=== block 1 ===
File: src/rtl/bram_stream_out.sv
// Streams a WIDTH x HEIGHT image out of a 2-cycle-latency BRAM as a valid/ready pixel stream.
// Optional STREAM_COORD_EN attaches the column/row of each pixel (x_out/y_out).
module bram_stream_out #(
  parameter int BIT_DEPTH  = 8,
  parameter int WIDTH      = 64,
  parameter int HEIGHT     = 64,
  parameter int FIFO_DEPTH = 4,
  localparam int AW = $clog2(WIDTH * HEIGHT),
  localparam int XW = (WIDTH > 1) ? $clog2(WIDTH) : 1,
  localparam int YW = (HEIGHT > 1) ? $clog2(HEIGHT) : 1
) (
  input  logic                 clk_in,
  input  logic                 rst_n_in,
  input  logic                 start_in,
  output logic [AW-1:0]        ext_read_addr,
  output logic                 ext_read_addr_valid,
  input  logic [BIT_DEPTH-1:0] ext_pixel_in,
  output logic [BIT_DEPTH-1:0] pixel_out,
  output logic                 pixel_valid_out,
  input  logic                 pixel_ready_in,
  output logic                 last_out,
  output logic [XW-1:0]        x_out,
  output logic [YW-1:0]        y_out,
  output logic                 busy_out,
  output logic                 done_out,
  output logic [1:0]           state_out
);

  // Stream handshake: a pixel transfers on any rising edge where pixel_valid_out
  // and pixel_ready_in are both high; valid never drops and data never changes
  // while waiting for ready.

  localparam int NPIX = WIDTH * HEIGHT;
  localparam int PW   = $clog2(FIFO_DEPTH);
  localparam int CW   = $clog2(FIFO_DEPTH + 1) + 1;
`ifdef STREAM_COORD_EN
  localparam int EW = BIT_DEPTH + 1 + XW + YW;
`else
  localparam int EW = BIT_DEPTH + 1;
`endif

  typedef enum logic [1:0] {IDLE = 2'd0, RUN = 2'd1, DRAIN = 2'd2} state_t;

  state_t          state, state_nxt;
  logic [AW-1:0]   addr_cnt;
  logic            issue, issue_last, credit;
  logic            push, pop, fifo_valid, head_last, done_r;
  logic [CW-1:0]   fifo_count, in_flight;
  logic [PW-1:0]   wr_ptr, rd_ptr;
  logic [EW-1:0]   mem [FIFO_DEPTH];
  logic [EW-1:0]   head, push_entry;
  logic [1:0]      pipe_v, pipe_last;

  assign issue_last = (addr_cnt == AW'(NPIX - 1));
  // Credits use registered occupancy only, so a pop this cycle frees nothing until next cycle.
  assign credit     = (fifo_count + in_flight) < CW'(FIFO_DEPTH);
  assign fifo_valid = (fifo_count != '0);
  assign pop        = fifo_valid && pixel_ready_in;
  assign push       = pipe_v[1];
  assign head       = mem[rd_ptr];
  assign head_last  = head[BIT_DEPTH];

  always_comb begin
    state_nxt = state;
    issue     = 1'b0;
    case (state)
      IDLE:  if (start_in) state_nxt = RUN;
      RUN: begin
        if (credit) begin
          issue = 1'b1;
          if (issue_last) state_nxt = DRAIN;
        end
      end
      DRAIN: if (pop && head_last) state_nxt = IDLE;
      default: state_nxt = IDLE;
    endcase
  end

  always_ff @(posedge clk_in or negedge rst_n_in) begin
    if (!rst_n_in) begin
      state     <= IDLE;
      addr_cnt  <= '0;
      pipe_v    <= '0;
      pipe_last <= '0;
      in_flight <= '0;
      done_r    <= 1'b0;
    end else begin
      state     <= state_nxt;
      pipe_v    <= {pipe_v[0], issue};
      pipe_last <= {pipe_last[0], issue && issue_last};
      done_r    <= (state == DRAIN) && pop && head_last;
      if (state == IDLE && start_in) addr_cnt <= '0;
      else if (issue && !issue_last) addr_cnt <= addr_cnt + AW'(1);
      case ({issue, push})
        2'b10:   in_flight <= in_flight + CW'(1);
        2'b01:   in_flight <= in_flight - CW'(1);
        default: in_flight <= in_flight;
      endcase
    end
  end

  always_ff @(posedge clk_in or negedge rst_n_in) begin
    if (!rst_n_in) begin
      wr_ptr     <= '0;
      rd_ptr     <= '0;
      fifo_count <= '0;
      for (int i = 0; i < FIFO_DEPTH; i++) mem[i] <= '0;
    end else begin
      if (push) begin
        mem[wr_ptr] <= push_entry;
        wr_ptr      <= (wr_ptr == PW'(FIFO_DEPTH - 1)) ? '0 : wr_ptr + PW'(1);
      end
      if (pop) rd_ptr <= (rd_ptr == PW'(FIFO_DEPTH - 1)) ? '0 : rd_ptr + PW'(1);
      case ({push, pop})
        2'b10:   fifo_count <= fifo_count + CW'(1);
        2'b01:   fifo_count <= fifo_count - CW'(1);
        default: fifo_count <= fifo_count;
      endcase
    end
  end

`ifdef STREAM_COORD_EN
  logic [XW-1:0] x_cnt;
  logic [YW-1:0] y_cnt;
  logic [XW-1:0] pipe_x [2];
  logic [YW-1:0] pipe_y [2];

  always_ff @(posedge clk_in or negedge rst_n_in) begin
    if (!rst_n_in) begin
      x_cnt     <= '0;
      y_cnt     <= '0;
      pipe_x[0] <= '0;
      pipe_x[1] <= '0;
      pipe_y[0] <= '0;
      pipe_y[1] <= '0;
    end else begin
      pipe_x[0] <= x_cnt;
      pipe_x[1] <= pipe_x[0];
      pipe_y[0] <= y_cnt;
      pipe_y[1] <= pipe_y[0];
      if (state == IDLE && start_in) begin
        x_cnt <= '0;
        y_cnt <= '0;
      end else if (issue) begin
        if (x_cnt == XW'(WIDTH - 1)) begin
          x_cnt <= '0;
          y_cnt <= y_cnt + YW'(1);
        end else begin
          x_cnt <= x_cnt + XW'(1);
        end
      end
    end
  end

  assign push_entry = {pipe_y[1], pipe_x[1], pipe_last[1], ext_pixel_in};
  assign x_out      = fifo_valid ? head[BIT_DEPTH+1 +: XW] : '0;
  assign y_out      = fifo_valid ? head[BIT_DEPTH+1+XW +: YW] : '0;
`else
  assign push_entry = {pipe_last[1], ext_pixel_in};
  assign x_out      = '0;
  assign y_out      = '0;
`endif

  assign ext_read_addr       = addr_cnt;
  assign ext_read_addr_valid = issue;
  assign pixel_valid_out     = fifo_valid;
  assign pixel_out           = fifo_valid ? head[BIT_DEPTH-1:0] : '0;
  assign last_out            = fifo_valid && head_last;
  assign busy_out            = (state != IDLE);
  assign done_out            = done_r;
  assign state_out           = state;

endmodule

File: config.mk
export PLATFORM = sky130hd
export DESIGN_NAME = bram_stream_out
export DESIGN_NICKNAME = d
export VERILOG_FILES = /design/src/rtl/bram_stream_out.sv
export SDC_FILE = /design/constraint.sdc
export NUM_CORES = 1
export LEC_CHECK = 0
export CORE_MARGIN = 1.5
export CORE_UTILIZATION = 30
export DETAILED_ROUTE_END_ITERATION = 7
export PLACE_DENSITY_LB_ADDON = 0.15
export SLEW_MARGIN = 20
export SYNTH_ARGS = -nofsm -noshare
export SYNTH_HDL_FRONTEND = slang
export SYNTH_SLANG_ARGS = --single-unit
File: constraint.sdc
create_clock -name clk_in -period 3.7 [get_ports clk_in]
set_clock_uncertainty 0.2 [all_clocks]
set_input_delay 0.925 -clock clk_in [delete_from_list [all_inputs] [get_ports clk_in]]
set_output_delay 0.925 -clock clk_in [all_outputs]
set_load 0.05 [all_outputs]
block_1/placement_by_type.png
Fill, decap, tap and diode cells in grey.
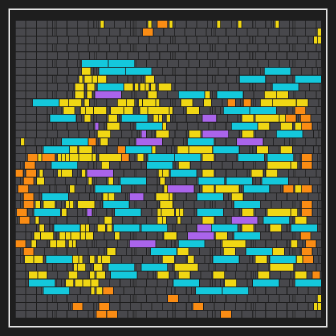
Key: combinational and other logic = yellow [cells 200]; clock drivers and dummy loads = purple [cells 15]; flops = cyan [cells 67]; other buffers and delay cells = orange [cells 43]

block_1/placement.png
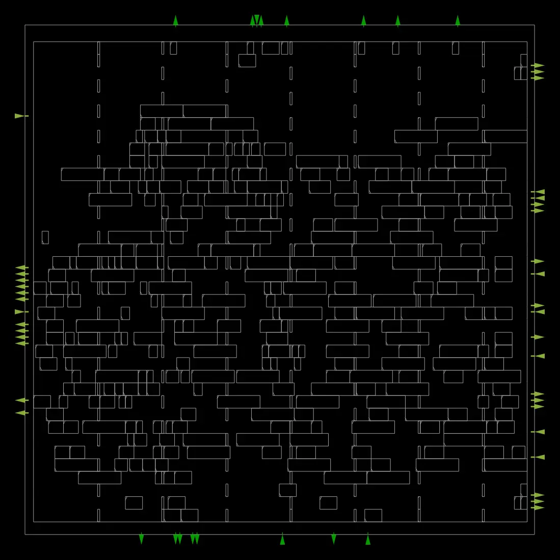
area of the placeable core: 11,000 um^2
sequential share of cell area: 0.398
number of core rows: 38
Core Util, Final: 0.383

==> ci_impl_report.md <==
### Flow metrics

| Metric | Value |
|---|---|
| Grt peak-use layer | met2 |
| Series of cell instances along the critical path | or4_1 -> and2_1 -> clkdlybuf4s50_1 |
| Most flop-heavy register | mem |
| Static Leak | 1.83 nW |
| Setup Viol. Count Final | 0 |
| Post-Place Cells | 449 |
| Fraction of post-synthesis cell area in the top cell type by area | 0.491 |
| Top cell excl fill/tap | sky130_fd_sc_hd__dfrtp_1 |
| Cell at the root of the clock tree | sky130_fd_sc_hd__clkbuf_16 |
| Flip-flop and latch count | 67 |
| Cell family contributing the most delay on the critical path | simple AND/OR/NAND/NOR gates |
| Main area contributors after synthesis | sky130_fd_sc_hd__dfrtp_1 49%, sky130_fd_sc_hd__mux2_2 13%, sky130_fd_sc_hd__mux4_2 5.9%, sky130_fd_sc_hd__ha_1 5.1%, sky130_fd_sc_hd__buf_4 2.9% |
| Run status | finished clean |
| Final-report max-slew violation count | 0 |
| Final wirelength | 6.84 mm |
| Number of buffers inserted for hold repair after clock tree synthesis | 0 |
| Layout cells sized above 1 | 0.231 |
| P&R area growth vs syn | 23.2% |
| Tightest Hold Check Type | reg2reg |
| Number of different library cells in the post-synthesis netlist | 43 |
| TritonCTS clock tree | done |
| Yosys warns | 0 |
| Proportion of synthesized area in mux cells | 0.191 |
| Initial antenna violation count | 0 |
| Met3 track demand over resource in global routing | 0.0373 |
| Mean instance size in the synthesized netlist | 12.5 um^2 |
| ANT nets after route | 0 |
| Arr. time, crit path | 2.44 ns |
| Area enclosed by the die boundary | 12,000 um^2 |
| Top logic cells by instance count in the layout | 67 x sky130_fd_sc_hd__dfrtp_1, 39 x sky130_fd_sc_hd__mux2_2, 35 x sky130_fd_sc_hd__clkdlybuf4s50_1, 19 x sky130_fd_sc_hd__nand2_1, 14 x sky130_fd_sc_hd__ha_1 |
| Avg WL per Cell | 14.7 um |
| Total global routing overflow | 0 |
| Post-synthesis cell type with the largest instance count | sky130_fd_sc_hd__dfrtp_1 |
| TritonCTS buffer count | 9 |
| Crit path setup slack, layout | 0.140 ns |
| Area reported by Yosys stat | 3410 um^2 |
| Power, Total | 0.00428 W |
| Storage element area | 1680 um^2 |
| Vias in the first global route | 2,191 |
## path summary, 6_finish.rpt
path	from	to	slack (ns)	depth (start not counted)
setup / recovery	fifo_count[1]$_DFFE_PN0P_	pixel_out[7]	0.14	3
hold / removal	pipe_last[0]$_DFF_PN0_	pipe_last[1]$_DFF_PN0_	0.15	0
setup reg to reg	in_flight[1]$_DFFE_PN0P_	in_flight[2]$_DFFE_PN0P_	0.58	12
min in group asynchronous	rst_n_in	mem[31]$_DFFE_PN0P_	0.41	1
hold reg to reg	pipe_last[0]$_DFF_PN0_	pipe_last[1]$_DFF_PN0_	0.15	0
max in group asynchronous	rst_n_in	ext_read_addr[8]$_DFFE_PN0P_	2.22	2
## metrics by stage
| stage | hold slack, ns | utilization | area [um^2] |
|---|---|---|---|
| after global routing | 0.158 | 0.383 | 4210 |
| after CTS | 0.148 | 0.383 | 4210 |
| after global placement | 0.132 | 0.356 | 3920 |
| after floorplan | 0.131 | - | 3460 |
| after detailed placement | 0.136 | 0.357 | 3920 |
| final | 0.145 | 0.383 | 4210 |

=== block 2 ===
block_2/io_fan.png
Bar = 50 um.
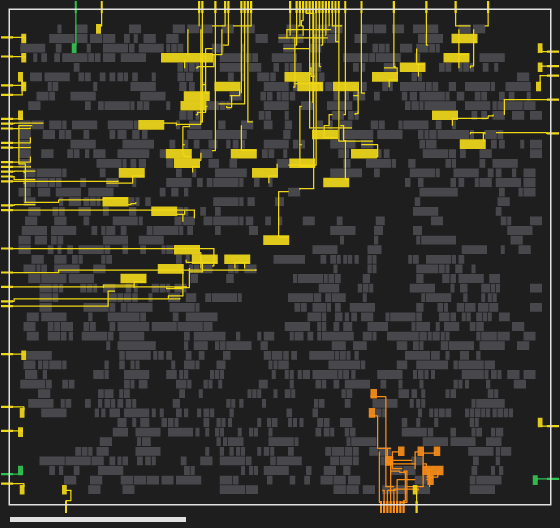
block_2/wires.png
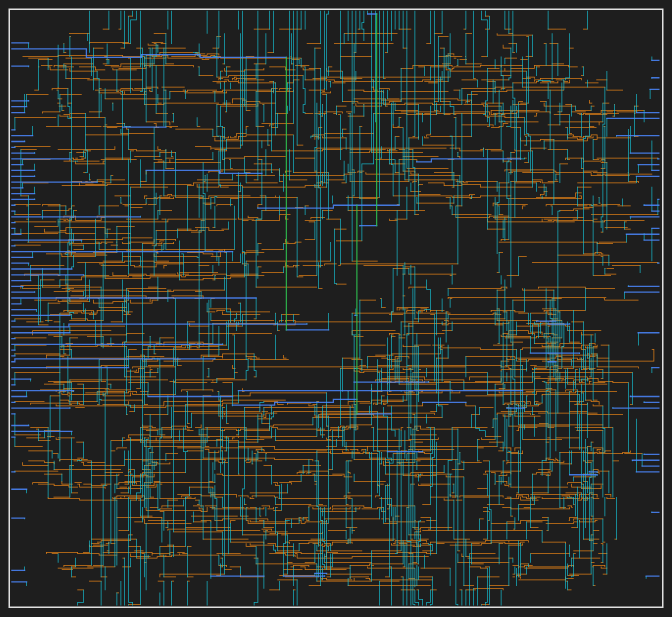
[src/rtl/matvec_tile_sched.sv]
// Tile scheduler for y = W*x on the reconfigurable array in MAC mode: walks row tiles outer,
// column tiles inner, chains partial sums through acc_in_vec and streams finished y tiles.
module matvec_tile_sched #(
    parameter int unsigned DATA_WIDTH = 16,
    parameter int unsigned ACC_WIDTH  = 32,
    parameter int unsigned FRAC_BITS  = 8,
    parameter int unsigned TILE_SIZE  = 2,
    parameter int unsigned CNT_W      = 8
) (
    input  logic                            clk,
    input  logic                            rst,
    input  logic                            start,
    input  logic [CNT_W-1:0]                n_row_tiles,
    input  logic [CNT_W-1:0]                n_col_tiles,
    output logic                            op_req,
    input  logic                            op_ack,
    output logic [CNT_W-1:0]                row_idx,
    output logic [CNT_W-1:0]                col_idx,
    output logic [2:0]                      arr_mode,
    output logic                            arr_valid_in,
    output logic                            arr_accumulate_en,
    output logic [TILE_SIZE*ACC_WIDTH-1:0]  arr_acc_in_vec,
    input  logic                            arr_done_tile,
    input  logic [TILE_SIZE*DATA_WIDTH-1:0] arr_result_vec,
    output logic                            y_valid,
    input  logic                            y_ready,
    output logic [TILE_SIZE*DATA_WIDTH-1:0] y_data,
    output logic [CNT_W-1:0]                y_row_idx,
    output logic                            busy,
    output logic                            done
);

    localparam int unsigned IssW = (TILE_SIZE > 1) ? $clog2(TILE_SIZE) : 1;

    typedef enum logic [2:0] {
        StIdle,
        StFetch,
        StIssue,
        StWait,
        StCapture,
        StOut,
        StDone
    } state_e;

    state_e                          state_q;
    logic [CNT_W-1:0]                n_row_q;
    logic [CNT_W-1:0]                n_col_q;
    logic [IssW-1:0]                 issue_cnt_q;
    logic [TILE_SIZE*DATA_WIDTH-1:0] part_q;
    logic [TILE_SIZE*ACC_WIDTH-1:0]  acc_seed;
    logic                            last_col;
    logic                            last_row;

    assign arr_mode = 3'b000;
    assign last_col = (col_idx == n_col_q - CNT_W'(1));
    assign last_row = (row_idx == n_row_q - CNT_W'(1));

    // Q8.8 partial re-expressed at the array's accumulator scale (sign-extended, shifted up).
    always_comb begin
        acc_seed = '0;
        for (int i = 0; i < TILE_SIZE; i++) begin
            acc_seed[i*ACC_WIDTH +: ACC_WIDTH] =
                ACC_WIDTH'($signed(part_q[i*DATA_WIDTH +: DATA_WIDTH])) <<< FRAC_BITS;
        end
    end

    always_ff @(posedge clk) begin
        if (rst) begin
            state_q           <= StIdle;
            n_row_q           <= '0;
            n_col_q           <= '0;
            issue_cnt_q       <= '0;
            part_q            <= '0;
            op_req            <= 1'b0;
            row_idx           <= '0;
            col_idx           <= '0;
            arr_valid_in      <= 1'b0;
            arr_accumulate_en <= 1'b0;
            arr_acc_in_vec    <= '0;
            y_valid           <= 1'b0;
            y_data            <= '0;
            y_row_idx         <= '0;
            busy              <= 1'b0;
            done              <= 1'b0;
        end else begin
            case (state_q)
                StIdle: begin
                    busy <= 1'b0;
                    done <= 1'b0;
                    if (start) begin
                        n_row_q <= n_row_tiles;
                        n_col_q <= n_col_tiles;
                        row_idx <= '0;
                        col_idx <= '0;
                        busy    <= 1'b1;
                        if (n_row_tiles == '0 || n_col_tiles == '0) begin
                            state_q <= StDone;
                        end else begin
                            op_req  <= 1'b1;
                            state_q <= StFetch;
                        end
                    end
                end

                StFetch: begin
                    if (op_ack) begin
                        op_req            <= 1'b0;
                        arr_valid_in      <= 1'b1;
                        issue_cnt_q       <= IssW'(TILE_SIZE - 1);
                        arr_accumulate_en <= (col_idx != '0);
                        arr_acc_in_vec    <= (col_idx != '0) ? acc_seed : '0;
                        state_q           <= StIssue;
                    end
                end

                StIssue: begin
                    if (issue_cnt_q == '0) begin
                        arr_valid_in <= 1'b0;
                        state_q      <= StWait;
                    end else begin
                        issue_cnt_q <= issue_cnt_q - IssW'(1);
                    end
                end

                StWait: begin
                    if (arr_done_tile) begin
                        state_q <= StCapture;
                    end
                end

                StCapture: begin
                    part_q <= arr_result_vec;
                    if (last_col) begin
                        y_data    <= arr_result_vec;
                        y_row_idx <= row_idx;
                        y_valid   <= 1'b1;
                        state_q   <= StOut;
                    end else begin
                        col_idx <= col_idx + CNT_W'(1);
                        op_req  <= 1'b1;
                        state_q <= StFetch;
                    end
                end

                StOut: begin
                    if (y_ready) begin
                        y_valid <= 1'b0;
                        if (last_row) begin
                            state_q <= StDone;
                        end else begin
                            row_idx <= row_idx + CNT_W'(1);
                            col_idx <= '0;
                            op_req  <= 1'b1;
                            state_q <= StFetch;
                        end
                    end
                end

                StDone: begin
                    // busy is released by IDLE on the following cycle.
                    done    <= 1'b1;
                    state_q <= StIdle;
                end

                default: state_q <= StIdle;
            endcase
        end
    end

endmodule

[config.mk]
export PLATFORM = sky130hd
export DESIGN_NAME = matvec_tile_sched
export DESIGN_NICKNAME = d
export VERILOG_FILES = /design/src/rtl/matvec_tile_sched.sv
export SDC_FILE = /design/constraint.sdc
export NUM_CORES = 1
export LEC_CHECK = 0
export ABC_AREA = 1
export CAP_MARGIN = 0
export CELL_PAD_IN_SITES_DETAIL_PLACEMENT = 0
export CELL_PAD_IN_SITES_GLOBAL_PLACEMENT = 1
export CORE_AREA = 2 2 151 138
export DETAILED_ROUTE_END_ITERATION = 8
export DIE_AREA = 0 0 153 140
export PLACE_DENSITY_LB_ADDON = 0.1
export SLEW_MARGIN = 0
export SYNTH_ARGS = -nofsm -noshare
export SYNTH_HDL_FRONTEND = slang
export SYNTH_SLANG_ARGS = --single-unit
export TNS_END_PERCENT = 50
[constraint.sdc]
create_clock -name clk -period 2.7 [get_ports clk]
set_clock_uncertainty 0.2 [all_clocks]
set_input_delay 0.405 -clock clk [delete_from_list [all_inputs] [get_ports clk]]
set_output_delay 0.405 -clock clk [all_outputs]
set_load 0.03 [all_outputs]
==> ci_impl_report.md <==
### Flow metrics

| Metric | Value |
|---|---|
| Run status | finished clean |
| Number of buffers inserted for hold repair after clock tree synthesis | 0 |
| Power per cell area | 747 nW/um^2 |
| Number of core rows | 49 |
| Area of the placeable core | 19,800 um^2 |
| Fraction of area in multi-input gates | 0.318 |
| Worst-path clk slew | 0.07 ns |
| Overall track demand over capacity in global routing | 0.170 |
| Area-dominant cell class after layout | flip-flops and latches |
| Count of instantiated cells in the yosys netlist | 891 |
| IO Count | 183 |
| Longest Clk Path Bufs | 2 |
| Post-synthesis cell type with the largest instance count | sky130_fd_sc_hd__dfxtp_1 |
| MaxCap Viol Count | 0 |
| Origin of the critical flop-to-flop path | n_col_q[0]$_SDFFE_PP0P_ |
| 1st-iter DRT viols | 305 |
| Setup TNS | 0 ns |
| Post-synthesis async set-or-reset flop share | 0 |
| Final period util | 0.861 |
| Number of buffers outside the clock class in the layout | 184 |
| Drt via density | 4.55 |
| Setup Viol. Count Final | 0 |
| Final hold violations | 0 |
| Nets | 1,092 |
| Pin count of the biggest net entering global routing | 58 |
| Rel. slew slack | 0.522 |
| Minimum period implied by the final worst setup slack | 2.33 ns |
| Peak clock frequency supported by timing | 430 MHz |
| Worst Hold Slack | 0.209 ns |
| Number of setup buffers added after CTS | 0 |
| Arr. time, crit path | 1.72 ns |
| Port Buffer Count | 163 |
| Number of different library cells in the post-synthesis netlist | 40 |
| Final-layout clock-cell area share | 0.0681 |
## Picture notes: block_2/io_fan.png
Key: `arr_acc_in_vec` = yellow [bits 64, direction output, edge 31 top, 25 left, 6 right, 2 bottom, end cells 48, buffers 48, wire 1,610 um]; `arr_mode` = green [bits 3, direction output, edge 1 top, 1 right, 1 left, end cells 3, buffers 0, wire 17.0 um]; `n_col_tiles` = orange [bits 8, direction input, edge bottom, end cells 10, buffers 8, wire 198 um]

## Picture notes: block_2/wires.png
Key: metal 4 = green [wire length 163 um]; metal 2 = cyan [wire length 7,570 um]; metal 1 = orange [wire length 9,020 um]; metal 3 = blue [wire length 1,150 um]

placed cells by master (no fill, tap or decap), drive strengths merged:
cell and instances:
clkdlybuf4s50 162, dfxtp 146, a21oi 144, nand2 133, inv 129, o21ai 90, nor2 50, nand3 36
or2 34, buf 22, conb 19, clkbuf 17, xor2 11, nor3 10, nand4 9, nor4 6
ha 5, xnor2 3, nor3b 3, clkinvlp 3, clkinv 3, nand3b 2, a31o 2, bufinv 2
xnor3 1, o41ai 1, a22oi 1, o21a 1, a31oi 1
metrics by stage:
stage                     setup WS, ns  utilization
after floorplan                  0.670            -
after global placement           0.390        0.424
after detailed placement         0.402        0.424
after CTS                        0.350        0.455
after global routing             0.209        0.455
final                            0.375        0.455
worst paths after layout:
check	to	slack, ns	cells after the start
setup / recovery	col_idx[3]	0.37	1
hold / removal	y_data[27]$_SDFFE_PP0P_	0.21	4
setup reg to reg	y_row_idx[4]$_SDFFE_PP0P_	0.46	10
hold reg to reg	y_data[8]$_SDFFE_PP0P_	0.24	2
power by group:
group / internal [W] / leakage (nW) / total (W) / switching, W
clock network: 0.00141 / 0.292 / 0.00244 / 0.00103
logic: 0.000675 / 1.78 / 0.00186 / 0.00118
registers: 0.00230 / 1.18 / 0.00243 / 0.000126

=== block 3 ===
block_3/wires.png
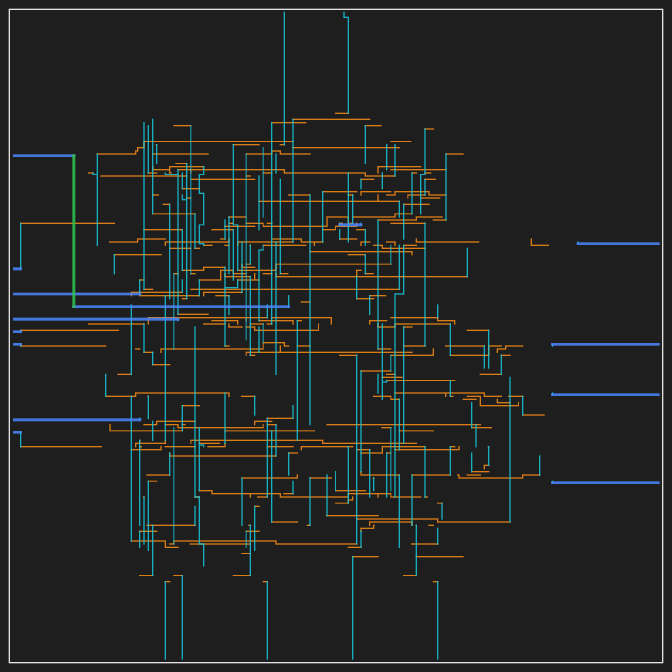
**src/rtl/sipo_pkg.sv**
```systemverilog
// rtl/sipo_pkg.sv - shared types, constants and helpers for the SIPO frame receiver
package sipo_pkg;

  typedef enum logic {
    IDLE  = 1'b0,
    SHIFT = 1'b1
  } state_e;

  localparam int DATA_WIDTH_DEF = 8;

  // Counter width able to hold values 0..n-1; never narrower than one bit.
  function automatic int cnt_width(input int n);
    return (n <= 2) ? 1 : $clog2(n);
  endfunction

endpackage

```
**src/rtl/sipo_shift_reg.sv**
```systemverilog
// rtl/sipo_shift_reg.sv - right-shifting serial-in/parallel-out register, serial_in enters the MSB
module sipo_shift_reg
  import sipo_pkg::*;
#(
  parameter int DATA_WIDTH = DATA_WIDTH_DEF
) (
  input  logic                  clk,
  input  logic                  reset,
  input  logic                  serial_in,
  input  logic                  shift_enable,
  output logic [DATA_WIDTH-1:0] parallel_out
);

  logic [DATA_WIDTH-1:0] sr_q;
  logic [DATA_WIDTH-1:0] sr_d;

  // Shift one bit in from the top when enabled, otherwise hold.
  always_comb begin
    sr_d = sr_q;
    if (shift_enable) begin
      sr_d = {serial_in, sr_q[DATA_WIDTH-1:1]};
    end
  end

  // Register the shift stage.
  always_ff @(posedge clk) begin
    if (reset) begin
      sr_q <= '0;
    end else begin
      sr_q <= sr_d;
    end
  end

  assign parallel_out = sr_q;

endmodule

```
**src/rtl/sipo_frame_ctrl.sv**
```systemverilog
// rtl/sipo_frame_ctrl.sv - frame sequencer: bit/byte counting, byte holding register, handshake and status flags
module sipo_frame_ctrl
  import sipo_pkg::*;
#(
  parameter int DATA_WIDTH  = DATA_WIDTH_DEF,
  parameter int FRAME_BYTES = 4
) (
  input  logic                  clk,
  input  logic                  reset,
  input  logic                  frame_start,
  input  logic                  bit_valid,
  input  logic                  serial_in,
  input  logic                  byte_ready,
  output logic [DATA_WIDTH-1:0] byte_data,
  output logic                  byte_valid,
  output logic                  busy,
  output logic                  frame_done,
  output logic                  overrun,
  output logic                  frame_error
);

  localparam int BIT_W  = cnt_width(DATA_WIDTH);
  localparam int BYTE_W = cnt_width(FRAME_BYTES + 1);
  localparam logic [BIT_W-1:0]  LAST_BIT   = BIT_W'(DATA_WIDTH - 1);
  localparam logic [BYTE_W-1:0] FRAME_LAST = BYTE_W'(FRAME_BYTES);

  state_e                state_q, state_d;
  logic [BIT_W-1:0]      bit_cnt_q, bit_cnt_d;
  logic [BYTE_W-1:0]     byte_cnt_q, byte_cnt_d;
  logic [BYTE_W-1:0]     byte_cnt_inc;
  logic [DATA_WIDTH-1:0] byte_data_q, byte_data_d;
  logic                  byte_valid_q, byte_valid_d;
  logic                  frame_done_q, frame_done_d;
  logic                  overrun_q, overrun_d;
  logic                  frame_error_q, frame_error_d;

  logic                  shift_enable;
  logic [DATA_WIDTH-1:0] sr;
  logic [DATA_WIDTH-1:0] new_byte;
  logic                  unused_sr_lsb;

  sipo_shift_reg #(
    .DATA_WIDTH (DATA_WIDTH)
  ) u_shift_reg (
    .clk          (clk),
    .reset        (reset),
    .serial_in    (serial_in),
    .shift_enable (shift_enable),
    .parallel_out (sr)
  );

  // The completing byte is taken from the shifter's next value so it lands in
  // the holding register on the same edge as the last bit.
  assign new_byte      = {serial_in, sr[DATA_WIDTH-1:1]};
  assign unused_sr_lsb = sr[0];
  assign byte_cnt_inc  = byte_cnt_q + 1'b1;

  // Next-state, counter, holding-register and flag logic; frame_start has priority over bits.
  always_comb begin
    state_d       = state_q;
    bit_cnt_d     = bit_cnt_q;
    byte_cnt_d    = byte_cnt_q;
    byte_data_d   = byte_data_q;
    byte_valid_d  = byte_valid_q;
    overrun_d     = overrun_q;
    frame_done_d  = 1'b0;
    frame_error_d = 1'b0;
    shift_enable  = 1'b0;

    // Downstream acceptance frees the holding register; a completion below may refill it.
    if (byte_valid_q && byte_ready) begin
      byte_valid_d = 1'b0;
    end

    if (frame_start) begin
      if ((state_q == SHIFT) && ((bit_cnt_q != '0) || (byte_cnt_q != '0))) begin
        frame_error_d = 1'b1;
      end
      state_d    = SHIFT;
      bit_cnt_d  = '0;
      byte_cnt_d = '0;
      overrun_d  = 1'b0;
    end else if ((state_q == SHIFT) && bit_valid) begin
      shift_enable = 1'b1;
      if (bit_cnt_q == LAST_BIT) begin
        bit_cnt_d  = '0;
        byte_cnt_d = byte_cnt_inc;
        if (!byte_valid_q || byte_ready) begin
          byte_data_d  = new_byte;
          byte_valid_d = 1'b1;
        end else begin
          overrun_d = 1'b1;
        end
        if (byte_cnt_inc == FRAME_LAST) begin
          state_d      = IDLE;
          frame_done_d = 1'b1;
        end
      end else begin
        bit_cnt_d = bit_cnt_q + 1'b1;
      end
    end
  end

  // State, counters, holding register and flags.
  always_ff @(posedge clk) begin
    if (reset) begin
      state_q       <= IDLE;
      bit_cnt_q     <= '0;
      byte_cnt_q    <= '0;
      byte_data_q   <= '0;
      byte_valid_q  <= 1'b0;
      frame_done_q  <= 1'b0;
      overrun_q     <= 1'b0;
      frame_error_q <= 1'b0;
    end else begin
      state_q       <= state_d;
      bit_cnt_q     <= bit_cnt_d;
      byte_cnt_q    <= byte_cnt_d;
      byte_data_q   <= byte_data_d;
      byte_valid_q  <= byte_valid_d;
      frame_done_q  <= frame_done_d;
      overrun_q     <= overrun_d;
      frame_error_q <= frame_error_d;
    end
  end

  assign byte_data   = byte_data_q;
  assign byte_valid  = byte_valid_q;
  assign busy        = (state_q == SHIFT);
  assign frame_done  = frame_done_q;
  assign overrun     = overrun_q;
  assign frame_error = frame_error_q;

endmodule

```
**config.mk**
```make
export PLATFORM = sky130hd
export DESIGN_NAME = sipo_frame_ctrl
export DESIGN_NICKNAME = d
export VERILOG_FILES = /design/src/rtl/sipo_pkg.sv /design/src/rtl/sipo_shift_reg.sv /design/src/rtl/sipo_frame_ctrl.sv
export SDC_FILE = /design/constraint.sdc
export NUM_CORES = 1
export LEC_CHECK = 0
export CORE_MARGIN = 8
export CORE_UTILIZATION = 40
export DETAILED_ROUTE_END_ITERATION = 10
export GPL_TIMING_DRIVEN = 1
export PLACE_DENSITY_LB_ADDON = 0.1
export SETUP_SLACK_MARGIN = 0.02
export SLEW_MARGIN = 20
export SYNTH_ARGS = -nofsm -noshare
export SYNTH_HDL_FRONTEND = slang
export SYNTH_SLANG_ARGS = --single-unit
```
**constraint.sdc**
```tcl
create_clock -name clk -period 3.2 [get_ports clk]
set_clock_uncertainty 0.15 [all_clocks]
set_input_delay 0.64 -clock clk [delete_from_list [all_inputs] [get_ports clk]]
set_output_delay 0.64 -clock clk [all_outputs]
set_load 0.02 [all_outputs]
```
==> ci_impl_report.md <==
### Flow metrics

| Metric | Value |
|---|---|
| Port Buffer Count | 18 |
| Highest cell delay on the worst timing path | 0.68 ns |
| Share of power burned in combinational logic | 0.051 |
| Mean instance size in the synthesized netlist | 10.1 um^2 |
| Required time at the worst-slack endpoint | 2.41 ns |
| Die Span Y | 70.5 um |
| Multi-input combinational cell area | 598 um^2 |
| Fraction of post-synthesis cell area in the top cell type by area | 0.438 |
| Total global routing overflow | 0 |
| Post-synthesis async set-or-reset flop share | 0 |
| Drt via density | 4.76 |
| Core utilization at floorplan | 0.427 |
| Area reported by Yosys stat | 1190 um^2 |
| Pin count of the biggest net entering global routing | 27 |
| Final period util | 0.736 |
| Overall track demand over capacity in global routing | 0.0864 |
| Seq pwr share | 0.564 |
| Cell count after synthesis | 117 |
| Number of buffers inserted for hold repair after clock tree synthesis | 0 |
| Run status | finished clean |
| Final hold violations | 0 |
| Rel. slew slack | 0.619 |
| Leading power group | sequential cells |
| Logic power comb | 0.0000298 W |
| Met3 track demand over resource in global routing | 0.0311 |
| Sequential share of cell area | 0.368 |
| Arr. time, crit path | 1.57 ns |
| TritonCTS clock tree | done |
| Power, Total | 0.000584 W |
| 1st-iter DRT viols | 26 |
| Setup crit start kind | flop |
| DRC | 0 |
| Post-synthesis cell type with the largest instance count | sky130_fd_sc_hd__dfxtp_1 |
| GR Layer Usage met1 | 0.103 |
| Area-dominant cell class after layout | combinational gates |
| Number of tap cells added at floorplan | 31 |
| Worst-path clk slew | 0.14 ns |
| Cell internal power dissipation | 0.000468 W |
| Insertion delay to the later sink of the worst-skew pair | 0.32 ns |
| Avg WL per Cell | 12.3 um |
| Worst Path Class, Setup | reg2out |
| Launching instance or port of the critical path | busy$_SDFFE_PP0P_ |
| Setup Viol. Count Final | 0 |
## Picture notes: block_3/wires.png
Key: metal 1 = orange [wire length 972 um]; metal 2 = cyan [wire length 913 um]; metal 4 = green [wire length 16.3 um]; metal 3 = blue [wire length 123 um]

[final timing paths]
kind                                     to  cells past startpoint
setup / recovery                       busy                      1
hold / removal    byte_data[3]$_SDFFE_PP0P_                      2
setup reg to reg  byte_data[5]$_SDFFE_PP0P_                      3
hold reg to reg   byte_data[3]$_SDFFE_PP0P_                      2
[logic make-up after synthesis]
kind of cell               count (synthesis)  share of synthesized area
DFF                                       26                      0.438
muxes                                     17                      0.143
buffers and inverters                     11                     0.0580
AOI/OAI and AO/OA                          6                     0.0390
adders and majority gates                  7                     0.0738
and+or+nand+nor                           47                      0.226
xor gates and xnor gates                   3                     0.0221
[sequential cells by signal, summed over array words and instances (netlist names)]
signal	count
u_shift_reg.parallel_out	7
frame_done	1
byte_data	8
overrun	1
busy	1
bit_cnt_q	3
frame_error	1
byte_valid	1
byte_cnt_q	3
[per-layer routing]
metal  part of all wire  routed length [um]
met1               0.48                 971
met2               0.45                 913
met3              0.060                 122
met4             0.0079                  16
met5                  0                   0
[per-stage QoR]
stage	util	hold slack [ns]	worst slack [ns]
floorplan	-	0.301	1.51
global placement	0.489	0.308	0.676
detailed placement	0.489	0.312	0.600
CTS	0.508	0.337	0.819
global route	0.508	0.370	0.746
finish	0.508	0.331	0.844

=== block 4 ===
## config.mk

```make
export PLATFORM = sky130hd
export DESIGN_NAME = boot_rom_fetch_flat
export DESIGN_NICKNAME = d
export VERILOG_FILES = /design/src/rtl/eclair_mem_pkg.sv /design/src/rtl/boot_rom_fetch_if.sv /design/src/rtl/rom_wait_timer.sv /design/src/rtl/boot_rom_fetch.sv /design/src/flat_wrapper.sv
export SDC_FILE = /design/constraint.sdc
export NUM_CORES = 1
export LEC_CHECK = 0
export ABC_AREA = 1
export CORE_ASPECT_RATIO = 1.1
export CORE_MARGIN = 2
export CORE_UTILIZATION = 56
export CTS_BUF_LIST = sky130_fd_sc_hd__clkbuf_8
export DETAILED_ROUTE_END_ITERATION = 10
export GPL_TIMING_DRIVEN = 0
export PLACE_DENSITY = 0.85
export SLEW_MARGIN = 25
export SYNTH_ARGS = -nofsm -noshare
export SYNTH_HDL_FRONTEND = slang
export SYNTH_SLANG_ARGS = --single-unit
```

## constraint.sdc

```tcl
create_clock -name clk -period 3.29 [get_ports clk]
set_clock_uncertainty 0.1 [all_clocks]
set_input_delay 0.658 -clock clk [delete_from_list [all_inputs] [get_ports clk]]
set_output_delay 0.658 -clock clk [all_outputs]
set_load 0.02 [all_outputs]
```

## src/rtl/eclair_mem_pkg.sv

```systemverilog
// Shared definitions for the boot-memory path: fetch FSM states, EPROM geometry
// and the default access wait-state count also used by the EPROM model and image tooling.
package eclair_mem_pkg;

  localparam int ROM_ADDR_W      = 20;
  localparam int ROM_DATA_W      = 8;
  localparam int ROM_WAIT_CYCLES = 3;

  typedef enum logic [1:0] {
    IDLE   = 2'd0,
    SETUP  = 2'd1,
    ACCESS = 2'd2,
    RESP   = 2'd3
  } fetch_state_e;

  // Bits needed to hold values 0..max_val, never less than one.
  function automatic int cnt_width(input int max_val);
    int w;
    w = 1;
    while ((1 << w) <= max_val) w++;
    return w;
  endfunction

endpackage

```

## src/rtl/boot_rom_fetch_if.sv

```systemverilog
// Core-side request/response channels of the boot ROM fetch controller.
interface boot_rom_fetch_if
  import eclair_mem_pkg::*;
#(
  parameter int ADDR_W     = ROM_ADDR_W,
  parameter int WORD_BYTES = 2
);

  logic                           req_valid;
  logic                           req_ready;
  logic [ADDR_W-1:0]              req_addr;
  logic                           abort;
  logic                           rsp_valid;
  logic                           rsp_ready;
  logic [ROM_DATA_W*WORD_BYTES-1:0] rsp_data;

  modport master (
    output req_valid, req_addr, abort, rsp_ready,
    input  req_ready, rsp_valid, rsp_data
  );

  modport slave (
    input  req_valid, req_addr, abort, rsp_ready,
    output req_ready, rsp_valid, rsp_data
  );

endinterface

```

## src/rtl/rom_wait_timer.sv

```systemverilog
// Loadable wait-state down-counter; holds at zero and flags it. Shared by the
// memory-side controllers that need programmable access windows.
module rom_wait_timer #(
  parameter int CNT_W = 2
) (
  input  logic             clk,
  input  logic             rst_n,
  input  logic             load,
  input  logic [CNT_W-1:0] load_val,
  input  logic             en,
  output logic             zero
);

  logic [CNT_W-1:0] cnt_q;
  logic [CNT_W-1:0] cnt_d;

  always_comb begin
    cnt_d = cnt_q;
    if (load) begin
      cnt_d = load_val;
    end else if (en && (cnt_q != '0)) begin
      cnt_d = cnt_q - CNT_W'(1);
    end
  end

  always_ff @(posedge clk or negedge rst_n) begin
    if (!rst_n) begin
      cnt_q <= '0;
    end else begin
      cnt_q <= cnt_d;
    end
  end

  assign zero = (cnt_q == '0);

endmodule

```

## src/rtl/boot_rom_fetch.sv

```systemverilog
// Boot EPROM fetch controller: sequences _cs/_oe/addr with wait-states and
// assembles consecutive bytes big-endian into one response word.
//
//   state  | meaning
//   IDLE   | ready for a request, EPROM deselected
//   SETUP  | one cycle of address setup before _cs/_oe drop
//   ACCESS | _cs/_oe low; byte sampled when the wait timer reaches zero
//   RESP   | word held on rsp_data until the core takes it
module boot_rom_fetch
  import eclair_mem_pkg::*;
#(
  parameter int ADDR_W      = ROM_ADDR_W,
  parameter int WORD_BYTES  = 2,
  parameter int WAIT_CYCLES = ROM_WAIT_CYCLES
) (
  input  logic                  clk,
  input  logic                  _reset,
  boot_rom_fetch_if.slave       bus,
  output logic                  _rom_cs,
  output logic                  _rom_oe,
  output logic [ADDR_W-1:0]     rom_addr,
  input  logic [ROM_DATA_W-1:0] rom_data
);

  localparam int WORD_W = ROM_DATA_W * WORD_BYTES;
  localparam int IDX_W  = cnt_width(WORD_BYTES - 1);
  localparam int CNT_W  = cnt_width(WAIT_CYCLES - 1);

  fetch_state_e      state_q, state_d;
  logic [ADDR_W-1:0] rom_addr_q, rom_addr_d;
  logic [IDX_W-1:0]  byte_idx_q, byte_idx_d;
  logic [WORD_W-1:0] asm_q, asm_d;
  logic [WORD_W-1:0] rsp_data_q, rsp_data_d;
  logic [WORD_W-1:0] word_cap;
  logic              last_byte;
  logic              tmr_load;
  logic              tmr_en;
  logic              tmr_zero;

  rom_wait_timer #(
    .CNT_W (CNT_W)
  ) u_wait_timer (
    .clk      (clk),
    .rst_n    (_reset),
    .load     (tmr_load),
    .load_val (CNT_W'(WAIT_CYCLES - 1)),
    .en       (tmr_en),
    .zero     (tmr_zero)
  );

  assign last_byte = (byte_idx_q == IDX_W'(WORD_BYTES - 1));

  // Bytes build up in asm_q so an aborted fetch never disturbs rsp_data.
  always_comb begin
    word_cap = asm_q;
    for (int i = 0; i < WORD_BYTES; i++) begin
      if (byte_idx_q == IDX_W'(WORD_BYTES - 1 - i)) begin
        word_cap[ROM_DATA_W*i +: ROM_DATA_W] = rom_data;
      end
    end
  end

  always_comb begin
    state_d    = state_q;
    rom_addr_d = rom_addr_q;
    byte_idx_d = byte_idx_q;
    asm_d      = asm_q;
    rsp_data_d = rsp_data_q;
    tmr_load   = 1'b0;
    tmr_en     = 1'b0;

    unique case (state_q)
      IDLE: begin
        if (bus.req_valid) begin
          rom_addr_d = bus.req_addr;
          byte_idx_d = '0;
          state_d    = SETUP;
        end
      end
      SETUP: begin
        if (bus.abort) begin
          state_d = IDLE;
        end else begin
          tmr_load = 1'b1;
          state_d  = ACCESS;
        end
      end
      ACCESS: begin
        if (bus.abort) begin
          state_d = IDLE;
        end else if (!tmr_zero) begin
          tmr_en = 1'b1;
        end else if (last_byte) begin
          rsp_data_d = word_cap;
          state_d    = RESP;
        end else begin
          asm_d      = word_cap;
          byte_idx_d = byte_idx_q + IDX_W'(1);
          rom_addr_d = rom_addr_q + ADDR_W'(1);
          tmr_load   = 1'b1;
        end
      end
      RESP: begin
        if (bus.rsp_ready) begin
          state_d = IDLE;
        end
      end
      default: state_d = IDLE;
    endcase
  end

  always_ff @(posedge clk or negedge _reset) begin
    if (!_reset) begin
      state_q    <= IDLE;
      rom_addr_q <= '0;
      byte_idx_q <= '0;
      asm_q      <= '0;
      rsp_data_q <= '0;
    end else begin
      state_q    <= state_d;
      rom_addr_q <= rom_addr_d;
      byte_idx_q <= byte_idx_d;
      asm_q      <= asm_d;
      rsp_data_q <= rsp_data_d;
    end
  end

  assign _rom_cs       = (state_q != ACCESS);
  assign _rom_oe       = (state_q != ACCESS);
  assign rom_addr      = rom_addr_q;
  assign bus.req_ready = (state_q == IDLE);
  assign bus.rsp_valid = (state_q == RESP);
  assign bus.rsp_data  = rsp_data_q;

endmodule

```

## src/flat_wrapper.sv

```systemverilog
// flat-port wrapper written by rule: the top's interface ports become plain ports
module boot_rom_fetch_flat import eclair_mem_pkg::*;
#(
  parameter int ADDR_W      = ROM_ADDR_W,
  parameter int WORD_BYTES  = 2,
  parameter int WAIT_CYCLES = ROM_WAIT_CYCLES
)
  (clk, _reset, _rom_cs, _rom_oe, rom_addr, rom_data, bus_req_valid, bus_req_addr, bus_abort, bus_rsp_ready, bus_req_ready, bus_rsp_valid, bus_rsp_data);
  boot_rom_fetch_if #(.ADDR_W(ADDR_W), .WORD_BYTES(WORD_BYTES)) bus_i ();
  input  logic clk;
  input  logic _reset;
  output logic _rom_cs;
  output logic _rom_oe;
  output logic [ADDR_W-1:0] rom_addr;
  input  logic [ROM_DATA_W-1:0] rom_data;
  input wire logic [$bits(bus_i.req_valid)-1:0] bus_req_valid;
  input wire logic [$bits(bus_i.req_addr)-1:0] bus_req_addr;
  input wire logic [$bits(bus_i.abort)-1:0] bus_abort;
  input wire logic [$bits(bus_i.rsp_ready)-1:0] bus_rsp_ready;
  output wire logic [$bits(bus_i.req_ready)-1:0] bus_req_ready;
  output wire logic [$bits(bus_i.rsp_valid)-1:0] bus_rsp_valid;
  output wire logic [$bits(bus_i.rsp_data)-1:0] bus_rsp_data;
  assign bus_i.req_valid = bus_req_valid;
  assign bus_i.req_addr = bus_req_addr;
  assign bus_i.abort = bus_abort;
  assign bus_i.rsp_ready = bus_rsp_ready;
  assign bus_req_ready = bus_i.req_ready;
  assign bus_rsp_valid = bus_i.rsp_valid;
  assign bus_rsp_data = bus_i.rsp_data;
  boot_rom_fetch #(.ADDR_W(ADDR_W), .WORD_BYTES(WORD_BYTES), .WAIT_CYCLES(WAIT_CYCLES)) u_core (.clk(clk), ._reset(_reset), .bus(bus_i), ._rom_cs(_rom_cs), ._rom_oe(_rom_oe), .rom_addr(rom_addr), .rom_data(rom_data));
endmodule
```

block_4/io_fan.png
Bar = 20 um.
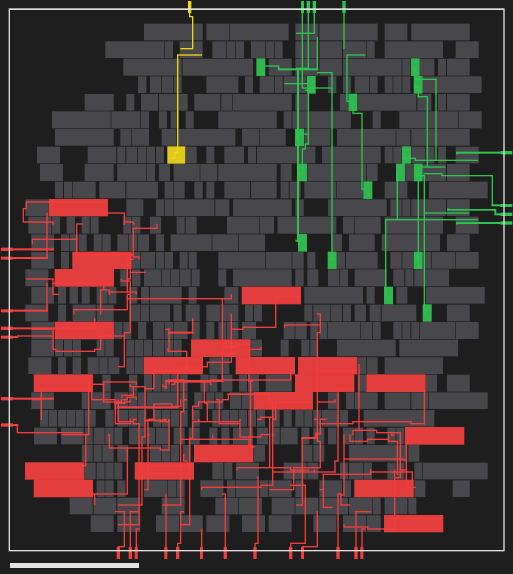
Key: `bus_rsp_ready` = yellow [bits 1, direction input, edge top, end cells 1, buffers 1, wire 28.5 um]; `rom_data` = green [bits 8, direction input, edge 4 top, 4 right, end cells 16, buffers 8, wire 325 um]; `rom_addr` = red [bits 20, direction output, edge 13 bottom, 7 left, end cells 20, buffers 20, wire 1,070 um]

block_4/sizes.png
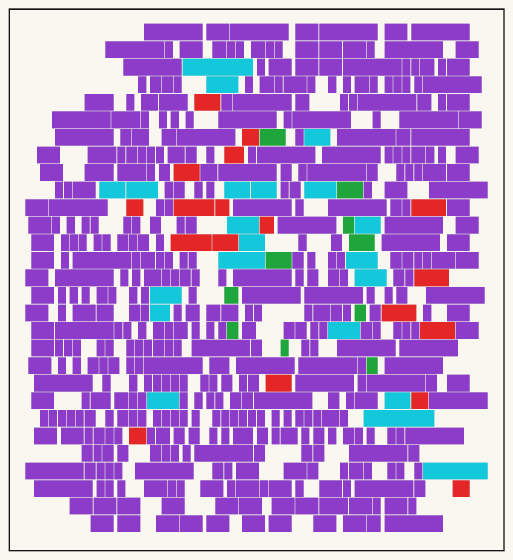
Key: _6 and larger = cyan [cells 21, share 4.2%, most used clkbuf_8]; _2 cells = green [cells 10, share 2.0%, most used mux2_2]; _0 and _1 cells = purple [cells 454, share 90%, most used nand2_1]; _3 and _4 cells = red [cells 18, share 3.6%, most used mux2_4]

block_4/placement.png
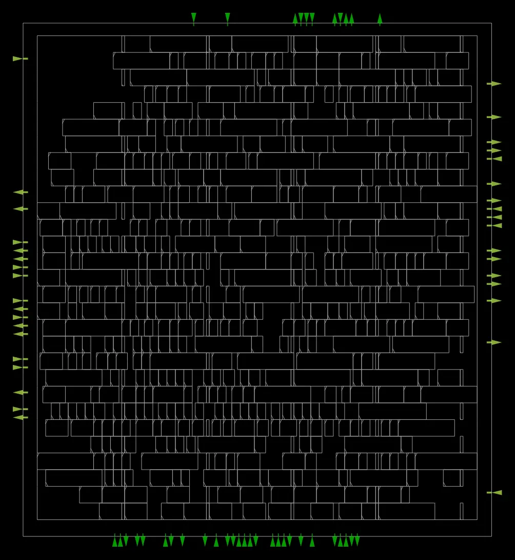
flip-flop and latch count: 57
area of the placeable core: 5660 um^2
count of filler cells inserted in the layout: 424
number of core rows: 29
post-layout instance count excluding filler cells: 580

==> ci_impl_report.md <==
### Flow metrics

| Metric | Value |
|---|---|
| Sequential share of cell area | 0.332 |
| Fraction of area in multi-input gates | 0.345 |
| Storage element area | 1430 um^2 |
| Yosys warns | 0 |
| Fraction of the mapped netlist area in simple logic gates | 0.295 |
| R2R cell count | 9 |
| Highest cell delay on the worst timing path | 0.59 ns |
| Main area contributors after synthesis | sky130_fd_sc_hd__dfrtp_1 44%, sky130_fd_sc_hd__nand2_1 13%, sky130_fd_sc_hd__nor2_1 7.2%, sky130_fd_sc_hd__o21ai_0 5.1%, sky130_fd_sc_hd__inv_1 4.6% |
| Worst Hold Slack | 0.0473 ns |
| Via count | 3,118 |
| IO Count | 73 |
| Max VDD drop | 0.594 mV |
| Fraction of post-synthesis cell area in the top cell type by area | 0.442 |
| Leading power group | combinational logic |
| Area reported by Yosys stat | 3230 um^2 |
| Switching power of the nets | 0.00173 W |
| Final-report max-slew violation count | 0 |
| Main logic family after synthesis | simple AND/OR/NAND/NOR gates |
| Drt via density | 5.38 |
| Slew of the pin with the lowest slew margin | 0.509 ns |
| Launching instance or port of the critical path | u_core.state_q[0]$_DFFE_PN0P_ |
| P&R area growth vs syn | 32.8% |
| Worst Path Class, Setup | reg2out |
| Logic power comb | 0.00202 W |
| Port Buffer Count | 72 |
| Run status | finished clean |
| Post-synthesis async set-or-reset flop share | 1.00 |
| Final wirelength | 8.34 mm |
| Global-route wire length before repair | 14.1 mm |
| Required time at the worst-slack endpoint | 2.53 ns |
| Placer's final routability congestion estimate | 0.915 |
| Count of instantiated cells in the yosys netlist | 414 |
| Dominant register cell in the synthesized netlist | sky130_fd_sc_hd__dfrtp_1 |
| Setup Viol. Count Final | 0 |
| Cell family contributing the most delay on the critical path | buffers and inverters |
| Power, Total | 0.00400 W |
| TritonCTS buffer count | 9 |
| Biggest fanout along the worst timing path | 11 |
| Reg-to-reg setup timing slack | 1.21 ns |
| Number of tap cells added at floorplan | 77 |
| Cell at the root of the clock tree | sky130_fd_sc_hd__clkbuf_8 |
| Count of flip-flops with a built-in enable after synthesis | 0 |
| Total of flip-flops plus latches after synthesis | 57 |
| Parity-gate share of the synthesized area counting xor and xnor cells | 0.00813 |
-- flip-flops by register name (all words and copies together) (netlist names) --
| signal | cells |
|---|---|
| u_core.byte_idx_q | 1 |
| u_core.rom_addr | 20 |
| u_core.u_wait_timer.cnt_q | 2 |
| u_core.asm_q | 16 |
| u_core.bus.rsp_data | 16 |
| u_core.state_q | 2 |
-- worst min path at each step --
stage | start | end | slack, ns
floorplan | _reset | u_core.asm_q[0]$_DFFE_PN0P_ | 0.26
global placement | u_core.asm_q[2]$_DFFE_PN0P_ | u_core.asm_q[2]$_DFFE_PN0P_ | 0.34
detailed placement | u_core.asm_q[2]$_DFFE_PN0P_ | u_core.asm_q[2]$_DFFE_PN0P_ | 0.35
CTS | _reset | u_core.rom_addr[5]$_DFFE_PN0P_ | 0.04
global route | _reset | u_core.rom_addr[5]$_DFFE_PN0P_ | 0.05
finish | _reset | u_core.rom_addr[5]$_DFFE_PN0P_ | 0.05
-- per-layer routing --
layer,up-vias,GRT usage,wire (um)
met5,-,0,0
met1,1485,0.348,3490
met2,122,0.463,4170
li1,1487,-,-
met4,0,0.117,198
met3,24,0.0411,476

=== block 5 ===
block_5/sizes.png
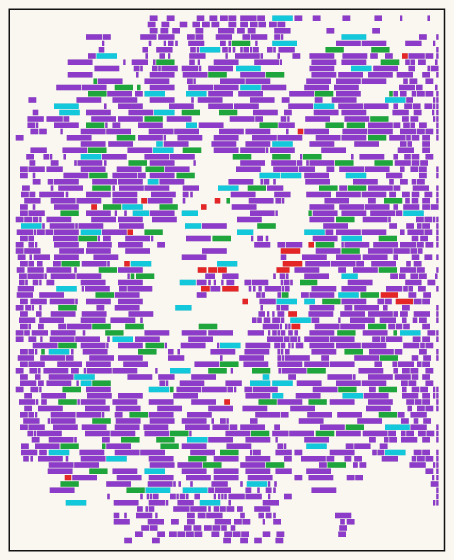
`config.mk`:
```
export PLATFORM = sky130hd
export DESIGN_NAME = pred_check
export DESIGN_NICKNAME = d
export VERILOG_FILES = /design/src/rtl/pred_check.sv
export SDC_FILE = /design/constraint.sdc
export NUM_CORES = 1
export LEC_CHECK = 0
export CAP_MARGIN = 20
export CORE_ASPECT_RATIO = 1.25
export CORE_MARGIN = 2
export CORE_UTILIZATION = 45
export CTS_CLUSTER_SIZE = 30
export DETAILED_ROUTE_END_ITERATION = 10
export HOLD_SLACK_MARGIN = 0.15
export PLACE_DENSITY = 0.69
export SETUP_SLACK_MARGIN = 0.1
export SYNTH_ARGS = -nofsm -noshare
export SYNTH_HDL_FRONTEND = slang
export SYNTH_SLANG_ARGS = --single-unit
```
`constraint.sdc`:
```
create_clock -name clk -period 5.7 [get_ports clk]
set_input_delay 1.14 -clock clk [delete_from_list [all_inputs] [get_ports clk]]
set_output_delay 1.14 -clock clk [all_outputs]
set_load 0.005 [all_outputs]
```
`src/rtl/pred_check.sv`:
```
// Branch-prediction checker: in-flight FIFO of issued instructions, resolve compare,
// predictor update triple and fetch redirect. Optional counters under PRED_CHECK_STATS_EN.
module pred_check #(
  parameter int DEPTH  = 4,
  parameter int CWIDTH = 32
) (
  input  logic              clk,
  input  logic              reset,
  input  logic              en,
  input  logic              push,
  input  logic [31:0]       push_pc,
  input  logic [31:0]       push_instr,
  input  logic [31:0]       push_pred_pc,
  output logic              full,
  output logic              empty,
  input  logic              resolve_valid,
  input  logic [31:0]       resolve_next_pc,
  output logic              upd_valid,
  output logic              miss,
  output logic [31:0]       last_pc,
  output logic [31:0]       last_instr,
  output logic              redirect_valid,
  output logic [31:0]       redirect_pc,
  output logic              err,
  output logic [CWIDTH-1:0] br_count,
  output logic [CWIDTH-1:0] miss_count
);

  // state   | meaning
  // RUN     | normal push/resolve operation
  // RECOVER | single cycle after a mispredict; pushes dropped, resolves flagged
  typedef enum logic {RUN, RECOVER} state_t;

  localparam int AW = $clog2(DEPTH);

  state_t        state_q, state_d;
  logic [AW-1:0] head_q, tail_q;
  logic [AW:0]   count_q;
  logic [31:0]   mem_pc    [DEPTH];
  logic [31:0]   mem_instr [DEPTH];
  logic [31:0]   mem_pred  [DEPTH];

  logic do_pop, do_push, mis, mis_cmp, flush, set_err;

  assign full  = (count_q == (AW+1)'(DEPTH));
  assign empty = (count_q == '0);

  always_ff @(posedge clk) begin
    if (!reset)  state_q <= RUN;
    else if (en) state_q <= state_d;
  end

  always_comb begin
    state_d = state_q;
    do_pop  = 1'b0;
    do_push = 1'b0;
    mis     = 1'b0;
    flush   = 1'b0;
    set_err = 1'b0;
    mis_cmp = (mem_pred[head_q] != resolve_next_pc);
    if (en) begin
      case (state_q)
        RUN: begin
          if (resolve_valid) begin
            if (empty) set_err = 1'b1;
            else begin
              do_pop = 1'b1;
              mis    = mis_cmp;
            end
          end
          // a mispredict flushes everything, so a same-cycle push is silently lost
          if (mis) begin
            flush   = 1'b1;
            state_d = RECOVER;
          end else if (push) begin
            if (!full || do_pop) do_push = 1'b1;
            else                 set_err = 1'b1;
          end
        end
        RECOVER: begin
          state_d = RUN;
          if (resolve_valid) set_err = 1'b1;
        end
        default: state_d = RUN;
      endcase
    end
  end

  always_ff @(posedge clk) begin
    if (reset && do_push) begin
      mem_pc[tail_q]    <= push_pc;
      mem_instr[tail_q] <= push_instr;
      mem_pred[tail_q]  <= push_pred_pc;
    end
  end

  always_ff @(posedge clk) begin
    if (!reset) begin
      head_q         <= '0;
      tail_q         <= '0;
      count_q        <= '0;
      upd_valid      <= 1'b0;
      miss           <= 1'b0;
      last_pc        <= '0;
      last_instr     <= '0;
      redirect_valid <= 1'b0;
      redirect_pc    <= '0;
      err            <= 1'b0;
    end else if (en) begin
      if (flush) begin
        head_q  <= '0;
        tail_q  <= '0;
        count_q <= '0;
      end else begin
        if (do_pop)  head_q <= head_q + 1'b1;
        if (do_push) tail_q <= tail_q + 1'b1;
        case ({do_push, do_pop})
          2'b10:   count_q <= count_q + 1'b1;
          2'b01:   count_q <= count_q - 1'b1;
          default: count_q <= count_q;
        endcase
      end
      upd_valid      <= do_pop;
      miss           <= mis;
      redirect_valid <= mis;
      if (do_pop) begin
        last_pc    <= mem_pc[head_q];
        last_instr <= mem_instr[head_q];
      end
      if (mis)     redirect_pc <= resolve_next_pc;
      if (set_err) err <= 1'b1;
    end
  end

`ifdef PRED_CHECK_STATS_EN
  logic [CWIDTH-1:0] br_q, miss_q;

  always_ff @(posedge clk) begin
    if (!reset) begin
      br_q   <= '0;
      miss_q <= '0;
    end else if (do_pop) begin
      br_q <= br_q + 1'b1;
      if (mis) miss_q <= miss_q + 1'b1;
    end
  end

  assign br_count   = br_q;
  assign miss_count = miss_q;
`else
  assign br_count   = '0;
  assign miss_count = '0;
`endif

endmodule

```
==> ci_impl_report.md <==
### Flow metrics

| Metric | Value |
|---|---|
| Run status | finished clean |
| 1st-iter DRT viols | 562 |
| Sequential Power | 0.00395 W |
| Synthesized cell area | 18,900 um^2 |
| Worst Path Class, Setup | reg2reg |
| Final period util | 0.783 |
| Final-layout clock buffer total | 67 |
| Final wirelength | 38.8 mm |
| Number of different library cells in the post-synthesis netlist | 39 |
| GR Layer Usage met1 | 0.221 |
| Flip-flop and latch count | 493 |
| Rel. slew slack | 0.296 |
| Drt first pass iters | 4 |
| Longest Clk Path Bufs | 3 |
| Power per cell area | 323 nW/um^2 |
| Area enclosed by the die boundary | 43,800 um^2 |
| Worst-path clk slew | 0.06 ns |
| Core utilization at floorplan | 0.453 |
| Proportion of synthesized area in mux cells | 0.132 |
| Port Buffer Count | 234 |
| Pin count of the biggest net entering global routing | 104 |
| Top sig layer | met5 |
| Logic power comb | 0.000349 W |
| Post_cts resized | 0 |
| Main logic family after synthesis | multiplexers |
| Count of flip-flops with a built-in enable after synthesis | 384 |
| Cell internal power dissipation | 0.00608 W |
| Arr. time, crit path | 4.68 ns |
| Overall track demand over capacity in global routing | 0.178 |
| Number of buffers outside the clock class in the layout | 251 |
| Leading power group | sequential cells |
| Via count | 9,722 |
| Hold path cells | 2 |
| Yosys warns | 0 |
| Cell at the root of the clock tree | sky130_fd_sc_hd__clkbuf_16 |
| Setup crit end kind | flop |
| Wire length on met2 | 20.0 mm |
Notes on block_5/sizes.png above:
Key: _3 and _4 cells = red [cells 24, share 1.8%, most used buf_4]; _6 and larger = cyan [cells 70, share 5.1%, most used clkbuf_16]; _0 and _1 cells = purple [cells 1,162, share 85%, most used edfxtp_1]; _2 cells = green [cells 108, share 7.9%, most used mux4_2]

Yosys cell counts (all sizes together) (2+ instances only):
| master | instances | share of area |
|---|---|---|
| a21boi | 67 | 0.027 |
| a21oi | 4 | 0.0011 |
| and3 | 4 | 0.0013 |
| buf | 86 | 0.033 |
| clkbuf | 30 | 0.0059 |
| dfxtp | 109 | 0.12 |
| edfxtp | 384 | 0.61 |
| ha | 4 | 0.0026 |
| inv | 5 | 0.00099 |
| mux2i | 34 | 0.018 |
| mux4 | 96 | 0.11 |
| nand2 | 140 | 0.028 |
| nand2b | 5 | 0.0017 |
| nand4 | 9 | 0.0030 |
| nor2 | 9 | 0.0018 |
| nor2b | 35 | 0.012 |
| nor4 | 2 | 0.0022 |
| o21a | 3 | 0.0012 |
| o21ai | 3 | 0.00079 |
| xnor2 | 33 | 0.015 |
per-stage QoR:
stage	power [W]	setup WS [ns]	instances	hold WS, ns
after detailed placement	0.00438	1.05	1833	0.459
after floorplan	0.00419	0.750	1139	0.460
final	0.00755	1.24	1924	0.466
after CTS	0.00765	1.09	1923	0.468
after global routing	0.00781	0.804	1924	0.493
after global placement	0.00437	1.10	1833	0.455

=== block 6 ===
## src/rtl/ahbl_pkg.sv

```systemverilog
// Shared AHB-Lite encodings and the command record
// used by the master port and its command FIFO.
package ahbl_pkg;

    localparam int CMD_AW = 32;

    typedef enum logic [1:0] {
        HTRANS_IDLE   = 2'b00,
        HTRANS_BUSY   = 2'b01,
        HTRANS_NONSEQ = 2'b10,
        HTRANS_SEQ    = 2'b11
    } htrans_e;

    typedef enum logic [2:0] {
        HSIZE_BYTE = 3'b000,
        HSIZE_HALF = 3'b001,
        HSIZE_WORD = 3'b010
    } hsize_e;

    typedef struct packed {
        logic [CMD_AW-1:0] addr;
        logic              write;
        logic [1:0]        size;
        logic [31:0]       wdata;
    } ahbl_cmd_t;

    // Size 3 has no meaning on a 32-bit bus; treat it as a word.
    function automatic logic [1:0] coerce_size(input logic [1:0] s);
        return (s == 2'd3) ? 2'd2 : s;
    endfunction

    // Clear the low address bits implied by the transfer size.
    function automatic logic [CMD_AW-1:0] align_addr(
        input logic [CMD_AW-1:0] a,
        input logic [1:0]        s
    );
        logic [CMD_AW-1:0] r;
        r = a;
        if (s == 2'd1)
            r[0] = 1'b0;
        else if (s == 2'd2)
            r[1:0] = 2'b00;
        return r;
    endfunction

endpackage

```

## src/rtl/ahbl_master_port_if.sv

```systemverilog
// Command, AHB-Lite bus and response signals of the master port.
// The master modport is the port's view; slave is the environment's.
interface ahbl_master_port_if #(
    parameter int AW = 32
);
    logic          cmd_valid;
    logic          cmd_ready;
    logic [AW-1:0] cmd_addr;
    logic          cmd_write;
    logic [1:0]    cmd_size;
    logic [31:0]   cmd_wdata;

    logic [AW-1:0] HADDR;
    logic [1:0]    HTRANS;
    logic          HWRITE;
    logic [2:0]    HSIZE;
    logic [31:0]   HWDATA;
    logic          HREADY;
    logic [31:0]   HRDATA;
    logic          HRESP;

    logic          rsp_valid;
    logic [31:0]   rsp_rdata;
    logic          rsp_err;
    logic          busy;

    modport master (
        input  cmd_valid, cmd_addr, cmd_write,
        input  cmd_size, cmd_wdata,
        output cmd_ready,
        output HADDR, HTRANS, HWRITE, HSIZE, HWDATA,
        input  HREADY, HRDATA, HRESP,
        output rsp_valid, rsp_rdata, rsp_err, busy
    );

    modport slave (
        output cmd_valid, cmd_addr, cmd_write,
        output cmd_size, cmd_wdata,
        input  cmd_ready,
        input  HADDR, HTRANS, HWRITE, HSIZE, HWDATA,
        output HREADY, HRDATA, HRESP,
        input  rsp_valid, rsp_rdata, rsp_err, busy
    );
endinterface

```

## src/rtl/ahbl_cmd_fifo.sv

```systemverilog
// Synchronous command FIFO, power-of-two depth, async high reset.
// Head entry is presented combinationally on rdata.
module ahbl_cmd_fifo #(
    parameter int DEPTH = 4,
    parameter int WIDTH = 8
) (
    input  logic             clk,
    input  logic             rst,
    input  logic             push,
    input  logic [WIDTH-1:0] wdata,
    input  logic             pop,
    output logic [WIDTH-1:0] rdata,
    output logic             full,
    output logic             empty
);
    localparam int PW = $clog2(DEPTH);

    logic [WIDTH-1:0] mem [DEPTH];
    logic [PW:0]      wr_ptr;
    logic [PW:0]      rd_ptr;

    assign empty = (wr_ptr == rd_ptr);
    assign full  = (wr_ptr[PW] != rd_ptr[PW]) &&
                   (wr_ptr[PW-1:0] == rd_ptr[PW-1:0]);
    assign rdata = mem[rd_ptr[PW-1:0]];

    // Storage needs no reset; the pointers define what is valid.
    always_ff @(posedge clk) begin
        if (push && !full)
            mem[wr_ptr[PW-1:0]] <= wdata;
    end

    // Pointer update; reset flushes the contents.
    always_ff @(posedge clk or posedge rst) begin
        if (rst) begin
            wr_ptr <= '0;
            rd_ptr <= '0;
        end else begin
            if (push && !full)
                wr_ptr <= wr_ptr + 1'b1;
            if (pop && !empty)
                rd_ptr <= rd_ptr + 1'b1;
        end
    end
endmodule

```

## src/rtl/ahbl_master_port.sv

```systemverilog
// AHB-Lite initiator: command FIFO -> address reg A -> data reg D -> rsp.
// Optional ERROR handling is built when AHBL_MASTER_ERR_EN is defined.
module ahbl_master_port
    import ahbl_pkg::*;
#(
    parameter int FIFO_DEPTH = 4,
    parameter int AW         = 32
) (
    input  logic                HCLK,
    input  logic                HRESET,
    ahbl_master_port_if.master  bus
);
    localparam int CW = $bits(ahbl_cmd_t);

    ahbl_cmd_t   push_cmd;
    ahbl_cmd_t   head;
    logic        fifo_full;
    logic        fifo_empty;
    logic        push;
    logic        pop;

    logic        a_valid;
    ahbl_cmd_t   a_cmd;
    logic        d_valid;
    logic        d_write;
    logic [31:0] d_wdata;

    logic        cancel;
    logic        err;
    logic        a_adv;
    logic        d_done;

`ifdef AHBL_MASTER_ERR_EN
    // While D is in an ERROR response, keep A off the bus and in place.
    assign cancel = d_valid && bus.HRESP;
    assign err    = bus.HRESP;
`else
    logic unused_hresp;
    assign unused_hresp = bus.HRESP;
    assign cancel       = 1'b0;
    assign err          = 1'b0;
`endif

    assign push   = bus.cmd_valid && !fifo_full;
    assign a_adv  = (!a_valid || bus.HREADY) && !cancel;
    assign pop    = a_adv && !fifo_empty;
    assign d_done = d_valid && bus.HREADY;

    // Normalise size and alignment once, on the way into the FIFO.
    always_comb begin
        push_cmd       = '0;
        push_cmd.size  = coerce_size(bus.cmd_size);
        push_cmd.addr  = align_addr(CMD_AW'(bus.cmd_addr), push_cmd.size);
        push_cmd.write = bus.cmd_write;
        push_cmd.wdata = bus.cmd_wdata;
    end

    ahbl_cmd_fifo #(
        .DEPTH (FIFO_DEPTH),
        .WIDTH (CW)
    ) u_fifo (
        .clk   (HCLK),
        .rst   (HRESET),
        .push  (push),
        .wdata (push_cmd),
        .pop   (pop),
        .rdata (head),
        .full  (fifo_full),
        .empty (fifo_empty)
    );

    // Address phase: fields are kept when A drains so the bus holds them.
    always_ff @(posedge HCLK or posedge HRESET) begin
        if (HRESET) begin
            a_valid <= 1'b0;
            a_cmd   <= '0;
        end else if (a_adv) begin
            a_valid <= !fifo_empty;
            if (!fifo_empty)
                a_cmd <= head;
        end
    end

    // Data phase: an accepted address phase moves in on HREADY.
    always_ff @(posedge HCLK or posedge HRESET) begin
        if (HRESET) begin
            d_valid <= 1'b0;
            d_write <= 1'b0;
            d_wdata <= '0;
        end else if (bus.HREADY) begin
            d_valid <= a_valid && !cancel;
            if (a_valid && !cancel) begin
                d_write <= a_cmd.write;
                d_wdata <= a_cmd.wdata;
            end
        end
    end

    // Response: one pulse the cycle after the data phase completes.
    always_ff @(posedge HCLK or posedge HRESET) begin
        if (HRESET) begin
            bus.rsp_valid <= 1'b0;
            bus.rsp_rdata <= '0;
            bus.rsp_err   <= 1'b0;
        end else begin
            bus.rsp_valid <= d_done;
            bus.rsp_err   <= d_done && err;
            if (d_done && !d_write && !err)
                bus.rsp_rdata <= bus.HRDATA;
            else
                bus.rsp_rdata <= '0;
        end
    end

    assign bus.cmd_ready = !fifo_full;
    assign bus.HTRANS    = (a_valid && !cancel) ? HTRANS_NONSEQ : HTRANS_IDLE;
    assign bus.HADDR     = AW'(a_cmd.addr);
    assign bus.HWRITE    = a_cmd.write;
    assign bus.HSIZE     = {1'b0, a_cmd.size};
    assign bus.HWDATA    = d_wdata;
    assign bus.busy      = !fifo_empty || a_valid ||
                           d_valid || bus.rsp_valid;
endmodule

```

## src/flat_wrapper.sv

```systemverilog
// flat-port wrapper written by rule: the top's interface ports become plain ports
module ahbl_master_port_flat import ahbl_pkg::*;
#(
    parameter int FIFO_DEPTH = 4,
    parameter int AW         = 32
)
  (HCLK, HRESET, bus_cmd_valid, bus_cmd_addr, bus_cmd_write, bus_cmd_size, bus_cmd_wdata, bus_cmd_ready, bus_HADDR, bus_HTRANS, bus_HWRITE, bus_HSIZE, bus_HWDATA, bus_HREADY, bus_HRDATA, bus_HRESP, bus_rsp_valid, bus_rsp_rdata, bus_rsp_err, bus_busy);
  ahbl_master_port_if #(.AW(AW)) bus_i ();
  input  logic HCLK;
  input  logic HRESET;
  input wire logic [$bits(bus_i.cmd_valid)-1:0] bus_cmd_valid;
  input wire logic [$bits(bus_i.cmd_addr)-1:0] bus_cmd_addr;
  input wire logic [$bits(bus_i.cmd_write)-1:0] bus_cmd_write;
  input wire logic [$bits(bus_i.cmd_size)-1:0] bus_cmd_size;
  input wire logic [$bits(bus_i.cmd_wdata)-1:0] bus_cmd_wdata;
  output wire logic [$bits(bus_i.cmd_ready)-1:0] bus_cmd_ready;
  output wire logic [$bits(bus_i.HADDR)-1:0] bus_HADDR;
  output wire logic [$bits(bus_i.HTRANS)-1:0] bus_HTRANS;
  output wire logic [$bits(bus_i.HWRITE)-1:0] bus_HWRITE;
  output wire logic [$bits(bus_i.HSIZE)-1:0] bus_HSIZE;
  output wire logic [$bits(bus_i.HWDATA)-1:0] bus_HWDATA;
  input wire logic [$bits(bus_i.HREADY)-1:0] bus_HREADY;
  input wire logic [$bits(bus_i.HRDATA)-1:0] bus_HRDATA;
  input wire logic [$bits(bus_i.HRESP)-1:0] bus_HRESP;
  output wire logic [$bits(bus_i.rsp_valid)-1:0] bus_rsp_valid;
  output wire logic [$bits(bus_i.rsp_rdata)-1:0] bus_rsp_rdata;
  output wire logic [$bits(bus_i.rsp_err)-1:0] bus_rsp_err;
  output wire logic [$bits(bus_i.busy)-1:0] bus_busy;
  assign bus_i.cmd_valid = bus_cmd_valid;
  assign bus_i.cmd_addr = bus_cmd_addr;
  assign bus_i.cmd_write = bus_cmd_write;
  assign bus_i.cmd_size = bus_cmd_size;
  assign bus_i.cmd_wdata = bus_cmd_wdata;
  assign bus_cmd_ready = bus_i.cmd_ready;
  assign bus_HADDR = bus_i.HADDR;
  assign bus_HTRANS = bus_i.HTRANS;
  assign bus_HWRITE = bus_i.HWRITE;
  assign bus_HSIZE = bus_i.HSIZE;
  assign bus_HWDATA = bus_i.HWDATA;
  assign bus_i.HREADY = bus_HREADY;
  assign bus_i.HRDATA = bus_HRDATA;
  assign bus_i.HRESP = bus_HRESP;
  assign bus_rsp_valid = bus_i.rsp_valid;
  assign bus_rsp_rdata = bus_i.rsp_rdata;
  assign bus_rsp_err = bus_i.rsp_err;
  assign bus_busy = bus_i.busy;
  ahbl_master_port #(.FIFO_DEPTH(FIFO_DEPTH), .AW(AW)) u_core (.HCLK(HCLK), .HRESET(HRESET), .bus(bus_i));
endmodule
```

## config.mk

```make
export PLATFORM = sky130hd
export DESIGN_NAME = ahbl_master_port_flat
export DESIGN_NICKNAME = d
export VERILOG_FILES = /design/src/rtl/ahbl_pkg.sv /design/src/rtl/ahbl_master_port_if.sv /design/src/rtl/ahbl_cmd_fifo.sv /design/src/rtl/ahbl_master_port.sv /design/src/flat_wrapper.sv
export SDC_FILE = /design/constraint.sdc
export NUM_CORES = 1
export LEC_CHECK = 0
export ABC_AREA = 1
export ABC_CLOCK_PERIOD_IN_PS = 4900
export CORE_MARGIN = 2
export CORE_UTILIZATION = 50
export DETAILED_ROUTE_END_ITERATION = 16
export PLACE_DENSITY = 0.84
export SYNTH_ARGS = -nofsm -noshare
export SYNTH_HDL_FRONTEND = slang
export SYNTH_SLANG_ARGS = --single-unit
```

## constraint.sdc

```tcl
create_clock -name HCLK -period 4.9 [get_ports HCLK]
set_input_delay 0.98 -clock HCLK [delete_from_list [all_inputs] [get_ports HCLK]]
set_output_delay 0.98 -clock HCLK [all_outputs]
set_load 0.02 [all_outputs]
```

block_6/placement_by_type.png
Fill, decap, tap and diode cells in grey.
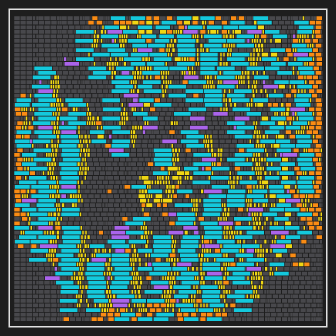
Key: other buffers and delay cells = orange [cells 217]; clock drivers and dummy loads = purple [cells 78]; combinational and other logic = yellow [cells 1,110]; flops = cyan [cells 409]

==> ci_impl_report.md <==
### Flow metrics

| Metric | Value |
|---|---|
| Run status | finished clean |
| Minimum period implied by the final worst setup slack | 3.62 ns |
| Number of buffers inserted for hold repair after clock tree synthesis | 0 |
| Setup crit end kind | output pin |
| Area-dominant cell class after layout | flip-flops and latches |
| Final hold violations | 0 |
| TritonCTS clock tree | done |
| Die x size | 188 um |
| Logic power comb | 0.00446 W |
| Combinational Gates | 794 |
| IO Count | 210 |
| Worst path slowest cell | sky130_fd_sc_hd__dfrtp_4 |
| Proportion of synthesized area in mux cells | 0.0218 |
| Total of flip-flops plus latches after synthesis | 409 |
| Required time at the worst-slack endpoint | 3.92 ns |
| DRC | 0 |
| Longest Clk Path Bufs | 3 |
| Power share of the clock group | 0.250 |
| Core Util, Final | 0.612 |
| Number of different library cells in the post-synthesis netlist | 22 |
| Port Buffer Count | 205 |
| Via count | 11,148 |
| Drt via density | 4.92 |
| Post-Place Cells | 2,184 |
| Biggest fanout along the worst timing path | 60 |
| Worst-path clk slew | 0.06 ns |
| Parity-gate share of the synthesized area counting xor and xnor cells | 0.00147 |
| Total global routing overflow | 0 |
| TritonCTS Sinks | 409 |
| Flip-flop count of the largest register, all copies and words added | 268 |
| RSZ-0062 raised after global routing | false |
| Wire length on met2 | 18.3 mm |
| Top sig layer | met5 |
block_6/io_fan.png
Bar = 50 um.
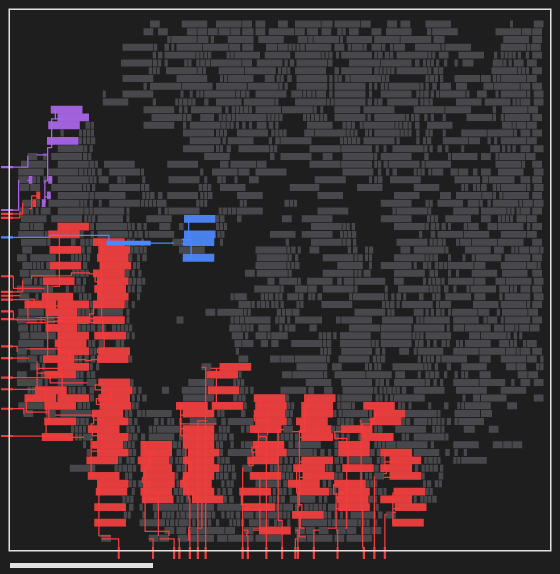
Key: `bus_cmd_size` = purple [bits 2, direction input, edge left, end cells 8, buffers 2, wire 70.6 um]; `bus_cmd_addr` = red [bits 32, direction input, edge 18 bottom, 14 left, end cells 122, buffers 32, wire 1,520 um]; `bus_cmd_write` = blue [bits 1, direction input, edge left, end cells 4, buffers 1, wire 80.6 um]

-- through the flow --
| stage | total power (W) | setup WS, ns | hold slack, ns |
|---|---|---|---|
| after global placement | 0.00952 | 1.75 | 0.451 |
| after detailed placement | 0.00972 | 1.72 | 0.455 |
| after CTS | 0.0130 | 1.27 | 0.470 |
| after global routing | 0.0137 | 1.18 | 0.489 |
| after floorplan | 0.00836 | 0.139 | 0.438 |
| final | 0.0129 | 1.28 | 0.466 |
-- worst paths after layout --
kind,from,endpoint,slack (ns),depth (start not counted)
min in group asynchronous,HRESET,u_core.a_cmd[7]$_DFFE_PP0P_,0.94,2
max reg2reg,u_core.u_fifo.rd_ptr[0]$_DFFE_PP0P_,u_core.u_fifo.mem[2][35]$_DFFE_PP_,1.84,5
max in group asynchronous,HRESET,u_core.a_cmd[26]$_DFFE_PP0P_,3.02,3
min,u_core.a_cmd[13]$_DFFE_PP0P_,u_core.a_cmd[13]$_DFFE_PP0P_,0.47,2
max,u_core.u_fifo.rd_ptr[0]$_DFFE_PP0P_,bus_cmd_ready,1.28,3
min reg2reg,u_core.a_cmd[13]$_DFFE_PP0P_,u_core.a_cmd[13]$_DFFE_PP0P_,0.47,2

=== block 7 ===
block_7/io_fan.png
Bar = 100 um.
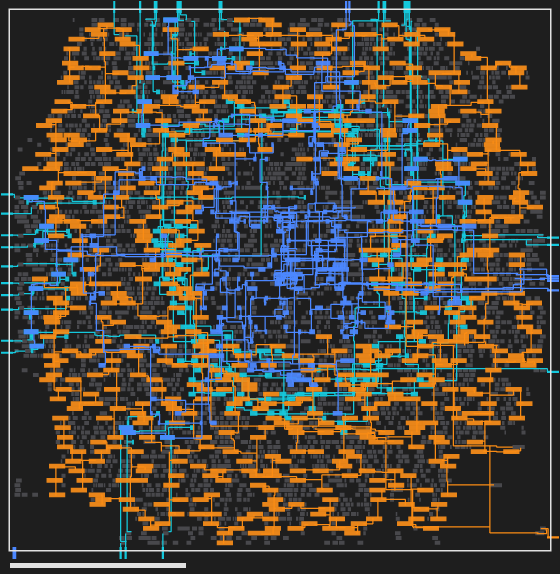
block_7/placement.png
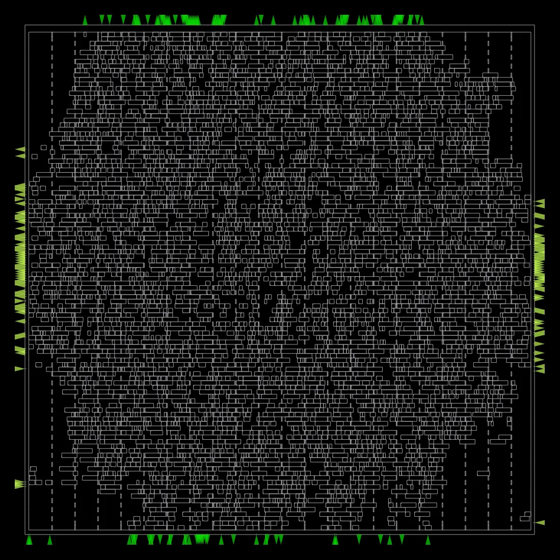
--- config.mk ---
export PLATFORM = sky130hd
export DESIGN_NAME = apb_gpio_v2_flat
export DESIGN_NICKNAME = d
export VERILOG_FILES = /design/src/rtl/apb_gpio_v2_pkg.sv /design/src/rtl/apb_gpio_v2_if.sv /design/src/rtl/apb_gpio_v2_pin.sv /design/src/rtl/apb_gpio_v2.sv /design/src/flat_wrapper.sv
export SDC_FILE = /design/constraint.sdc
export NUM_CORES = 1
export LEC_CHECK = 0
export ABC_CLOCK_PERIOD_IN_PS = 3100
export CAP_MARGIN = 5
export CORE_MARGIN = 2
export CORE_UTILIZATION = 40
export CTS_BUF_LIST = sky130_fd_sc_hd__clkbuf_4
export CTS_CLUSTER_DIAMETER = 30
export DETAILED_ROUTE_END_ITERATION = 8
export GPL_TIMING_DRIVEN = 1
export HOLD_SLACK_MARGIN = 0.03
export PLACE_DENSITY_LB_ADDON = 0.15
export SYNTH_ARGS = -nofsm -noshare
export SYNTH_HDL_FRONTEND = slang
export SYNTH_HIERARCHICAL = 1
export SYNTH_SLANG_ARGS = --single-unit
--- constraint.sdc ---
create_clock -name PCLK -period 3.1 [get_ports PCLK]
set_input_delay 0.62 -clock PCLK [delete_from_list [all_inputs] [get_ports PCLK]]
set_output_delay 0.62 -clock PCLK [all_outputs]
set_load 0.03 [all_outputs]
--- src/rtl/apb_gpio_v2_pkg.sv ---
// Shared constants and types for the APB GPIO v2 block: register offsets,
// CONFIG field positions and the interrupt-type encoding.
package apb_gpio_v2_pkg;

  localparam int unsigned DB_W_DEFAULT = 8;

  localparam logic [7:0] ADDR_IRQ = 8'h80;
  localparam logic [7:0] ADDR_IN  = 8'h90;
  localparam logic [7:0] ADDR_OUT = 8'hA0;
  localparam logic [7:0] ADDR_SET = 8'hA4;
  localparam logic [7:0] ADDR_CLR = 8'hA8;
  localparam logic [7:0] ADDR_TGL = 8'hAC;
  localparam logic [7:0] ADDR_DBP = 8'hB0;

  localparam int CFG_OE       = 2;
  localparam int CFG_INT_EN   = 3;
  localparam int CFG_TYPE_LSB = 5;
  localparam int CFG_DB_EN    = 8;

  // Only OE, INT_EN, INT_TYPE and DB_EN are storable; other bits read 0.
  localparam logic [8:0] CFG_MASK = 9'h1EC;

  typedef enum logic [2:0] {
    INT_LVL_HIGH = 3'd0,
    INT_LVL_LOW  = 3'd1,
    INT_RISE     = 3'd2,
    INT_FALL     = 3'd3,
    INT_BOTH     = 3'd4,
    INT_NONE     = 3'd5
  } int_type_e;

endpackage

--- src/rtl/apb_gpio_v2_if.sv ---
// APB slave bus bundle used by the GPIO block.
interface apb_gpio_v2_if;
  logic        PSEL;
  logic        PENABLE;
  logic        PWRITE;
  logic [7:0]  PADDR;
  logic [31:0] PWDATA;
  logic [31:0] PRDATA;
  logic        PREADY;
  logic        PSLVERR;

  modport slave (
    input  PSEL, PENABLE, PWRITE, PADDR, PWDATA,
    output PRDATA, PREADY, PSLVERR
  );

  modport master (
    output PSEL, PENABLE, PWRITE, PADDR, PWDATA,
    input  PRDATA, PREADY, PSLVERR
  );
endinterface

--- src/rtl/apb_gpio_v2_pin.sv ---
// One GPIO pin: 2-FF synchroniser, debounce filter, edge/level event decode
// and the sticky interrupt pending flag.
module apb_gpio_v2_pin
  import apb_gpio_v2_pkg::*;
#(
  parameter int DB_W = DB_W_DEFAULT
) (
  input  logic            clk,
  input  logic            rst_n,
  input  logic            gpio_in,
  input  logic            db_en,
  input  logic [DB_W-1:0] db_period,
  input  logic            int_en,
  input  int_type_e       int_type,
  input  logic            clr,
  output logic            p,
  output logic            pend
);

  logic [1:0]      sync_q, sync_d;
  logic            filt_q, filt_d;
  logic [DB_W-1:0] cnt_q, cnt_d;
  logic            prev_q, prev_d;
  logic            pend_q, pend_d;
  logic            evt_s;

  assign p    = db_en ? filt_q : sync_q[1];
  assign pend = pend_q;

  // Next-state for synchroniser, debounce filter, previous value and pending.
  always_comb begin
    sync_d = {sync_q[0], gpio_in};
    filt_d = filt_q;
    cnt_d  = cnt_q;
    if (!db_en) begin
      // Track the input so enabling the filter later produces no edge.
      filt_d = sync_q[1];
      cnt_d  = {DB_W{1'b0}};
    end else if (sync_q[1] == filt_q) begin
      cnt_d = {DB_W{1'b0}};
    end else if (cnt_q == db_period) begin
      filt_d = sync_q[1];
      cnt_d  = {DB_W{1'b0}};
    end else begin
      cnt_d = cnt_q + {{(DB_W-1){1'b0}}, 1'b1};
    end

    prev_d = p;

    evt_s = 1'b0;
    case (int_type)
      INT_LVL_HIGH: evt_s = p;
      INT_LVL_LOW:  evt_s = ~p;
      INT_RISE:     evt_s = p & ~prev_q;
      INT_FALL:     evt_s = ~p & prev_q;
      INT_BOTH:     evt_s = p ^ prev_q;
      default:      evt_s = 1'b0;
    endcase

    // A new event beats a same-cycle write-1-to-clear.
    if (int_en && evt_s) begin
      pend_d = 1'b1;
    end else if (clr) begin
      pend_d = 1'b0;
    end else begin
      pend_d = pend_q;
    end
  end

  // Pin state registers with asynchronous reset.
  always_ff @(posedge clk or negedge rst_n) begin
    if (!rst_n) begin
      sync_q <= 2'b00;
      filt_q <= 1'b0;
      cnt_q  <= {DB_W{1'b0}};
      prev_q <= 1'b0;
      pend_q <= 1'b0;
    end else begin
      sync_q <= sync_d;
      filt_q <= filt_d;
      cnt_q  <= cnt_d;
      prev_q <= prev_d;
      pend_q <= pend_d;
    end
  end

endmodule

--- src/rtl/apb_gpio_v2.sv ---
// APB GPIO v2 top: bus decode, CONFIG/OUT/DB_PERIOD registers, read mux
// and one pin instance per implemented GPIO.
module apb_gpio_v2
  import apb_gpio_v2_pkg::*;
#(
  parameter int                IO_NUM     = 32,
  parameter int                DB_W       = DB_W_DEFAULT,
  parameter int                DB_DEFAULT = 3,
  parameter logic [IO_NUM-1:0] OUT_RESET  = {IO_NUM{1'b0}}
) (
  input  logic              PCLK,
  input  logic              PRESETN,
  apb_gpio_v2_if.slave      apb,
  input  logic [IO_NUM-1:0] GPIO_IN,
  output logic [IO_NUM-1:0] GPIO_OUT,
  output logic [IO_NUM-1:0] GPIO_OE,
  output logic [IO_NUM-1:0] INT,
  output logic              INT_OR
);

  logic [8:0]        cfg_q [IO_NUM];
  logic [8:0]        cfg_d [IO_NUM];
  logic [IO_NUM-1:0] out_q, out_d;
  logic [DB_W-1:0]   dbp_q, dbp_d;

  logic [7:0]        addr_s;
  logic [4:0]        cfg_idx_s;
  logic              access_s, cfg_hit_s, reg_hit_s, err_s, wr_ok_s;
  logic [31:0]       prdata_s;
  logic [IO_NUM-1:0] p_s, pend_s, int_en_s, clr_s;
  logic              unused_s;

  assign addr_s    = {apb.PADDR[7:2], 2'b00};
  assign cfg_idx_s = addr_s[6:2];
  assign access_s  = apb.PSEL & apb.PENABLE;
  assign cfg_hit_s = (addr_s[7] == 1'b0) && ({27'd0, cfg_idx_s} < 32'(IO_NUM));
  assign err_s     = access_s & (~reg_hit_s | (apb.PWRITE & (addr_s == ADDR_IN)));
  assign wr_ok_s   = access_s & apb.PWRITE & ~err_s;
  assign clr_s     = (wr_ok_s && addr_s == ADDR_IRQ) ? apb.PWDATA[IO_NUM-1:0]
                                                     : {IO_NUM{1'b0}};
  assign unused_s  = ^{apb.PWDATA, apb.PADDR[1:0]};

  assign apb.PRDATA  = prdata_s;
  assign apb.PREADY  = 1'b1;
  assign apb.PSLVERR = err_s;
  assign GPIO_OUT    = out_q;
  assign INT         = pend_s & int_en_s;
  assign INT_OR      = |INT;

  // Address decode: which offsets are backed by a register.
  always_comb begin
    reg_hit_s = 1'b0;
    case (addr_s)
      ADDR_IRQ, ADDR_IN, ADDR_OUT, ADDR_SET,
      ADDR_CLR, ADDR_TGL, ADDR_DBP: reg_hit_s = 1'b1;
      default:                      reg_hit_s = cfg_hit_s;
    endcase
  end

  // Register write path, including atomic set/clear/toggle on OUT.
  always_comb begin
    cfg_d = cfg_q;
    out_d = out_q;
    dbp_d = dbp_q;
    if (wr_ok_s) begin
      for (int n = 0; n < IO_NUM; n++) begin
        if (cfg_hit_s && cfg_idx_s == 5'(n)) begin
          cfg_d[n] = apb.PWDATA[8:0] & CFG_MASK;
        end else begin
          cfg_d[n] = cfg_q[n];
        end
      end
      case (addr_s)
        ADDR_OUT: out_d = apb.PWDATA[IO_NUM-1:0];
        ADDR_SET: out_d = out_q | apb.PWDATA[IO_NUM-1:0];
        ADDR_CLR: out_d = out_q & ~apb.PWDATA[IO_NUM-1:0];
        ADDR_TGL: out_d = out_q ^ apb.PWDATA[IO_NUM-1:0];
        ADDR_DBP: dbp_d = apb.PWDATA[DB_W-1:0];
        default:  out_d = out_q;
      endcase
    end else begin
      out_d = out_q;
    end
  end

  // Read mux: data only during a read access phase, zero otherwise.
  always_comb begin
    prdata_s = 32'h0000_0000;
    if (access_s && !apb.PWRITE) begin
      for (int n = 0; n < IO_NUM; n++) begin
        if (cfg_hit_s && cfg_idx_s == 5'(n)) begin
          prdata_s[8:0] = cfg_q[n];
        end else begin
          prdata_s = prdata_s;
        end
      end
      case (addr_s)
        ADDR_IRQ: prdata_s[IO_NUM-1:0] = pend_s;
        ADDR_IN:  prdata_s[IO_NUM-1:0] = p_s;
        ADDR_OUT: prdata_s[IO_NUM-1:0] = out_q;
        ADDR_DBP: prdata_s[DB_W-1:0]   = dbp_q;
        default:  prdata_s = prdata_s;
      endcase
    end else begin
      prdata_s = 32'h0000_0000;
    end
  end

  // Configuration, output and debounce-period registers.
  always_ff @(posedge PCLK or negedge PRESETN) begin
    if (!PRESETN) begin
      cfg_q <= '{default: 9'h000};
      out_q <= OUT_RESET;
      dbp_q <= DB_W'(DB_DEFAULT);
    end else begin
      cfg_q <= cfg_d;
      out_q <= out_d;
      dbp_q <= dbp_d;
    end
  end

  for (genvar g = 0; g < IO_NUM; g++) begin : g_pin
    assign GPIO_OE[g]  = cfg_q[g][CFG_OE];
    assign int_en_s[g] = cfg_q[g][CFG_INT_EN];

    apb_gpio_v2_pin #(.DB_W(DB_W)) u_pin (
      .clk       (PCLK),
      .rst_n     (PRESETN),
      .gpio_in   (GPIO_IN[g]),
      .db_en     (cfg_q[g][CFG_DB_EN]),
      .db_period (dbp_q),
      .int_en    (cfg_q[g][CFG_INT_EN]),
      .int_type  (int_type_e'(cfg_q[g][CFG_TYPE_LSB +: 3])),
      .clr       (clr_s[g]),
      .p         (p_s[g]),
      .pend      (pend_s[g])
    );
  end

endmodule

--- src/flat_wrapper.sv ---
// flat-port wrapper written by rule: the top's interface ports become plain ports
module apb_gpio_v2_flat import apb_gpio_v2_pkg::*;
#(
  parameter int                IO_NUM     = 32,
  parameter int                DB_W       = DB_W_DEFAULT,
  parameter int                DB_DEFAULT = 3,
  parameter logic [IO_NUM-1:0] OUT_RESET  = {IO_NUM{1'b0}}
)
  (PCLK, PRESETN, GPIO_IN, GPIO_OUT, GPIO_OE, INT, INT_OR, apb_PSEL, apb_PENABLE, apb_PWRITE, apb_PADDR, apb_PWDATA, apb_PRDATA, apb_PREADY, apb_PSLVERR);
  apb_gpio_v2_if apb_i ();
  input  logic PCLK;
  input  logic PRESETN;
  input  logic [IO_NUM-1:0] GPIO_IN;
  output logic [IO_NUM-1:0] GPIO_OUT;
  output logic [IO_NUM-1:0] GPIO_OE;
  output logic [IO_NUM-1:0] INT;
  output logic INT_OR;
  input wire logic [$bits(apb_i.PSEL)-1:0] apb_PSEL;
  input wire logic [$bits(apb_i.PENABLE)-1:0] apb_PENABLE;
  input wire logic [$bits(apb_i.PWRITE)-1:0] apb_PWRITE;
  input wire logic [$bits(apb_i.PADDR)-1:0] apb_PADDR;
  input wire logic [$bits(apb_i.PWDATA)-1:0] apb_PWDATA;
  output wire logic [$bits(apb_i.PRDATA)-1:0] apb_PRDATA;
  output wire logic [$bits(apb_i.PREADY)-1:0] apb_PREADY;
  output wire logic [$bits(apb_i.PSLVERR)-1:0] apb_PSLVERR;
  assign apb_i.PSEL = apb_PSEL;
  assign apb_i.PENABLE = apb_PENABLE;
  assign apb_i.PWRITE = apb_PWRITE;
  assign apb_i.PADDR = apb_PADDR;
  assign apb_i.PWDATA = apb_PWDATA;
  assign apb_PRDATA = apb_i.PRDATA;
  assign apb_PREADY = apb_i.PREADY;
  assign apb_PSLVERR = apb_i.PSLVERR;
  apb_gpio_v2 #(.IO_NUM(IO_NUM), .DB_W(DB_W), .DB_DEFAULT(DB_DEFAULT), .OUT_RESET(OUT_RESET)) u_core (.PCLK(PCLK), .PRESETN(PRESETN), .apb(apb_i), .GPIO_IN(GPIO_IN), .GPIO_OUT(GPIO_OUT), .GPIO_OE(GPIO_OE), .INT(INT), .INT_OR(INT_OR));
endmodule
==> ci_impl_report.md <==
### Flow metrics

| Metric | Value |
|---|---|
| Run status | finished, violations left |
| Violations in the final reports | negative setup slack |
| Parity-gate share of the synthesized area counting xor and xnor cells | 0.115 |
| Origin of the critical flop-to-flop path | u_core/cfg_q[197]$_DFFE_PN0P_ |
| Setup crit start kind | flop |
| Avg WL per Cell | 21.8 um |
| DPL Wire Length | 85.7 mm |
| Met1 WL | 57.0 mm |
| Final-report max-slew violation count | 0 |
| Switching power of the nets | 0.00582 W |
| Main area contributors after synthesis | sky130_fd_sc_hd__dfrtp_1 44%, sky130_fd_sc_hd__xnor2_1 7.7%, sky130_fd_sc_hd__ha_1 5.5%, sky130_fd_sc_hd__nor2_1 4.0%, sky130_fd_sc_hd__mux2_2 3.9% |
| Number of setup buffers added after CTS | 140 |
| Max VDD drop | 0.273 mV |
| Met2 usage | 0.403 |
| Most common cell on crit path | sky130_fd_sc_hd__or4_4 |
| Nets | 4,497 |
| Via count | 29,330 |
| Synthesized-area fraction occupied by adder cells | 0.0548 |
| Static Leak | 21.2 nW |
| Power share of the clock group | 0.420 |
| IO Count | 208 |
| Post-layout instance count excluding filler cells | 5,603 |
| Flip-flop count of the largest register, all copies and words added | 256 |
| Die Span Y | 306 um |
| Setup Viol. Count Final | 26 |
| Fraction of post-synthesis cell area in the top cell type by area | 0.442 |
| Syn_nets | 3,731 |
| Capture point of the worst path | INT_OR |
| Vias in the first global route | 29,370 |
| Top cells by count | 646 x sky130_fd_sc_hd__dfrtp_1, 392 x sky130_fd_sc_hd__nor2_1, 320 x sky130_fd_sc_hd__xnor2_1 |
| ANT nets after route | 0 |
| Biggest fanout along the worst timing path | 2 |
| Crit path setup slack, layout | -0.978 ns |
| Critical path depth in cells | 5 |
| Worst path slowest cell | sky130_fd_sc_hd__or4_4 |
| Final clock skew | 0.0815 ns |
| Pin count of the biggest net entering global routing | 108 |
| Cell taking the most area after synthesis | sky130_fd_sc_hd__dfrtp_1 |
| Layout cells sized above 1 | 0.287 |
| AO/OA Area Share | 0.0905 |
| TritonCTS buffer count | 196 |
| Wire length on met2 | 55.2 mm |
| Yosys warns | 6 |
## Picture notes: block_7/io_fan.png
Key: `PRESETN` = orange [bits 1, direction input, edge right, end cells 648, buffers 18, wire 6,120 um]; `apb_PADDR` = blue [bits 8, direction input, edge 4 right, 2 bottom, 2 top, end cells 264, buffers 58, wire 6,530 um]; `apb_PWDATA` = cyan [bits 32, direction input, edge 16 top, 10 left, 3 right, 3 bottom, end cells 208, buffers 38, wire 6,220 um]

## Picture notes: block_7/placement.png
Core Util, Final: 0.523
count of filler cells inserted in the layout: 8,384
sequential share of cell area: 0.344
number of core rows: 110
number of tap cells added at floorplan: 1,176

[power by group through the flow]
stage | clock, W | sequential, W | combinational, W
6_report | 0.00846 | 0.00898 | 0.00272
5_1_grt | 0.00925 | 0.00900 | 0.00292
4_1_cts | 0.00876 | 0.00897 | 0.00269
3_5_place_dp | 0 | 0.00911 | 0.00242
3_3_place_gp | 0 | 0.00911 | 0.00240
2_1_floorplan | 0 | 0.00911 | 0.00117
[per-stage QoR]
| stage | instance area (um^2) | setup WS, ns |
|---|---|---|
| global route | 47200 | -1.09 |
| finish | 47200 | -0.978 |
| floorplan | 36600 | -0.0578 |
| global placement | 42300 | -1.00 |
| CTS | 46900 | -1.12 |
| detailed placement | 42300 | -0.941 |
[area by class of cell]
| class | instances | area (um^2) | area share |
|---|---|---|---|
| Sequential cell | 648 | 16300 | 0.344 |
| Clock inverter | 86 | 509 | 0.0108 |
| Timing Repair Buffer | 714 | 6520 | 0.138 |
| Clock buffer | 273 | 2050 | 0.0434 |
| Multi-Input combinational cell | 2470 | 19500 | 0.413 |
| Antenna cell | 6 | 15.0 | 0.000318 |
| Tap cell | 1176 | 1470 | 0.0312 |
| Inverter | 230 | 878 | 0.0186 |

=== block 8 ===
===== config.mk =====
export PLATFORM = sky130hd
export DESIGN_NAME = jpeg_stream_packer_flat
export DESIGN_NICKNAME = d
export VERILOG_FILES = /design/src/rtl/jpeg_stream_packer_pkg.sv /design/src/rtl/jpeg_stream_packer_if.sv /design/src/rtl/jpeg_stream_packer_bit_accumulator.sv /design/src/rtl/jpeg_stream_packer.sv /design/src/flat_wrapper.sv
export SDC_FILE = /design/constraint.sdc
export NUM_CORES = 1
export LEC_CHECK = 0
export CORE_MARGIN = 2
export CORE_UTILIZATION = 54
export CTS_CLUSTER_DIAMETER = 80
export DETAILED_ROUTE_END_ITERATION = 12
export PLACE_DENSITY = 0.88
export RECOVER_POWER = 100
export SYNTH_ARGS = -nofsm -noshare
export SYNTH_HDL_FRONTEND = slang
export SYNTH_SLANG_ARGS = --single-unit

===== constraint.sdc =====
create_clock -name clk -period 7.5 [get_ports clk]
set_input_delay 1.5 -clock clk [delete_from_list [all_inputs] [get_ports clk]]
set_output_delay 1.5 -clock clk [all_outputs]
set_load 0.005 [all_outputs]

===== src/rtl/jpeg_stream_packer_pkg.sv =====
// Shared types and byte constants for the JPEG stream packer.
// code_word_t carries one {code,len,eob} Huffman word at the default widths.
package jpeg_pack_pkg;

  typedef enum logic [1:0] {
    RUN    = 2'd0,
    FLUSH  = 2'd1,
    EOI_FF = 2'd2,
    EOI_D9 = 2'd3
  } state_e;

  localparam logic [7:0] MARKER_FF = 8'hFF;
  localparam logic [7:0] EOI_LO    = 8'hD9;
  localparam logic [7:0] STUFF     = 8'h00;

  localparam int PKG_CODE_W = 32;
  localparam int PKG_LEN_W  = 6;

  typedef struct packed {
    logic [PKG_CODE_W-1:0] code;
    logic [PKG_LEN_W-1:0]  len;
    logic                  eob;
  } code_word_t;

endpackage


===== src/rtl/jpeg_stream_packer_if.sv =====
// Per-channel code-word inputs, frame control and the packed byte output of the packer.
// slave = packer side, master = producer/sink side.
interface jpeg_stream_packer_if #(
  parameter int NUM_CH = 3,
  parameter int CODE_W = 32,
  parameter int LEN_W  = 6
);
  logic [NUM_CH-1:0]             in_valid;
  logic [NUM_CH-1:0]             in_ready;
  logic [NUM_CH-1:0][CODE_W-1:0] in_code;
  logic [NUM_CH-1:0][LEN_W-1:0]  in_len;
  logic [NUM_CH-1:0]             in_eob;
  logic                          frame_end;
  logic                          out_valid;
  logic                          out_ready;
  logic [7:0]                    out_data;
  logic                          out_last;
  logic                          busy;

  modport slave (
    input  in_valid, in_code, in_len, in_eob, frame_end, out_ready,
    output in_ready, out_valid, out_data, out_last, busy
  );

  modport master (
    output in_valid, in_code, in_len, in_eob, frame_end, out_ready,
    input  in_ready, out_valid, out_data, out_last, busy
  );
endinterface


===== src/rtl/jpeg_stream_packer_bit_accumulator.sv =====
// MSB-first bit accumulator: appends a masked code or 1-padding at the bottom, exposes the oldest byte.
// head is registered-state combinational; pop removes it the same cycle an append may land.
module bit_accumulator import jpeg_pack_pkg::*; #(
  parameter int ACC_W = 64,
  parameter int CODE_W = 32,
  parameter int LEN_W = 6,
  localparam int CNT_W = $clog2(ACC_W + 1)
) (
  input  logic             clk,
  input  logic             rst,
  input  logic             append,
  input  logic [CODE_W-1:0] code,
  input  logic [LEN_W-1:0] len,
  input  logic             pad,
  input  logic             pop,
  output logic [7:0]       head,
  output logic [CNT_W-1:0] bit_cnt
);
  logic [ACC_W-1:0] acc;
  logic [ACC_W-1:0] add_bits;
  logic [CNT_W-1:0] add_len;
  logic [2:0]       pad_len;

  always_comb begin
    pad_len  = 3'd0 - bit_cnt[2:0];
    add_len  = '0;
    add_bits = '0;
    if (append) begin
      add_len  = CNT_W'(len);
      add_bits = ACC_W'(code) & ~({ACC_W{1'b1}} << len);
    end else if (pad) begin
      add_len  = CNT_W'(pad_len);
      add_bits = ~({ACC_W{1'b1}} << pad_len);
    end
  end

  // Bits above bit_cnt are stale; only the window below bit_cnt is ever read.
  assign head = 8'(acc >> (bit_cnt - CNT_W'(8)));

  always_ff @(posedge clk) begin
    if (rst) begin
      acc     <= '0;
      bit_cnt <= '0;
    end else begin
      acc     <= (acc << add_len) | add_bits;
      bit_cnt <= bit_cnt + add_len - (pop ? CNT_W'(8) : CNT_W'(0));
    end
  end
endmodule


===== src/rtl/jpeg_stream_packer.sv =====
// Interleaves per-channel Huffman words in MCU order into a stuffed byte stream ending in FF D9.
// First byte 1 cycle after the accept that fills 8 bits; in_ready drops when a full code may not fit.
module jpeg_stream_packer import jpeg_pack_pkg::*; #(
  parameter int NUM_CH   = 3,
  parameter int Y_BLOCKS = 1,
  parameter int CODE_W   = 32,
  parameter int LEN_W    = 6,
  parameter int ACC_W    = 64
) (
  input logic clk,
  input logic rst,
  jpeg_stream_packer_if.slave bus
);
  localparam int CH_W  = (NUM_CH > 1) ? $clog2(NUM_CH) : 1;
  localparam int CNT_W = $clog2(ACC_W + 1);

  state_e           state, state_nxt;
  logic [CH_W-1:0]  grant;
  logic [2:0]       blk_cnt;
  logic             stuff_pend, end_pend, started;
  logic [7:0]       head;
  logic [CNT_W-1:0] bit_cnt;
  logic             room, accept, stall, pad, pop, out_fire, flowing;
  code_word_t       sel;

  always_comb begin
    sel      = '0;
    sel.code = PKG_CODE_W'(bus.in_code[grant]);
    sel.len  = PKG_LEN_W'(bus.in_len[grant]);
    sel.eob  = bus.in_eob[grant];
  end

  assign room     = (int'(bit_cnt) + CODE_W) <= ACC_W;
  assign flowing  = (state == RUN) || (state == FLUSH);
  assign accept   = |(bus.in_valid & bus.in_ready);
  assign stall    = bus.in_valid[grant] && !room;
  assign out_fire = bus.out_valid && bus.out_ready;
  assign pop      = out_fire && flowing && !stuff_pend;
  assign bus.busy = started || (state != RUN) || (bit_cnt != '0);

  always_comb begin
    bus.in_ready = '0;
    for (int i = 0; i < NUM_CH; i++)
      bus.in_ready[i] = !rst && (state == RUN) && room && (grant == CH_W'(i));
  end

  always_ff @(posedge clk) begin
    if (rst) state <= RUN;
    else     state <= state_nxt;
  end

  always_comb begin
    state_nxt     = state;
    bus.out_valid = 1'b0;
    bus.out_data  = STUFF;
    bus.out_last  = 1'b0;
    pad           = 1'b0;
    case (state)
      RUN: begin
        bus.out_valid = stuff_pend || (bit_cnt >= CNT_W'(8));
        bus.out_data  = stuff_pend ? STUFF : head;
        // A word still waiting for room belongs to this frame, so hold off the flush.
        if ((bus.frame_end || end_pend) && !stall) state_nxt = FLUSH;
      end
      FLUSH: begin
        bus.out_valid = stuff_pend || (bit_cnt >= CNT_W'(8));
        bus.out_data  = stuff_pend ? STUFF : head;
        pad           = 1'b1;
        if ((bit_cnt == '0) && !stuff_pend) state_nxt = EOI_FF;
      end
      EOI_FF: begin
        bus.out_valid = 1'b1;
        bus.out_data  = MARKER_FF;
        if (bus.out_ready) state_nxt = EOI_D9;
      end
      EOI_D9: begin
        bus.out_valid = 1'b1;
        bus.out_data  = EOI_LO;
        bus.out_last  = 1'b1;
        if (bus.out_ready) state_nxt = RUN;
      end
      default: state_nxt = RUN;
    endcase
  end

  always_ff @(posedge clk) begin
    if (rst) begin
      grant      <= '0;
      blk_cnt    <= '0;
      stuff_pend <= 1'b0;
      end_pend   <= 1'b0;
      started    <= 1'b0;
    end else begin
      if (out_fire && flowing) stuff_pend <= !stuff_pend && (head == MARKER_FF);
      end_pend <= (state == RUN) && (bus.frame_end || end_pend) && stall;
      if (accept) started <= 1'b1;
      if (accept && sel.eob) begin
        if (grant == '0) begin
          if (blk_cnt == 3'(Y_BLOCKS - 1)) begin
            blk_cnt <= '0;
            grant   <= (NUM_CH > 1) ? CH_W'(1) : '0;
          end else begin
            blk_cnt <= blk_cnt + 3'd1;
          end
        end else begin
          grant <= (grant == CH_W'(NUM_CH - 1)) ? '0 : grant + 1'b1;
        end
      end
      if ((state == EOI_D9) && bus.out_ready) begin
        grant   <= '0;
        blk_cnt <= '0;
        started <= 1'b0;
      end
    end
  end

  a_len_legal: assert property (@(posedge clk) disable iff (rst)
    accept |-> (int'(bus.in_len[grant]) <= CODE_W));

  bit_accumulator #(.ACC_W(ACC_W), .CODE_W(CODE_W), .LEN_W(LEN_W)) u_acc (
    .clk    (clk),
    .rst    (rst),
    .append (accept),
    .code   (CODE_W'(sel.code)),
    .len    (LEN_W'(sel.len)),
    .pad    (pad),
    .pop    (pop),
    .head   (head),
    .bit_cnt(bit_cnt)
  );
endmodule

===== src/flat_wrapper.sv =====
// flat-port wrapper written by rule: the top's interface ports become plain ports
module jpeg_stream_packer_flat import jpeg_pack_pkg::*;
#(
  parameter int NUM_CH   = 3,
  parameter int Y_BLOCKS = 1,
  parameter int CODE_W   = 32,
  parameter int LEN_W    = 6,
  parameter int ACC_W    = 64
)
  (clk, rst, bus_in_valid, bus_in_code, bus_in_len, bus_in_eob, bus_frame_end, bus_out_ready, bus_in_ready, bus_out_valid, bus_out_data, bus_out_last, bus_busy);
  jpeg_stream_packer_if #(.NUM_CH(NUM_CH), .CODE_W(CODE_W), .LEN_W(LEN_W)) bus_i ();
  input logic clk;
  input logic rst;
  input wire logic [$bits(bus_i.in_valid)-1:0] bus_in_valid;
  input wire logic [$bits(bus_i.in_code)-1:0] bus_in_code;
  input wire logic [$bits(bus_i.in_len)-1:0] bus_in_len;
  input wire logic [$bits(bus_i.in_eob)-1:0] bus_in_eob;
  input wire logic [$bits(bus_i.frame_end)-1:0] bus_frame_end;
  input wire logic [$bits(bus_i.out_ready)-1:0] bus_out_ready;
  output wire logic [$bits(bus_i.in_ready)-1:0] bus_in_ready;
  output wire logic [$bits(bus_i.out_valid)-1:0] bus_out_valid;
  output wire logic [$bits(bus_i.out_data)-1:0] bus_out_data;
  output wire logic [$bits(bus_i.out_last)-1:0] bus_out_last;
  output wire logic [$bits(bus_i.busy)-1:0] bus_busy;
  assign bus_i.in_valid = bus_in_valid;
  assign bus_i.in_code = bus_in_code;
  assign bus_i.in_len = bus_in_len;
  assign bus_i.in_eob = bus_in_eob;
  assign bus_i.frame_end = bus_frame_end;
  assign bus_i.out_ready = bus_out_ready;
  assign bus_in_ready = bus_i.in_ready;
  assign bus_out_valid = bus_i.out_valid;
  assign bus_out_data = bus_i.out_data;
  assign bus_out_last = bus_i.out_last;
  assign bus_busy = bus_i.busy;
  jpeg_stream_packer #(.NUM_CH(NUM_CH), .Y_BLOCKS(Y_BLOCKS), .CODE_W(CODE_W), .LEN_W(LEN_W), .ACC_W(ACC_W)) u_core (.clk(clk), .rst(rst), .bus(bus_i));
endmodule

block_8/io_fan.png
Bar = 50 um.
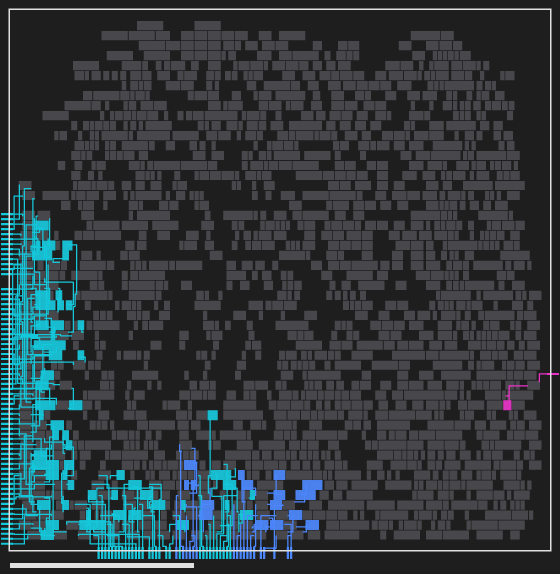
Key: `bus_in_code` = cyan [bits 96, direction input, edge 65 left, 31 bottom, end cells 64, buffers 96, wire 1,960 um]; `bus_in_len` = blue [bits 18, direction input, edge bottom, end cells 16, buffers 18, wire 305 um]; `bus_out_valid` = magenta [bits 1, direction output, edge right, end cells 1, buffers 1, wire 15.1 um]

==> ci_impl_report.md <==
### Flow metrics

| Metric | Value |
|---|---|
| DRC | 0 |
| Reg-to-reg setup timing slack | 0.87 ns |
| TritonCTS clock tree | done |
| Series of cell instances along the critical path | inv_1 -> ha_1 -> and4bb_1 -> a21oi_1 -> buf_4 -> nor2_1 -> nand2_2 -> inv_1 -> clkbuf_2 -> nor2_1 -> a222oi_1 -> o21ai_0 -> a221oi_2 |
| Required time at the worst-slack endpoint | 7.64 ns |
| Launching instance or port of the critical path | u_core.u_acc.bit_cnt[1]$_SDFF_PP0_ |
| Total global routing overflow | 0 |
| Power per cell area | 433 nW/um^2 |
| Top logic cells by instance count in the layout | 198 x sky130_fd_sc_hd__nand2_1, 153 x sky130_fd_sc_hd__mux2i_1, 129 x sky130_fd_sc_hd__clkdlybuf4s50_1, 123 x sky130_fd_sc_hd__o21ai_0, 112 x sky130_fd_sc_hd__nor2_1 |
| Violations in the final reports | max-capacitance violations, max-slew violations |
| Final-report max-slew violation count | 77 |
| Cell internal power dissipation | 0.00243 W |
| Cell at the root of the clock tree | sky130_fd_sc_hd__clkbuf_16 |
| Setup Viol. Count Final | 0 |
| Endpoint of the worst hold path | u_core.started$_SDFFE_PP0P_ |
| Main area contributors after synthesis | sky130_fd_sc_hd__dfxtp_1 15%, sky130_fd_sc_hd__mux2i_1 14%, sky130_fd_sc_hd__nand2_1 6.8%, sky130_fd_sc_hd__o21ai_0 5.5%, sky130_fd_sc_hd__mux4_2 4.7% |
| Seq pwr share | 0.178 |
| Cell taking the most area after synthesis | sky130_fd_sc_hd__dfxtp_1 |
| Cell family contributing the most delay on the critical path | buffers and inverters |
| Cell count after synthesis | 1,477 |
| Post-layout instance count excluding filler cells | 1,787 |
| Static Leak | 4.54 nW |
| MaxCap Viol Count | 2 |
| Top cells by count | 199 x sky130_fd_sc_hd__nand2_1, 153 x sky130_fd_sc_hd__mux2i_1, 122 x sky130_fd_sc_hd__o21ai_0 |
| Minimum period implied by the final worst setup slack | 6.63 ns |
| Sequential-to-total area share from yosys stat | 0.147 |
| Multi-input combinational cell area | 8670 um^2 |
| Longest Clk Path Bufs | 2 |
| Max VDD drop | 0.181 mV |
| Global-route wire length before repair | 72.8 mm |
| Ant diodes | 0 |
| Capture point of the worst path | u_core.u_acc.acc[60]$_SDFF_PP0_ |
| Highest cell delay on the worst timing path | 1.50 ns |
| Number of different library cells in the post-synthesis netlist | 88 |
| Area of the placeable core | 20,200 um^2 |
| DPL Wire Length | 36.4 mm |
| Placer's final routability congestion estimate | 1.06 |
| Cell area after layout | 12,600 um^2 |
| Run status | finished, violations left |
| TritonCTS buffer count | 9 |
| Mean instance size in the synthesized netlist | 7.48 um^2 |
| Slew of the pin with the lowest slew margin | 2.09 ns |
| Rel. slew slack | -0.393 |
| Setup TNS | 0 ns |
| Count of flip-flops with a built-in enable after synthesis | 0 |
## flip-flops by register name (all words and copies together), names as in the netlist, named ones only
signal / cells
u_core.started: 1
u_core.u_acc.bit_cnt: 7
u_core.blk_cnt: 3
u_core.end_pend: 1
u_core.grant: 2
u_core.u_acc.acc: 62
u_core.stuff_pend: 1
u_core.state: 2
## logic make-up after synthesis
group           count (synthesis)  synth area share
xor+xnor                        8           0.00634
fa+ha+maj                      24            0.0278
flops                          81             0.147
buf+inv                       165            0.0683
mux                           218             0.229
compound gates                531             0.341
simple gates                  450             0.181
## per-layer routing
metal | up-vias | global-route usage | share of wire
met5 | - | 0 | 0.00021
met4 | 2 | 0.208 | 0.059
met3 | 228 | 0.119 | 0.15
met2 | 1132 | 0.660 | 0.42
met1 | 6016 | 0.565 | 0.37
li1 | 5751 | - | -
## area by class of cell
| type | instances | share of cell area |
|---|---|---|
| clock buffer | 10 | 0.0189 |
| clock inverter | 4 | 0.00615 |
| multi-input combinational | 1231 | 0.687 |
| sequential | 81 | 0.129 |
| inverter | 28 | 0.00853 |
| timing repair buffer | 163 | 0.123 |
| tap | 270 | 0.0268 |

=== block 9 ===
block_9/wires.png
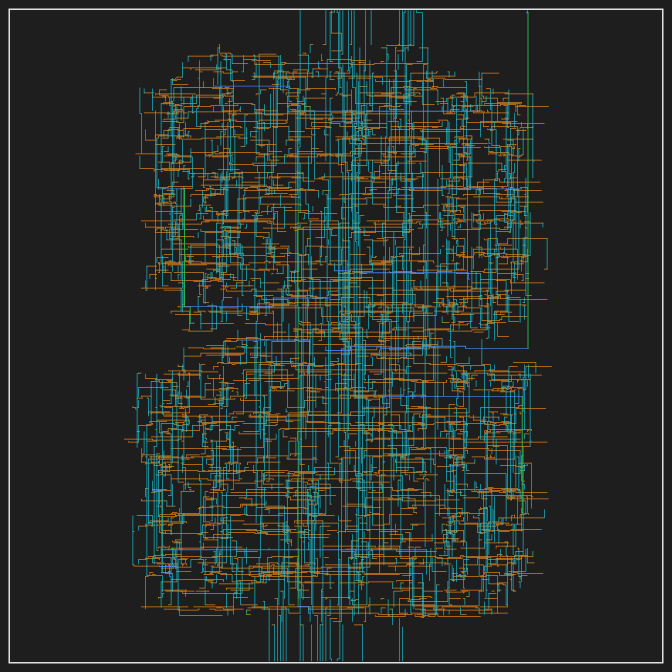
block_9/sizes.png
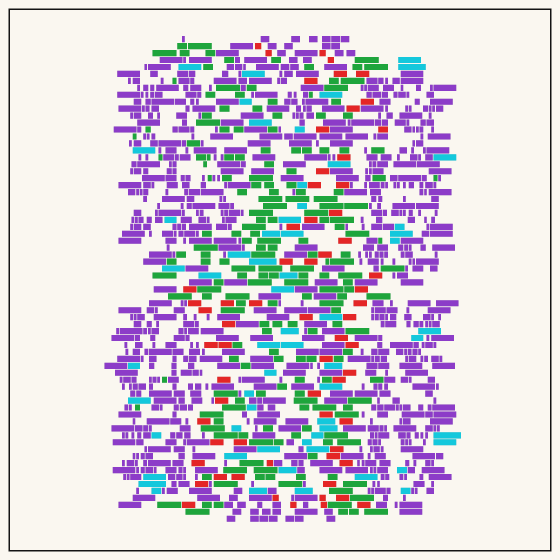
### config.mk
export PLATFORM = sky130hd
export DESIGN_NAME = clk_div_bank_flat
export DESIGN_NICKNAME = d
export VERILOG_FILES = /design/src/rtl/clk_gen_pkg.sv /design/src/rtl/clk_div_bank_if.sv /design/src/rtl/clk_div_ch.sv /design/src/rtl/clk_div_bank.sv /design/src/flat_wrapper.sv
export SDC_FILE = /design/constraint.sdc
export NUM_CORES = 1
export LEC_CHECK = 0
export CAP_MARGIN = 20
export CORE_MARGIN = 10
export CORE_UTILIZATION = 35
export CTS_CLUSTER_DIAMETER = 80
export DETAILED_ROUTE_END_ITERATION = 7
export GPL_TIMING_DRIVEN = 0
export SYNTH_ARGS = -nofsm -noshare
export SYNTH_HDL_FRONTEND = slang
export SYNTH_SLANG_ARGS = --single-unit
### constraint.sdc
create_clock -name i_clk_50M -period 7.4 [get_ports i_clk_50M]
set_input_delay 0.74 -clock i_clk_50M [delete_from_list [all_inputs] [get_ports i_clk_50M]]
set_output_delay 0.74 -clock i_clk_50M [all_outputs]
set_load 0.03 [all_outputs]
### src/rtl/clk_gen_pkg.sv
// Shared definitions for the clock divider bank.
// Contents:
//   mode_e       - per-channel output mode (TOGGLE divided clock / PULSE tick)
//   CNT_W_DEF    - default counter / divisor width
//   DEF_DIV_DEF  - default divisor loaded at reset (50 MHz -> 1 kHz in TOGGLE)
//   ch_sel_w()   - width of a channel-select field for a given channel count
package clk_gen_pkg;

    typedef enum logic {
        MODE_TOGGLE = 1'b0,
        MODE_PULSE  = 1'b1
    } mode_e;

    localparam int CNT_W_DEF   = 20;
    localparam int DEF_DIV_DEF = 24999;

    // A single-channel bank still gets a 1-bit select so the port never collapses.
    function automatic int ch_sel_w(input int n_ch);
        return (n_ch > 1) ? $clog2(n_ch) : 1;
    endfunction

endpackage

### src/rtl/clk_div_bank_if.sv
// Configuration write bus of the clock divider bank.
// Signals:
//   i_wr_en   - write strobe, one cycle per write
//   i_wr_ch   - target channel index
//   i_wr_div  - divisor value (period of terminal count is value+1 cycles)
//   i_wr_mode - 0 = TOGGLE, 1 = PULSE
// Modports: master drives the bus, slave (the bank) receives it.
interface clk_div_bank_if
    import clk_gen_pkg::*;
#(
    parameter int N_CH  = 4,
    parameter int CNT_W = CNT_W_DEF
);
    localparam int WCH_W = ch_sel_w(N_CH);

    logic             i_wr_en;
    logic [WCH_W-1:0] i_wr_ch;
    logic [CNT_W-1:0] i_wr_div;
    logic             i_wr_mode;

    modport master (output i_wr_en, output i_wr_ch, output i_wr_div, output i_wr_mode);
    modport slave  (input  i_wr_en, input  i_wr_ch, input  i_wr_div, input  i_wr_mode);

endinterface

### src/rtl/clk_div_ch.sv
// One divider channel: counter, active/shadow divisor and mode, registered outputs.
// Ports:
//   i_clk, i_rst   - system clock, asynchronous active-high reset
//   i_en           - run enable; low holds the channel idle and loads shadow values
//   i_sync         - phase-align strobe; restarts the channel and loads shadow values
//   i_wr           - write strobe already decoded for this channel
//   i_wr_div/mode  - values to write into the shadow registers
//   o_clk          - divided clock (TOGGLE) or one-cycle tick (PULSE), 1 cycle after TC
//   o_tc           - one-cycle terminal-count strobe, 1 cycle after TC
module clk_div_ch
    import clk_gen_pkg::*;
#(
    parameter int CNT_W   = CNT_W_DEF,
    parameter int DEF_DIV = DEF_DIV_DEF
) (
    input  logic             i_clk,
    input  logic             i_rst,
    input  logic             i_en,
    input  logic             i_sync,
    input  logic             i_wr,
    input  logic [CNT_W-1:0] i_wr_div,
    input  mode_e            i_wr_mode,
    output logic             o_clk,
    output logic             o_tc
);
    localparam logic [CNT_W-1:0] DEF_DIV_V = CNT_W'(DEF_DIV);

    logic [CNT_W-1:0] cnt_q, cnt_d;
    logic [CNT_W-1:0] act_div_q, act_div_d;
    logic [CNT_W-1:0] sh_div_q, sh_div_d;
    mode_e            act_mode_q, act_mode_d;
    mode_e            sh_mode_q, sh_mode_d;
    logic             phase_q, phase_d;
    logic             clk_q, tc_q;
    logic             tc, wrap, int_bit;

    always_comb begin
        // A write in this cycle is visible to any load happening in the same cycle.
        sh_div_d  = i_wr ? i_wr_div  : sh_div_q;
        sh_mode_d = i_wr ? i_wr_mode : sh_mode_q;

        tc   = i_en && !i_sync && (cnt_q == act_div_q);
        // >= rather than == so a count left above a shrunk divisor still reloads.
        wrap = cnt_q >= act_div_q;

        // Internal bit as seen by the output register in this cycle.
        if (!i_en || i_sync) begin
            int_bit = 1'b0;
        end else if (act_mode_q == MODE_PULSE) begin
            int_bit = tc;
        end else begin
            int_bit = phase_q ^ tc;
        end

        cnt_d      = cnt_q + 1'b1;
        act_div_d  = act_div_q;
        act_mode_d = act_mode_q;
        phase_d    = int_bit;

        if (i_sync || !i_en) begin
            cnt_d      = '0;
            act_div_d  = sh_div_d;
            act_mode_d = sh_mode_d;
        end else if (wrap) begin
            cnt_d      = '0;
            act_div_d  = sh_div_d;
            act_mode_d = sh_mode_d;
            // A mode switch starts the new mode from a low phase.
            if (sh_mode_d != act_mode_q) begin
                phase_d = 1'b0;
            end
        end
    end

    always_ff @(posedge i_clk or posedge i_rst) begin
        if (i_rst) begin
            cnt_q      <= '0;
            act_div_q  <= DEF_DIV_V;
            sh_div_q   <= DEF_DIV_V;
            act_mode_q <= MODE_TOGGLE;
            sh_mode_q  <= MODE_TOGGLE;
            phase_q    <= 1'b0;
            clk_q      <= 1'b0;
            tc_q       <= 1'b0;
        end else begin
            cnt_q      <= cnt_d;
            act_div_q  <= act_div_d;
            sh_div_q   <= sh_div_d;
            act_mode_q <= act_mode_d;
            sh_mode_q  <= sh_mode_d;
            phase_q    <= phase_d;
            clk_q      <= int_bit;
            tc_q       <= tc;
        end
    end

    assign o_clk = clk_q;
    assign o_tc  = tc_q;

endmodule

### src/rtl/clk_div_bank.sv
// Bank of N_CH independent programmable clock dividers on the 50 MHz clock.
// Ports:
//   i_clk_50M - system clock (only clock)
//   i_rst     - asynchronous active-high reset
//   i_en      - per-channel run enable
//   i_sync    - one-cycle strobe that restarts all channels in phase
//   cfg       - configuration write bus (clk_div_bank_if.slave)
//   o_clk     - per-channel divided clock / tick strobe
//   o_tc      - per-channel terminal-count strobe
module clk_div_bank
    import clk_gen_pkg::*;
#(
    parameter int N_CH    = 4,
    parameter int CNT_W   = CNT_W_DEF,
    parameter int DEF_DIV = DEF_DIV_DEF
) (
    input  logic            i_clk_50M,
    input  logic            i_rst,
    input  logic [N_CH-1:0] i_en,
    input  logic            i_sync,
    clk_div_bank_if.slave   cfg,
    output logic [N_CH-1:0] o_clk,
    output logic [N_CH-1:0] o_tc
);
    localparam int WCH_W = ch_sel_w(N_CH);

    logic [N_CH-1:0] wr_sel;

    for (genvar g = 0; g < N_CH; g++) begin : g_ch
        // Exact index match: a select value >= N_CH matches no channel and is dropped.
        assign wr_sel[g] = cfg.i_wr_en && (cfg.i_wr_ch == WCH_W'(g));

        clk_div_ch #(
            .CNT_W   (CNT_W),
            .DEF_DIV (DEF_DIV)
        ) u_ch (
            .i_clk     (i_clk_50M),
            .i_rst     (i_rst),
            .i_en      (i_en[g]),
            .i_sync    (i_sync),
            .i_wr      (wr_sel[g]),
            .i_wr_div  (cfg.i_wr_div),
            .i_wr_mode (mode_e'(cfg.i_wr_mode)),
            .o_clk     (o_clk[g]),
            .o_tc      (o_tc[g])
        );
    end

endmodule

### src/flat_wrapper.sv
// flat-port wrapper written by rule: the top's interface ports become plain ports
module clk_div_bank_flat import clk_gen_pkg::*;
#(
    parameter int N_CH    = 4,
    parameter int CNT_W   = CNT_W_DEF,
    parameter int DEF_DIV = DEF_DIV_DEF
)
  (i_clk_50M, i_rst, i_en, i_sync, o_clk, o_tc, cfg_i_wr_en, cfg_i_wr_ch, cfg_i_wr_div, cfg_i_wr_mode);
  clk_div_bank_if #(.N_CH(N_CH), .CNT_W(CNT_W)) cfg_i ();
  input  logic i_clk_50M;
  input  logic i_rst;
  input  logic [N_CH-1:0] i_en;
  input  logic i_sync;
  output logic [N_CH-1:0] o_clk;
  output logic [N_CH-1:0] o_tc;
  input wire logic [$bits(cfg_i.i_wr_en)-1:0] cfg_i_wr_en;
  input wire logic [$bits(cfg_i.i_wr_ch)-1:0] cfg_i_wr_ch;
  input wire logic [$bits(cfg_i.i_wr_div)-1:0] cfg_i_wr_div;
  input wire logic [$bits(cfg_i.i_wr_mode)-1:0] cfg_i_wr_mode;
  assign cfg_i.i_wr_en = cfg_i_wr_en;
  assign cfg_i.i_wr_ch = cfg_i_wr_ch;
  assign cfg_i.i_wr_div = cfg_i_wr_div;
  assign cfg_i.i_wr_mode = cfg_i_wr_mode;
  clk_div_bank #(.N_CH(N_CH), .CNT_W(CNT_W), .DEF_DIV(DEF_DIV)) u_core (.i_clk_50M(i_clk_50M), .i_rst(i_rst), .i_en(i_en), .i_sync(i_sync), .cfg(cfg_i), .o_clk(o_clk), .o_tc(o_tc));
endmodule
==> ci_impl_report.md <==
### Flow metrics

| Metric | Value |
|---|---|
| Fraction of post-synthesis cell area in the top cell type by area | 0.383 |
| Sw frac | 0.239 |
| Static Leak | 6.94 nW |
| Final period util | 0.387 |
| Final-report max-slew violation count | 0 |
| Initial antenna violation count | 0 |
| Tightest Hold Check Type | reg2reg |
| End of the worst register-to-register path | u_core.g_ch[2].u_ch.act_div_q[4]$_DFFE_PP0P_ |
| Yosys warns | 0 |
| Final clock skew | 0.00607 ns |
| Worst hold start | u_core.g_ch[1].u_ch.sh_div_q[18]$_DFF_PP0_ |
| TritonCTS buffer count | 27 |
| Cell area after layout | 14,900 um^2 |
| Area reported by Yosys stat | 12,800 um^2 |
| Peak clock frequency supported by timing | 349 MHz |
| Setup Viol. Count Final | 0 |
| Final wirelength | 25.2 mm |
| Placer's final routability congestion estimate | 0.753 |
| Post-synthesis cell type with the largest instance count | sky130_fd_sc_hd__dfrtp_1 |
| Dominant register cell in the synthesized netlist | sky130_fd_sc_hd__dfrtp_1 |
| Setup TNS | 0 ns |
| Drt first pass iters | 4 |
| Cell area reported after detailed placement | 13,900 um^2 |
| Run status | finished clean |
| Switching power of the nets | 0.000886 W |
| Cell internal power dissipation | 0.00283 W |
| Arr. time, crit path | 3.27 ns |
| Count of instantiated cells in the yosys netlist | 1,064 |
## Picture notes: block_9/wires.png
Key: metal 1 = orange [wire length 11,600 um]; metal 2 = cyan [wire length 12,600 um]; metal 3 = blue [wire length 510 um]; metal 4 = green [wire length 507 um]

## Picture notes: block_9/sizes.png
Key: _6 and larger = cyan [cells 59, share 5.1%, most used clkbuf_16]; _3 and _4 cells = red [cells 64, share 5.5%, most used mux2_4]; _2 cells = green [cells 194, share 17%, most used mux2_2]; _0 and _1 cells = purple [cells 841, share 73%, most used dfrtp_1]

## cell type report
type | count | area, um^2 | share of cell area
flip-flops and latches | 260 | 6590 | 0.443
multi-input cells | 677 | 5580 | 0.376
clock buffers | 39 | 781 | 0.0526
well taps | 468 | 586 | 0.0394
repair buffers | 45 | 520 | 0.0350
inverters | 91 | 345 | 0.0232
plain buffers | 36 | 300 | 0.0202
clock inverters | 10 | 150 | 0.0101
## through the flow
stage	power, W	worst slack [ns]	util
floorplan	0.00217	3.28	-
global route	0.00391	4.29	0.409
finish	0.00372	4.54	0.409
CTS	0.00377	4.47	0.409
detailed placement	0.00233	4.41	0.383
global placement	0.00230	1.31	0.379
## metal layers
metal  vias up  routed length (um)  GRT usage
li1       3735                   -          -
met1      3742               11600      0.146
met2        47               12600      0.206
met3        26                 509     0.0136
met4         0                 506     0.0322
met5         -                   0          0
## power groups by stage
stage	Sequential, W	Combinational, W	Clock [W]
finish	0.00175	0.000549	0.00142
global route	0.00177	0.000619	0.00152
CTS	0.00175	0.000559	0.00146
detailed placement	0.00177	0.000555	0
global placement	0.00177	0.000529	0
floorplan	0.00174	0.000428	0

=== block 10 ===
===== config.mk =====
export PLATFORM = sky130hd
export DESIGN_NAME = alu_ctrl_seq
export DESIGN_NICKNAME = d
export VERILOG_FILES = /design/src/rtl/alu_pkg.sv /design/src/rtl/muldiv_iter.sv /design/src/rtl/alu_ctrl_seq.sv
export SDC_FILE = /design/constraint.sdc
export NUM_CORES = 1
export LEC_CHECK = 0
export CAP_MARGIN = 20
export CELL_PAD_IN_SITES_DETAIL_PLACEMENT = 0
export CELL_PAD_IN_SITES_GLOBAL_PLACEMENT = 1
export CORE_MARGIN = 5
export CORE_UTILIZATION = 44
export CTS_CLUSTER_SIZE = 28
export DETAILED_ROUTE_END_ITERATION = 6
export PLACE_DENSITY = 0.9
export SYNTH_ARGS = -nofsm -noshare
export SYNTH_HDL_FRONTEND = slang
export SYNTH_SLANG_ARGS = --single-unit

===== constraint.sdc =====
create_clock -name clk -period 5.1 [get_ports clk]
set_input_delay 1.02 -clock clk [delete_from_list [all_inputs] [get_ports clk]]
set_output_delay 1.02 -clock clk [all_outputs]
set_load 0.03 [all_outputs]

===== src/rtl/alu_pkg.sv =====
// Shared ALU-control constants, funct codes, FSM state enum and decode record.
package alu_pkg;

  localparam logic [1:0] OP_MEM   = 2'b00;
  localparam logic [1:0] OP_BR    = 2'b01;
  localparam logic [1:0] OP_RTYPE = 2'b10;
  localparam logic [1:0] OP_IMM   = 2'b11;

  localparam logic [3:0] CTRL_AND  = 4'b0000;
  localparam logic [3:0] CTRL_OR   = 4'b0001;
  localparam logic [3:0] CTRL_ADD  = 4'b0010;
  localparam logic [3:0] CTRL_SUB  = 4'b0110;
  localparam logic [3:0] CTRL_NOR  = 4'b1100;
  localparam logic [3:0] CTRL_SLT  = 4'b0111;
  localparam logic [3:0] CTRL_SLL  = 4'b1000;
  localparam logic [3:0] CTRL_SRL  = 4'b1001;
  localparam logic [3:0] CTRL_SRA  = 4'b1010;
  localparam logic [3:0] CTRL_XOR  = 4'b0100;
  localparam logic [3:0] CTRL_MULT = 4'b0101;
  localparam logic [3:0] CTRL_DIV  = 4'b1011;

  localparam logic [5:0] F_AND  = 6'b100100;
  localparam logic [5:0] F_OR   = 6'b100101;
  localparam logic [5:0] F_ADD  = 6'b100000;
  localparam logic [5:0] F_SUB  = 6'b100010;
  localparam logic [5:0] F_NOR  = 6'b100111;
  localparam logic [5:0] F_SLT  = 6'b101010;
  localparam logic [5:0] F_SLL  = 6'b000000;
  localparam logic [5:0] F_SRL  = 6'b000010;
  localparam logic [5:0] F_SRA  = 6'b000011;
  localparam logic [5:0] F_XOR  = 6'b100110;
  localparam logic [5:0] F_MULT = 6'b011000;
  localparam logic [5:0] F_DIV  = 6'b011010;

  typedef enum logic [1:0] {S_IDLE, S_MUL, S_DIV, S_DONE} state_e;

  typedef struct packed {
    logic [3:0] ctrl;
    logic       illegal;
    logic       is_mul;
    logic       is_div;
  } dec_t;

endpackage


===== src/rtl/muldiv_iter.sv =====
// One-bit-per-cycle unsigned shift-add multiplier / restoring divider.
// Divider datapath exists only when ALU_CTRL_DIV_EN is defined.
module muldiv_iter
  import alu_pkg::*;
#(
  parameter int WIDTH = 32
) (
  input  logic             clk,
  input  logic             rst_n,
  input  logic             start_i,
`ifdef ALU_CTRL_DIV_EN
  input  logic             is_div_i,
`endif
  input  logic             step_i,
  input  logic [WIDTH-1:0] a_i,
  input  logic [WIDTH-1:0] b_i,
  output logic [WIDTH-1:0] nxt_hi_o,
  output logic [WIDTH-1:0] nxt_lo_o
);

  // hi_q: partial product high half / running remainder
  // lo_q: multiplier shifting out / dividend shifting into quotient
  logic [WIDTH-1:0] hi_q, lo_q, opb_q;
  logic [WIDTH-1:0] hi_d, lo_d;
  logic [WIDTH:0]   sum, addend;

`ifdef ALU_CTRL_DIV_EN
  logic             div_q;
  logic [WIDTH:0]   r_sh, diff;
  logic             take;
`endif

  always_comb begin
    sum    = {1'b0, hi_q} + {1'b0, opb_q};
    addend = lo_q[0] ? sum : {1'b0, hi_q};
    hi_d   = addend[WIDTH:1];
    lo_d   = {addend[0], lo_q[WIDTH-1:1]};
`ifdef ALU_CTRL_DIV_EN
    r_sh = {hi_q, lo_q[WIDTH-1]};
    diff = r_sh - {1'b0, opb_q};
    // zero divisor always "subtracts": quotient all ones, remainder = dividend
    take = ~diff[WIDTH] | (opb_q == '0);
    if (div_q) begin
      hi_d = take ? diff[WIDTH-1:0] : r_sh[WIDTH-1:0];
      lo_d = {lo_q[WIDTH-2:0], take};
    end
`endif
  end

  assign nxt_hi_o = hi_d;
  assign nxt_lo_o = lo_d;

  always_ff @(posedge clk or negedge rst_n) begin
    if (!rst_n) begin
      hi_q  <= '0;
      lo_q  <= '0;
      opb_q <= '0;
`ifdef ALU_CTRL_DIV_EN
      div_q <= 1'b0;
`endif
    end else if (start_i) begin
      hi_q  <= '0;
      lo_q  <= a_i;
      opb_q <= b_i;
`ifdef ALU_CTRL_DIV_EN
      div_q <= is_div_i;
`endif
    end else if (step_i) begin
      hi_q <= hi_d;
      lo_q <= lo_d;
    end
  end

endmodule


===== src/rtl/alu_ctrl_seq.sv =====
// ALU control decoder plus sequencer for iterative mult/div.
// Divide support compiled in only when ALU_CTRL_DIV_EN is defined.
module alu_ctrl_seq
  import alu_pkg::*;
#(
  parameter int WIDTH = 32
) (
  input  logic             clk,
  input  logic             rst_n,
  input  logic [1:0]       alu_op,
  input  logic [5:0]       funct,
  input  logic [WIDTH-1:0] op_a,
  input  logic [WIDTH-1:0] op_b,
  input  logic             in_valid,
  output logic             in_ready,
  output logic [3:0]       alu_ctrl,
  output logic             illegal,
  output logic             stall,
  output logic [WIDTH-1:0] hi,
  output logic [WIDTH-1:0] lo,
  output logic             out_valid,
  input  logic             out_ready,
  output logic             div0
);

  localparam int CW = $clog2(WIDTH + 1);
  localparam logic [CW-1:0] LAST = CW'(WIDTH - 1);

  dec_t             dec;
  state_e           state_q, state_d;
  logic [CW-1:0]    cnt_q, cnt_d;
  logic [WIDTH-1:0] hi_q, lo_q, nxt_hi, nxt_lo;
  logic             accept, start, last_step;

  always_comb begin
    dec = '{ctrl: CTRL_AND, illegal: 1'b1, is_mul: 1'b0, is_div: 1'b0};
    unique case (alu_op)
      OP_MEM: begin dec.ctrl = CTRL_ADD; dec.illegal = 1'b0; end
      OP_BR:  begin dec.ctrl = CTRL_SUB; dec.illegal = 1'b0; end
      OP_IMM: if (funct == F_AND) dec.illegal = 1'b0;
      OP_RTYPE: begin
        dec.illegal = 1'b0;
        case (funct)
          F_AND:  dec.ctrl = CTRL_AND;
          F_OR:   dec.ctrl = CTRL_OR;
          F_ADD:  dec.ctrl = CTRL_ADD;
          F_SUB:  dec.ctrl = CTRL_SUB;
          F_NOR:  dec.ctrl = CTRL_NOR;
          F_SLT:  dec.ctrl = CTRL_SLT;
          F_SLL:  dec.ctrl = CTRL_SLL;
          F_SRL:  dec.ctrl = CTRL_SRL;
          F_SRA:  dec.ctrl = CTRL_SRA;
          F_XOR:  dec.ctrl = CTRL_XOR;
          F_MULT: begin dec.ctrl = CTRL_MULT; dec.is_mul = 1'b1; end
`ifdef ALU_CTRL_DIV_EN
          F_DIV:  begin dec.ctrl = CTRL_DIV; dec.is_div = 1'b1; end
`endif
          default: dec.illegal = 1'b1;
        endcase
      end
      default: ;
    endcase
  end

  assign alu_ctrl  = dec.ctrl;
  assign illegal   = dec.illegal;
  assign accept    = in_valid && in_ready;
  assign start     = accept && (dec.is_mul || dec.is_div);
  assign last_step = stall && (cnt_q == LAST);

  always_ff @(posedge clk or negedge rst_n) begin
    if (!rst_n) begin
      state_q <= S_IDLE;
      cnt_q   <= '0;
    end else begin
      state_q <= state_d;
      cnt_q   <= cnt_d;
    end
  end

  always_comb begin
    state_d = state_q;
    cnt_d   = cnt_q;
    case (state_q)
      S_IDLE: begin
        if (start) cnt_d = '0;
        if (accept && dec.is_mul) state_d = S_MUL;
`ifdef ALU_CTRL_DIV_EN
        else if (accept && dec.is_div) state_d = S_DIV;
`endif
      end
      S_MUL, S_DIV: begin
        cnt_d = cnt_q + 1'b1;
        if (cnt_q == LAST) state_d = S_DONE;
      end
      S_DONE: if (out_ready) state_d = S_IDLE;
      default: state_d = S_IDLE;
    endcase
  end

  always_comb begin
    in_ready  = (state_q == S_IDLE);
    stall     = (state_q == S_MUL) || (state_q == S_DIV);
    out_valid = (state_q == S_DONE);
  end

  muldiv_iter #(.WIDTH(WIDTH)) u_iter (
    .clk      (clk),
    .rst_n    (rst_n),
    .start_i  (start),
`ifdef ALU_CTRL_DIV_EN
    .is_div_i (dec.is_div),
`endif
    .step_i   (stall),
    .a_i      (op_a),
    .b_i      (op_b),
    .nxt_hi_o (nxt_hi),
    .nxt_lo_o (nxt_lo)
  );

  // Results are captured from the final step so hi/lo never show partial work.
  always_ff @(posedge clk or negedge rst_n) begin
    if (!rst_n) begin
      hi_q <= '0;
      lo_q <= '0;
    end else if (last_step) begin
      hi_q <= nxt_hi;
      lo_q <= nxt_lo;
    end
  end

  assign hi = hi_q;
  assign lo = lo_q;

`ifdef ALU_CTRL_DIV_EN
  logic div0_q;
  always_ff @(posedge clk or negedge rst_n) begin
    if (!rst_n)     div0_q <= 1'b0;
    else if (start) div0_q <= dec.is_div && (op_b == '0);
  end
  assign div0 = div0_q;
`else
  assign div0 = 1'b0;
`endif

endmodule

block_10/wires.png
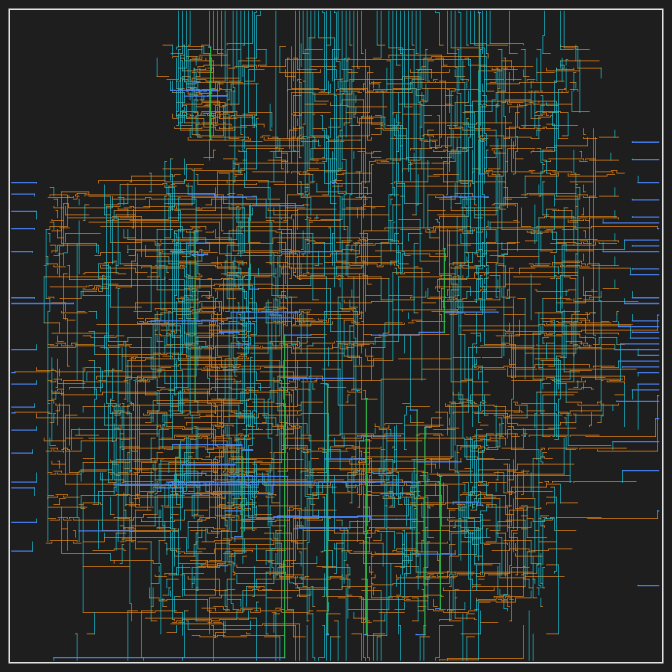
Key: metal 4 = green [wire length 478 um]; metal 1 = orange [wire length 11,000 um]; metal 2 = cyan [wire length 11,700 um]; metal 3 = blue [wire length 930 um]

block_10/placement.png
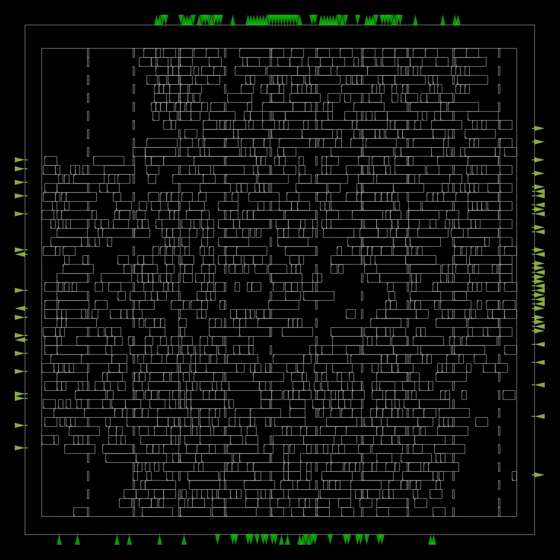
number of core rows: 52
post-layout instance count excluding filler cells: 1,431

==> ci_impl_report.md <==
### Flow metrics

| Metric | Value |
|---|---|
| Run status | finished clean |
| DRC | 0 |
| Top cells by count | 292 x sky130_fd_sc_hd__nand2_1, 168 x sky130_fd_sc_hd__dfrtp_1, 89 x sky130_fd_sc_hd__o21ai_0 |
| R2R cell count | 9 |
| Layout cells sized above 1 | 0.0508 |
| Longest Clk Path Bufs | 2 |
| AO/OA Area Share | 0.178 |
| Drt first pass iters | 5 |
| Seq pwr share | 0.355 |
| Ant diodes | 0 |
| Nets | 1,261 |
| Met2 usage | 0.335 |
| Area-dominant cell class after layout | combinational gates |
| Mean instance size in the synthesized netlist | 8.82 um^2 |
| Met3 track demand over resource in global routing | 0.0368 |
| P&R area growth vs syn | 24.8% |
| Peak clock frequency supported by timing | 204 MHz |
| Worst Hold Slack | 0.473 ns |
| Pin count of the biggest net entering global routing | 117 |
| MaxCap Viol Count | 0 |
| Share of power burned in combinational logic | 0.437 |
| Final clock skew | 0.0119 ns |
| Setup TNS | 0 ns |
| Area of the placeable core | 20,300 um^2 |
| Cell count after synthesis | 1,034 |
==> cell families (layout without fill, tap and decap cells) <==
family | count (synthesis) | count (layout)
mux | 57 | 57
other cells | 1 | 1
compound gates | 264 | 264
fa+ha+maj | 37 | 37
flops | 168 | 168
buf+inv | 76 | 203
simple gates | 403 | 403
xor+xnor | 28 | 28
==> power by group through the flow <==
stage                     Combinational, W  Clock [W]  Sequential, W
after detailed placement           0.00270          0        0.00221
after global routing               0.00293    0.00137        0.00226
after CTS                          0.00272    0.00132        0.00219
after floorplan                    0.00130          0        0.00259
final                              0.00269    0.00129        0.00219
after global placement             0.00265          0        0.00219
==> worst max-delay path: stages <==
cell and delay, ns:
sky130_fd_sc_hd__clkdlybuf4s50_1 0.61, sky130_fd_sc_hd__or3b_4 0.45, sky130_fd_sc_hd__o22a_1 0.21, sky130_fd_sc_hd__o32a_1 0.18, sky130_fd_sc_hd__o32ai_1 0.18, sky130_fd_sc_hd__nand2_1 0.12
sky130_fd_sc_hd__o41ai_1 0.36, sky130_fd_sc_hd__clkdlybuf4s50_1 0.74

=== block 11 ===
File: src/rtl/serial_sub.sv
// rtl/serial_sub.sv - bit-serial subtractor, a - b - bin, LSB first
// One full-subtractor cell plus a registered borrow; result lands WIDTH cycles after start.
module serial_sub #(
  parameter int WIDTH = 8
) (
  input  logic             clk,
  input  logic             rst_n,
  input  logic             start,
  input  logic [WIDTH-1:0] a,
  input  logic [WIDTH-1:0] b,
  input  logic             bin,
  output logic             busy,
  output logic             done,
  output logic [WIDTH-1:0] diff,
  output logic             bout
);

  localparam int CW = $clog2(WIDTH);
  localparam logic [1:0] IDLE = 2'd0;
  localparam logic [1:0] RUN  = 2'd1;
  localparam logic [1:0] DONE = 2'd2;

  logic [1:0]       state;
  logic [WIDTH-1:0] sa;
  logic [WIDTH-1:0] sb;
  logic [WIDTH-1:0] sd;
  logic             br;
  logic [CW-1:0]    cnt;

  logic             d;
  logic             br_next;
  logic [WIDTH-1:0] sd_next;
  logic             last;

  assign d       = sa[0] ^ sb[0] ^ br;
  assign br_next = (~sa[0] & sb[0]) | (~(sa[0] ^ sb[0]) & br);
  assign sd_next = {d, sd[WIDTH-1:1]};
  assign last    = (cnt == CW'(WIDTH - 1));
  assign busy    = (state == RUN);

  always_ff @(posedge clk or negedge rst_n) begin
    if (!rst_n) begin
      state <= IDLE;
      sa    <= '0;
      sb    <= '0;
      sd    <= '0;
      br    <= 1'b0;
      cnt   <= '0;
      done  <= 1'b0;
      diff  <= '0;
      bout  <= 1'b0;
    end else begin
      case (state)
        RUN: begin
          sa  <= sa >> 1;
          sb  <= sb >> 1;
          sd  <= sd_next;
          br  <= br_next;
          cnt <= cnt + 1'b1;
          if (last) begin
            // publish the final bit and borrow in the same edge that leaves RUN
            diff  <= sd_next;
            bout  <= br_next;
            done  <= 1'b1;
            state <= DONE;
          end
        end
        default: begin
          // IDLE and DONE both accept start, giving back-to-back operation
          done <= 1'b0;
          if (start) begin
            sa    <= a;
            sb    <= b;
            br    <= bin;
            cnt   <= '0;
            state <= RUN;
          end else begin
            state <= IDLE;
          end
        end
      endcase
    end
  end

endmodule

File: config.mk
export PLATFORM = sky130hd
export DESIGN_NAME = serial_sub
export DESIGN_NICKNAME = d
export VERILOG_FILES = /design/src/rtl/serial_sub.sv
export SDC_FILE = /design/constraint.sdc
export NUM_CORES = 1
export LEC_CHECK = 0
export CAP_MARGIN = 5
export CORE_MARGIN = 5
export CORE_UTILIZATION = 54
export DETAILED_ROUTE_END_ITERATION = 8
export GPL_TIMING_DRIVEN = 0
export HOLD_SLACK_MARGIN = 0.03
export PLACE_DENSITY = 0.87
export SLEW_MARGIN = 20
export SYNTH_ARGS = -nofsm -noshare
export SYNTH_HDL_FRONTEND = slang
export SYNTH_SLANG_ARGS = --single-unit
File: constraint.sdc
create_clock -name clk -period 2.4 [get_ports clk]
set_input_delay 0.24 -clock clk [delete_from_list [all_inputs] [get_ports clk]]
set_output_delay 0.24 -clock clk [all_outputs]
set_load 0.05 [all_outputs]
block_11/sizes.png
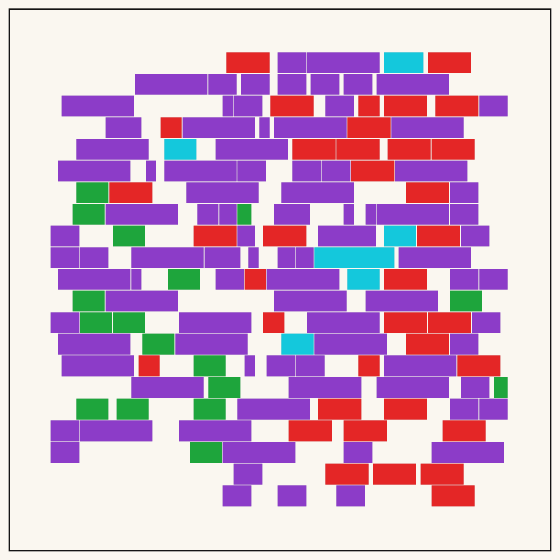
Key: _3 and _4 cells = red [cells 36, share 24%, most used mux2_4]; _0 and _1 cells = purple [cells 91, share 61%, most used dfrtp_1]; _6 and larger = cyan [cells 6, share 4.0%, most used buf_6]; _2 cells = green [cells 17, share 11%, most used mux2_2]

==> ci_impl_report.md <==
### Flow metrics

| Metric | Value |
|---|---|
| DPL Wire Length | 2.33 mm |
| Parity-gate share of the synthesized area counting xor and xnor cells | 0 |
| Final hold violations | 0 |
| Tightest Hold Check Type | in2async |
| Setup crit start kind | flop |
| Detail Route met3 WL | 188 um |
| Core Util, Final | 0.685 |
| Fraction of post-synthesis cell area in the top cell type by area | 0.527 |
| Leading power group | combinational logic |
| Total global routing overflow | 0 |
| GR Layer Usage met1 | 0.218 |
| Crit path buffers/inverters | 3 |
| Series of cell instances along the critical path | nand2b_1 -> buf_4 -> inv_1 -> dlymetal6s2s_1 |
| Grt peak-use layer | met2 |
| DRC | 0 |
| Drt via density | 5.23 |
| ANT nets after route | 0 |
| Run status | finished clean |
| AO/OA Area Share | 0 |
| Worst path slowest cell | sky130_fd_sc_hd__dlymetal6s2s_1 |
| Fraction of the mapped netlist area in simple logic gates | 0.0222 |
block_11/io_fan.png
Bar = 20 um.
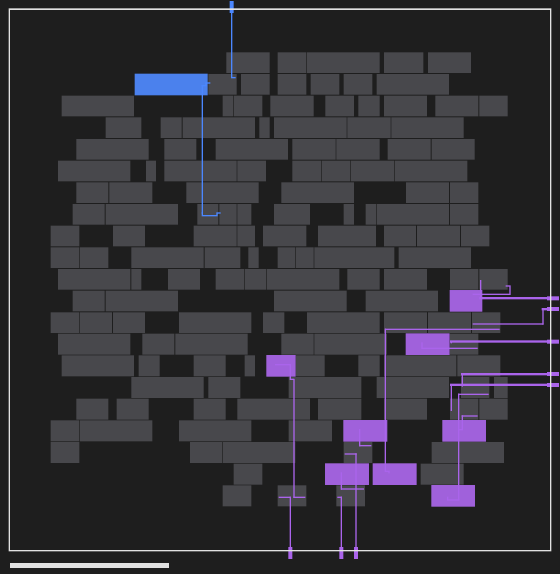
Key: `b` = purple [bits 8, direction input, edge 5 right, 3 bottom, end cells 8, buffers 8, wire 187 um]; `done` = blue [bits 1, direction output, edge top, end cells 1, buffers 1, wire 29.0 um]

[cell usage after synthesis]
master                      n
sky130_fd_sc_hd__buf_6      4
sky130_fd_sc_hd__nand3b_1   1
sky130_fd_sc_hd__nor2_1     2
sky130_fd_sc_hd__ha_1       2
sky130_fd_sc_hd__nor2b_1    2
sky130_fd_sc_hd__mux2_2    15
sky130_fd_sc_hd__nand2b_1   2
sky130_fd_sc_hd__buf_4      1
sky130_fd_sc_hd__fa_1       1
sky130_fd_sc_hd__mux2_4    30
sky130_fd_sc_hd__dfrtp_1   38
sky130_fd_sc_hd__inv_1      6
sky130_fd_sc_hd__buf_2      1
sky130_fd_sc_hd__mux2i_1    7
[cell type report]
class                   count  area, um^2  share of cell area
flip-flops and latches     38         951               0.423
plain buffers               6        57.6              0.0256
repair buffers             32         335               0.149
multi-input cells          62         774               0.344
well taps                  46        57.6              0.0256
inverters                   6        22.5              0.0100
clock buffers               6        51.3              0.0228
[per-stage QoR]
stage	power, W	instances	hold WS, ns
after CTS	0.00295	196	0.365
after global routing	0.00310	196	0.382
after detailed placement	0.00261	189	0.200
final	0.00292	196	0.358
after floorplan	0.00220	112	-0.0556
after global placement	0.00255	188	0.466

=== block 12 ===
block_12/io_fan.png
Bar = 20 um.
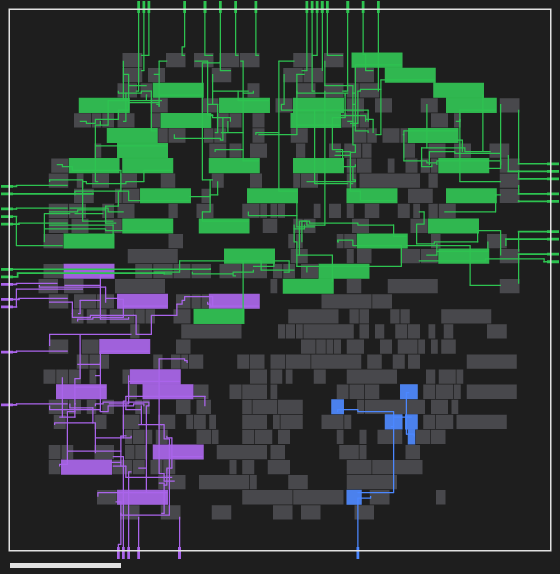
### src/rtl/gol_pkg.sv
// Shared constants and types for the Game-of-Life generation datapath.
package gol_pkg;

  localparam int unsigned ROWS  = 720;
  localparam int unsigned COLS  = 1280;
  localparam int unsigned ROW_W = $clog2(ROWS);
  localparam int unsigned GEN_W = 32;
  localparam int unsigned WB_W  = ROW_W + 1;

  localparam logic SRC_A = 1'b0;
  localparam logic SRC_B = 1'b1;

  typedef enum logic [1:0] {
    IDLE,
    ISSUE,
    DRAIN,
    WAIT_SWAP
  } seq_state_t;

endpackage : gol_pkg

### src/rtl/generation_sequencer.sv
// Sequences one Game-of-Life generation: issues rows to the line buffer, counts
// write-backs, and swaps the ping-pong source buffer on a video frame boundary.
module generation_sequencer
  import gol_pkg::*;
(
  input  logic             out_stream_aclk,
  input  logic             periph_resetn,
  input  logic             run,
  input  logic             step,
  input  logic             frame_sync,
  input  logic             row_ack,
  input  logic             wb_en,
  output logic             calc_flag,
  output logic [ROW_W-1:0] calc_row,
  output logic             src_sel,
  output logic             busy,
  output logic [GEN_W-1:0] gen_count,
  output logic             wb_err
);

  localparam logic [ROW_W-1:0] LAST_ROW = ROW_W'(ROWS - 1);
  localparam logic [WB_W-1:0]  WB_FULL  = WB_W'(ROWS);

  seq_state_t       state_q, state_d;
  logic             step_pend_q, step_pend_d;
  logic             calc_flag_q, calc_flag_d;
  logic [ROW_W-1:0] calc_row_q, calc_row_d;
  logic [WB_W-1:0]  wb_cnt_q, wb_cnt_d;
  logic             src_sel_q, src_sel_d;
  logic             busy_q, busy_d;
  logic [GEN_W-1:0] gen_count_q, gen_count_d;
  logic             wb_err_q, wb_err_d;
  logic             wb_window;

  assign wb_window = (state_q == ISSUE) || (state_q == DRAIN);

  // Next-state and registered-output logic.
  always_comb begin
    state_d     = state_q;
    step_pend_d = step_pend_q;
    calc_flag_d = calc_flag_q;
    calc_row_d  = calc_row_q;
    wb_cnt_d    = wb_cnt_q;
    src_sel_d   = src_sel_q;
    gen_count_d = gen_count_q;
    wb_err_d    = wb_err_q;

    // A write-back is only legal while a generation is draining into the frame.
    if (wb_en) begin
      if (!wb_window || (wb_cnt_q == WB_FULL)) begin
        wb_err_d = 1'b1;
      end else begin
        wb_cnt_d = wb_cnt_q + WB_W'(1);
      end
    end

    case (state_q)
      IDLE: begin
        if (run || step_pend_q) begin
          state_d     = ISSUE;
          step_pend_d = 1'b0;
          calc_flag_d = 1'b1;
          calc_row_d  = '0;
          wb_cnt_d    = '0;
        end else if (step) begin
          step_pend_d = 1'b1;
        end
      end

      ISSUE: begin
        if (row_ack) begin
          if (calc_row_q == LAST_ROW) begin
            state_d     = DRAIN;
            calc_flag_d = 1'b0;
            calc_row_d  = '0;
          end else begin
            calc_row_d = calc_row_q + ROW_W'(1);
          end
        end
      end

      DRAIN: begin
        if (wb_cnt_q == WB_FULL) begin
          state_d = WAIT_SWAP;
        end
      end

      WAIT_SWAP: begin
        if (frame_sync) begin
          src_sel_d   = ~src_sel_q;
          gen_count_d = gen_count_q + GEN_W'(1);
          if (run) begin
            state_d     = ISSUE;
            calc_flag_d = 1'b1;
            calc_row_d  = '0;
            wb_cnt_d    = '0;
          end else begin
            state_d = IDLE;
          end
        end
      end

      default: begin
        state_d = IDLE;
      end
    endcase

    busy_d = (state_d != IDLE);
  end

  always_ff @(posedge out_stream_aclk or negedge periph_resetn) begin
    if (!periph_resetn) begin
      state_q     <= IDLE;
      step_pend_q <= 1'b0;
      calc_flag_q <= 1'b0;
      calc_row_q  <= '0;
      wb_cnt_q    <= '0;
      src_sel_q   <= SRC_A;
      busy_q      <= 1'b0;
      gen_count_q <= '0;
      wb_err_q    <= 1'b0;
    end else begin
      state_q     <= state_d;
      step_pend_q <= step_pend_d;
      calc_flag_q <= calc_flag_d;
      calc_row_q  <= calc_row_d;
      wb_cnt_q    <= wb_cnt_d;
      src_sel_q   <= src_sel_d;
      busy_q      <= busy_d;
      gen_count_q <= gen_count_d;
      wb_err_q    <= wb_err_d;
    end
  end

  assign calc_flag = calc_flag_q;
  assign calc_row  = calc_row_q;
  assign src_sel   = src_sel_q;
  assign busy      = busy_q;
  assign gen_count = gen_count_q;
  assign wb_err    = wb_err_q;

endmodule : generation_sequencer

### config.mk
export PLATFORM = sky130hd
export DESIGN_NAME = generation_sequencer
export DESIGN_NICKNAME = d
export VERILOG_FILES = /design/src/rtl/gol_pkg.sv /design/src/rtl/generation_sequencer.sv
export SDC_FILE = /design/constraint.sdc
export NUM_CORES = 1
export LEC_CHECK = 0
export CORE_MARGIN = 5
export CORE_UTILIZATION = 40
export CTS_BUF_LIST = sky130_fd_sc_hd__clkbuf_4
export CTS_CLUSTER_DIAMETER = 40
export DETAILED_ROUTE_END_ITERATION = 10
export SLEW_MARGIN = 20
export SYNTH_ARGS = -nofsm -noshare
export SYNTH_HDL_FRONTEND = slang
export SYNTH_SLANG_ARGS = --single-unit
### constraint.sdc
create_clock -name out_stream_aclk -period 4.8 [get_ports out_stream_aclk]
set_clock_uncertainty 0.1 [all_clocks]
set_input_delay 0.72 -clock out_stream_aclk [delete_from_list [all_inputs] [get_ports out_stream_aclk]]
set_output_delay 0.72 -clock out_stream_aclk [all_outputs]
set_load 0.005 [all_outputs]
==> ci_impl_report.md <==
### Flow metrics

| Metric | Value |
|---|---|
| Synthesized-area fraction occupied by adder cells | 0.0327 |
| Worst path slowest cell | sky130_fd_sc_hd__or4_1 |
| Area enclosed by the die boundary | 9500 um^2 |
| R2R cell count | 5 |
| TritonCTS Sinks | 60 |
| Cell at the root of the clock tree | sky130_fd_sc_hd__clkbuf_4 |
| Proportion of synthesized area in mux cells | 0.0180 |
| Launching instance or port of the critical path | frame_sync |
| Power per cell area | 335 nW/um^2 |
| Minimum period implied by the final worst setup slack | 2.38 ns |
| End of the worst register-to-register path | calc_row[7]$_DFFE_PN0P_ |
| Run status | finished clean |
| Power share of the clock group | 0.346 |
| Synthesized cell area | 3060 um^2 |
| Number of core rows | 31 |
| Worst Path Class, Setup | in2reg |
| Count of flip-flops with a built-in enable after synthesis | 0 |
| Insertion delay to the later sink of the worst-skew pair | 0.38 ns |
| Pre-CTS WS | 2.01 ns |
| Slew of the pin with the lowest slew margin | 0.685 ns |
| AO/OA Area Share | 0.0875 |
| IO Count | 53 |
| Via count | 2,460 |
| GR Layer Usage met1 | 0.207 |
About block_12/io_fan.png:
Key: `gen_count` = green [bits 32, direction output, edge 16 top, 9 right, 7 left, end cells 32, buffers 32, wire 1,490 um]; `wb_en` = blue [bits 1, direction input, edge bottom, end cells 6, buffers 1, wire 56.9 um]; `calc_row` = purple [bits 10, direction output, edge 5 left, 5 bottom, end cells 10, buffers 10, wire 568 um]

-- power by group through the flow --
stage	logic, W	clock network, W	registers, W
after global placement	0.000212	0	0.000636
after floorplan	0.000121	0	0.000620
after CTS	0.000222	0.000461	0.000628
final	0.000219	0.000448	0.000629
after global routing	0.000244	0.000483	0.000639
after detailed placement	0.000221	0	0.000637
-- worst register-to-register path, cell delays in order, from the launching register on --
cell and delay [ns]:
sky130_fd_sc_hd__dfrtp_1 0.44, sky130_fd_sc_hd__inv_1 0.10, sky130_fd_sc_hd__ha_1 0.26, sky130_fd_sc_hd__nor3b_2 0.22
sky130_fd_sc_hd__or4_1 0.68, sky130_fd_sc_hd__a221o_1 0.39
-- metrics by stage --
| stage | hold WS, ns | cells | utilization |
|---|---|---|---|
| after CTS | 0.0854 | 459 | 0.527 |
| after detailed placement | 0.346 | 443 | 0.503 |
| final | 0.101 | 459 | 0.527 |
| after global routing | 0.0826 | 459 | 0.527 |
| after floorplan | 0.324 | 297 | - |
| after global placement | 0.338 | 443 | 0.503 |
-- area by class of cell --
type	count	area, um^2
timing repair buffer	54	531
inverter	11	41.3
fill	666	3470
multi-input combinational	219	1490
clock buffer	10	75.1
clock inverter	6	103
tap	99	124
sequential	60	1500

=== block 13 ===
block_13/wires.png
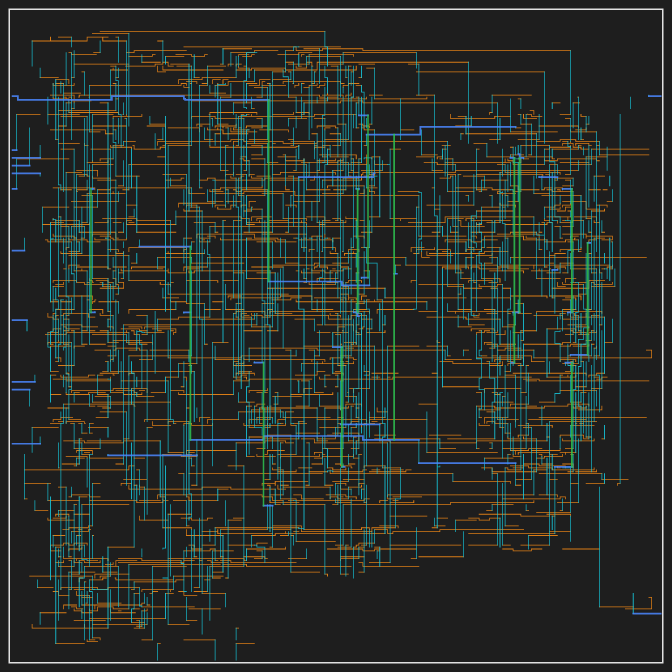
block_13/placement_by_type.png
Fill, decap, tap and diode cells in grey.
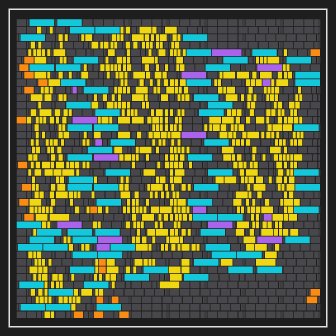
## src/rtl/delta_sigma_dac.sv

```systemverilog
`default_nettype none
// ============================================================================
// Module      : delta_sigma_dac
// Description : Linear-interpolating first-order delta-sigma DAC. Each strobed
//               sample is ramped over 2^LF clocks and modulated to a 1-bit stream.
// Revision    : 1.0 - initial release
// ============================================================================
module delta_sigma_dac #(
    parameter int DW = 10,
    parameter int LF = 10   // must be >= 2
) (
    input  logic          i_clk,
    input  logic          i_rst_n,
    input  logic [DW-1:0] i_dac_dt,
    input  logic          i_dac_dt_en,
    output logic          o_dac,
    output logic          o_hold,
    output logic          o_early
);

    localparam int            c_N        = DW + LF;
    localparam logic [LF-1:0] c_CNT_LAST = {LF{1'b1}};
    localparam logic [LF-1:0] c_CNT_ONE  = {{(LF-1){1'b0}}, 1'b1};

    typedef enum logic [0:0] {
        S_IDLE = 1'b0,
        S_RAMP = 1'b1
    } state_t;

    state_t          r_state;
    logic [DW-1:0]   r_tgt;
    logic [c_N-1:0]  r_interp;
    logic [DW:0]     r_step;
    logic [LF-1:0]   r_cnt;
    logic [c_N-1:0]  r_acc;

    logic [c_N-1:0]  w_step_ext;
    logic [c_N:0]    w_sum;
    logic            w_last;

    // Step is a signed DW+1 difference; sign-extend it onto the interpolant width
    assign w_step_ext = {{(LF-1){r_step[DW]}}, r_step};
    assign w_last     = (r_cnt == c_CNT_LAST);
    assign w_sum      = {1'b0, r_acc} + {1'b0, r_interp};
    assign o_hold     = (r_state == S_IDLE);

    // Ramp control: a new strobe always restarts from the last accepted target
    always_ff @(posedge i_clk or negedge i_rst_n) begin
        if (!i_rst_n) begin
            r_state  <= S_IDLE;
            r_tgt    <= '0;
            r_interp <= '0;
            r_step   <= '0;
            r_cnt    <= '0;
            o_early  <= 1'b0;
        end else if (i_dac_dt_en) begin
            r_tgt    <= i_dac_dt;
            r_interp <= {r_tgt, {LF{1'b0}}};
            r_step   <= {1'b0, i_dac_dt} - {1'b0, r_tgt};
            r_cnt    <= '0;
            r_state  <= S_RAMP;
            o_early  <= (r_state == S_RAMP) && !w_last;
        end else begin
            o_early <= 1'b0;
            if (r_state == S_RAMP) begin
                r_interp <= r_interp + w_step_ext;
                r_cnt    <= r_cnt + c_CNT_ONE;
                if (w_last) begin
                    r_state <= S_IDLE;
                end
            end
        end
    end

    // First-order modulator: the carry out of the accumulator is the bitstream
    always_ff @(posedge i_clk or negedge i_rst_n) begin
        if (!i_rst_n) begin
            r_acc <= '0;
            o_dac <= 1'b0;
        end else begin
            r_acc <= w_sum[c_N-1:0];
            o_dac <= w_sum[c_N];
        end
    end

endmodule
`default_nettype wire
```

## config.mk

```make
export PLATFORM = sky130hd
export DESIGN_NAME = delta_sigma_dac
export DESIGN_NICKNAME = d
export VERILOG_FILES = /design/src/rtl/delta_sigma_dac.sv
export SDC_FILE = /design/constraint.sdc
export NUM_CORES = 1
export LEC_CHECK = 0
export ABC_AREA = 1
export CAP_MARGIN = 5
export CORE_MARGIN = 2
export CORE_UTILIZATION = 43
export CTS_CLUSTER_SIZE = 20
export DETAILED_ROUTE_END_ITERATION = 10
export HOLD_SLACK_MARGIN = 0.03
export SLEW_MARGIN = 30
export SYNTH_ARGS = -nofsm -noshare
export SYNTH_HDL_FRONTEND = slang
export SYNTH_SLANG_ARGS = --single-unit
```

## constraint.sdc

```tcl
create_clock -name i_clk -period 2.9 [get_ports i_clk]
set_input_delay 0.29 -clock i_clk [delete_from_list [all_inputs] [get_ports i_clk]]
set_output_delay 0.29 -clock i_clk [all_outputs]
set_load 0.01 [all_outputs]
```

==> ci_impl_report.md <==
### Flow metrics

| Metric | Value |
|---|---|
| Worst path slowest cell | sky130_fd_sc_hd__fa_1 |
| Cell count after synthesis | 710 |
| Total of flip-flops plus latches after synthesis | 74 |
| Run status | finished clean |
| Arr. time, crit path | 2.26 ns |
| MaxCap Viol Count | 0 |
| Top cells by count | 212 x sky130_fd_sc_hd__nand2_1, 74 x sky130_fd_sc_hd__dfrtp_1, 72 x sky130_fd_sc_hd__inv_1 |
| Longest Clk Path Bufs | 2 |
| End of the worst register-to-register path | r_acc[12]$_DFF_PN0_ |
| Worst-path clk slew | 0.06 ns |
| Hold path cells | 1 |
| Syn_nets | 776 |
| Sequential share of cell area | 0.312 |
| Core Util, Final | 0.494 |
| Wire length on met2 | 5.77 mm |
| Initial antenna violation count | 0 |
| Area of the placeable core | 12,000 um^2 |
| Most common cell on crit path | sky130_fd_sc_hd__nand2_1 |
| Pin count of the biggest net entering global routing | 75 |
| DPL Wire Length | 9.84 mm |
| Highest cell delay on the worst timing path | 0.46 ns |
| Placer's final routability congestion estimate | 0.894 |
| Tally of OpenROAD warnings | 26 |
| Final-layout clock buffer total | 11 |
## Picture notes: block_13/wires.png
Key: metal 2 = cyan [wire length 5,770 um]; metal 1 = orange [wire length 6,010 um]; metal 3 = blue [wire length 264 um]; metal 4 = green [wire length 361 um]

## Picture notes: block_13/placement_by_type.png
Key: combinational and other logic = yellow [cells 627]; clock drivers and dummy loads = purple [cells 16]; flops = cyan [cells 74]; other buffers and delay cells = orange [cells 21]

[layout by cell type, fill, tap and decap left out, drive strengths merged, types with 5 or more instances in the layout]
master / netlist / final
nand3b: 5 / 5
xor2: 12 / 12
clkbuf: 5 / 11
a22oi: 10 / 10
inv: 74 / 76
dfrtp: 74 / 74
xnor2: 12 / 12
nand4: 12 / 12
a21oi: 53 / 53
o21ai: 49 / 49
nand2: 217 / 217
ha: 50 / 50
clkdlybuf4s50: 0 / 14
nand3: 42 / 42
nor3: 14 / 14
nor2: 56 / 56
buf: 4 / 6
[power by group]
group | internal, W | switching (W) | leakage, nW
Combinational | 0.00132 | 0.00217 | 1.95
Sequential | 0.00138 | 0.000276 | 0.909
Clock | 0.000717 | 0.000437 | 0.153
[metrics by stage]
stage	hold slack, ns	power, W	std cells	cell area [um^2]
2_1_floorplan	-0.00559	0.00434	710	5280
3_3_place_gp	0.454	0.00509	868	5610
3_5_place_dp	0.461	0.00515	868	5610
4_1_cts	0.136	0.00634	884	5920
5_1_grt	0.491	0.00700	885	5940
6_report	0.471	0.00630	885	5940

=== block 14 ===
**src/rtl/ifetch_pkg.sv**
```systemverilog
// Shared types and constants for the pipelined instruction-fetch queue.
package ifetch_pkg;

    typedef enum logic [1:0] {
        ST_RUN   = 2'd0,
        ST_DRAIN = 2'd1,
        ST_HALT  = 2'd2
    } fetch_state_e;

    localparam int EXC_ADEL_BIT    = 14;
    localparam int EXC_TLBMISS_BIT = 15;
    localparam int EXC_TLBINV_BIT  = 16;

    typedef struct packed {
        logic [31:0] pc;
        logic [31:0] inst;
        logic [31:0] except_type;
    } fetch_entry_t;

    // Fetch exception vector; a misaligned PC shares the address-error bit with user access.
    function automatic logic [31:0] except_vector(input logic [1:0] pc_lo, input logic miss,
                                                  input logic invalid, input logic user);
        logic [31:0] vec;
        vec                  = 32'h0000_0000;
        vec[EXC_ADEL_BIT]    = (pc_lo != 2'b00) | user;
        vec[EXC_TLBMISS_BIT] = miss;
        vec[EXC_TLBINV_BIT]  = invalid;
        return vec;
    endfunction

endpackage

```
**src/rtl/fifo_sync.sv**
```systemverilog
// Synchronous FIFO with clear; a push into a full FIFO is accepted only alongside a pop.
module fifo_sync #(
    parameter int WIDTH = 32,
    parameter int DEPTH = 4
) (
    input  logic                   clk,
    input  logic                   rst,
    input  logic                   push,
    input  logic                   pop,
    input  logic                   clear,
    input  logic [WIDTH-1:0]       push_data,
    output logic [WIDTH-1:0]       pop_data,
    output logic                   full,
    output logic                   empty,
    output logic [$clog2(DEPTH):0] count
);

    localparam int AW   = (DEPTH > 1) ? $clog2(DEPTH) : 1;
    localparam int CNTW = $clog2(DEPTH) + 1;

    logic [WIDTH-1:0] mem_r [DEPTH];
    logic [AW-1:0]    wr_ptr_r;
    logic [AW-1:0]    rd_ptr_r;
    logic [CNTW-1:0]  count_r;
    logic             do_push_s;
    logic             do_pop_s;

    function automatic logic [AW-1:0] ptr_inc(input logic [AW-1:0] p);
        if (p == AW'(DEPTH - 1)) begin
            return {AW{1'b0}};
        end else begin
            return p + AW'(1'b1);
        end
    endfunction

    assign full      = (count_r == CNTW'(DEPTH));
    assign empty     = (count_r == {CNTW{1'b0}});
    assign count     = count_r;
    assign pop_data  = mem_r[rd_ptr_r];
    assign do_pop_s  = pop & ~empty;
    assign do_push_s = push & (~full | pop);

    // Storage array, written at the tail.
    always_ff @(posedge clk) begin
        if (do_push_s) begin
            mem_r[wr_ptr_r] <= push_data;
        end
    end

    // Pointers and occupancy.
    always_ff @(posedge clk) begin
        if (rst || clear) begin
            wr_ptr_r <= {AW{1'b0}};
            rd_ptr_r <= {AW{1'b0}};
            count_r  <= {CNTW{1'b0}};
        end else begin
            if (do_push_s) begin
                wr_ptr_r <= ptr_inc(wr_ptr_r);
            end
            if (do_pop_s) begin
                rd_ptr_r <= ptr_inc(rd_ptr_r);
            end
            case ({do_push_s, do_pop_s})
                2'b10:   count_r <= count_r + CNTW'(1'b1);
                2'b01:   count_r <= count_r - CNTW'(1'b1);
                default: count_r <= count_r;
            endcase
        end
    end

endmodule

```
**src/rtl/ifetch_queue_checker.sv**
```systemverilog
// Protocol and bookkeeping invariants of the fetch queue.
module ifetch_queue_checker #(
    parameter int CW = 2
) (
    input logic          clk,
    input logic          rst,
    input logic          inst_data_ok,
    input logic          accept,
    input logic          pend_full,
    input logic [CW-1:0] inflight,
    input logic [CW-1:0] live,
    input logic [CW-1:0] pend_count
);

    // Responses only for requests that are actually outstanding; one pending PC per live request.
    a_dok_needs_inflight: assert property (@(posedge clk) disable iff (rst)
        inst_data_ok |-> (inflight != {CW{1'b0}}));
    a_pend_tracks_live: assert property (@(posedge clk) disable iff (rst)
        pend_count == live);
    a_no_push_full: assert property (@(posedge clk) disable iff (rst)
        accept |-> !pend_full);

endmodule

```
**src/rtl/ifetch_queue.sv**
```systemverilog
// Pipelined instruction fetch: owns the PC, keeps several requests in flight and
// delivers instructions or a precise fetch exception in order to decode.
module ifetch_queue
    import ifetch_pkg::*;
#(
    parameter int          MAX_OUTSTANDING = 2,
    parameter int          BUF_DEPTH       = 4,
    parameter logic [31:0] RESET_PC        = 32'hBFC0_0000
) (
    input  logic        clk,
    input  logic        rst,
    input  logic        redirect_valid,
    input  logic [31:0] redirect_pc,
    output logic        inst_req,
    output logic        inst_wr,
    output logic [1:0]  inst_size,
    output logic [31:0] inst_addr,
    output logic [31:0] inst_wdata,
    input  logic [31:0] inst_rdata,
    input  logic        inst_addr_ok,
    input  logic        inst_data_ok,
    output logic        inst_uncached,
    output logic [31:0] mmu_virt_addr,
    output logic        mmu_en,
    input  logic [31:0] mmu_phys_addr,
    input  logic        mmu_uncached,
    input  logic        mmu_except_miss,
    input  logic        mmu_except_invalid,
    input  logic        mmu_except_user,
    output logic        out_valid,
    input  logic        out_ready,
    output logic [31:0] out_pc,
    output logic [31:0] out_inst,
    output logic [31:0] out_except_type
);

    localparam int CW = $clog2(MAX_OUTSTANDING) + 1;
    localparam int BW = $clog2(BUF_DEPTH) + 1;

    fetch_state_e state_r, state_nxt_s;
    logic [31:0]  pc_r;
    logic [CW-1:0] inflight_r, discard_r, live_s, inflight_dec_s;
    logic [31:0]  exc_vec_s;
    logic         has_exc_s, issue_s, accept_s, live_dok_s, drop_dok_s, exc_push_s;
    logic [31:0]  pend_head_s;
    logic         pend_full_s, pend_empty_s;
    logic [CW-1:0] pend_count_s;
    fetch_entry_t buf_entry_s, buf_head_s;
    logic         buf_push_s, buf_pop_s, buf_full_s, buf_empty_s;
    logic [BW-1:0] buf_count_s;

    // Issue decision: only registered state, redirect and the MMU result feed inst_req.
    always_comb begin
        exc_vec_s      = except_vector(pc_r[1:0], mmu_except_miss, mmu_except_invalid, mmu_except_user);
        has_exc_s      = |exc_vec_s;
        live_s         = inflight_r - discard_r;
        inflight_dec_s = inflight_r - CW'(inst_data_ok);
        if (!rst && !redirect_valid && (state_r == ST_RUN) && !has_exc_s &&
            (inflight_r < CW'(MAX_OUTSTANDING)) &&
            ((32'(live_s) + 32'(buf_count_s)) < 32'(BUF_DEPTH))) begin
            issue_s = 1'b1;
        end else begin
            issue_s = 1'b0;
        end
        accept_s   = issue_s & inst_addr_ok;
        live_dok_s = inst_data_ok & ~redirect_valid & (discard_r == {CW{1'b0}});
        drop_dok_s = inst_data_ok & ~redirect_valid & (discard_r != {CW{1'b0}});
    end

    // Next state and the exception-entry push that retires DRAIN.
    always_comb begin
        state_nxt_s = state_r;
        exc_push_s  = 1'b0;
        if (redirect_valid) begin
            state_nxt_s = ST_RUN;
        end else begin
            case (state_r)
                ST_RUN: begin
                    if (has_exc_s) begin
                        state_nxt_s = ST_DRAIN;
                    end else begin
                        state_nxt_s = ST_RUN;
                    end
                end
                ST_DRAIN: begin
                    if ((live_s == {CW{1'b0}}) && !buf_full_s) begin
                        exc_push_s  = 1'b1;
                        state_nxt_s = ST_HALT;
                    end else begin
                        state_nxt_s = ST_DRAIN;
                    end
                end
                ST_HALT: state_nxt_s = ST_HALT;
                default: state_nxt_s = ST_RUN;
            endcase
        end
    end

    // Output-buffer write data: exception entry or returned instruction.
    always_comb begin
        if (exc_push_s) begin
            buf_entry_s = '{pc: pc_r, inst: 32'h0000_0000, except_type: exc_vec_s};
        end else begin
            buf_entry_s = '{pc: pend_head_s, inst: inst_rdata, except_type: 32'h0000_0000};
        end
        buf_push_s = live_dok_s | exc_push_s;
        buf_pop_s  = ~buf_empty_s & out_ready;
    end

    // PC, FSM and outstanding-request bookkeeping; a redirect overrides everything else.
    always_ff @(posedge clk) begin
        if (rst) begin
            state_r    <= ST_RUN;
            pc_r       <= RESET_PC;
            inflight_r <= {CW{1'b0}};
            discard_r  <= {CW{1'b0}};
        end else if (redirect_valid) begin
            state_r    <= ST_RUN;
            pc_r       <= redirect_pc;
            inflight_r <= inflight_dec_s;
            discard_r  <= inflight_dec_s;
        end else begin
            state_r    <= state_nxt_s;
            inflight_r <= inflight_dec_s + CW'(accept_s);
            if (accept_s) begin
                pc_r <= pc_r + 32'd4;
            end
            if (drop_dok_s) begin
                discard_r <= discard_r - CW'(1'b1);
            end
        end
    end

    fifo_sync #(.WIDTH(32), .DEPTH(MAX_OUTSTANDING)) u_pend_fifo (
        .clk(clk), .rst(rst), .push(accept_s), .pop(live_dok_s), .clear(redirect_valid),
        .push_data(pc_r), .pop_data(pend_head_s), .full(pend_full_s), .empty(pend_empty_s),
        .count(pend_count_s)
    );

    fifo_sync #(.WIDTH($bits(fetch_entry_t)), .DEPTH(BUF_DEPTH)) u_out_buf (
        .clk(clk), .rst(rst), .push(buf_push_s), .pop(buf_pop_s), .clear(redirect_valid),
        .push_data(buf_entry_s), .pop_data(buf_head_s), .full(buf_full_s), .empty(buf_empty_s),
        .count(buf_count_s)
    );

    ifetch_queue_checker #(.CW(CW)) u_checker (
        .clk(clk), .rst(rst), .inst_data_ok(inst_data_ok), .accept(accept_s),
        .pend_full(pend_full_s | (pend_empty_s & pend_full_s)), .inflight(inflight_r),
        .live(live_s), .pend_count(pend_count_s)
    );

    assign inst_req        = issue_s;
    assign inst_wr         = 1'b0;
    assign inst_size       = 2'b10;
    assign inst_addr       = mmu_phys_addr;
    assign inst_wdata      = 32'h0000_0000;
    assign inst_uncached   = mmu_uncached;
    assign mmu_virt_addr   = pc_r;
    assign mmu_en          = 1'b1;
    assign out_valid       = ~buf_empty_s;
    assign out_pc          = buf_head_s.pc;
    assign out_inst        = buf_head_s.inst;
    assign out_except_type = buf_head_s.except_type;

endmodule

```
**config.mk**
```make
export PLATFORM = sky130hd
export DESIGN_NAME = ifetch_queue
export DESIGN_NICKNAME = d
export VERILOG_FILES = /design/src/rtl/ifetch_pkg.sv /design/src/rtl/fifo_sync.sv /design/src/rtl/ifetch_queue_checker.sv /design/src/rtl/ifetch_queue.sv
export SDC_FILE = /design/constraint.sdc
export NUM_CORES = 1
export LEC_CHECK = 0
export ABC_AREA = 1
export CORE_ASPECT_RATIO = 1.4
export CORE_UTILIZATION = 57
export DETAILED_ROUTE_END_ITERATION = 6
export PLACE_DENSITY_LB_ADDON = 0.25
export SYNTH_ARGS = -nofsm -noshare
export SYNTH_HDL_FRONTEND = slang
export SYNTH_SLANG_ARGS = --single-unit
```
**constraint.sdc**
```tcl
create_clock -name clk -period 13.4 [get_ports clk]
set_clock_uncertainty 0.05 [all_clocks]
set_input_delay 2.68 -clock clk [delete_from_list [all_inputs] [get_ports clk]]
set_output_delay 2.68 -clock clk [all_outputs]
set_load 0.02 [all_outputs]
```
block_14/sizes.png
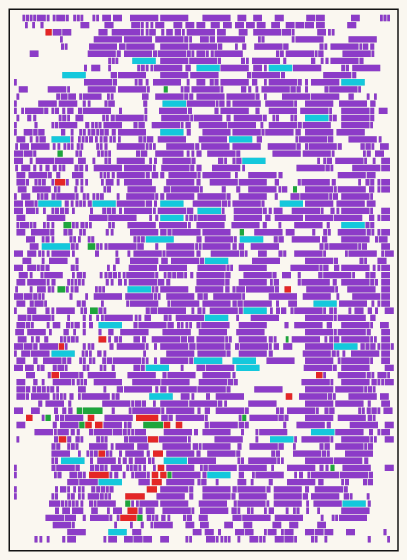
Key: _2 cells = green [cells 19, share 1.1%, most used clkinv_2]; _0 and _1 cells = purple [cells 1,626, share 95%, most used edfxtp_1]; _6 and larger = cyan [cells 42, share 2.4%, most used clkbuf_16]; _3 and _4 cells = red [cells 28, share 1.6%, most used buf_4]

block_14/wires.png
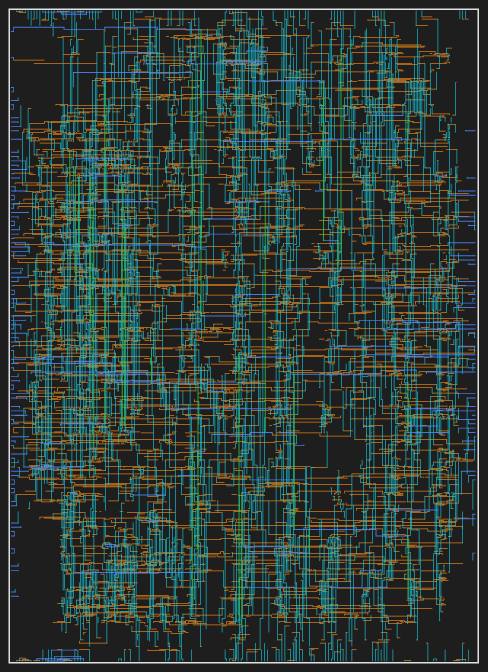
Key: metal 2 = cyan [wire length 18,900 um]; metal 4 = green [wire length 1,090 um]; metal 1 = orange [wire length 14,400 um]; metal 3 = blue [wire length 1,790 um]

## final timing paths
kind	start	to	slack (ns)	depth (start not counted)
worst min-delay path	u_pend_fifo.rd_ptr_r$_SDFFE_PP0P_	flop	0.41	1
worst max-delay path	redirect_valid	inst_req	5.93	8
worst max register to register	inflight_r[0]$_SDFF_PP0_	u_out_buf.count[2]$_SDFFE_PP0P_	9.46	17
worst min register to register	u_pend_fifo.rd_ptr_r$_SDFFE_PP0P_	flop	0.41	1
## where the power goes
group	internal, W	switching, W
registers	0.00134	0.0000216
logic	0.0000999	0.000164
clock network	0.000565	0.000410
total	0.00200	0.000596
## final cells by class
class                           count  share of cell area
Timing Repair Buffer              186              0.0936
Clock buffer                       46              0.0491
Sequential cell                   384               0.564
Clock inverter                     15             0.00826
Inverter                          140              0.0271
Multi-Input combinational cell    944               0.234
Tap cell                          380              0.0243
## through the flow
step / instances / total power (W)
floorplan: 1637 / 0.00156
global placement: 2034 / 0.00164
detailed placement: 2034 / 0.00165
CTS: 2095 / 0.00261
global route: 2095 / 0.00268
finish: 2095 / 0.00260
==> ci_impl_report.md <==
### Flow metrics

| Metric | Value |
|---|---|
| Top logic cells by instance count in the layout | 332 x sky130_fd_sc_hd__edfxtp_1, 234 x sky130_fd_sc_hd__nand2_1, 201 x sky130_fd_sc_hd__nor2_1, 180 x sky130_fd_sc_hd__o21ai_0, 173 x sky130_fd_sc_hd__clkdlybuf4s50_1 |
| Highest cell delay on the worst timing path | 0.60 ns |
| Setup Viol. Count Final | 0 |
| Vias in the first global route | 10,853 |
| TritonCTS Sinks | 384 |
| Drt via density | 5.44 |
| MaxCap Viol Count | 0 |
| Fraction of post-synthesis cell area in the top cell type by area | 0.590 |
| Most flop-heavy register | u_out_buf.mem_r |
| Count of filler cells inserted in the layout | 2,227 |
| IO Count | 305 |
| Run status | finished clean |
| Setup crit end kind | output pin |
| Cell at the root of the clock tree | sky130_fd_sc_hd__clkbuf_16 |
| Overall track demand over capacity in global routing | 0.237 |
| Core utilization at floorplan | 0.579 |
| RSZ-0062 raised after global routing | false |
| Biggest fanout along the worst timing path | 28 |
| Placer's final routability congestion estimate | 0.907 |
| Count of flip-flops with a built-in enable after synthesis | 332 |
| Port Buffer Count | 173 |
| Arr. time, crit path | 4.74 ns |
| Crit path setup slack, layout | 5.93 ns |
| Ant diodes | 0 |
| Global-route wire length before repair | 55.5 mm |
| Cell area after layout | 19,500 um^2 |
| Grt peak-use layer | met2 |
| Number of different library cells in the post-synthesis netlist | 39 |
| Via count | 11,389 |
| Proportion of synthesized area in mux cells | 0.00119 |
| Tally of OpenROAD warnings | 31 |
| Max VDD drop | 0.103 mV |
| Worst-path clk slew | 0.07 ns |
| TritonCTS clock tree | done |
| Area of the placeable core | 29,200 um^2 |
| Met2 usage | 0.438 |
| Setup TNS | 0 ns |
| Cell area reported after detailed placement | 18,400 um^2 |
| Final hold violations | 0 |
| Drt first pass iters | 5 |
| Post-synthesis cell type with the largest instance count | sky130_fd_sc_hd__edfxtp_1 |

=== block 15 ===
block_15/io_fan.png
Bar = 50 um.
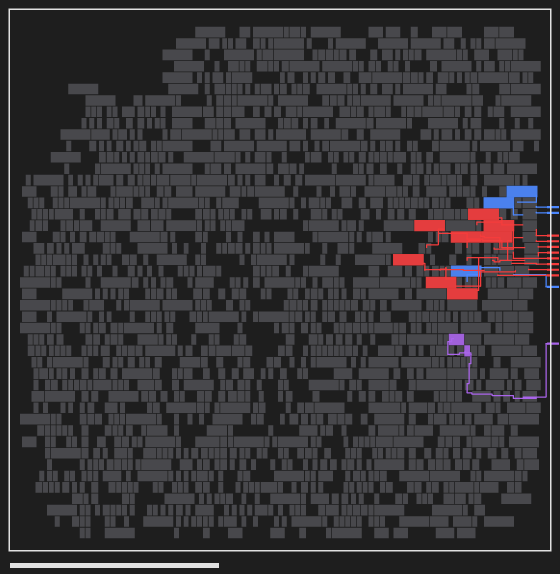
block_15/wires.png
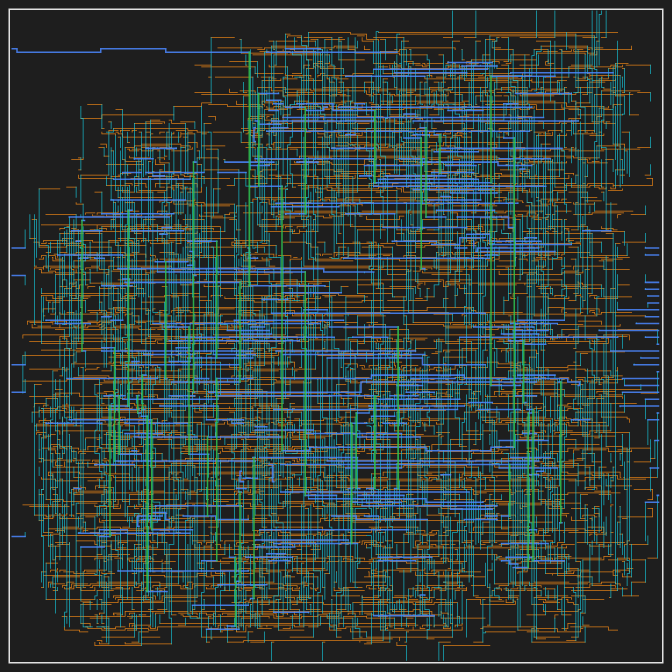
$ cat src/rtl/post_core_argmax.sv
// post_core_argmax
//   Output-layer decision logic for the SNN core. Per-neuron saturating
//   spike counters accumulate over one image's core phase. When the image
//   ends, a linear scan (one counter per cycle) finds the winning neuron,
//   with ties going to the lowest index. In test mode the winner is bound
//   to test_label in a label table. In classify mode the winner's stored
//   label is reported. The result is offered over a valid/ready handshake.
//
// Ports
//   clk, rst        clock, synchronous active-high reset
//   mode            00 idle, 01 train, 10 test (assign label), 11 classify
//   test_label      label of the current image (test mode)
//   coring          core phase active
//   ops             output-neuron spike vector for this time unit
//   tu_incre        time-unit strobe; qualifies ops and done_core_img
//   done_core_img   last time unit of the image
//   res_ready       consumer accepts the result
//   res_valid       result available, held until res_ready
//   image_label     classify: winner's label; test: label written
//   win_index       index of the winning neuron
//   win_count       spike count of the winning neuron
//   no_spike        all counters were zero at the end of the image
//   busy            high in every state other than COUNT

// Single saturating spike counter for one output neuron.
module post_core_argmax_cnt #(
    parameter int CW = 8
) (
    input  logic          clk,
    input  logic          rst,
    input  logic          inc,
    input  logic          clr,
    output logic [CW-1:0] cnt,
    output logic [CW-1:0] cnt_nxt
);
    always_comb begin
        cnt_nxt = cnt;
        if (clr)
            cnt_nxt = '0;
        else if (inc && cnt != {CW{1'b1}})
            cnt_nxt = cnt + 1'b1;
    end

    always_ff @(posedge clk) begin
        if (rst) cnt <= '0;
        else     cnt <= cnt_nxt;
    end
endmodule

module post_core_argmax #(
    parameter int N  = 8,
    parameter int CW = 8,
    parameter int LW = 8,
    parameter int IW = 3
) (
    input  logic          clk,
    input  logic          rst,
    input  logic [1:0]    mode,
    input  logic [LW-1:0] test_label,
    input  logic          coring,
    input  logic [N-1:0]  ops,
    input  logic          tu_incre,
    input  logic          done_core_img,
    input  logic          res_ready,
    output logic          res_valid,
    output logic [LW-1:0] image_label,
    output logic [IW-1:0] win_index,
    output logic [CW-1:0] win_count,
    output logic          no_spike,
    output logic          busy
);
    typedef enum logic [1:0] {COUNT, SCAN, COMMIT, OUTPUT} state_t;

    localparam logic [1:0] M_TRAIN = 2'b01;
    localparam logic [1:0] M_TEST  = 2'b10;

    state_t               state;
    logic [1:0]           mode_q;
    logic [IW-1:0]        scan_idx;
    logic [IW-1:0]        best_idx;
    logic [CW-1:0]        best;
    logic [N-1:0][LW-1:0] label_tbl;
    logic [N-1:0][CW-1:0] cnt_arr;
    logic [N-1:0][CW-1:0] cnt_nxt;

    // Strobes only count in COUNT; any other state ignores the upstream.
    logic cnt_en, done_acc, clr;
    assign cnt_en   = (state == COUNT) && coring && tu_incre && (mode != 2'b00);
    assign done_acc = cnt_en && done_core_img;
    assign clr      = (state == OUTPUT) && res_valid && res_ready;
    assign busy     = (state != COUNT);

    for (genvar i = 0; i < N; i++) begin : g_cnt
        post_core_argmax_cnt #(.CW(CW)) u_cnt (
            .clk     (clk),
            .rst     (rst),
            .inc     (cnt_en & ops[i]),
            .clr     (clr),
            .cnt     (cnt_arr[i]),
            .cnt_nxt (cnt_nxt[i])
        );
    end

    always_ff @(posedge clk) begin
        if (rst) begin
            state       <= COUNT;
            mode_q      <= '0;
            scan_idx    <= '0;
            best_idx    <= '0;
            best        <= '0;
            label_tbl   <= '1;
            res_valid   <= 1'b0;
            image_label <= '0;
            win_index   <= '0;
            win_count   <= '0;
            no_spike    <= 1'b0;
        end else begin
            case (state)
                COUNT: begin
                    if (done_acc) begin
                        mode_q <= mode;
                        if (mode == M_TRAIN) begin
                            // Train skips the scan; no_spike includes this
                            // cycle's spikes, hence the next-state view.
                            state     <= OUTPUT;
                            res_valid <= 1'b1;
                            no_spike  <= ~|cnt_nxt;
                        end else begin
                            state    <= SCAN;
                            scan_idx <= '0;
                            best     <= '0;
                            best_idx <= '0;
                        end
                    end
                end
                SCAN: begin
                    // Strictly greater: equal counts keep the lower index.
                    if (cnt_arr[scan_idx] > best) begin
                        best     <= cnt_arr[scan_idx];
                        best_idx <= scan_idx;
                    end
                    if (scan_idx == IW'(N-1)) state    <= COMMIT;
                    else                      scan_idx <= scan_idx + 1'b1;
                end
                COMMIT: begin
                    no_spike  <= (best == '0);
                    win_index <= best_idx;
                    win_count <= best;
                    if (mode_q == M_TEST) begin
                        // A silent image carries no evidence; leave the table.
                        if (best != '0) label_tbl[best_idx] <= test_label;
                        image_label <= test_label;
                    end else begin
                        image_label <= (best == '0) ? {LW{1'b1}} : label_tbl[best_idx];
                    end
                    res_valid <= 1'b1;
                    state     <= OUTPUT;
                end
                OUTPUT: begin
                    if (res_ready) begin
                        res_valid <= 1'b0;
                        state     <= COUNT;
                    end
                end
                default: state <= COUNT;
            endcase
        end
    end
endmodule

$ cat config.mk
export PLATFORM = sky130hd
export DESIGN_NAME = post_core_argmax
export DESIGN_NICKNAME = d
export VERILOG_FILES = /design/src/rtl/post_core_argmax.sv
export SDC_FILE = /design/constraint.sdc
export NUM_CORES = 1
export LEC_CHECK = 0
export ABC_AREA = 1
export CORE_MARGIN = 2
export CORE_UTILIZATION = 60
export CTS_BUF_LIST = sky130_fd_sc_hd__clkbuf_4 sky130_fd_sc_hd__clkbuf_8
export CTS_CLUSTER_DIAMETER = 100
export DETAILED_ROUTE_END_ITERATION = 7
export GPL_TIMING_DRIVEN = 0
export PLACE_DENSITY = 0.88
export SYNTH_ARGS = -nofsm -noshare
export SYNTH_HDL_FRONTEND = slang
export SYNTH_SLANG_ARGS = --single-unit
export TNS_END_PERCENT = 10
$ cat constraint.sdc
create_clock -name clk -period 3.3 [get_ports clk]
set_clock_uncertainty 0.05 [all_clocks]
set_input_delay 0.495 -clock clk [delete_from_list [all_inputs] [get_ports clk]]
set_output_delay 0.495 -clock clk [all_outputs]
set_load 0.02 [all_outputs]
==> ci_impl_report.md <==
### Flow metrics

| Metric | Value |
|---|---|
| Multi-input combinational cell area | 5170 um^2 |
| Yosys warns | 0 |
| Cell family contributing the most delay on the critical path | simple AND/OR/NAND/NOR gates |
| Area enclosed by the die boundary | 16,700 um^2 |
| Tightest Hold Check Type | reg2reg |
| Data-path buffer share of cell area in the final layout | 0.0674 |
| Seq pwr share | 0.397 |
| Number of different library cells in the post-synthesis netlist | 35 |
| Count of instantiated cells in the yosys netlist | 1,473 |
| Flip-flop and latch count | 167 |
| Setup Viol. Count Final | 0 |
| Dominant register cell in the synthesized netlist | sky130_fd_sc_hd__dfxtp_1 |
| Run status | finished clean |
| Highest cell delay on the worst timing path | 0.38 ns |
| Mean instance size in the synthesized netlist | 6.37 um^2 |
| Reg-to-reg setup timing slack | 0.14 ns |
| Cell area reported after detailed placement | 10,100 um^2 |
Notes on block_15/io_fan.png above:
Key: `image_label` = red [bits 8, direction output, edge right, end cells 8, buffers 8, wire 191 um]; `coring` = purple [bits 1, direction input, edge right, end cells 2, buffers 1, wire 58.2 um]; `win_index` = blue [bits 3, direction output, edge right, end cells 3, buffers 3, wire 37.2 um]

Notes on block_15/wires.png above:
Key: metal 3 = blue [wire length 3,150 um]; metal 4 = green [wire length 1,010 um]; metal 1 = orange [wire length 12,400 um]; metal 2 = cyan [wire length 13,100 um]

[timing repair]
action,in CTS,in global routing
hold buffers,0,0
buffers inserted,0,1
endpoints found under the setup margin,10,11
endpoints found under the hold margin,0,0
pin swaps,0,1
gates resized,10,9
[flip-flops by register name (all words and copies together), names as in the netlist]
register         count
win_count            8
label_tbl           64
win_index            3
g_cnt.u_cnt.cnt     64
state                2
best_idx             3
mode_q               2
no_spike             1
res_valid            1
best                 8
image_label          8
scan_idx             3
[per-layer routing]
layer	vias to the layer above	track usage	wire, um
met3	87	0.0838	3150
met1	4625	0.479	12400
met4	0	0.137	1010
met5	-	0	0
li1	4950	-	-
met2	587	0.571	13100
[through the flow]
stage	util	std cells	power [W]	hold slack, ns	worst slack [ns]
2_1_floorplan	-	1473	0.00361	0.380	0.620
3_3_place_gp	0.661	1728	0.00426	0.396	-0.290
3_5_place_dp	0.661	1728	0.00429	0.407	-0.291
4_1_cts	0.687	1759	0.00573	0.424	0.0998
5_1_grt	0.690	1760	0.00609	0.435	-0.00257
6_report	0.690	1760	0.00581	0.423	0.140

=== block 16 ===
[src/rtl/cpu_pkg.sv]
// Shared types and constants for the multicycle MIPS core.
// Includes the fetch FSM states, PCSrc encodings and the opcodes the fetch path cares about.
package cpu_pkg;

  typedef enum logic {
    FETCH = 1'b0,
    ISSUE = 1'b1
  } fetchState_t;

  localparam logic [1:0] PCSRC_SEQ = 2'b00;
  localparam logic [1:0] PCSRC_J   = 2'b01;
  localparam logic [1:0] PCSRC_JR  = 2'b10;

  localparam logic [5:0] OP_RTYPE = 6'h00;
  localparam logic [5:0] OP_J     = 6'h02;
  localparam logic [5:0] OP_JAL   = 6'h03;
  localparam logic [5:0] OP_BEQ   = 6'h04;
  localparam logic [5:0] OP_LW    = 6'h23;
  localparam logic [5:0] OP_SW    = 6'h2b;

  localparam logic [31:0] DEFAULT_RESET_PC = 32'h0000_0000;

endpackage

[src/rtl/next_pc_calc.sv]
// Combinational next-PC selection for the instruction held in the fetch stage.
// Handles sequential flow, j/jal, jr/jalr and taken beq.
module next_pc_calc
  import cpu_pkg::*;
(
  input  logic [31:0] pc,
  input  logic [31:0] instr,
  input  logic [1:0]  PCSrc,
  input  logic        Branch,
  input  logic        Zero,
  input  logic [31:0] jr_addr,
  output logic [31:0] next_pc
);

  logic [31:0] seqPc;
  logic [31:0] branchOffset;
  logic        unusedOpBits;

  assign seqPc        = pc + 32'd4;
  assign branchOffset = {{14{instr[15]}}, instr[15:0], 2'b00};
  // Opcode bits are decoded upstream; only the immediate fields matter here.
  assign unusedOpBits = ^instr[31:26];

  always_comb begin
    next_pc = seqPc;
    case (PCSrc)
      PCSRC_J:   next_pc = {seqPc[31:28], instr[25:0], 2'b00};
      PCSRC_JR:  next_pc = jr_addr & 32'hFFFF_FFFC;
      PCSRC_SEQ: if (Branch && Zero) next_pc = seqPc + branchOffset;
      default:   next_pc = seqPc;
    endcase
  end

endmodule

[src/rtl/if_stage.sv]
// Instruction-fetch stage: owns the PC, fetches over a req/ack handshake and holds
// the instruction for the decoder until the pipeline advances.
module if_stage
  import cpu_pkg::*;
#(
  parameter logic [31:0] RESET_PC = DEFAULT_RESET_PC
) (
  input  logic        clk,
  input  logic        reset,
  output logic        imem_req,
  output logic [31:0] imem_addr,
  input  logic        imem_ack,
  input  logic [31:0] imem_rdata,
  input  logic        stall,
  input  logic [1:0]  PCSrc,
  input  logic        Branch,
  input  logic        Zero,
  input  logic [31:0] jr_addr,
  output logic [31:0] instr,
  output logic [5:0]  OpCode,
  output logic [5:0]  Funct,
  output logic [31:0] pc_plus4,
  output logic        instr_valid,
  output logic [31:0] retire_count
);

  fetchState_t state;
  logic [31:0] pc;
  logic [31:0] instrHeld;
  logic        validHeld;
  logic        reqHeld;
  logic [31:0] retireCnt;
  logic [31:0] nextPc;

  next_pc_calc u_next_pc_calc (
    .pc      (pc),
    .instr   (instrHeld),
    .PCSrc   (PCSrc),
    .Branch  (Branch),
    .Zero    (Zero),
    .jr_addr (jr_addr),
    .next_pc (nextPc)
  );

  // reqHeld stays low for the first cycle after reset release, so an ack there is ignored.
  always_ff @(posedge clk or negedge reset) begin
    if (!reset) begin
      state     <= FETCH;
      pc        <= RESET_PC;
      instrHeld <= 32'd0;
      validHeld <= 1'b0;
      reqHeld   <= 1'b0;
      retireCnt <= 32'd0;
    end else begin
      case (state)
        FETCH: begin
          if (reqHeld && imem_ack) begin
            instrHeld <= imem_rdata;
            validHeld <= 1'b1;
            reqHeld   <= 1'b0;
            state     <= ISSUE;
          end else begin
            reqHeld <= 1'b1;
          end
        end
        ISSUE: begin
          if (!stall) begin
            pc        <= nextPc;
            retireCnt <= retireCnt + 32'd1;
            validHeld <= 1'b0;
            reqHeld   <= 1'b1;
            state     <= FETCH;
          end
        end
        default: state <= FETCH;
      endcase
    end
  end

  assign imem_req     = reqHeld;
  assign imem_addr    = pc;
  assign instr        = instrHeld;
  assign OpCode       = instrHeld[31:26];
  assign Funct        = instrHeld[5:0];
  assign pc_plus4     = pc + 32'd4;
  assign instr_valid  = validHeld;
  assign retire_count = retireCnt;

endmodule
[config.mk]
export PLATFORM = sky130hd
export DESIGN_NAME = if_stage
export DESIGN_NICKNAME = d
export VERILOG_FILES = /design/src/rtl/cpu_pkg.sv /design/src/rtl/next_pc_calc.sv /design/src/rtl/if_stage.sv
export SDC_FILE = /design/constraint.sdc
export NUM_CORES = 1
export LEC_CHECK = 0
export CAP_MARGIN = 20
export CELL_PAD_IN_SITES_DETAIL_PLACEMENT = 1
export CELL_PAD_IN_SITES_GLOBAL_PLACEMENT = 2
export CORE_UTILIZATION = 27
export CTS_CLUSTER_SIZE = 8
export DETAILED_ROUTE_END_ITERATION = 7
export PLACE_DENSITY = 0.75
export RECOVER_POWER = 100
export SKIP_LAST_GASP = 1
export SLEW_MARGIN = 10
export SYNTH_ARGS = -nofsm -noshare
export SYNTH_HDL_FRONTEND = slang
export SYNTH_HIERARCHICAL = 1
export SYNTH_SLANG_ARGS = --single-unit
[constraint.sdc]
create_clock -name clk -period 4.2 [get_ports clk]
set_clock_uncertainty 0.05 [all_clocks]
set_input_delay 0.63 -clock clk [delete_from_list [all_inputs] [get_ports clk]]
set_output_delay 0.63 -clock clk [all_outputs]
set_load 0.02 [all_outputs]
block_16/placement.png
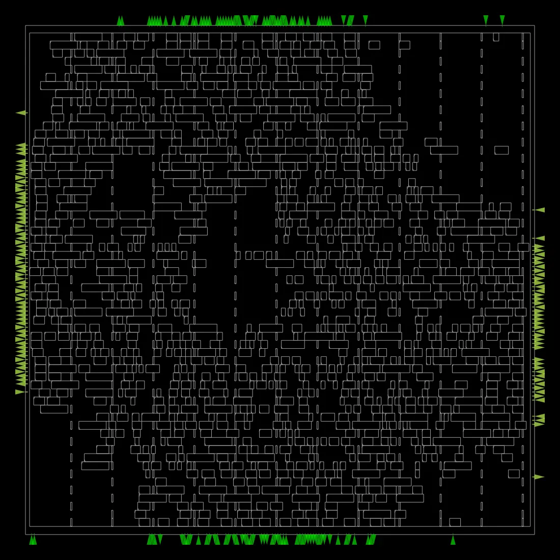
area of the placeable core: 27,900 um^2
post-layout instance count excluding filler cells: 1,427
sequential share of cell area: 0.229

block_16/wires.png
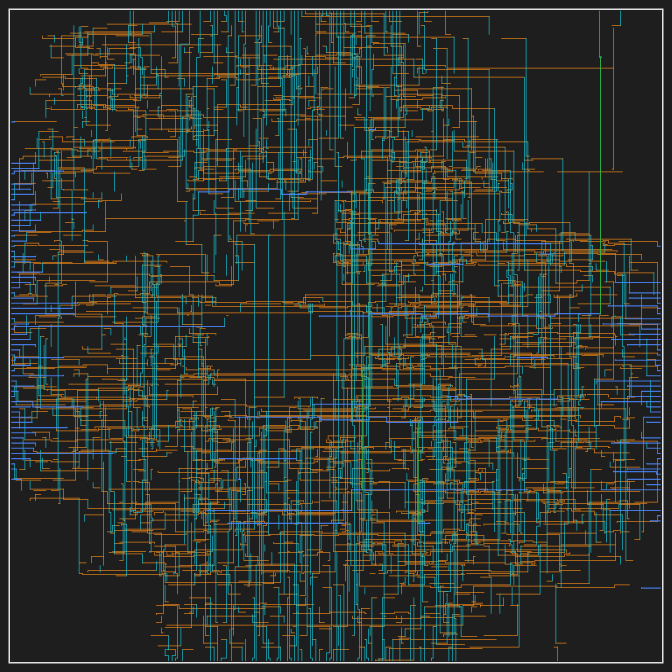
Key: metal 2 = cyan [wire length 13,300 um]; metal 3 = blue [wire length 1,140 um]; metal 4 = green [wire length 279 um]; metal 1 = orange [wire length 12,900 um]

## Yosys cell counts (18+ instances only)
master                     n
sky130_fd_sc_hd__dfrtp_1  99
sky130_fd_sc_hd__nand2_1  77
sky130_fd_sc_hd__xnor2_1  64
sky130_fd_sc_hd__a21oi_1  49
sky130_fd_sc_hd__mux2_2   46
sky130_fd_sc_hd__xor2_1   42
sky130_fd_sc_hd__nand3_1  38
sky130_fd_sc_hd__ha_1     36
sky130_fd_sc_hd__nor2_1   34
sky130_fd_sc_hd__o21ai_0  24
sky130_fd_sc_hd__and3_1   23
sky130_fd_sc_hd__nand4_1  22
sky130_fd_sc_hd__inv_1    21
sky130_fd_sc_hd__buf_4    18
## stage by stage
stage | cells | utilization | setup TNS [ns] | instance area, um^2 | power, W
CTS | 1425 | 0.385 | 0 | 10700 | 0.00866
finish | 1427 | 0.387 | 0 | 10800 | 0.00849
detailed placement | 1409 | 0.373 | 0 | 10400 | 0.00769
global placement | 1409 | 0.373 | 0 | 10400 | 0.00763
floorplan | 819 | - | 0 | 7730 | 0.00542
global route | 1426 | 0.387 | -0.0686 | 10800 | 0.00914
==> ci_impl_report.md <==
### Flow metrics

| Metric | Value |
|---|---|
| Fraction of the mapped netlist area in simple logic gates | 0.195 |
| Endpoint of the worst hold path | retire_count[31]$_DFFE_PN0P_ |
| Initial antenna violation count | 1 |
| Drt first pass iters | 5 |
| Storage element area | 2480 um^2 |
| Number of setup buffers added after CTS | 0 |
| MaxCap Viol Count | 2 |
| Sequential Power | 0.00174 W |
| Die x size | 171 um |
| Critical path depth in cells | 16 |
| Logic power comb | 0.00585 W |
| Overall track demand over capacity in global routing | 0.193 |
| Capture point of the worst path | imem_addr[23]$_DFFE_PN0P_ |
| Main area contributors after synthesis | sky130_fd_sc_hd__dfrtp_1 32%, sky130_fd_sc_hd__xnor2_1 7.3%, sky130_fd_sc_hd__mux2_2 6.7%, sky130_fd_sc_hd__ha_1 5.8%, sky130_fd_sc_hd__xor2_1 4.8% |
| ANT nets after route | 0 |
| Avg WL per Cell | 19.4 um |
| Arr. time, crit path | 4.26 ns |
| Data-path buffer share of cell area in the final layout | 0.228 |
| Combinational Gates | 651 |
| H-Tree Depth | 3 |
| Wire length on met2 | 13.3 mm |
| Sw frac | 0.479 |
| Power share of the clock group | 0.106 |
| Drt via density | 5.00 |
| Violations in the final reports | max-capacitance violations, max-slew violations |
| Share of power burned in combinational logic | 0.689 |
| Origin of the critical flop-to-flop path | imem_addr[2]$_DFFE_PN0P_ |
| IO Count | 214 |
| Pin count of the biggest net entering global routing | 62 |
| Fraction of area in multi-input gates | 0.463 |
| DPL Wire Length | 21.2 mm |
| Final-report max-slew violation count | 102 |
| Layout inverter count without the clock tree | 21 |
| Yosys warns | 6 |
| TritonCTS clock tree | done |
| Top cell excl fill/tap | sky130_fd_sc_hd__dlygate4sd3_1 |
| Pre-CTS WS | 0.0278 ns |
| Layout cells sized above 1 | 0.150 |
| Multi-input combinational cell area | 5000 um^2 |
| Via count | 7,128 |
| Ant diodes | 1 |
| Final wirelength | 27.6 mm |
| Run status | finished, violations left |
| Rel. slew slack | -0.317 |
| Slew of the pin with the lowest slew margin | 1.98 ns |


==> notes/layouts.md <==
Pictures saved along the way, in no particular order.

Sizing map.
picture 1
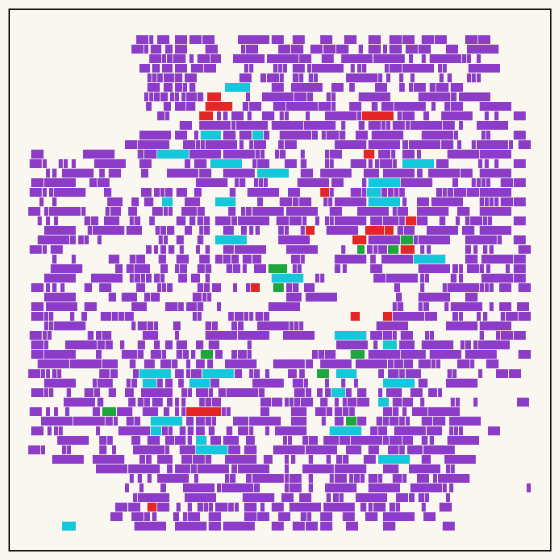
picture 2
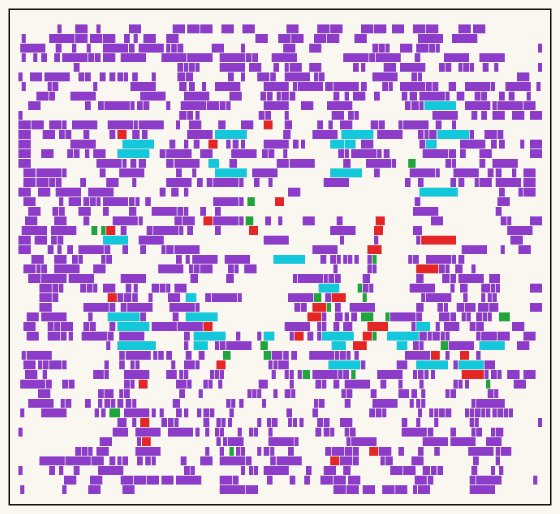
picture 3
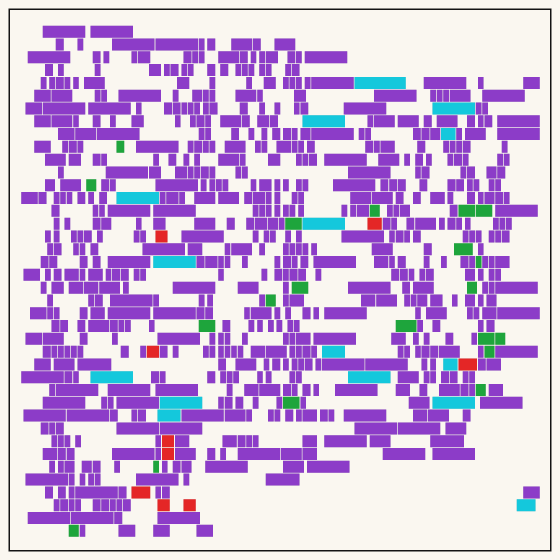
picture 4
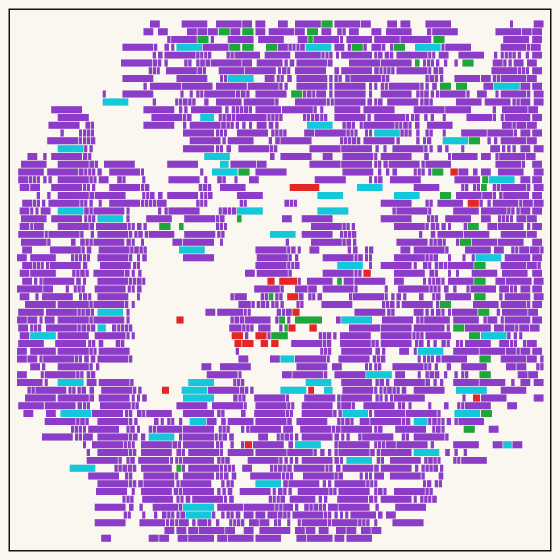
picture 5
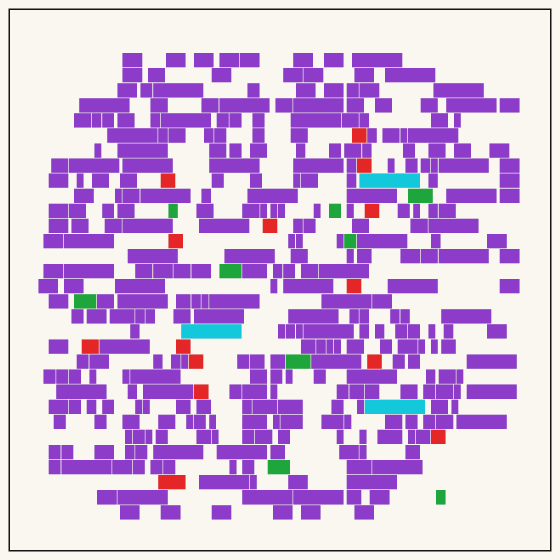
picture 6
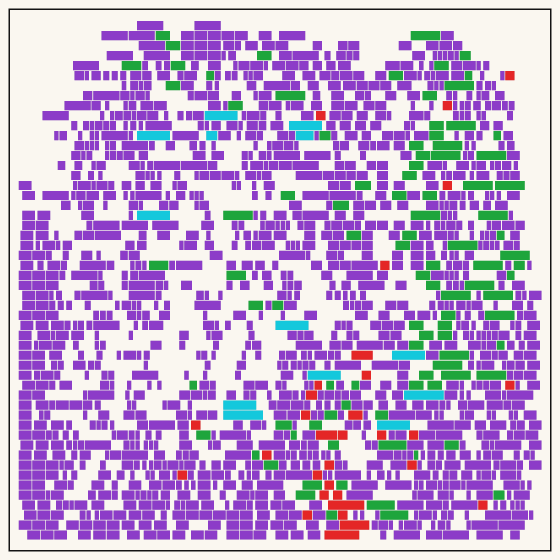
Picture 1 is block 10.
Picture 3 is block 13.
Picture 4 is block 6.
Picture 5 is block 12.
Picture 6 is block 8.
Picture 2 is block 2.
Of these, fewest cells: picture 5

Key to picture 6:
Key: _6 and larger = cyan [cells 13, share 0.86%, most used clkbuf_16]; _0 and _1 cells = purple [cells 1,378, share 91%, most used nand2_1]; _2 cells = green [cells 95, share 6.3%, most used mux2_2]; _3 and _4 cells = red [cells 31, share 2.0%, most used buf_4]


==> screenshots <==
Placed cells, one colour a class.
Fill, decap, tap and diode cells in grey.
image #1
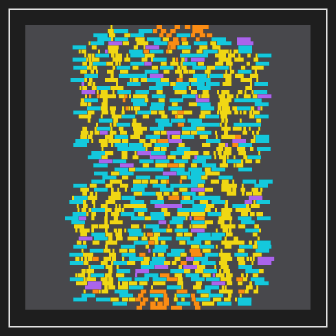
image #2
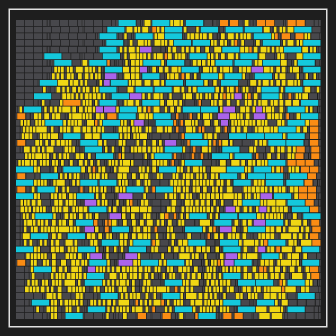
image #3
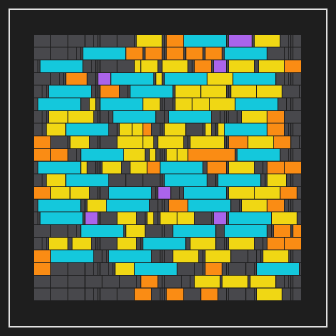
image #4
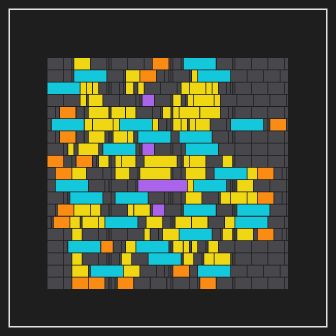
image #5
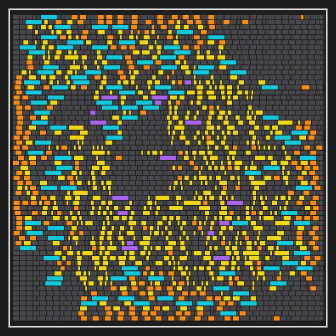
image #6
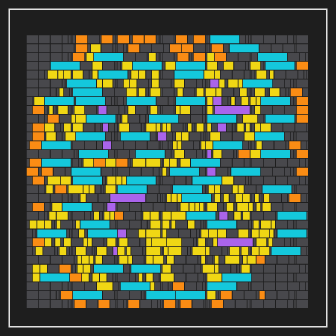
- image #1 = block 9
- image #5 = block 16
- image #2 = block 15
- image #6 = block 12
- image #4 = block 3
- image #3 = block 11

Power and IR drop assume default switching activity.
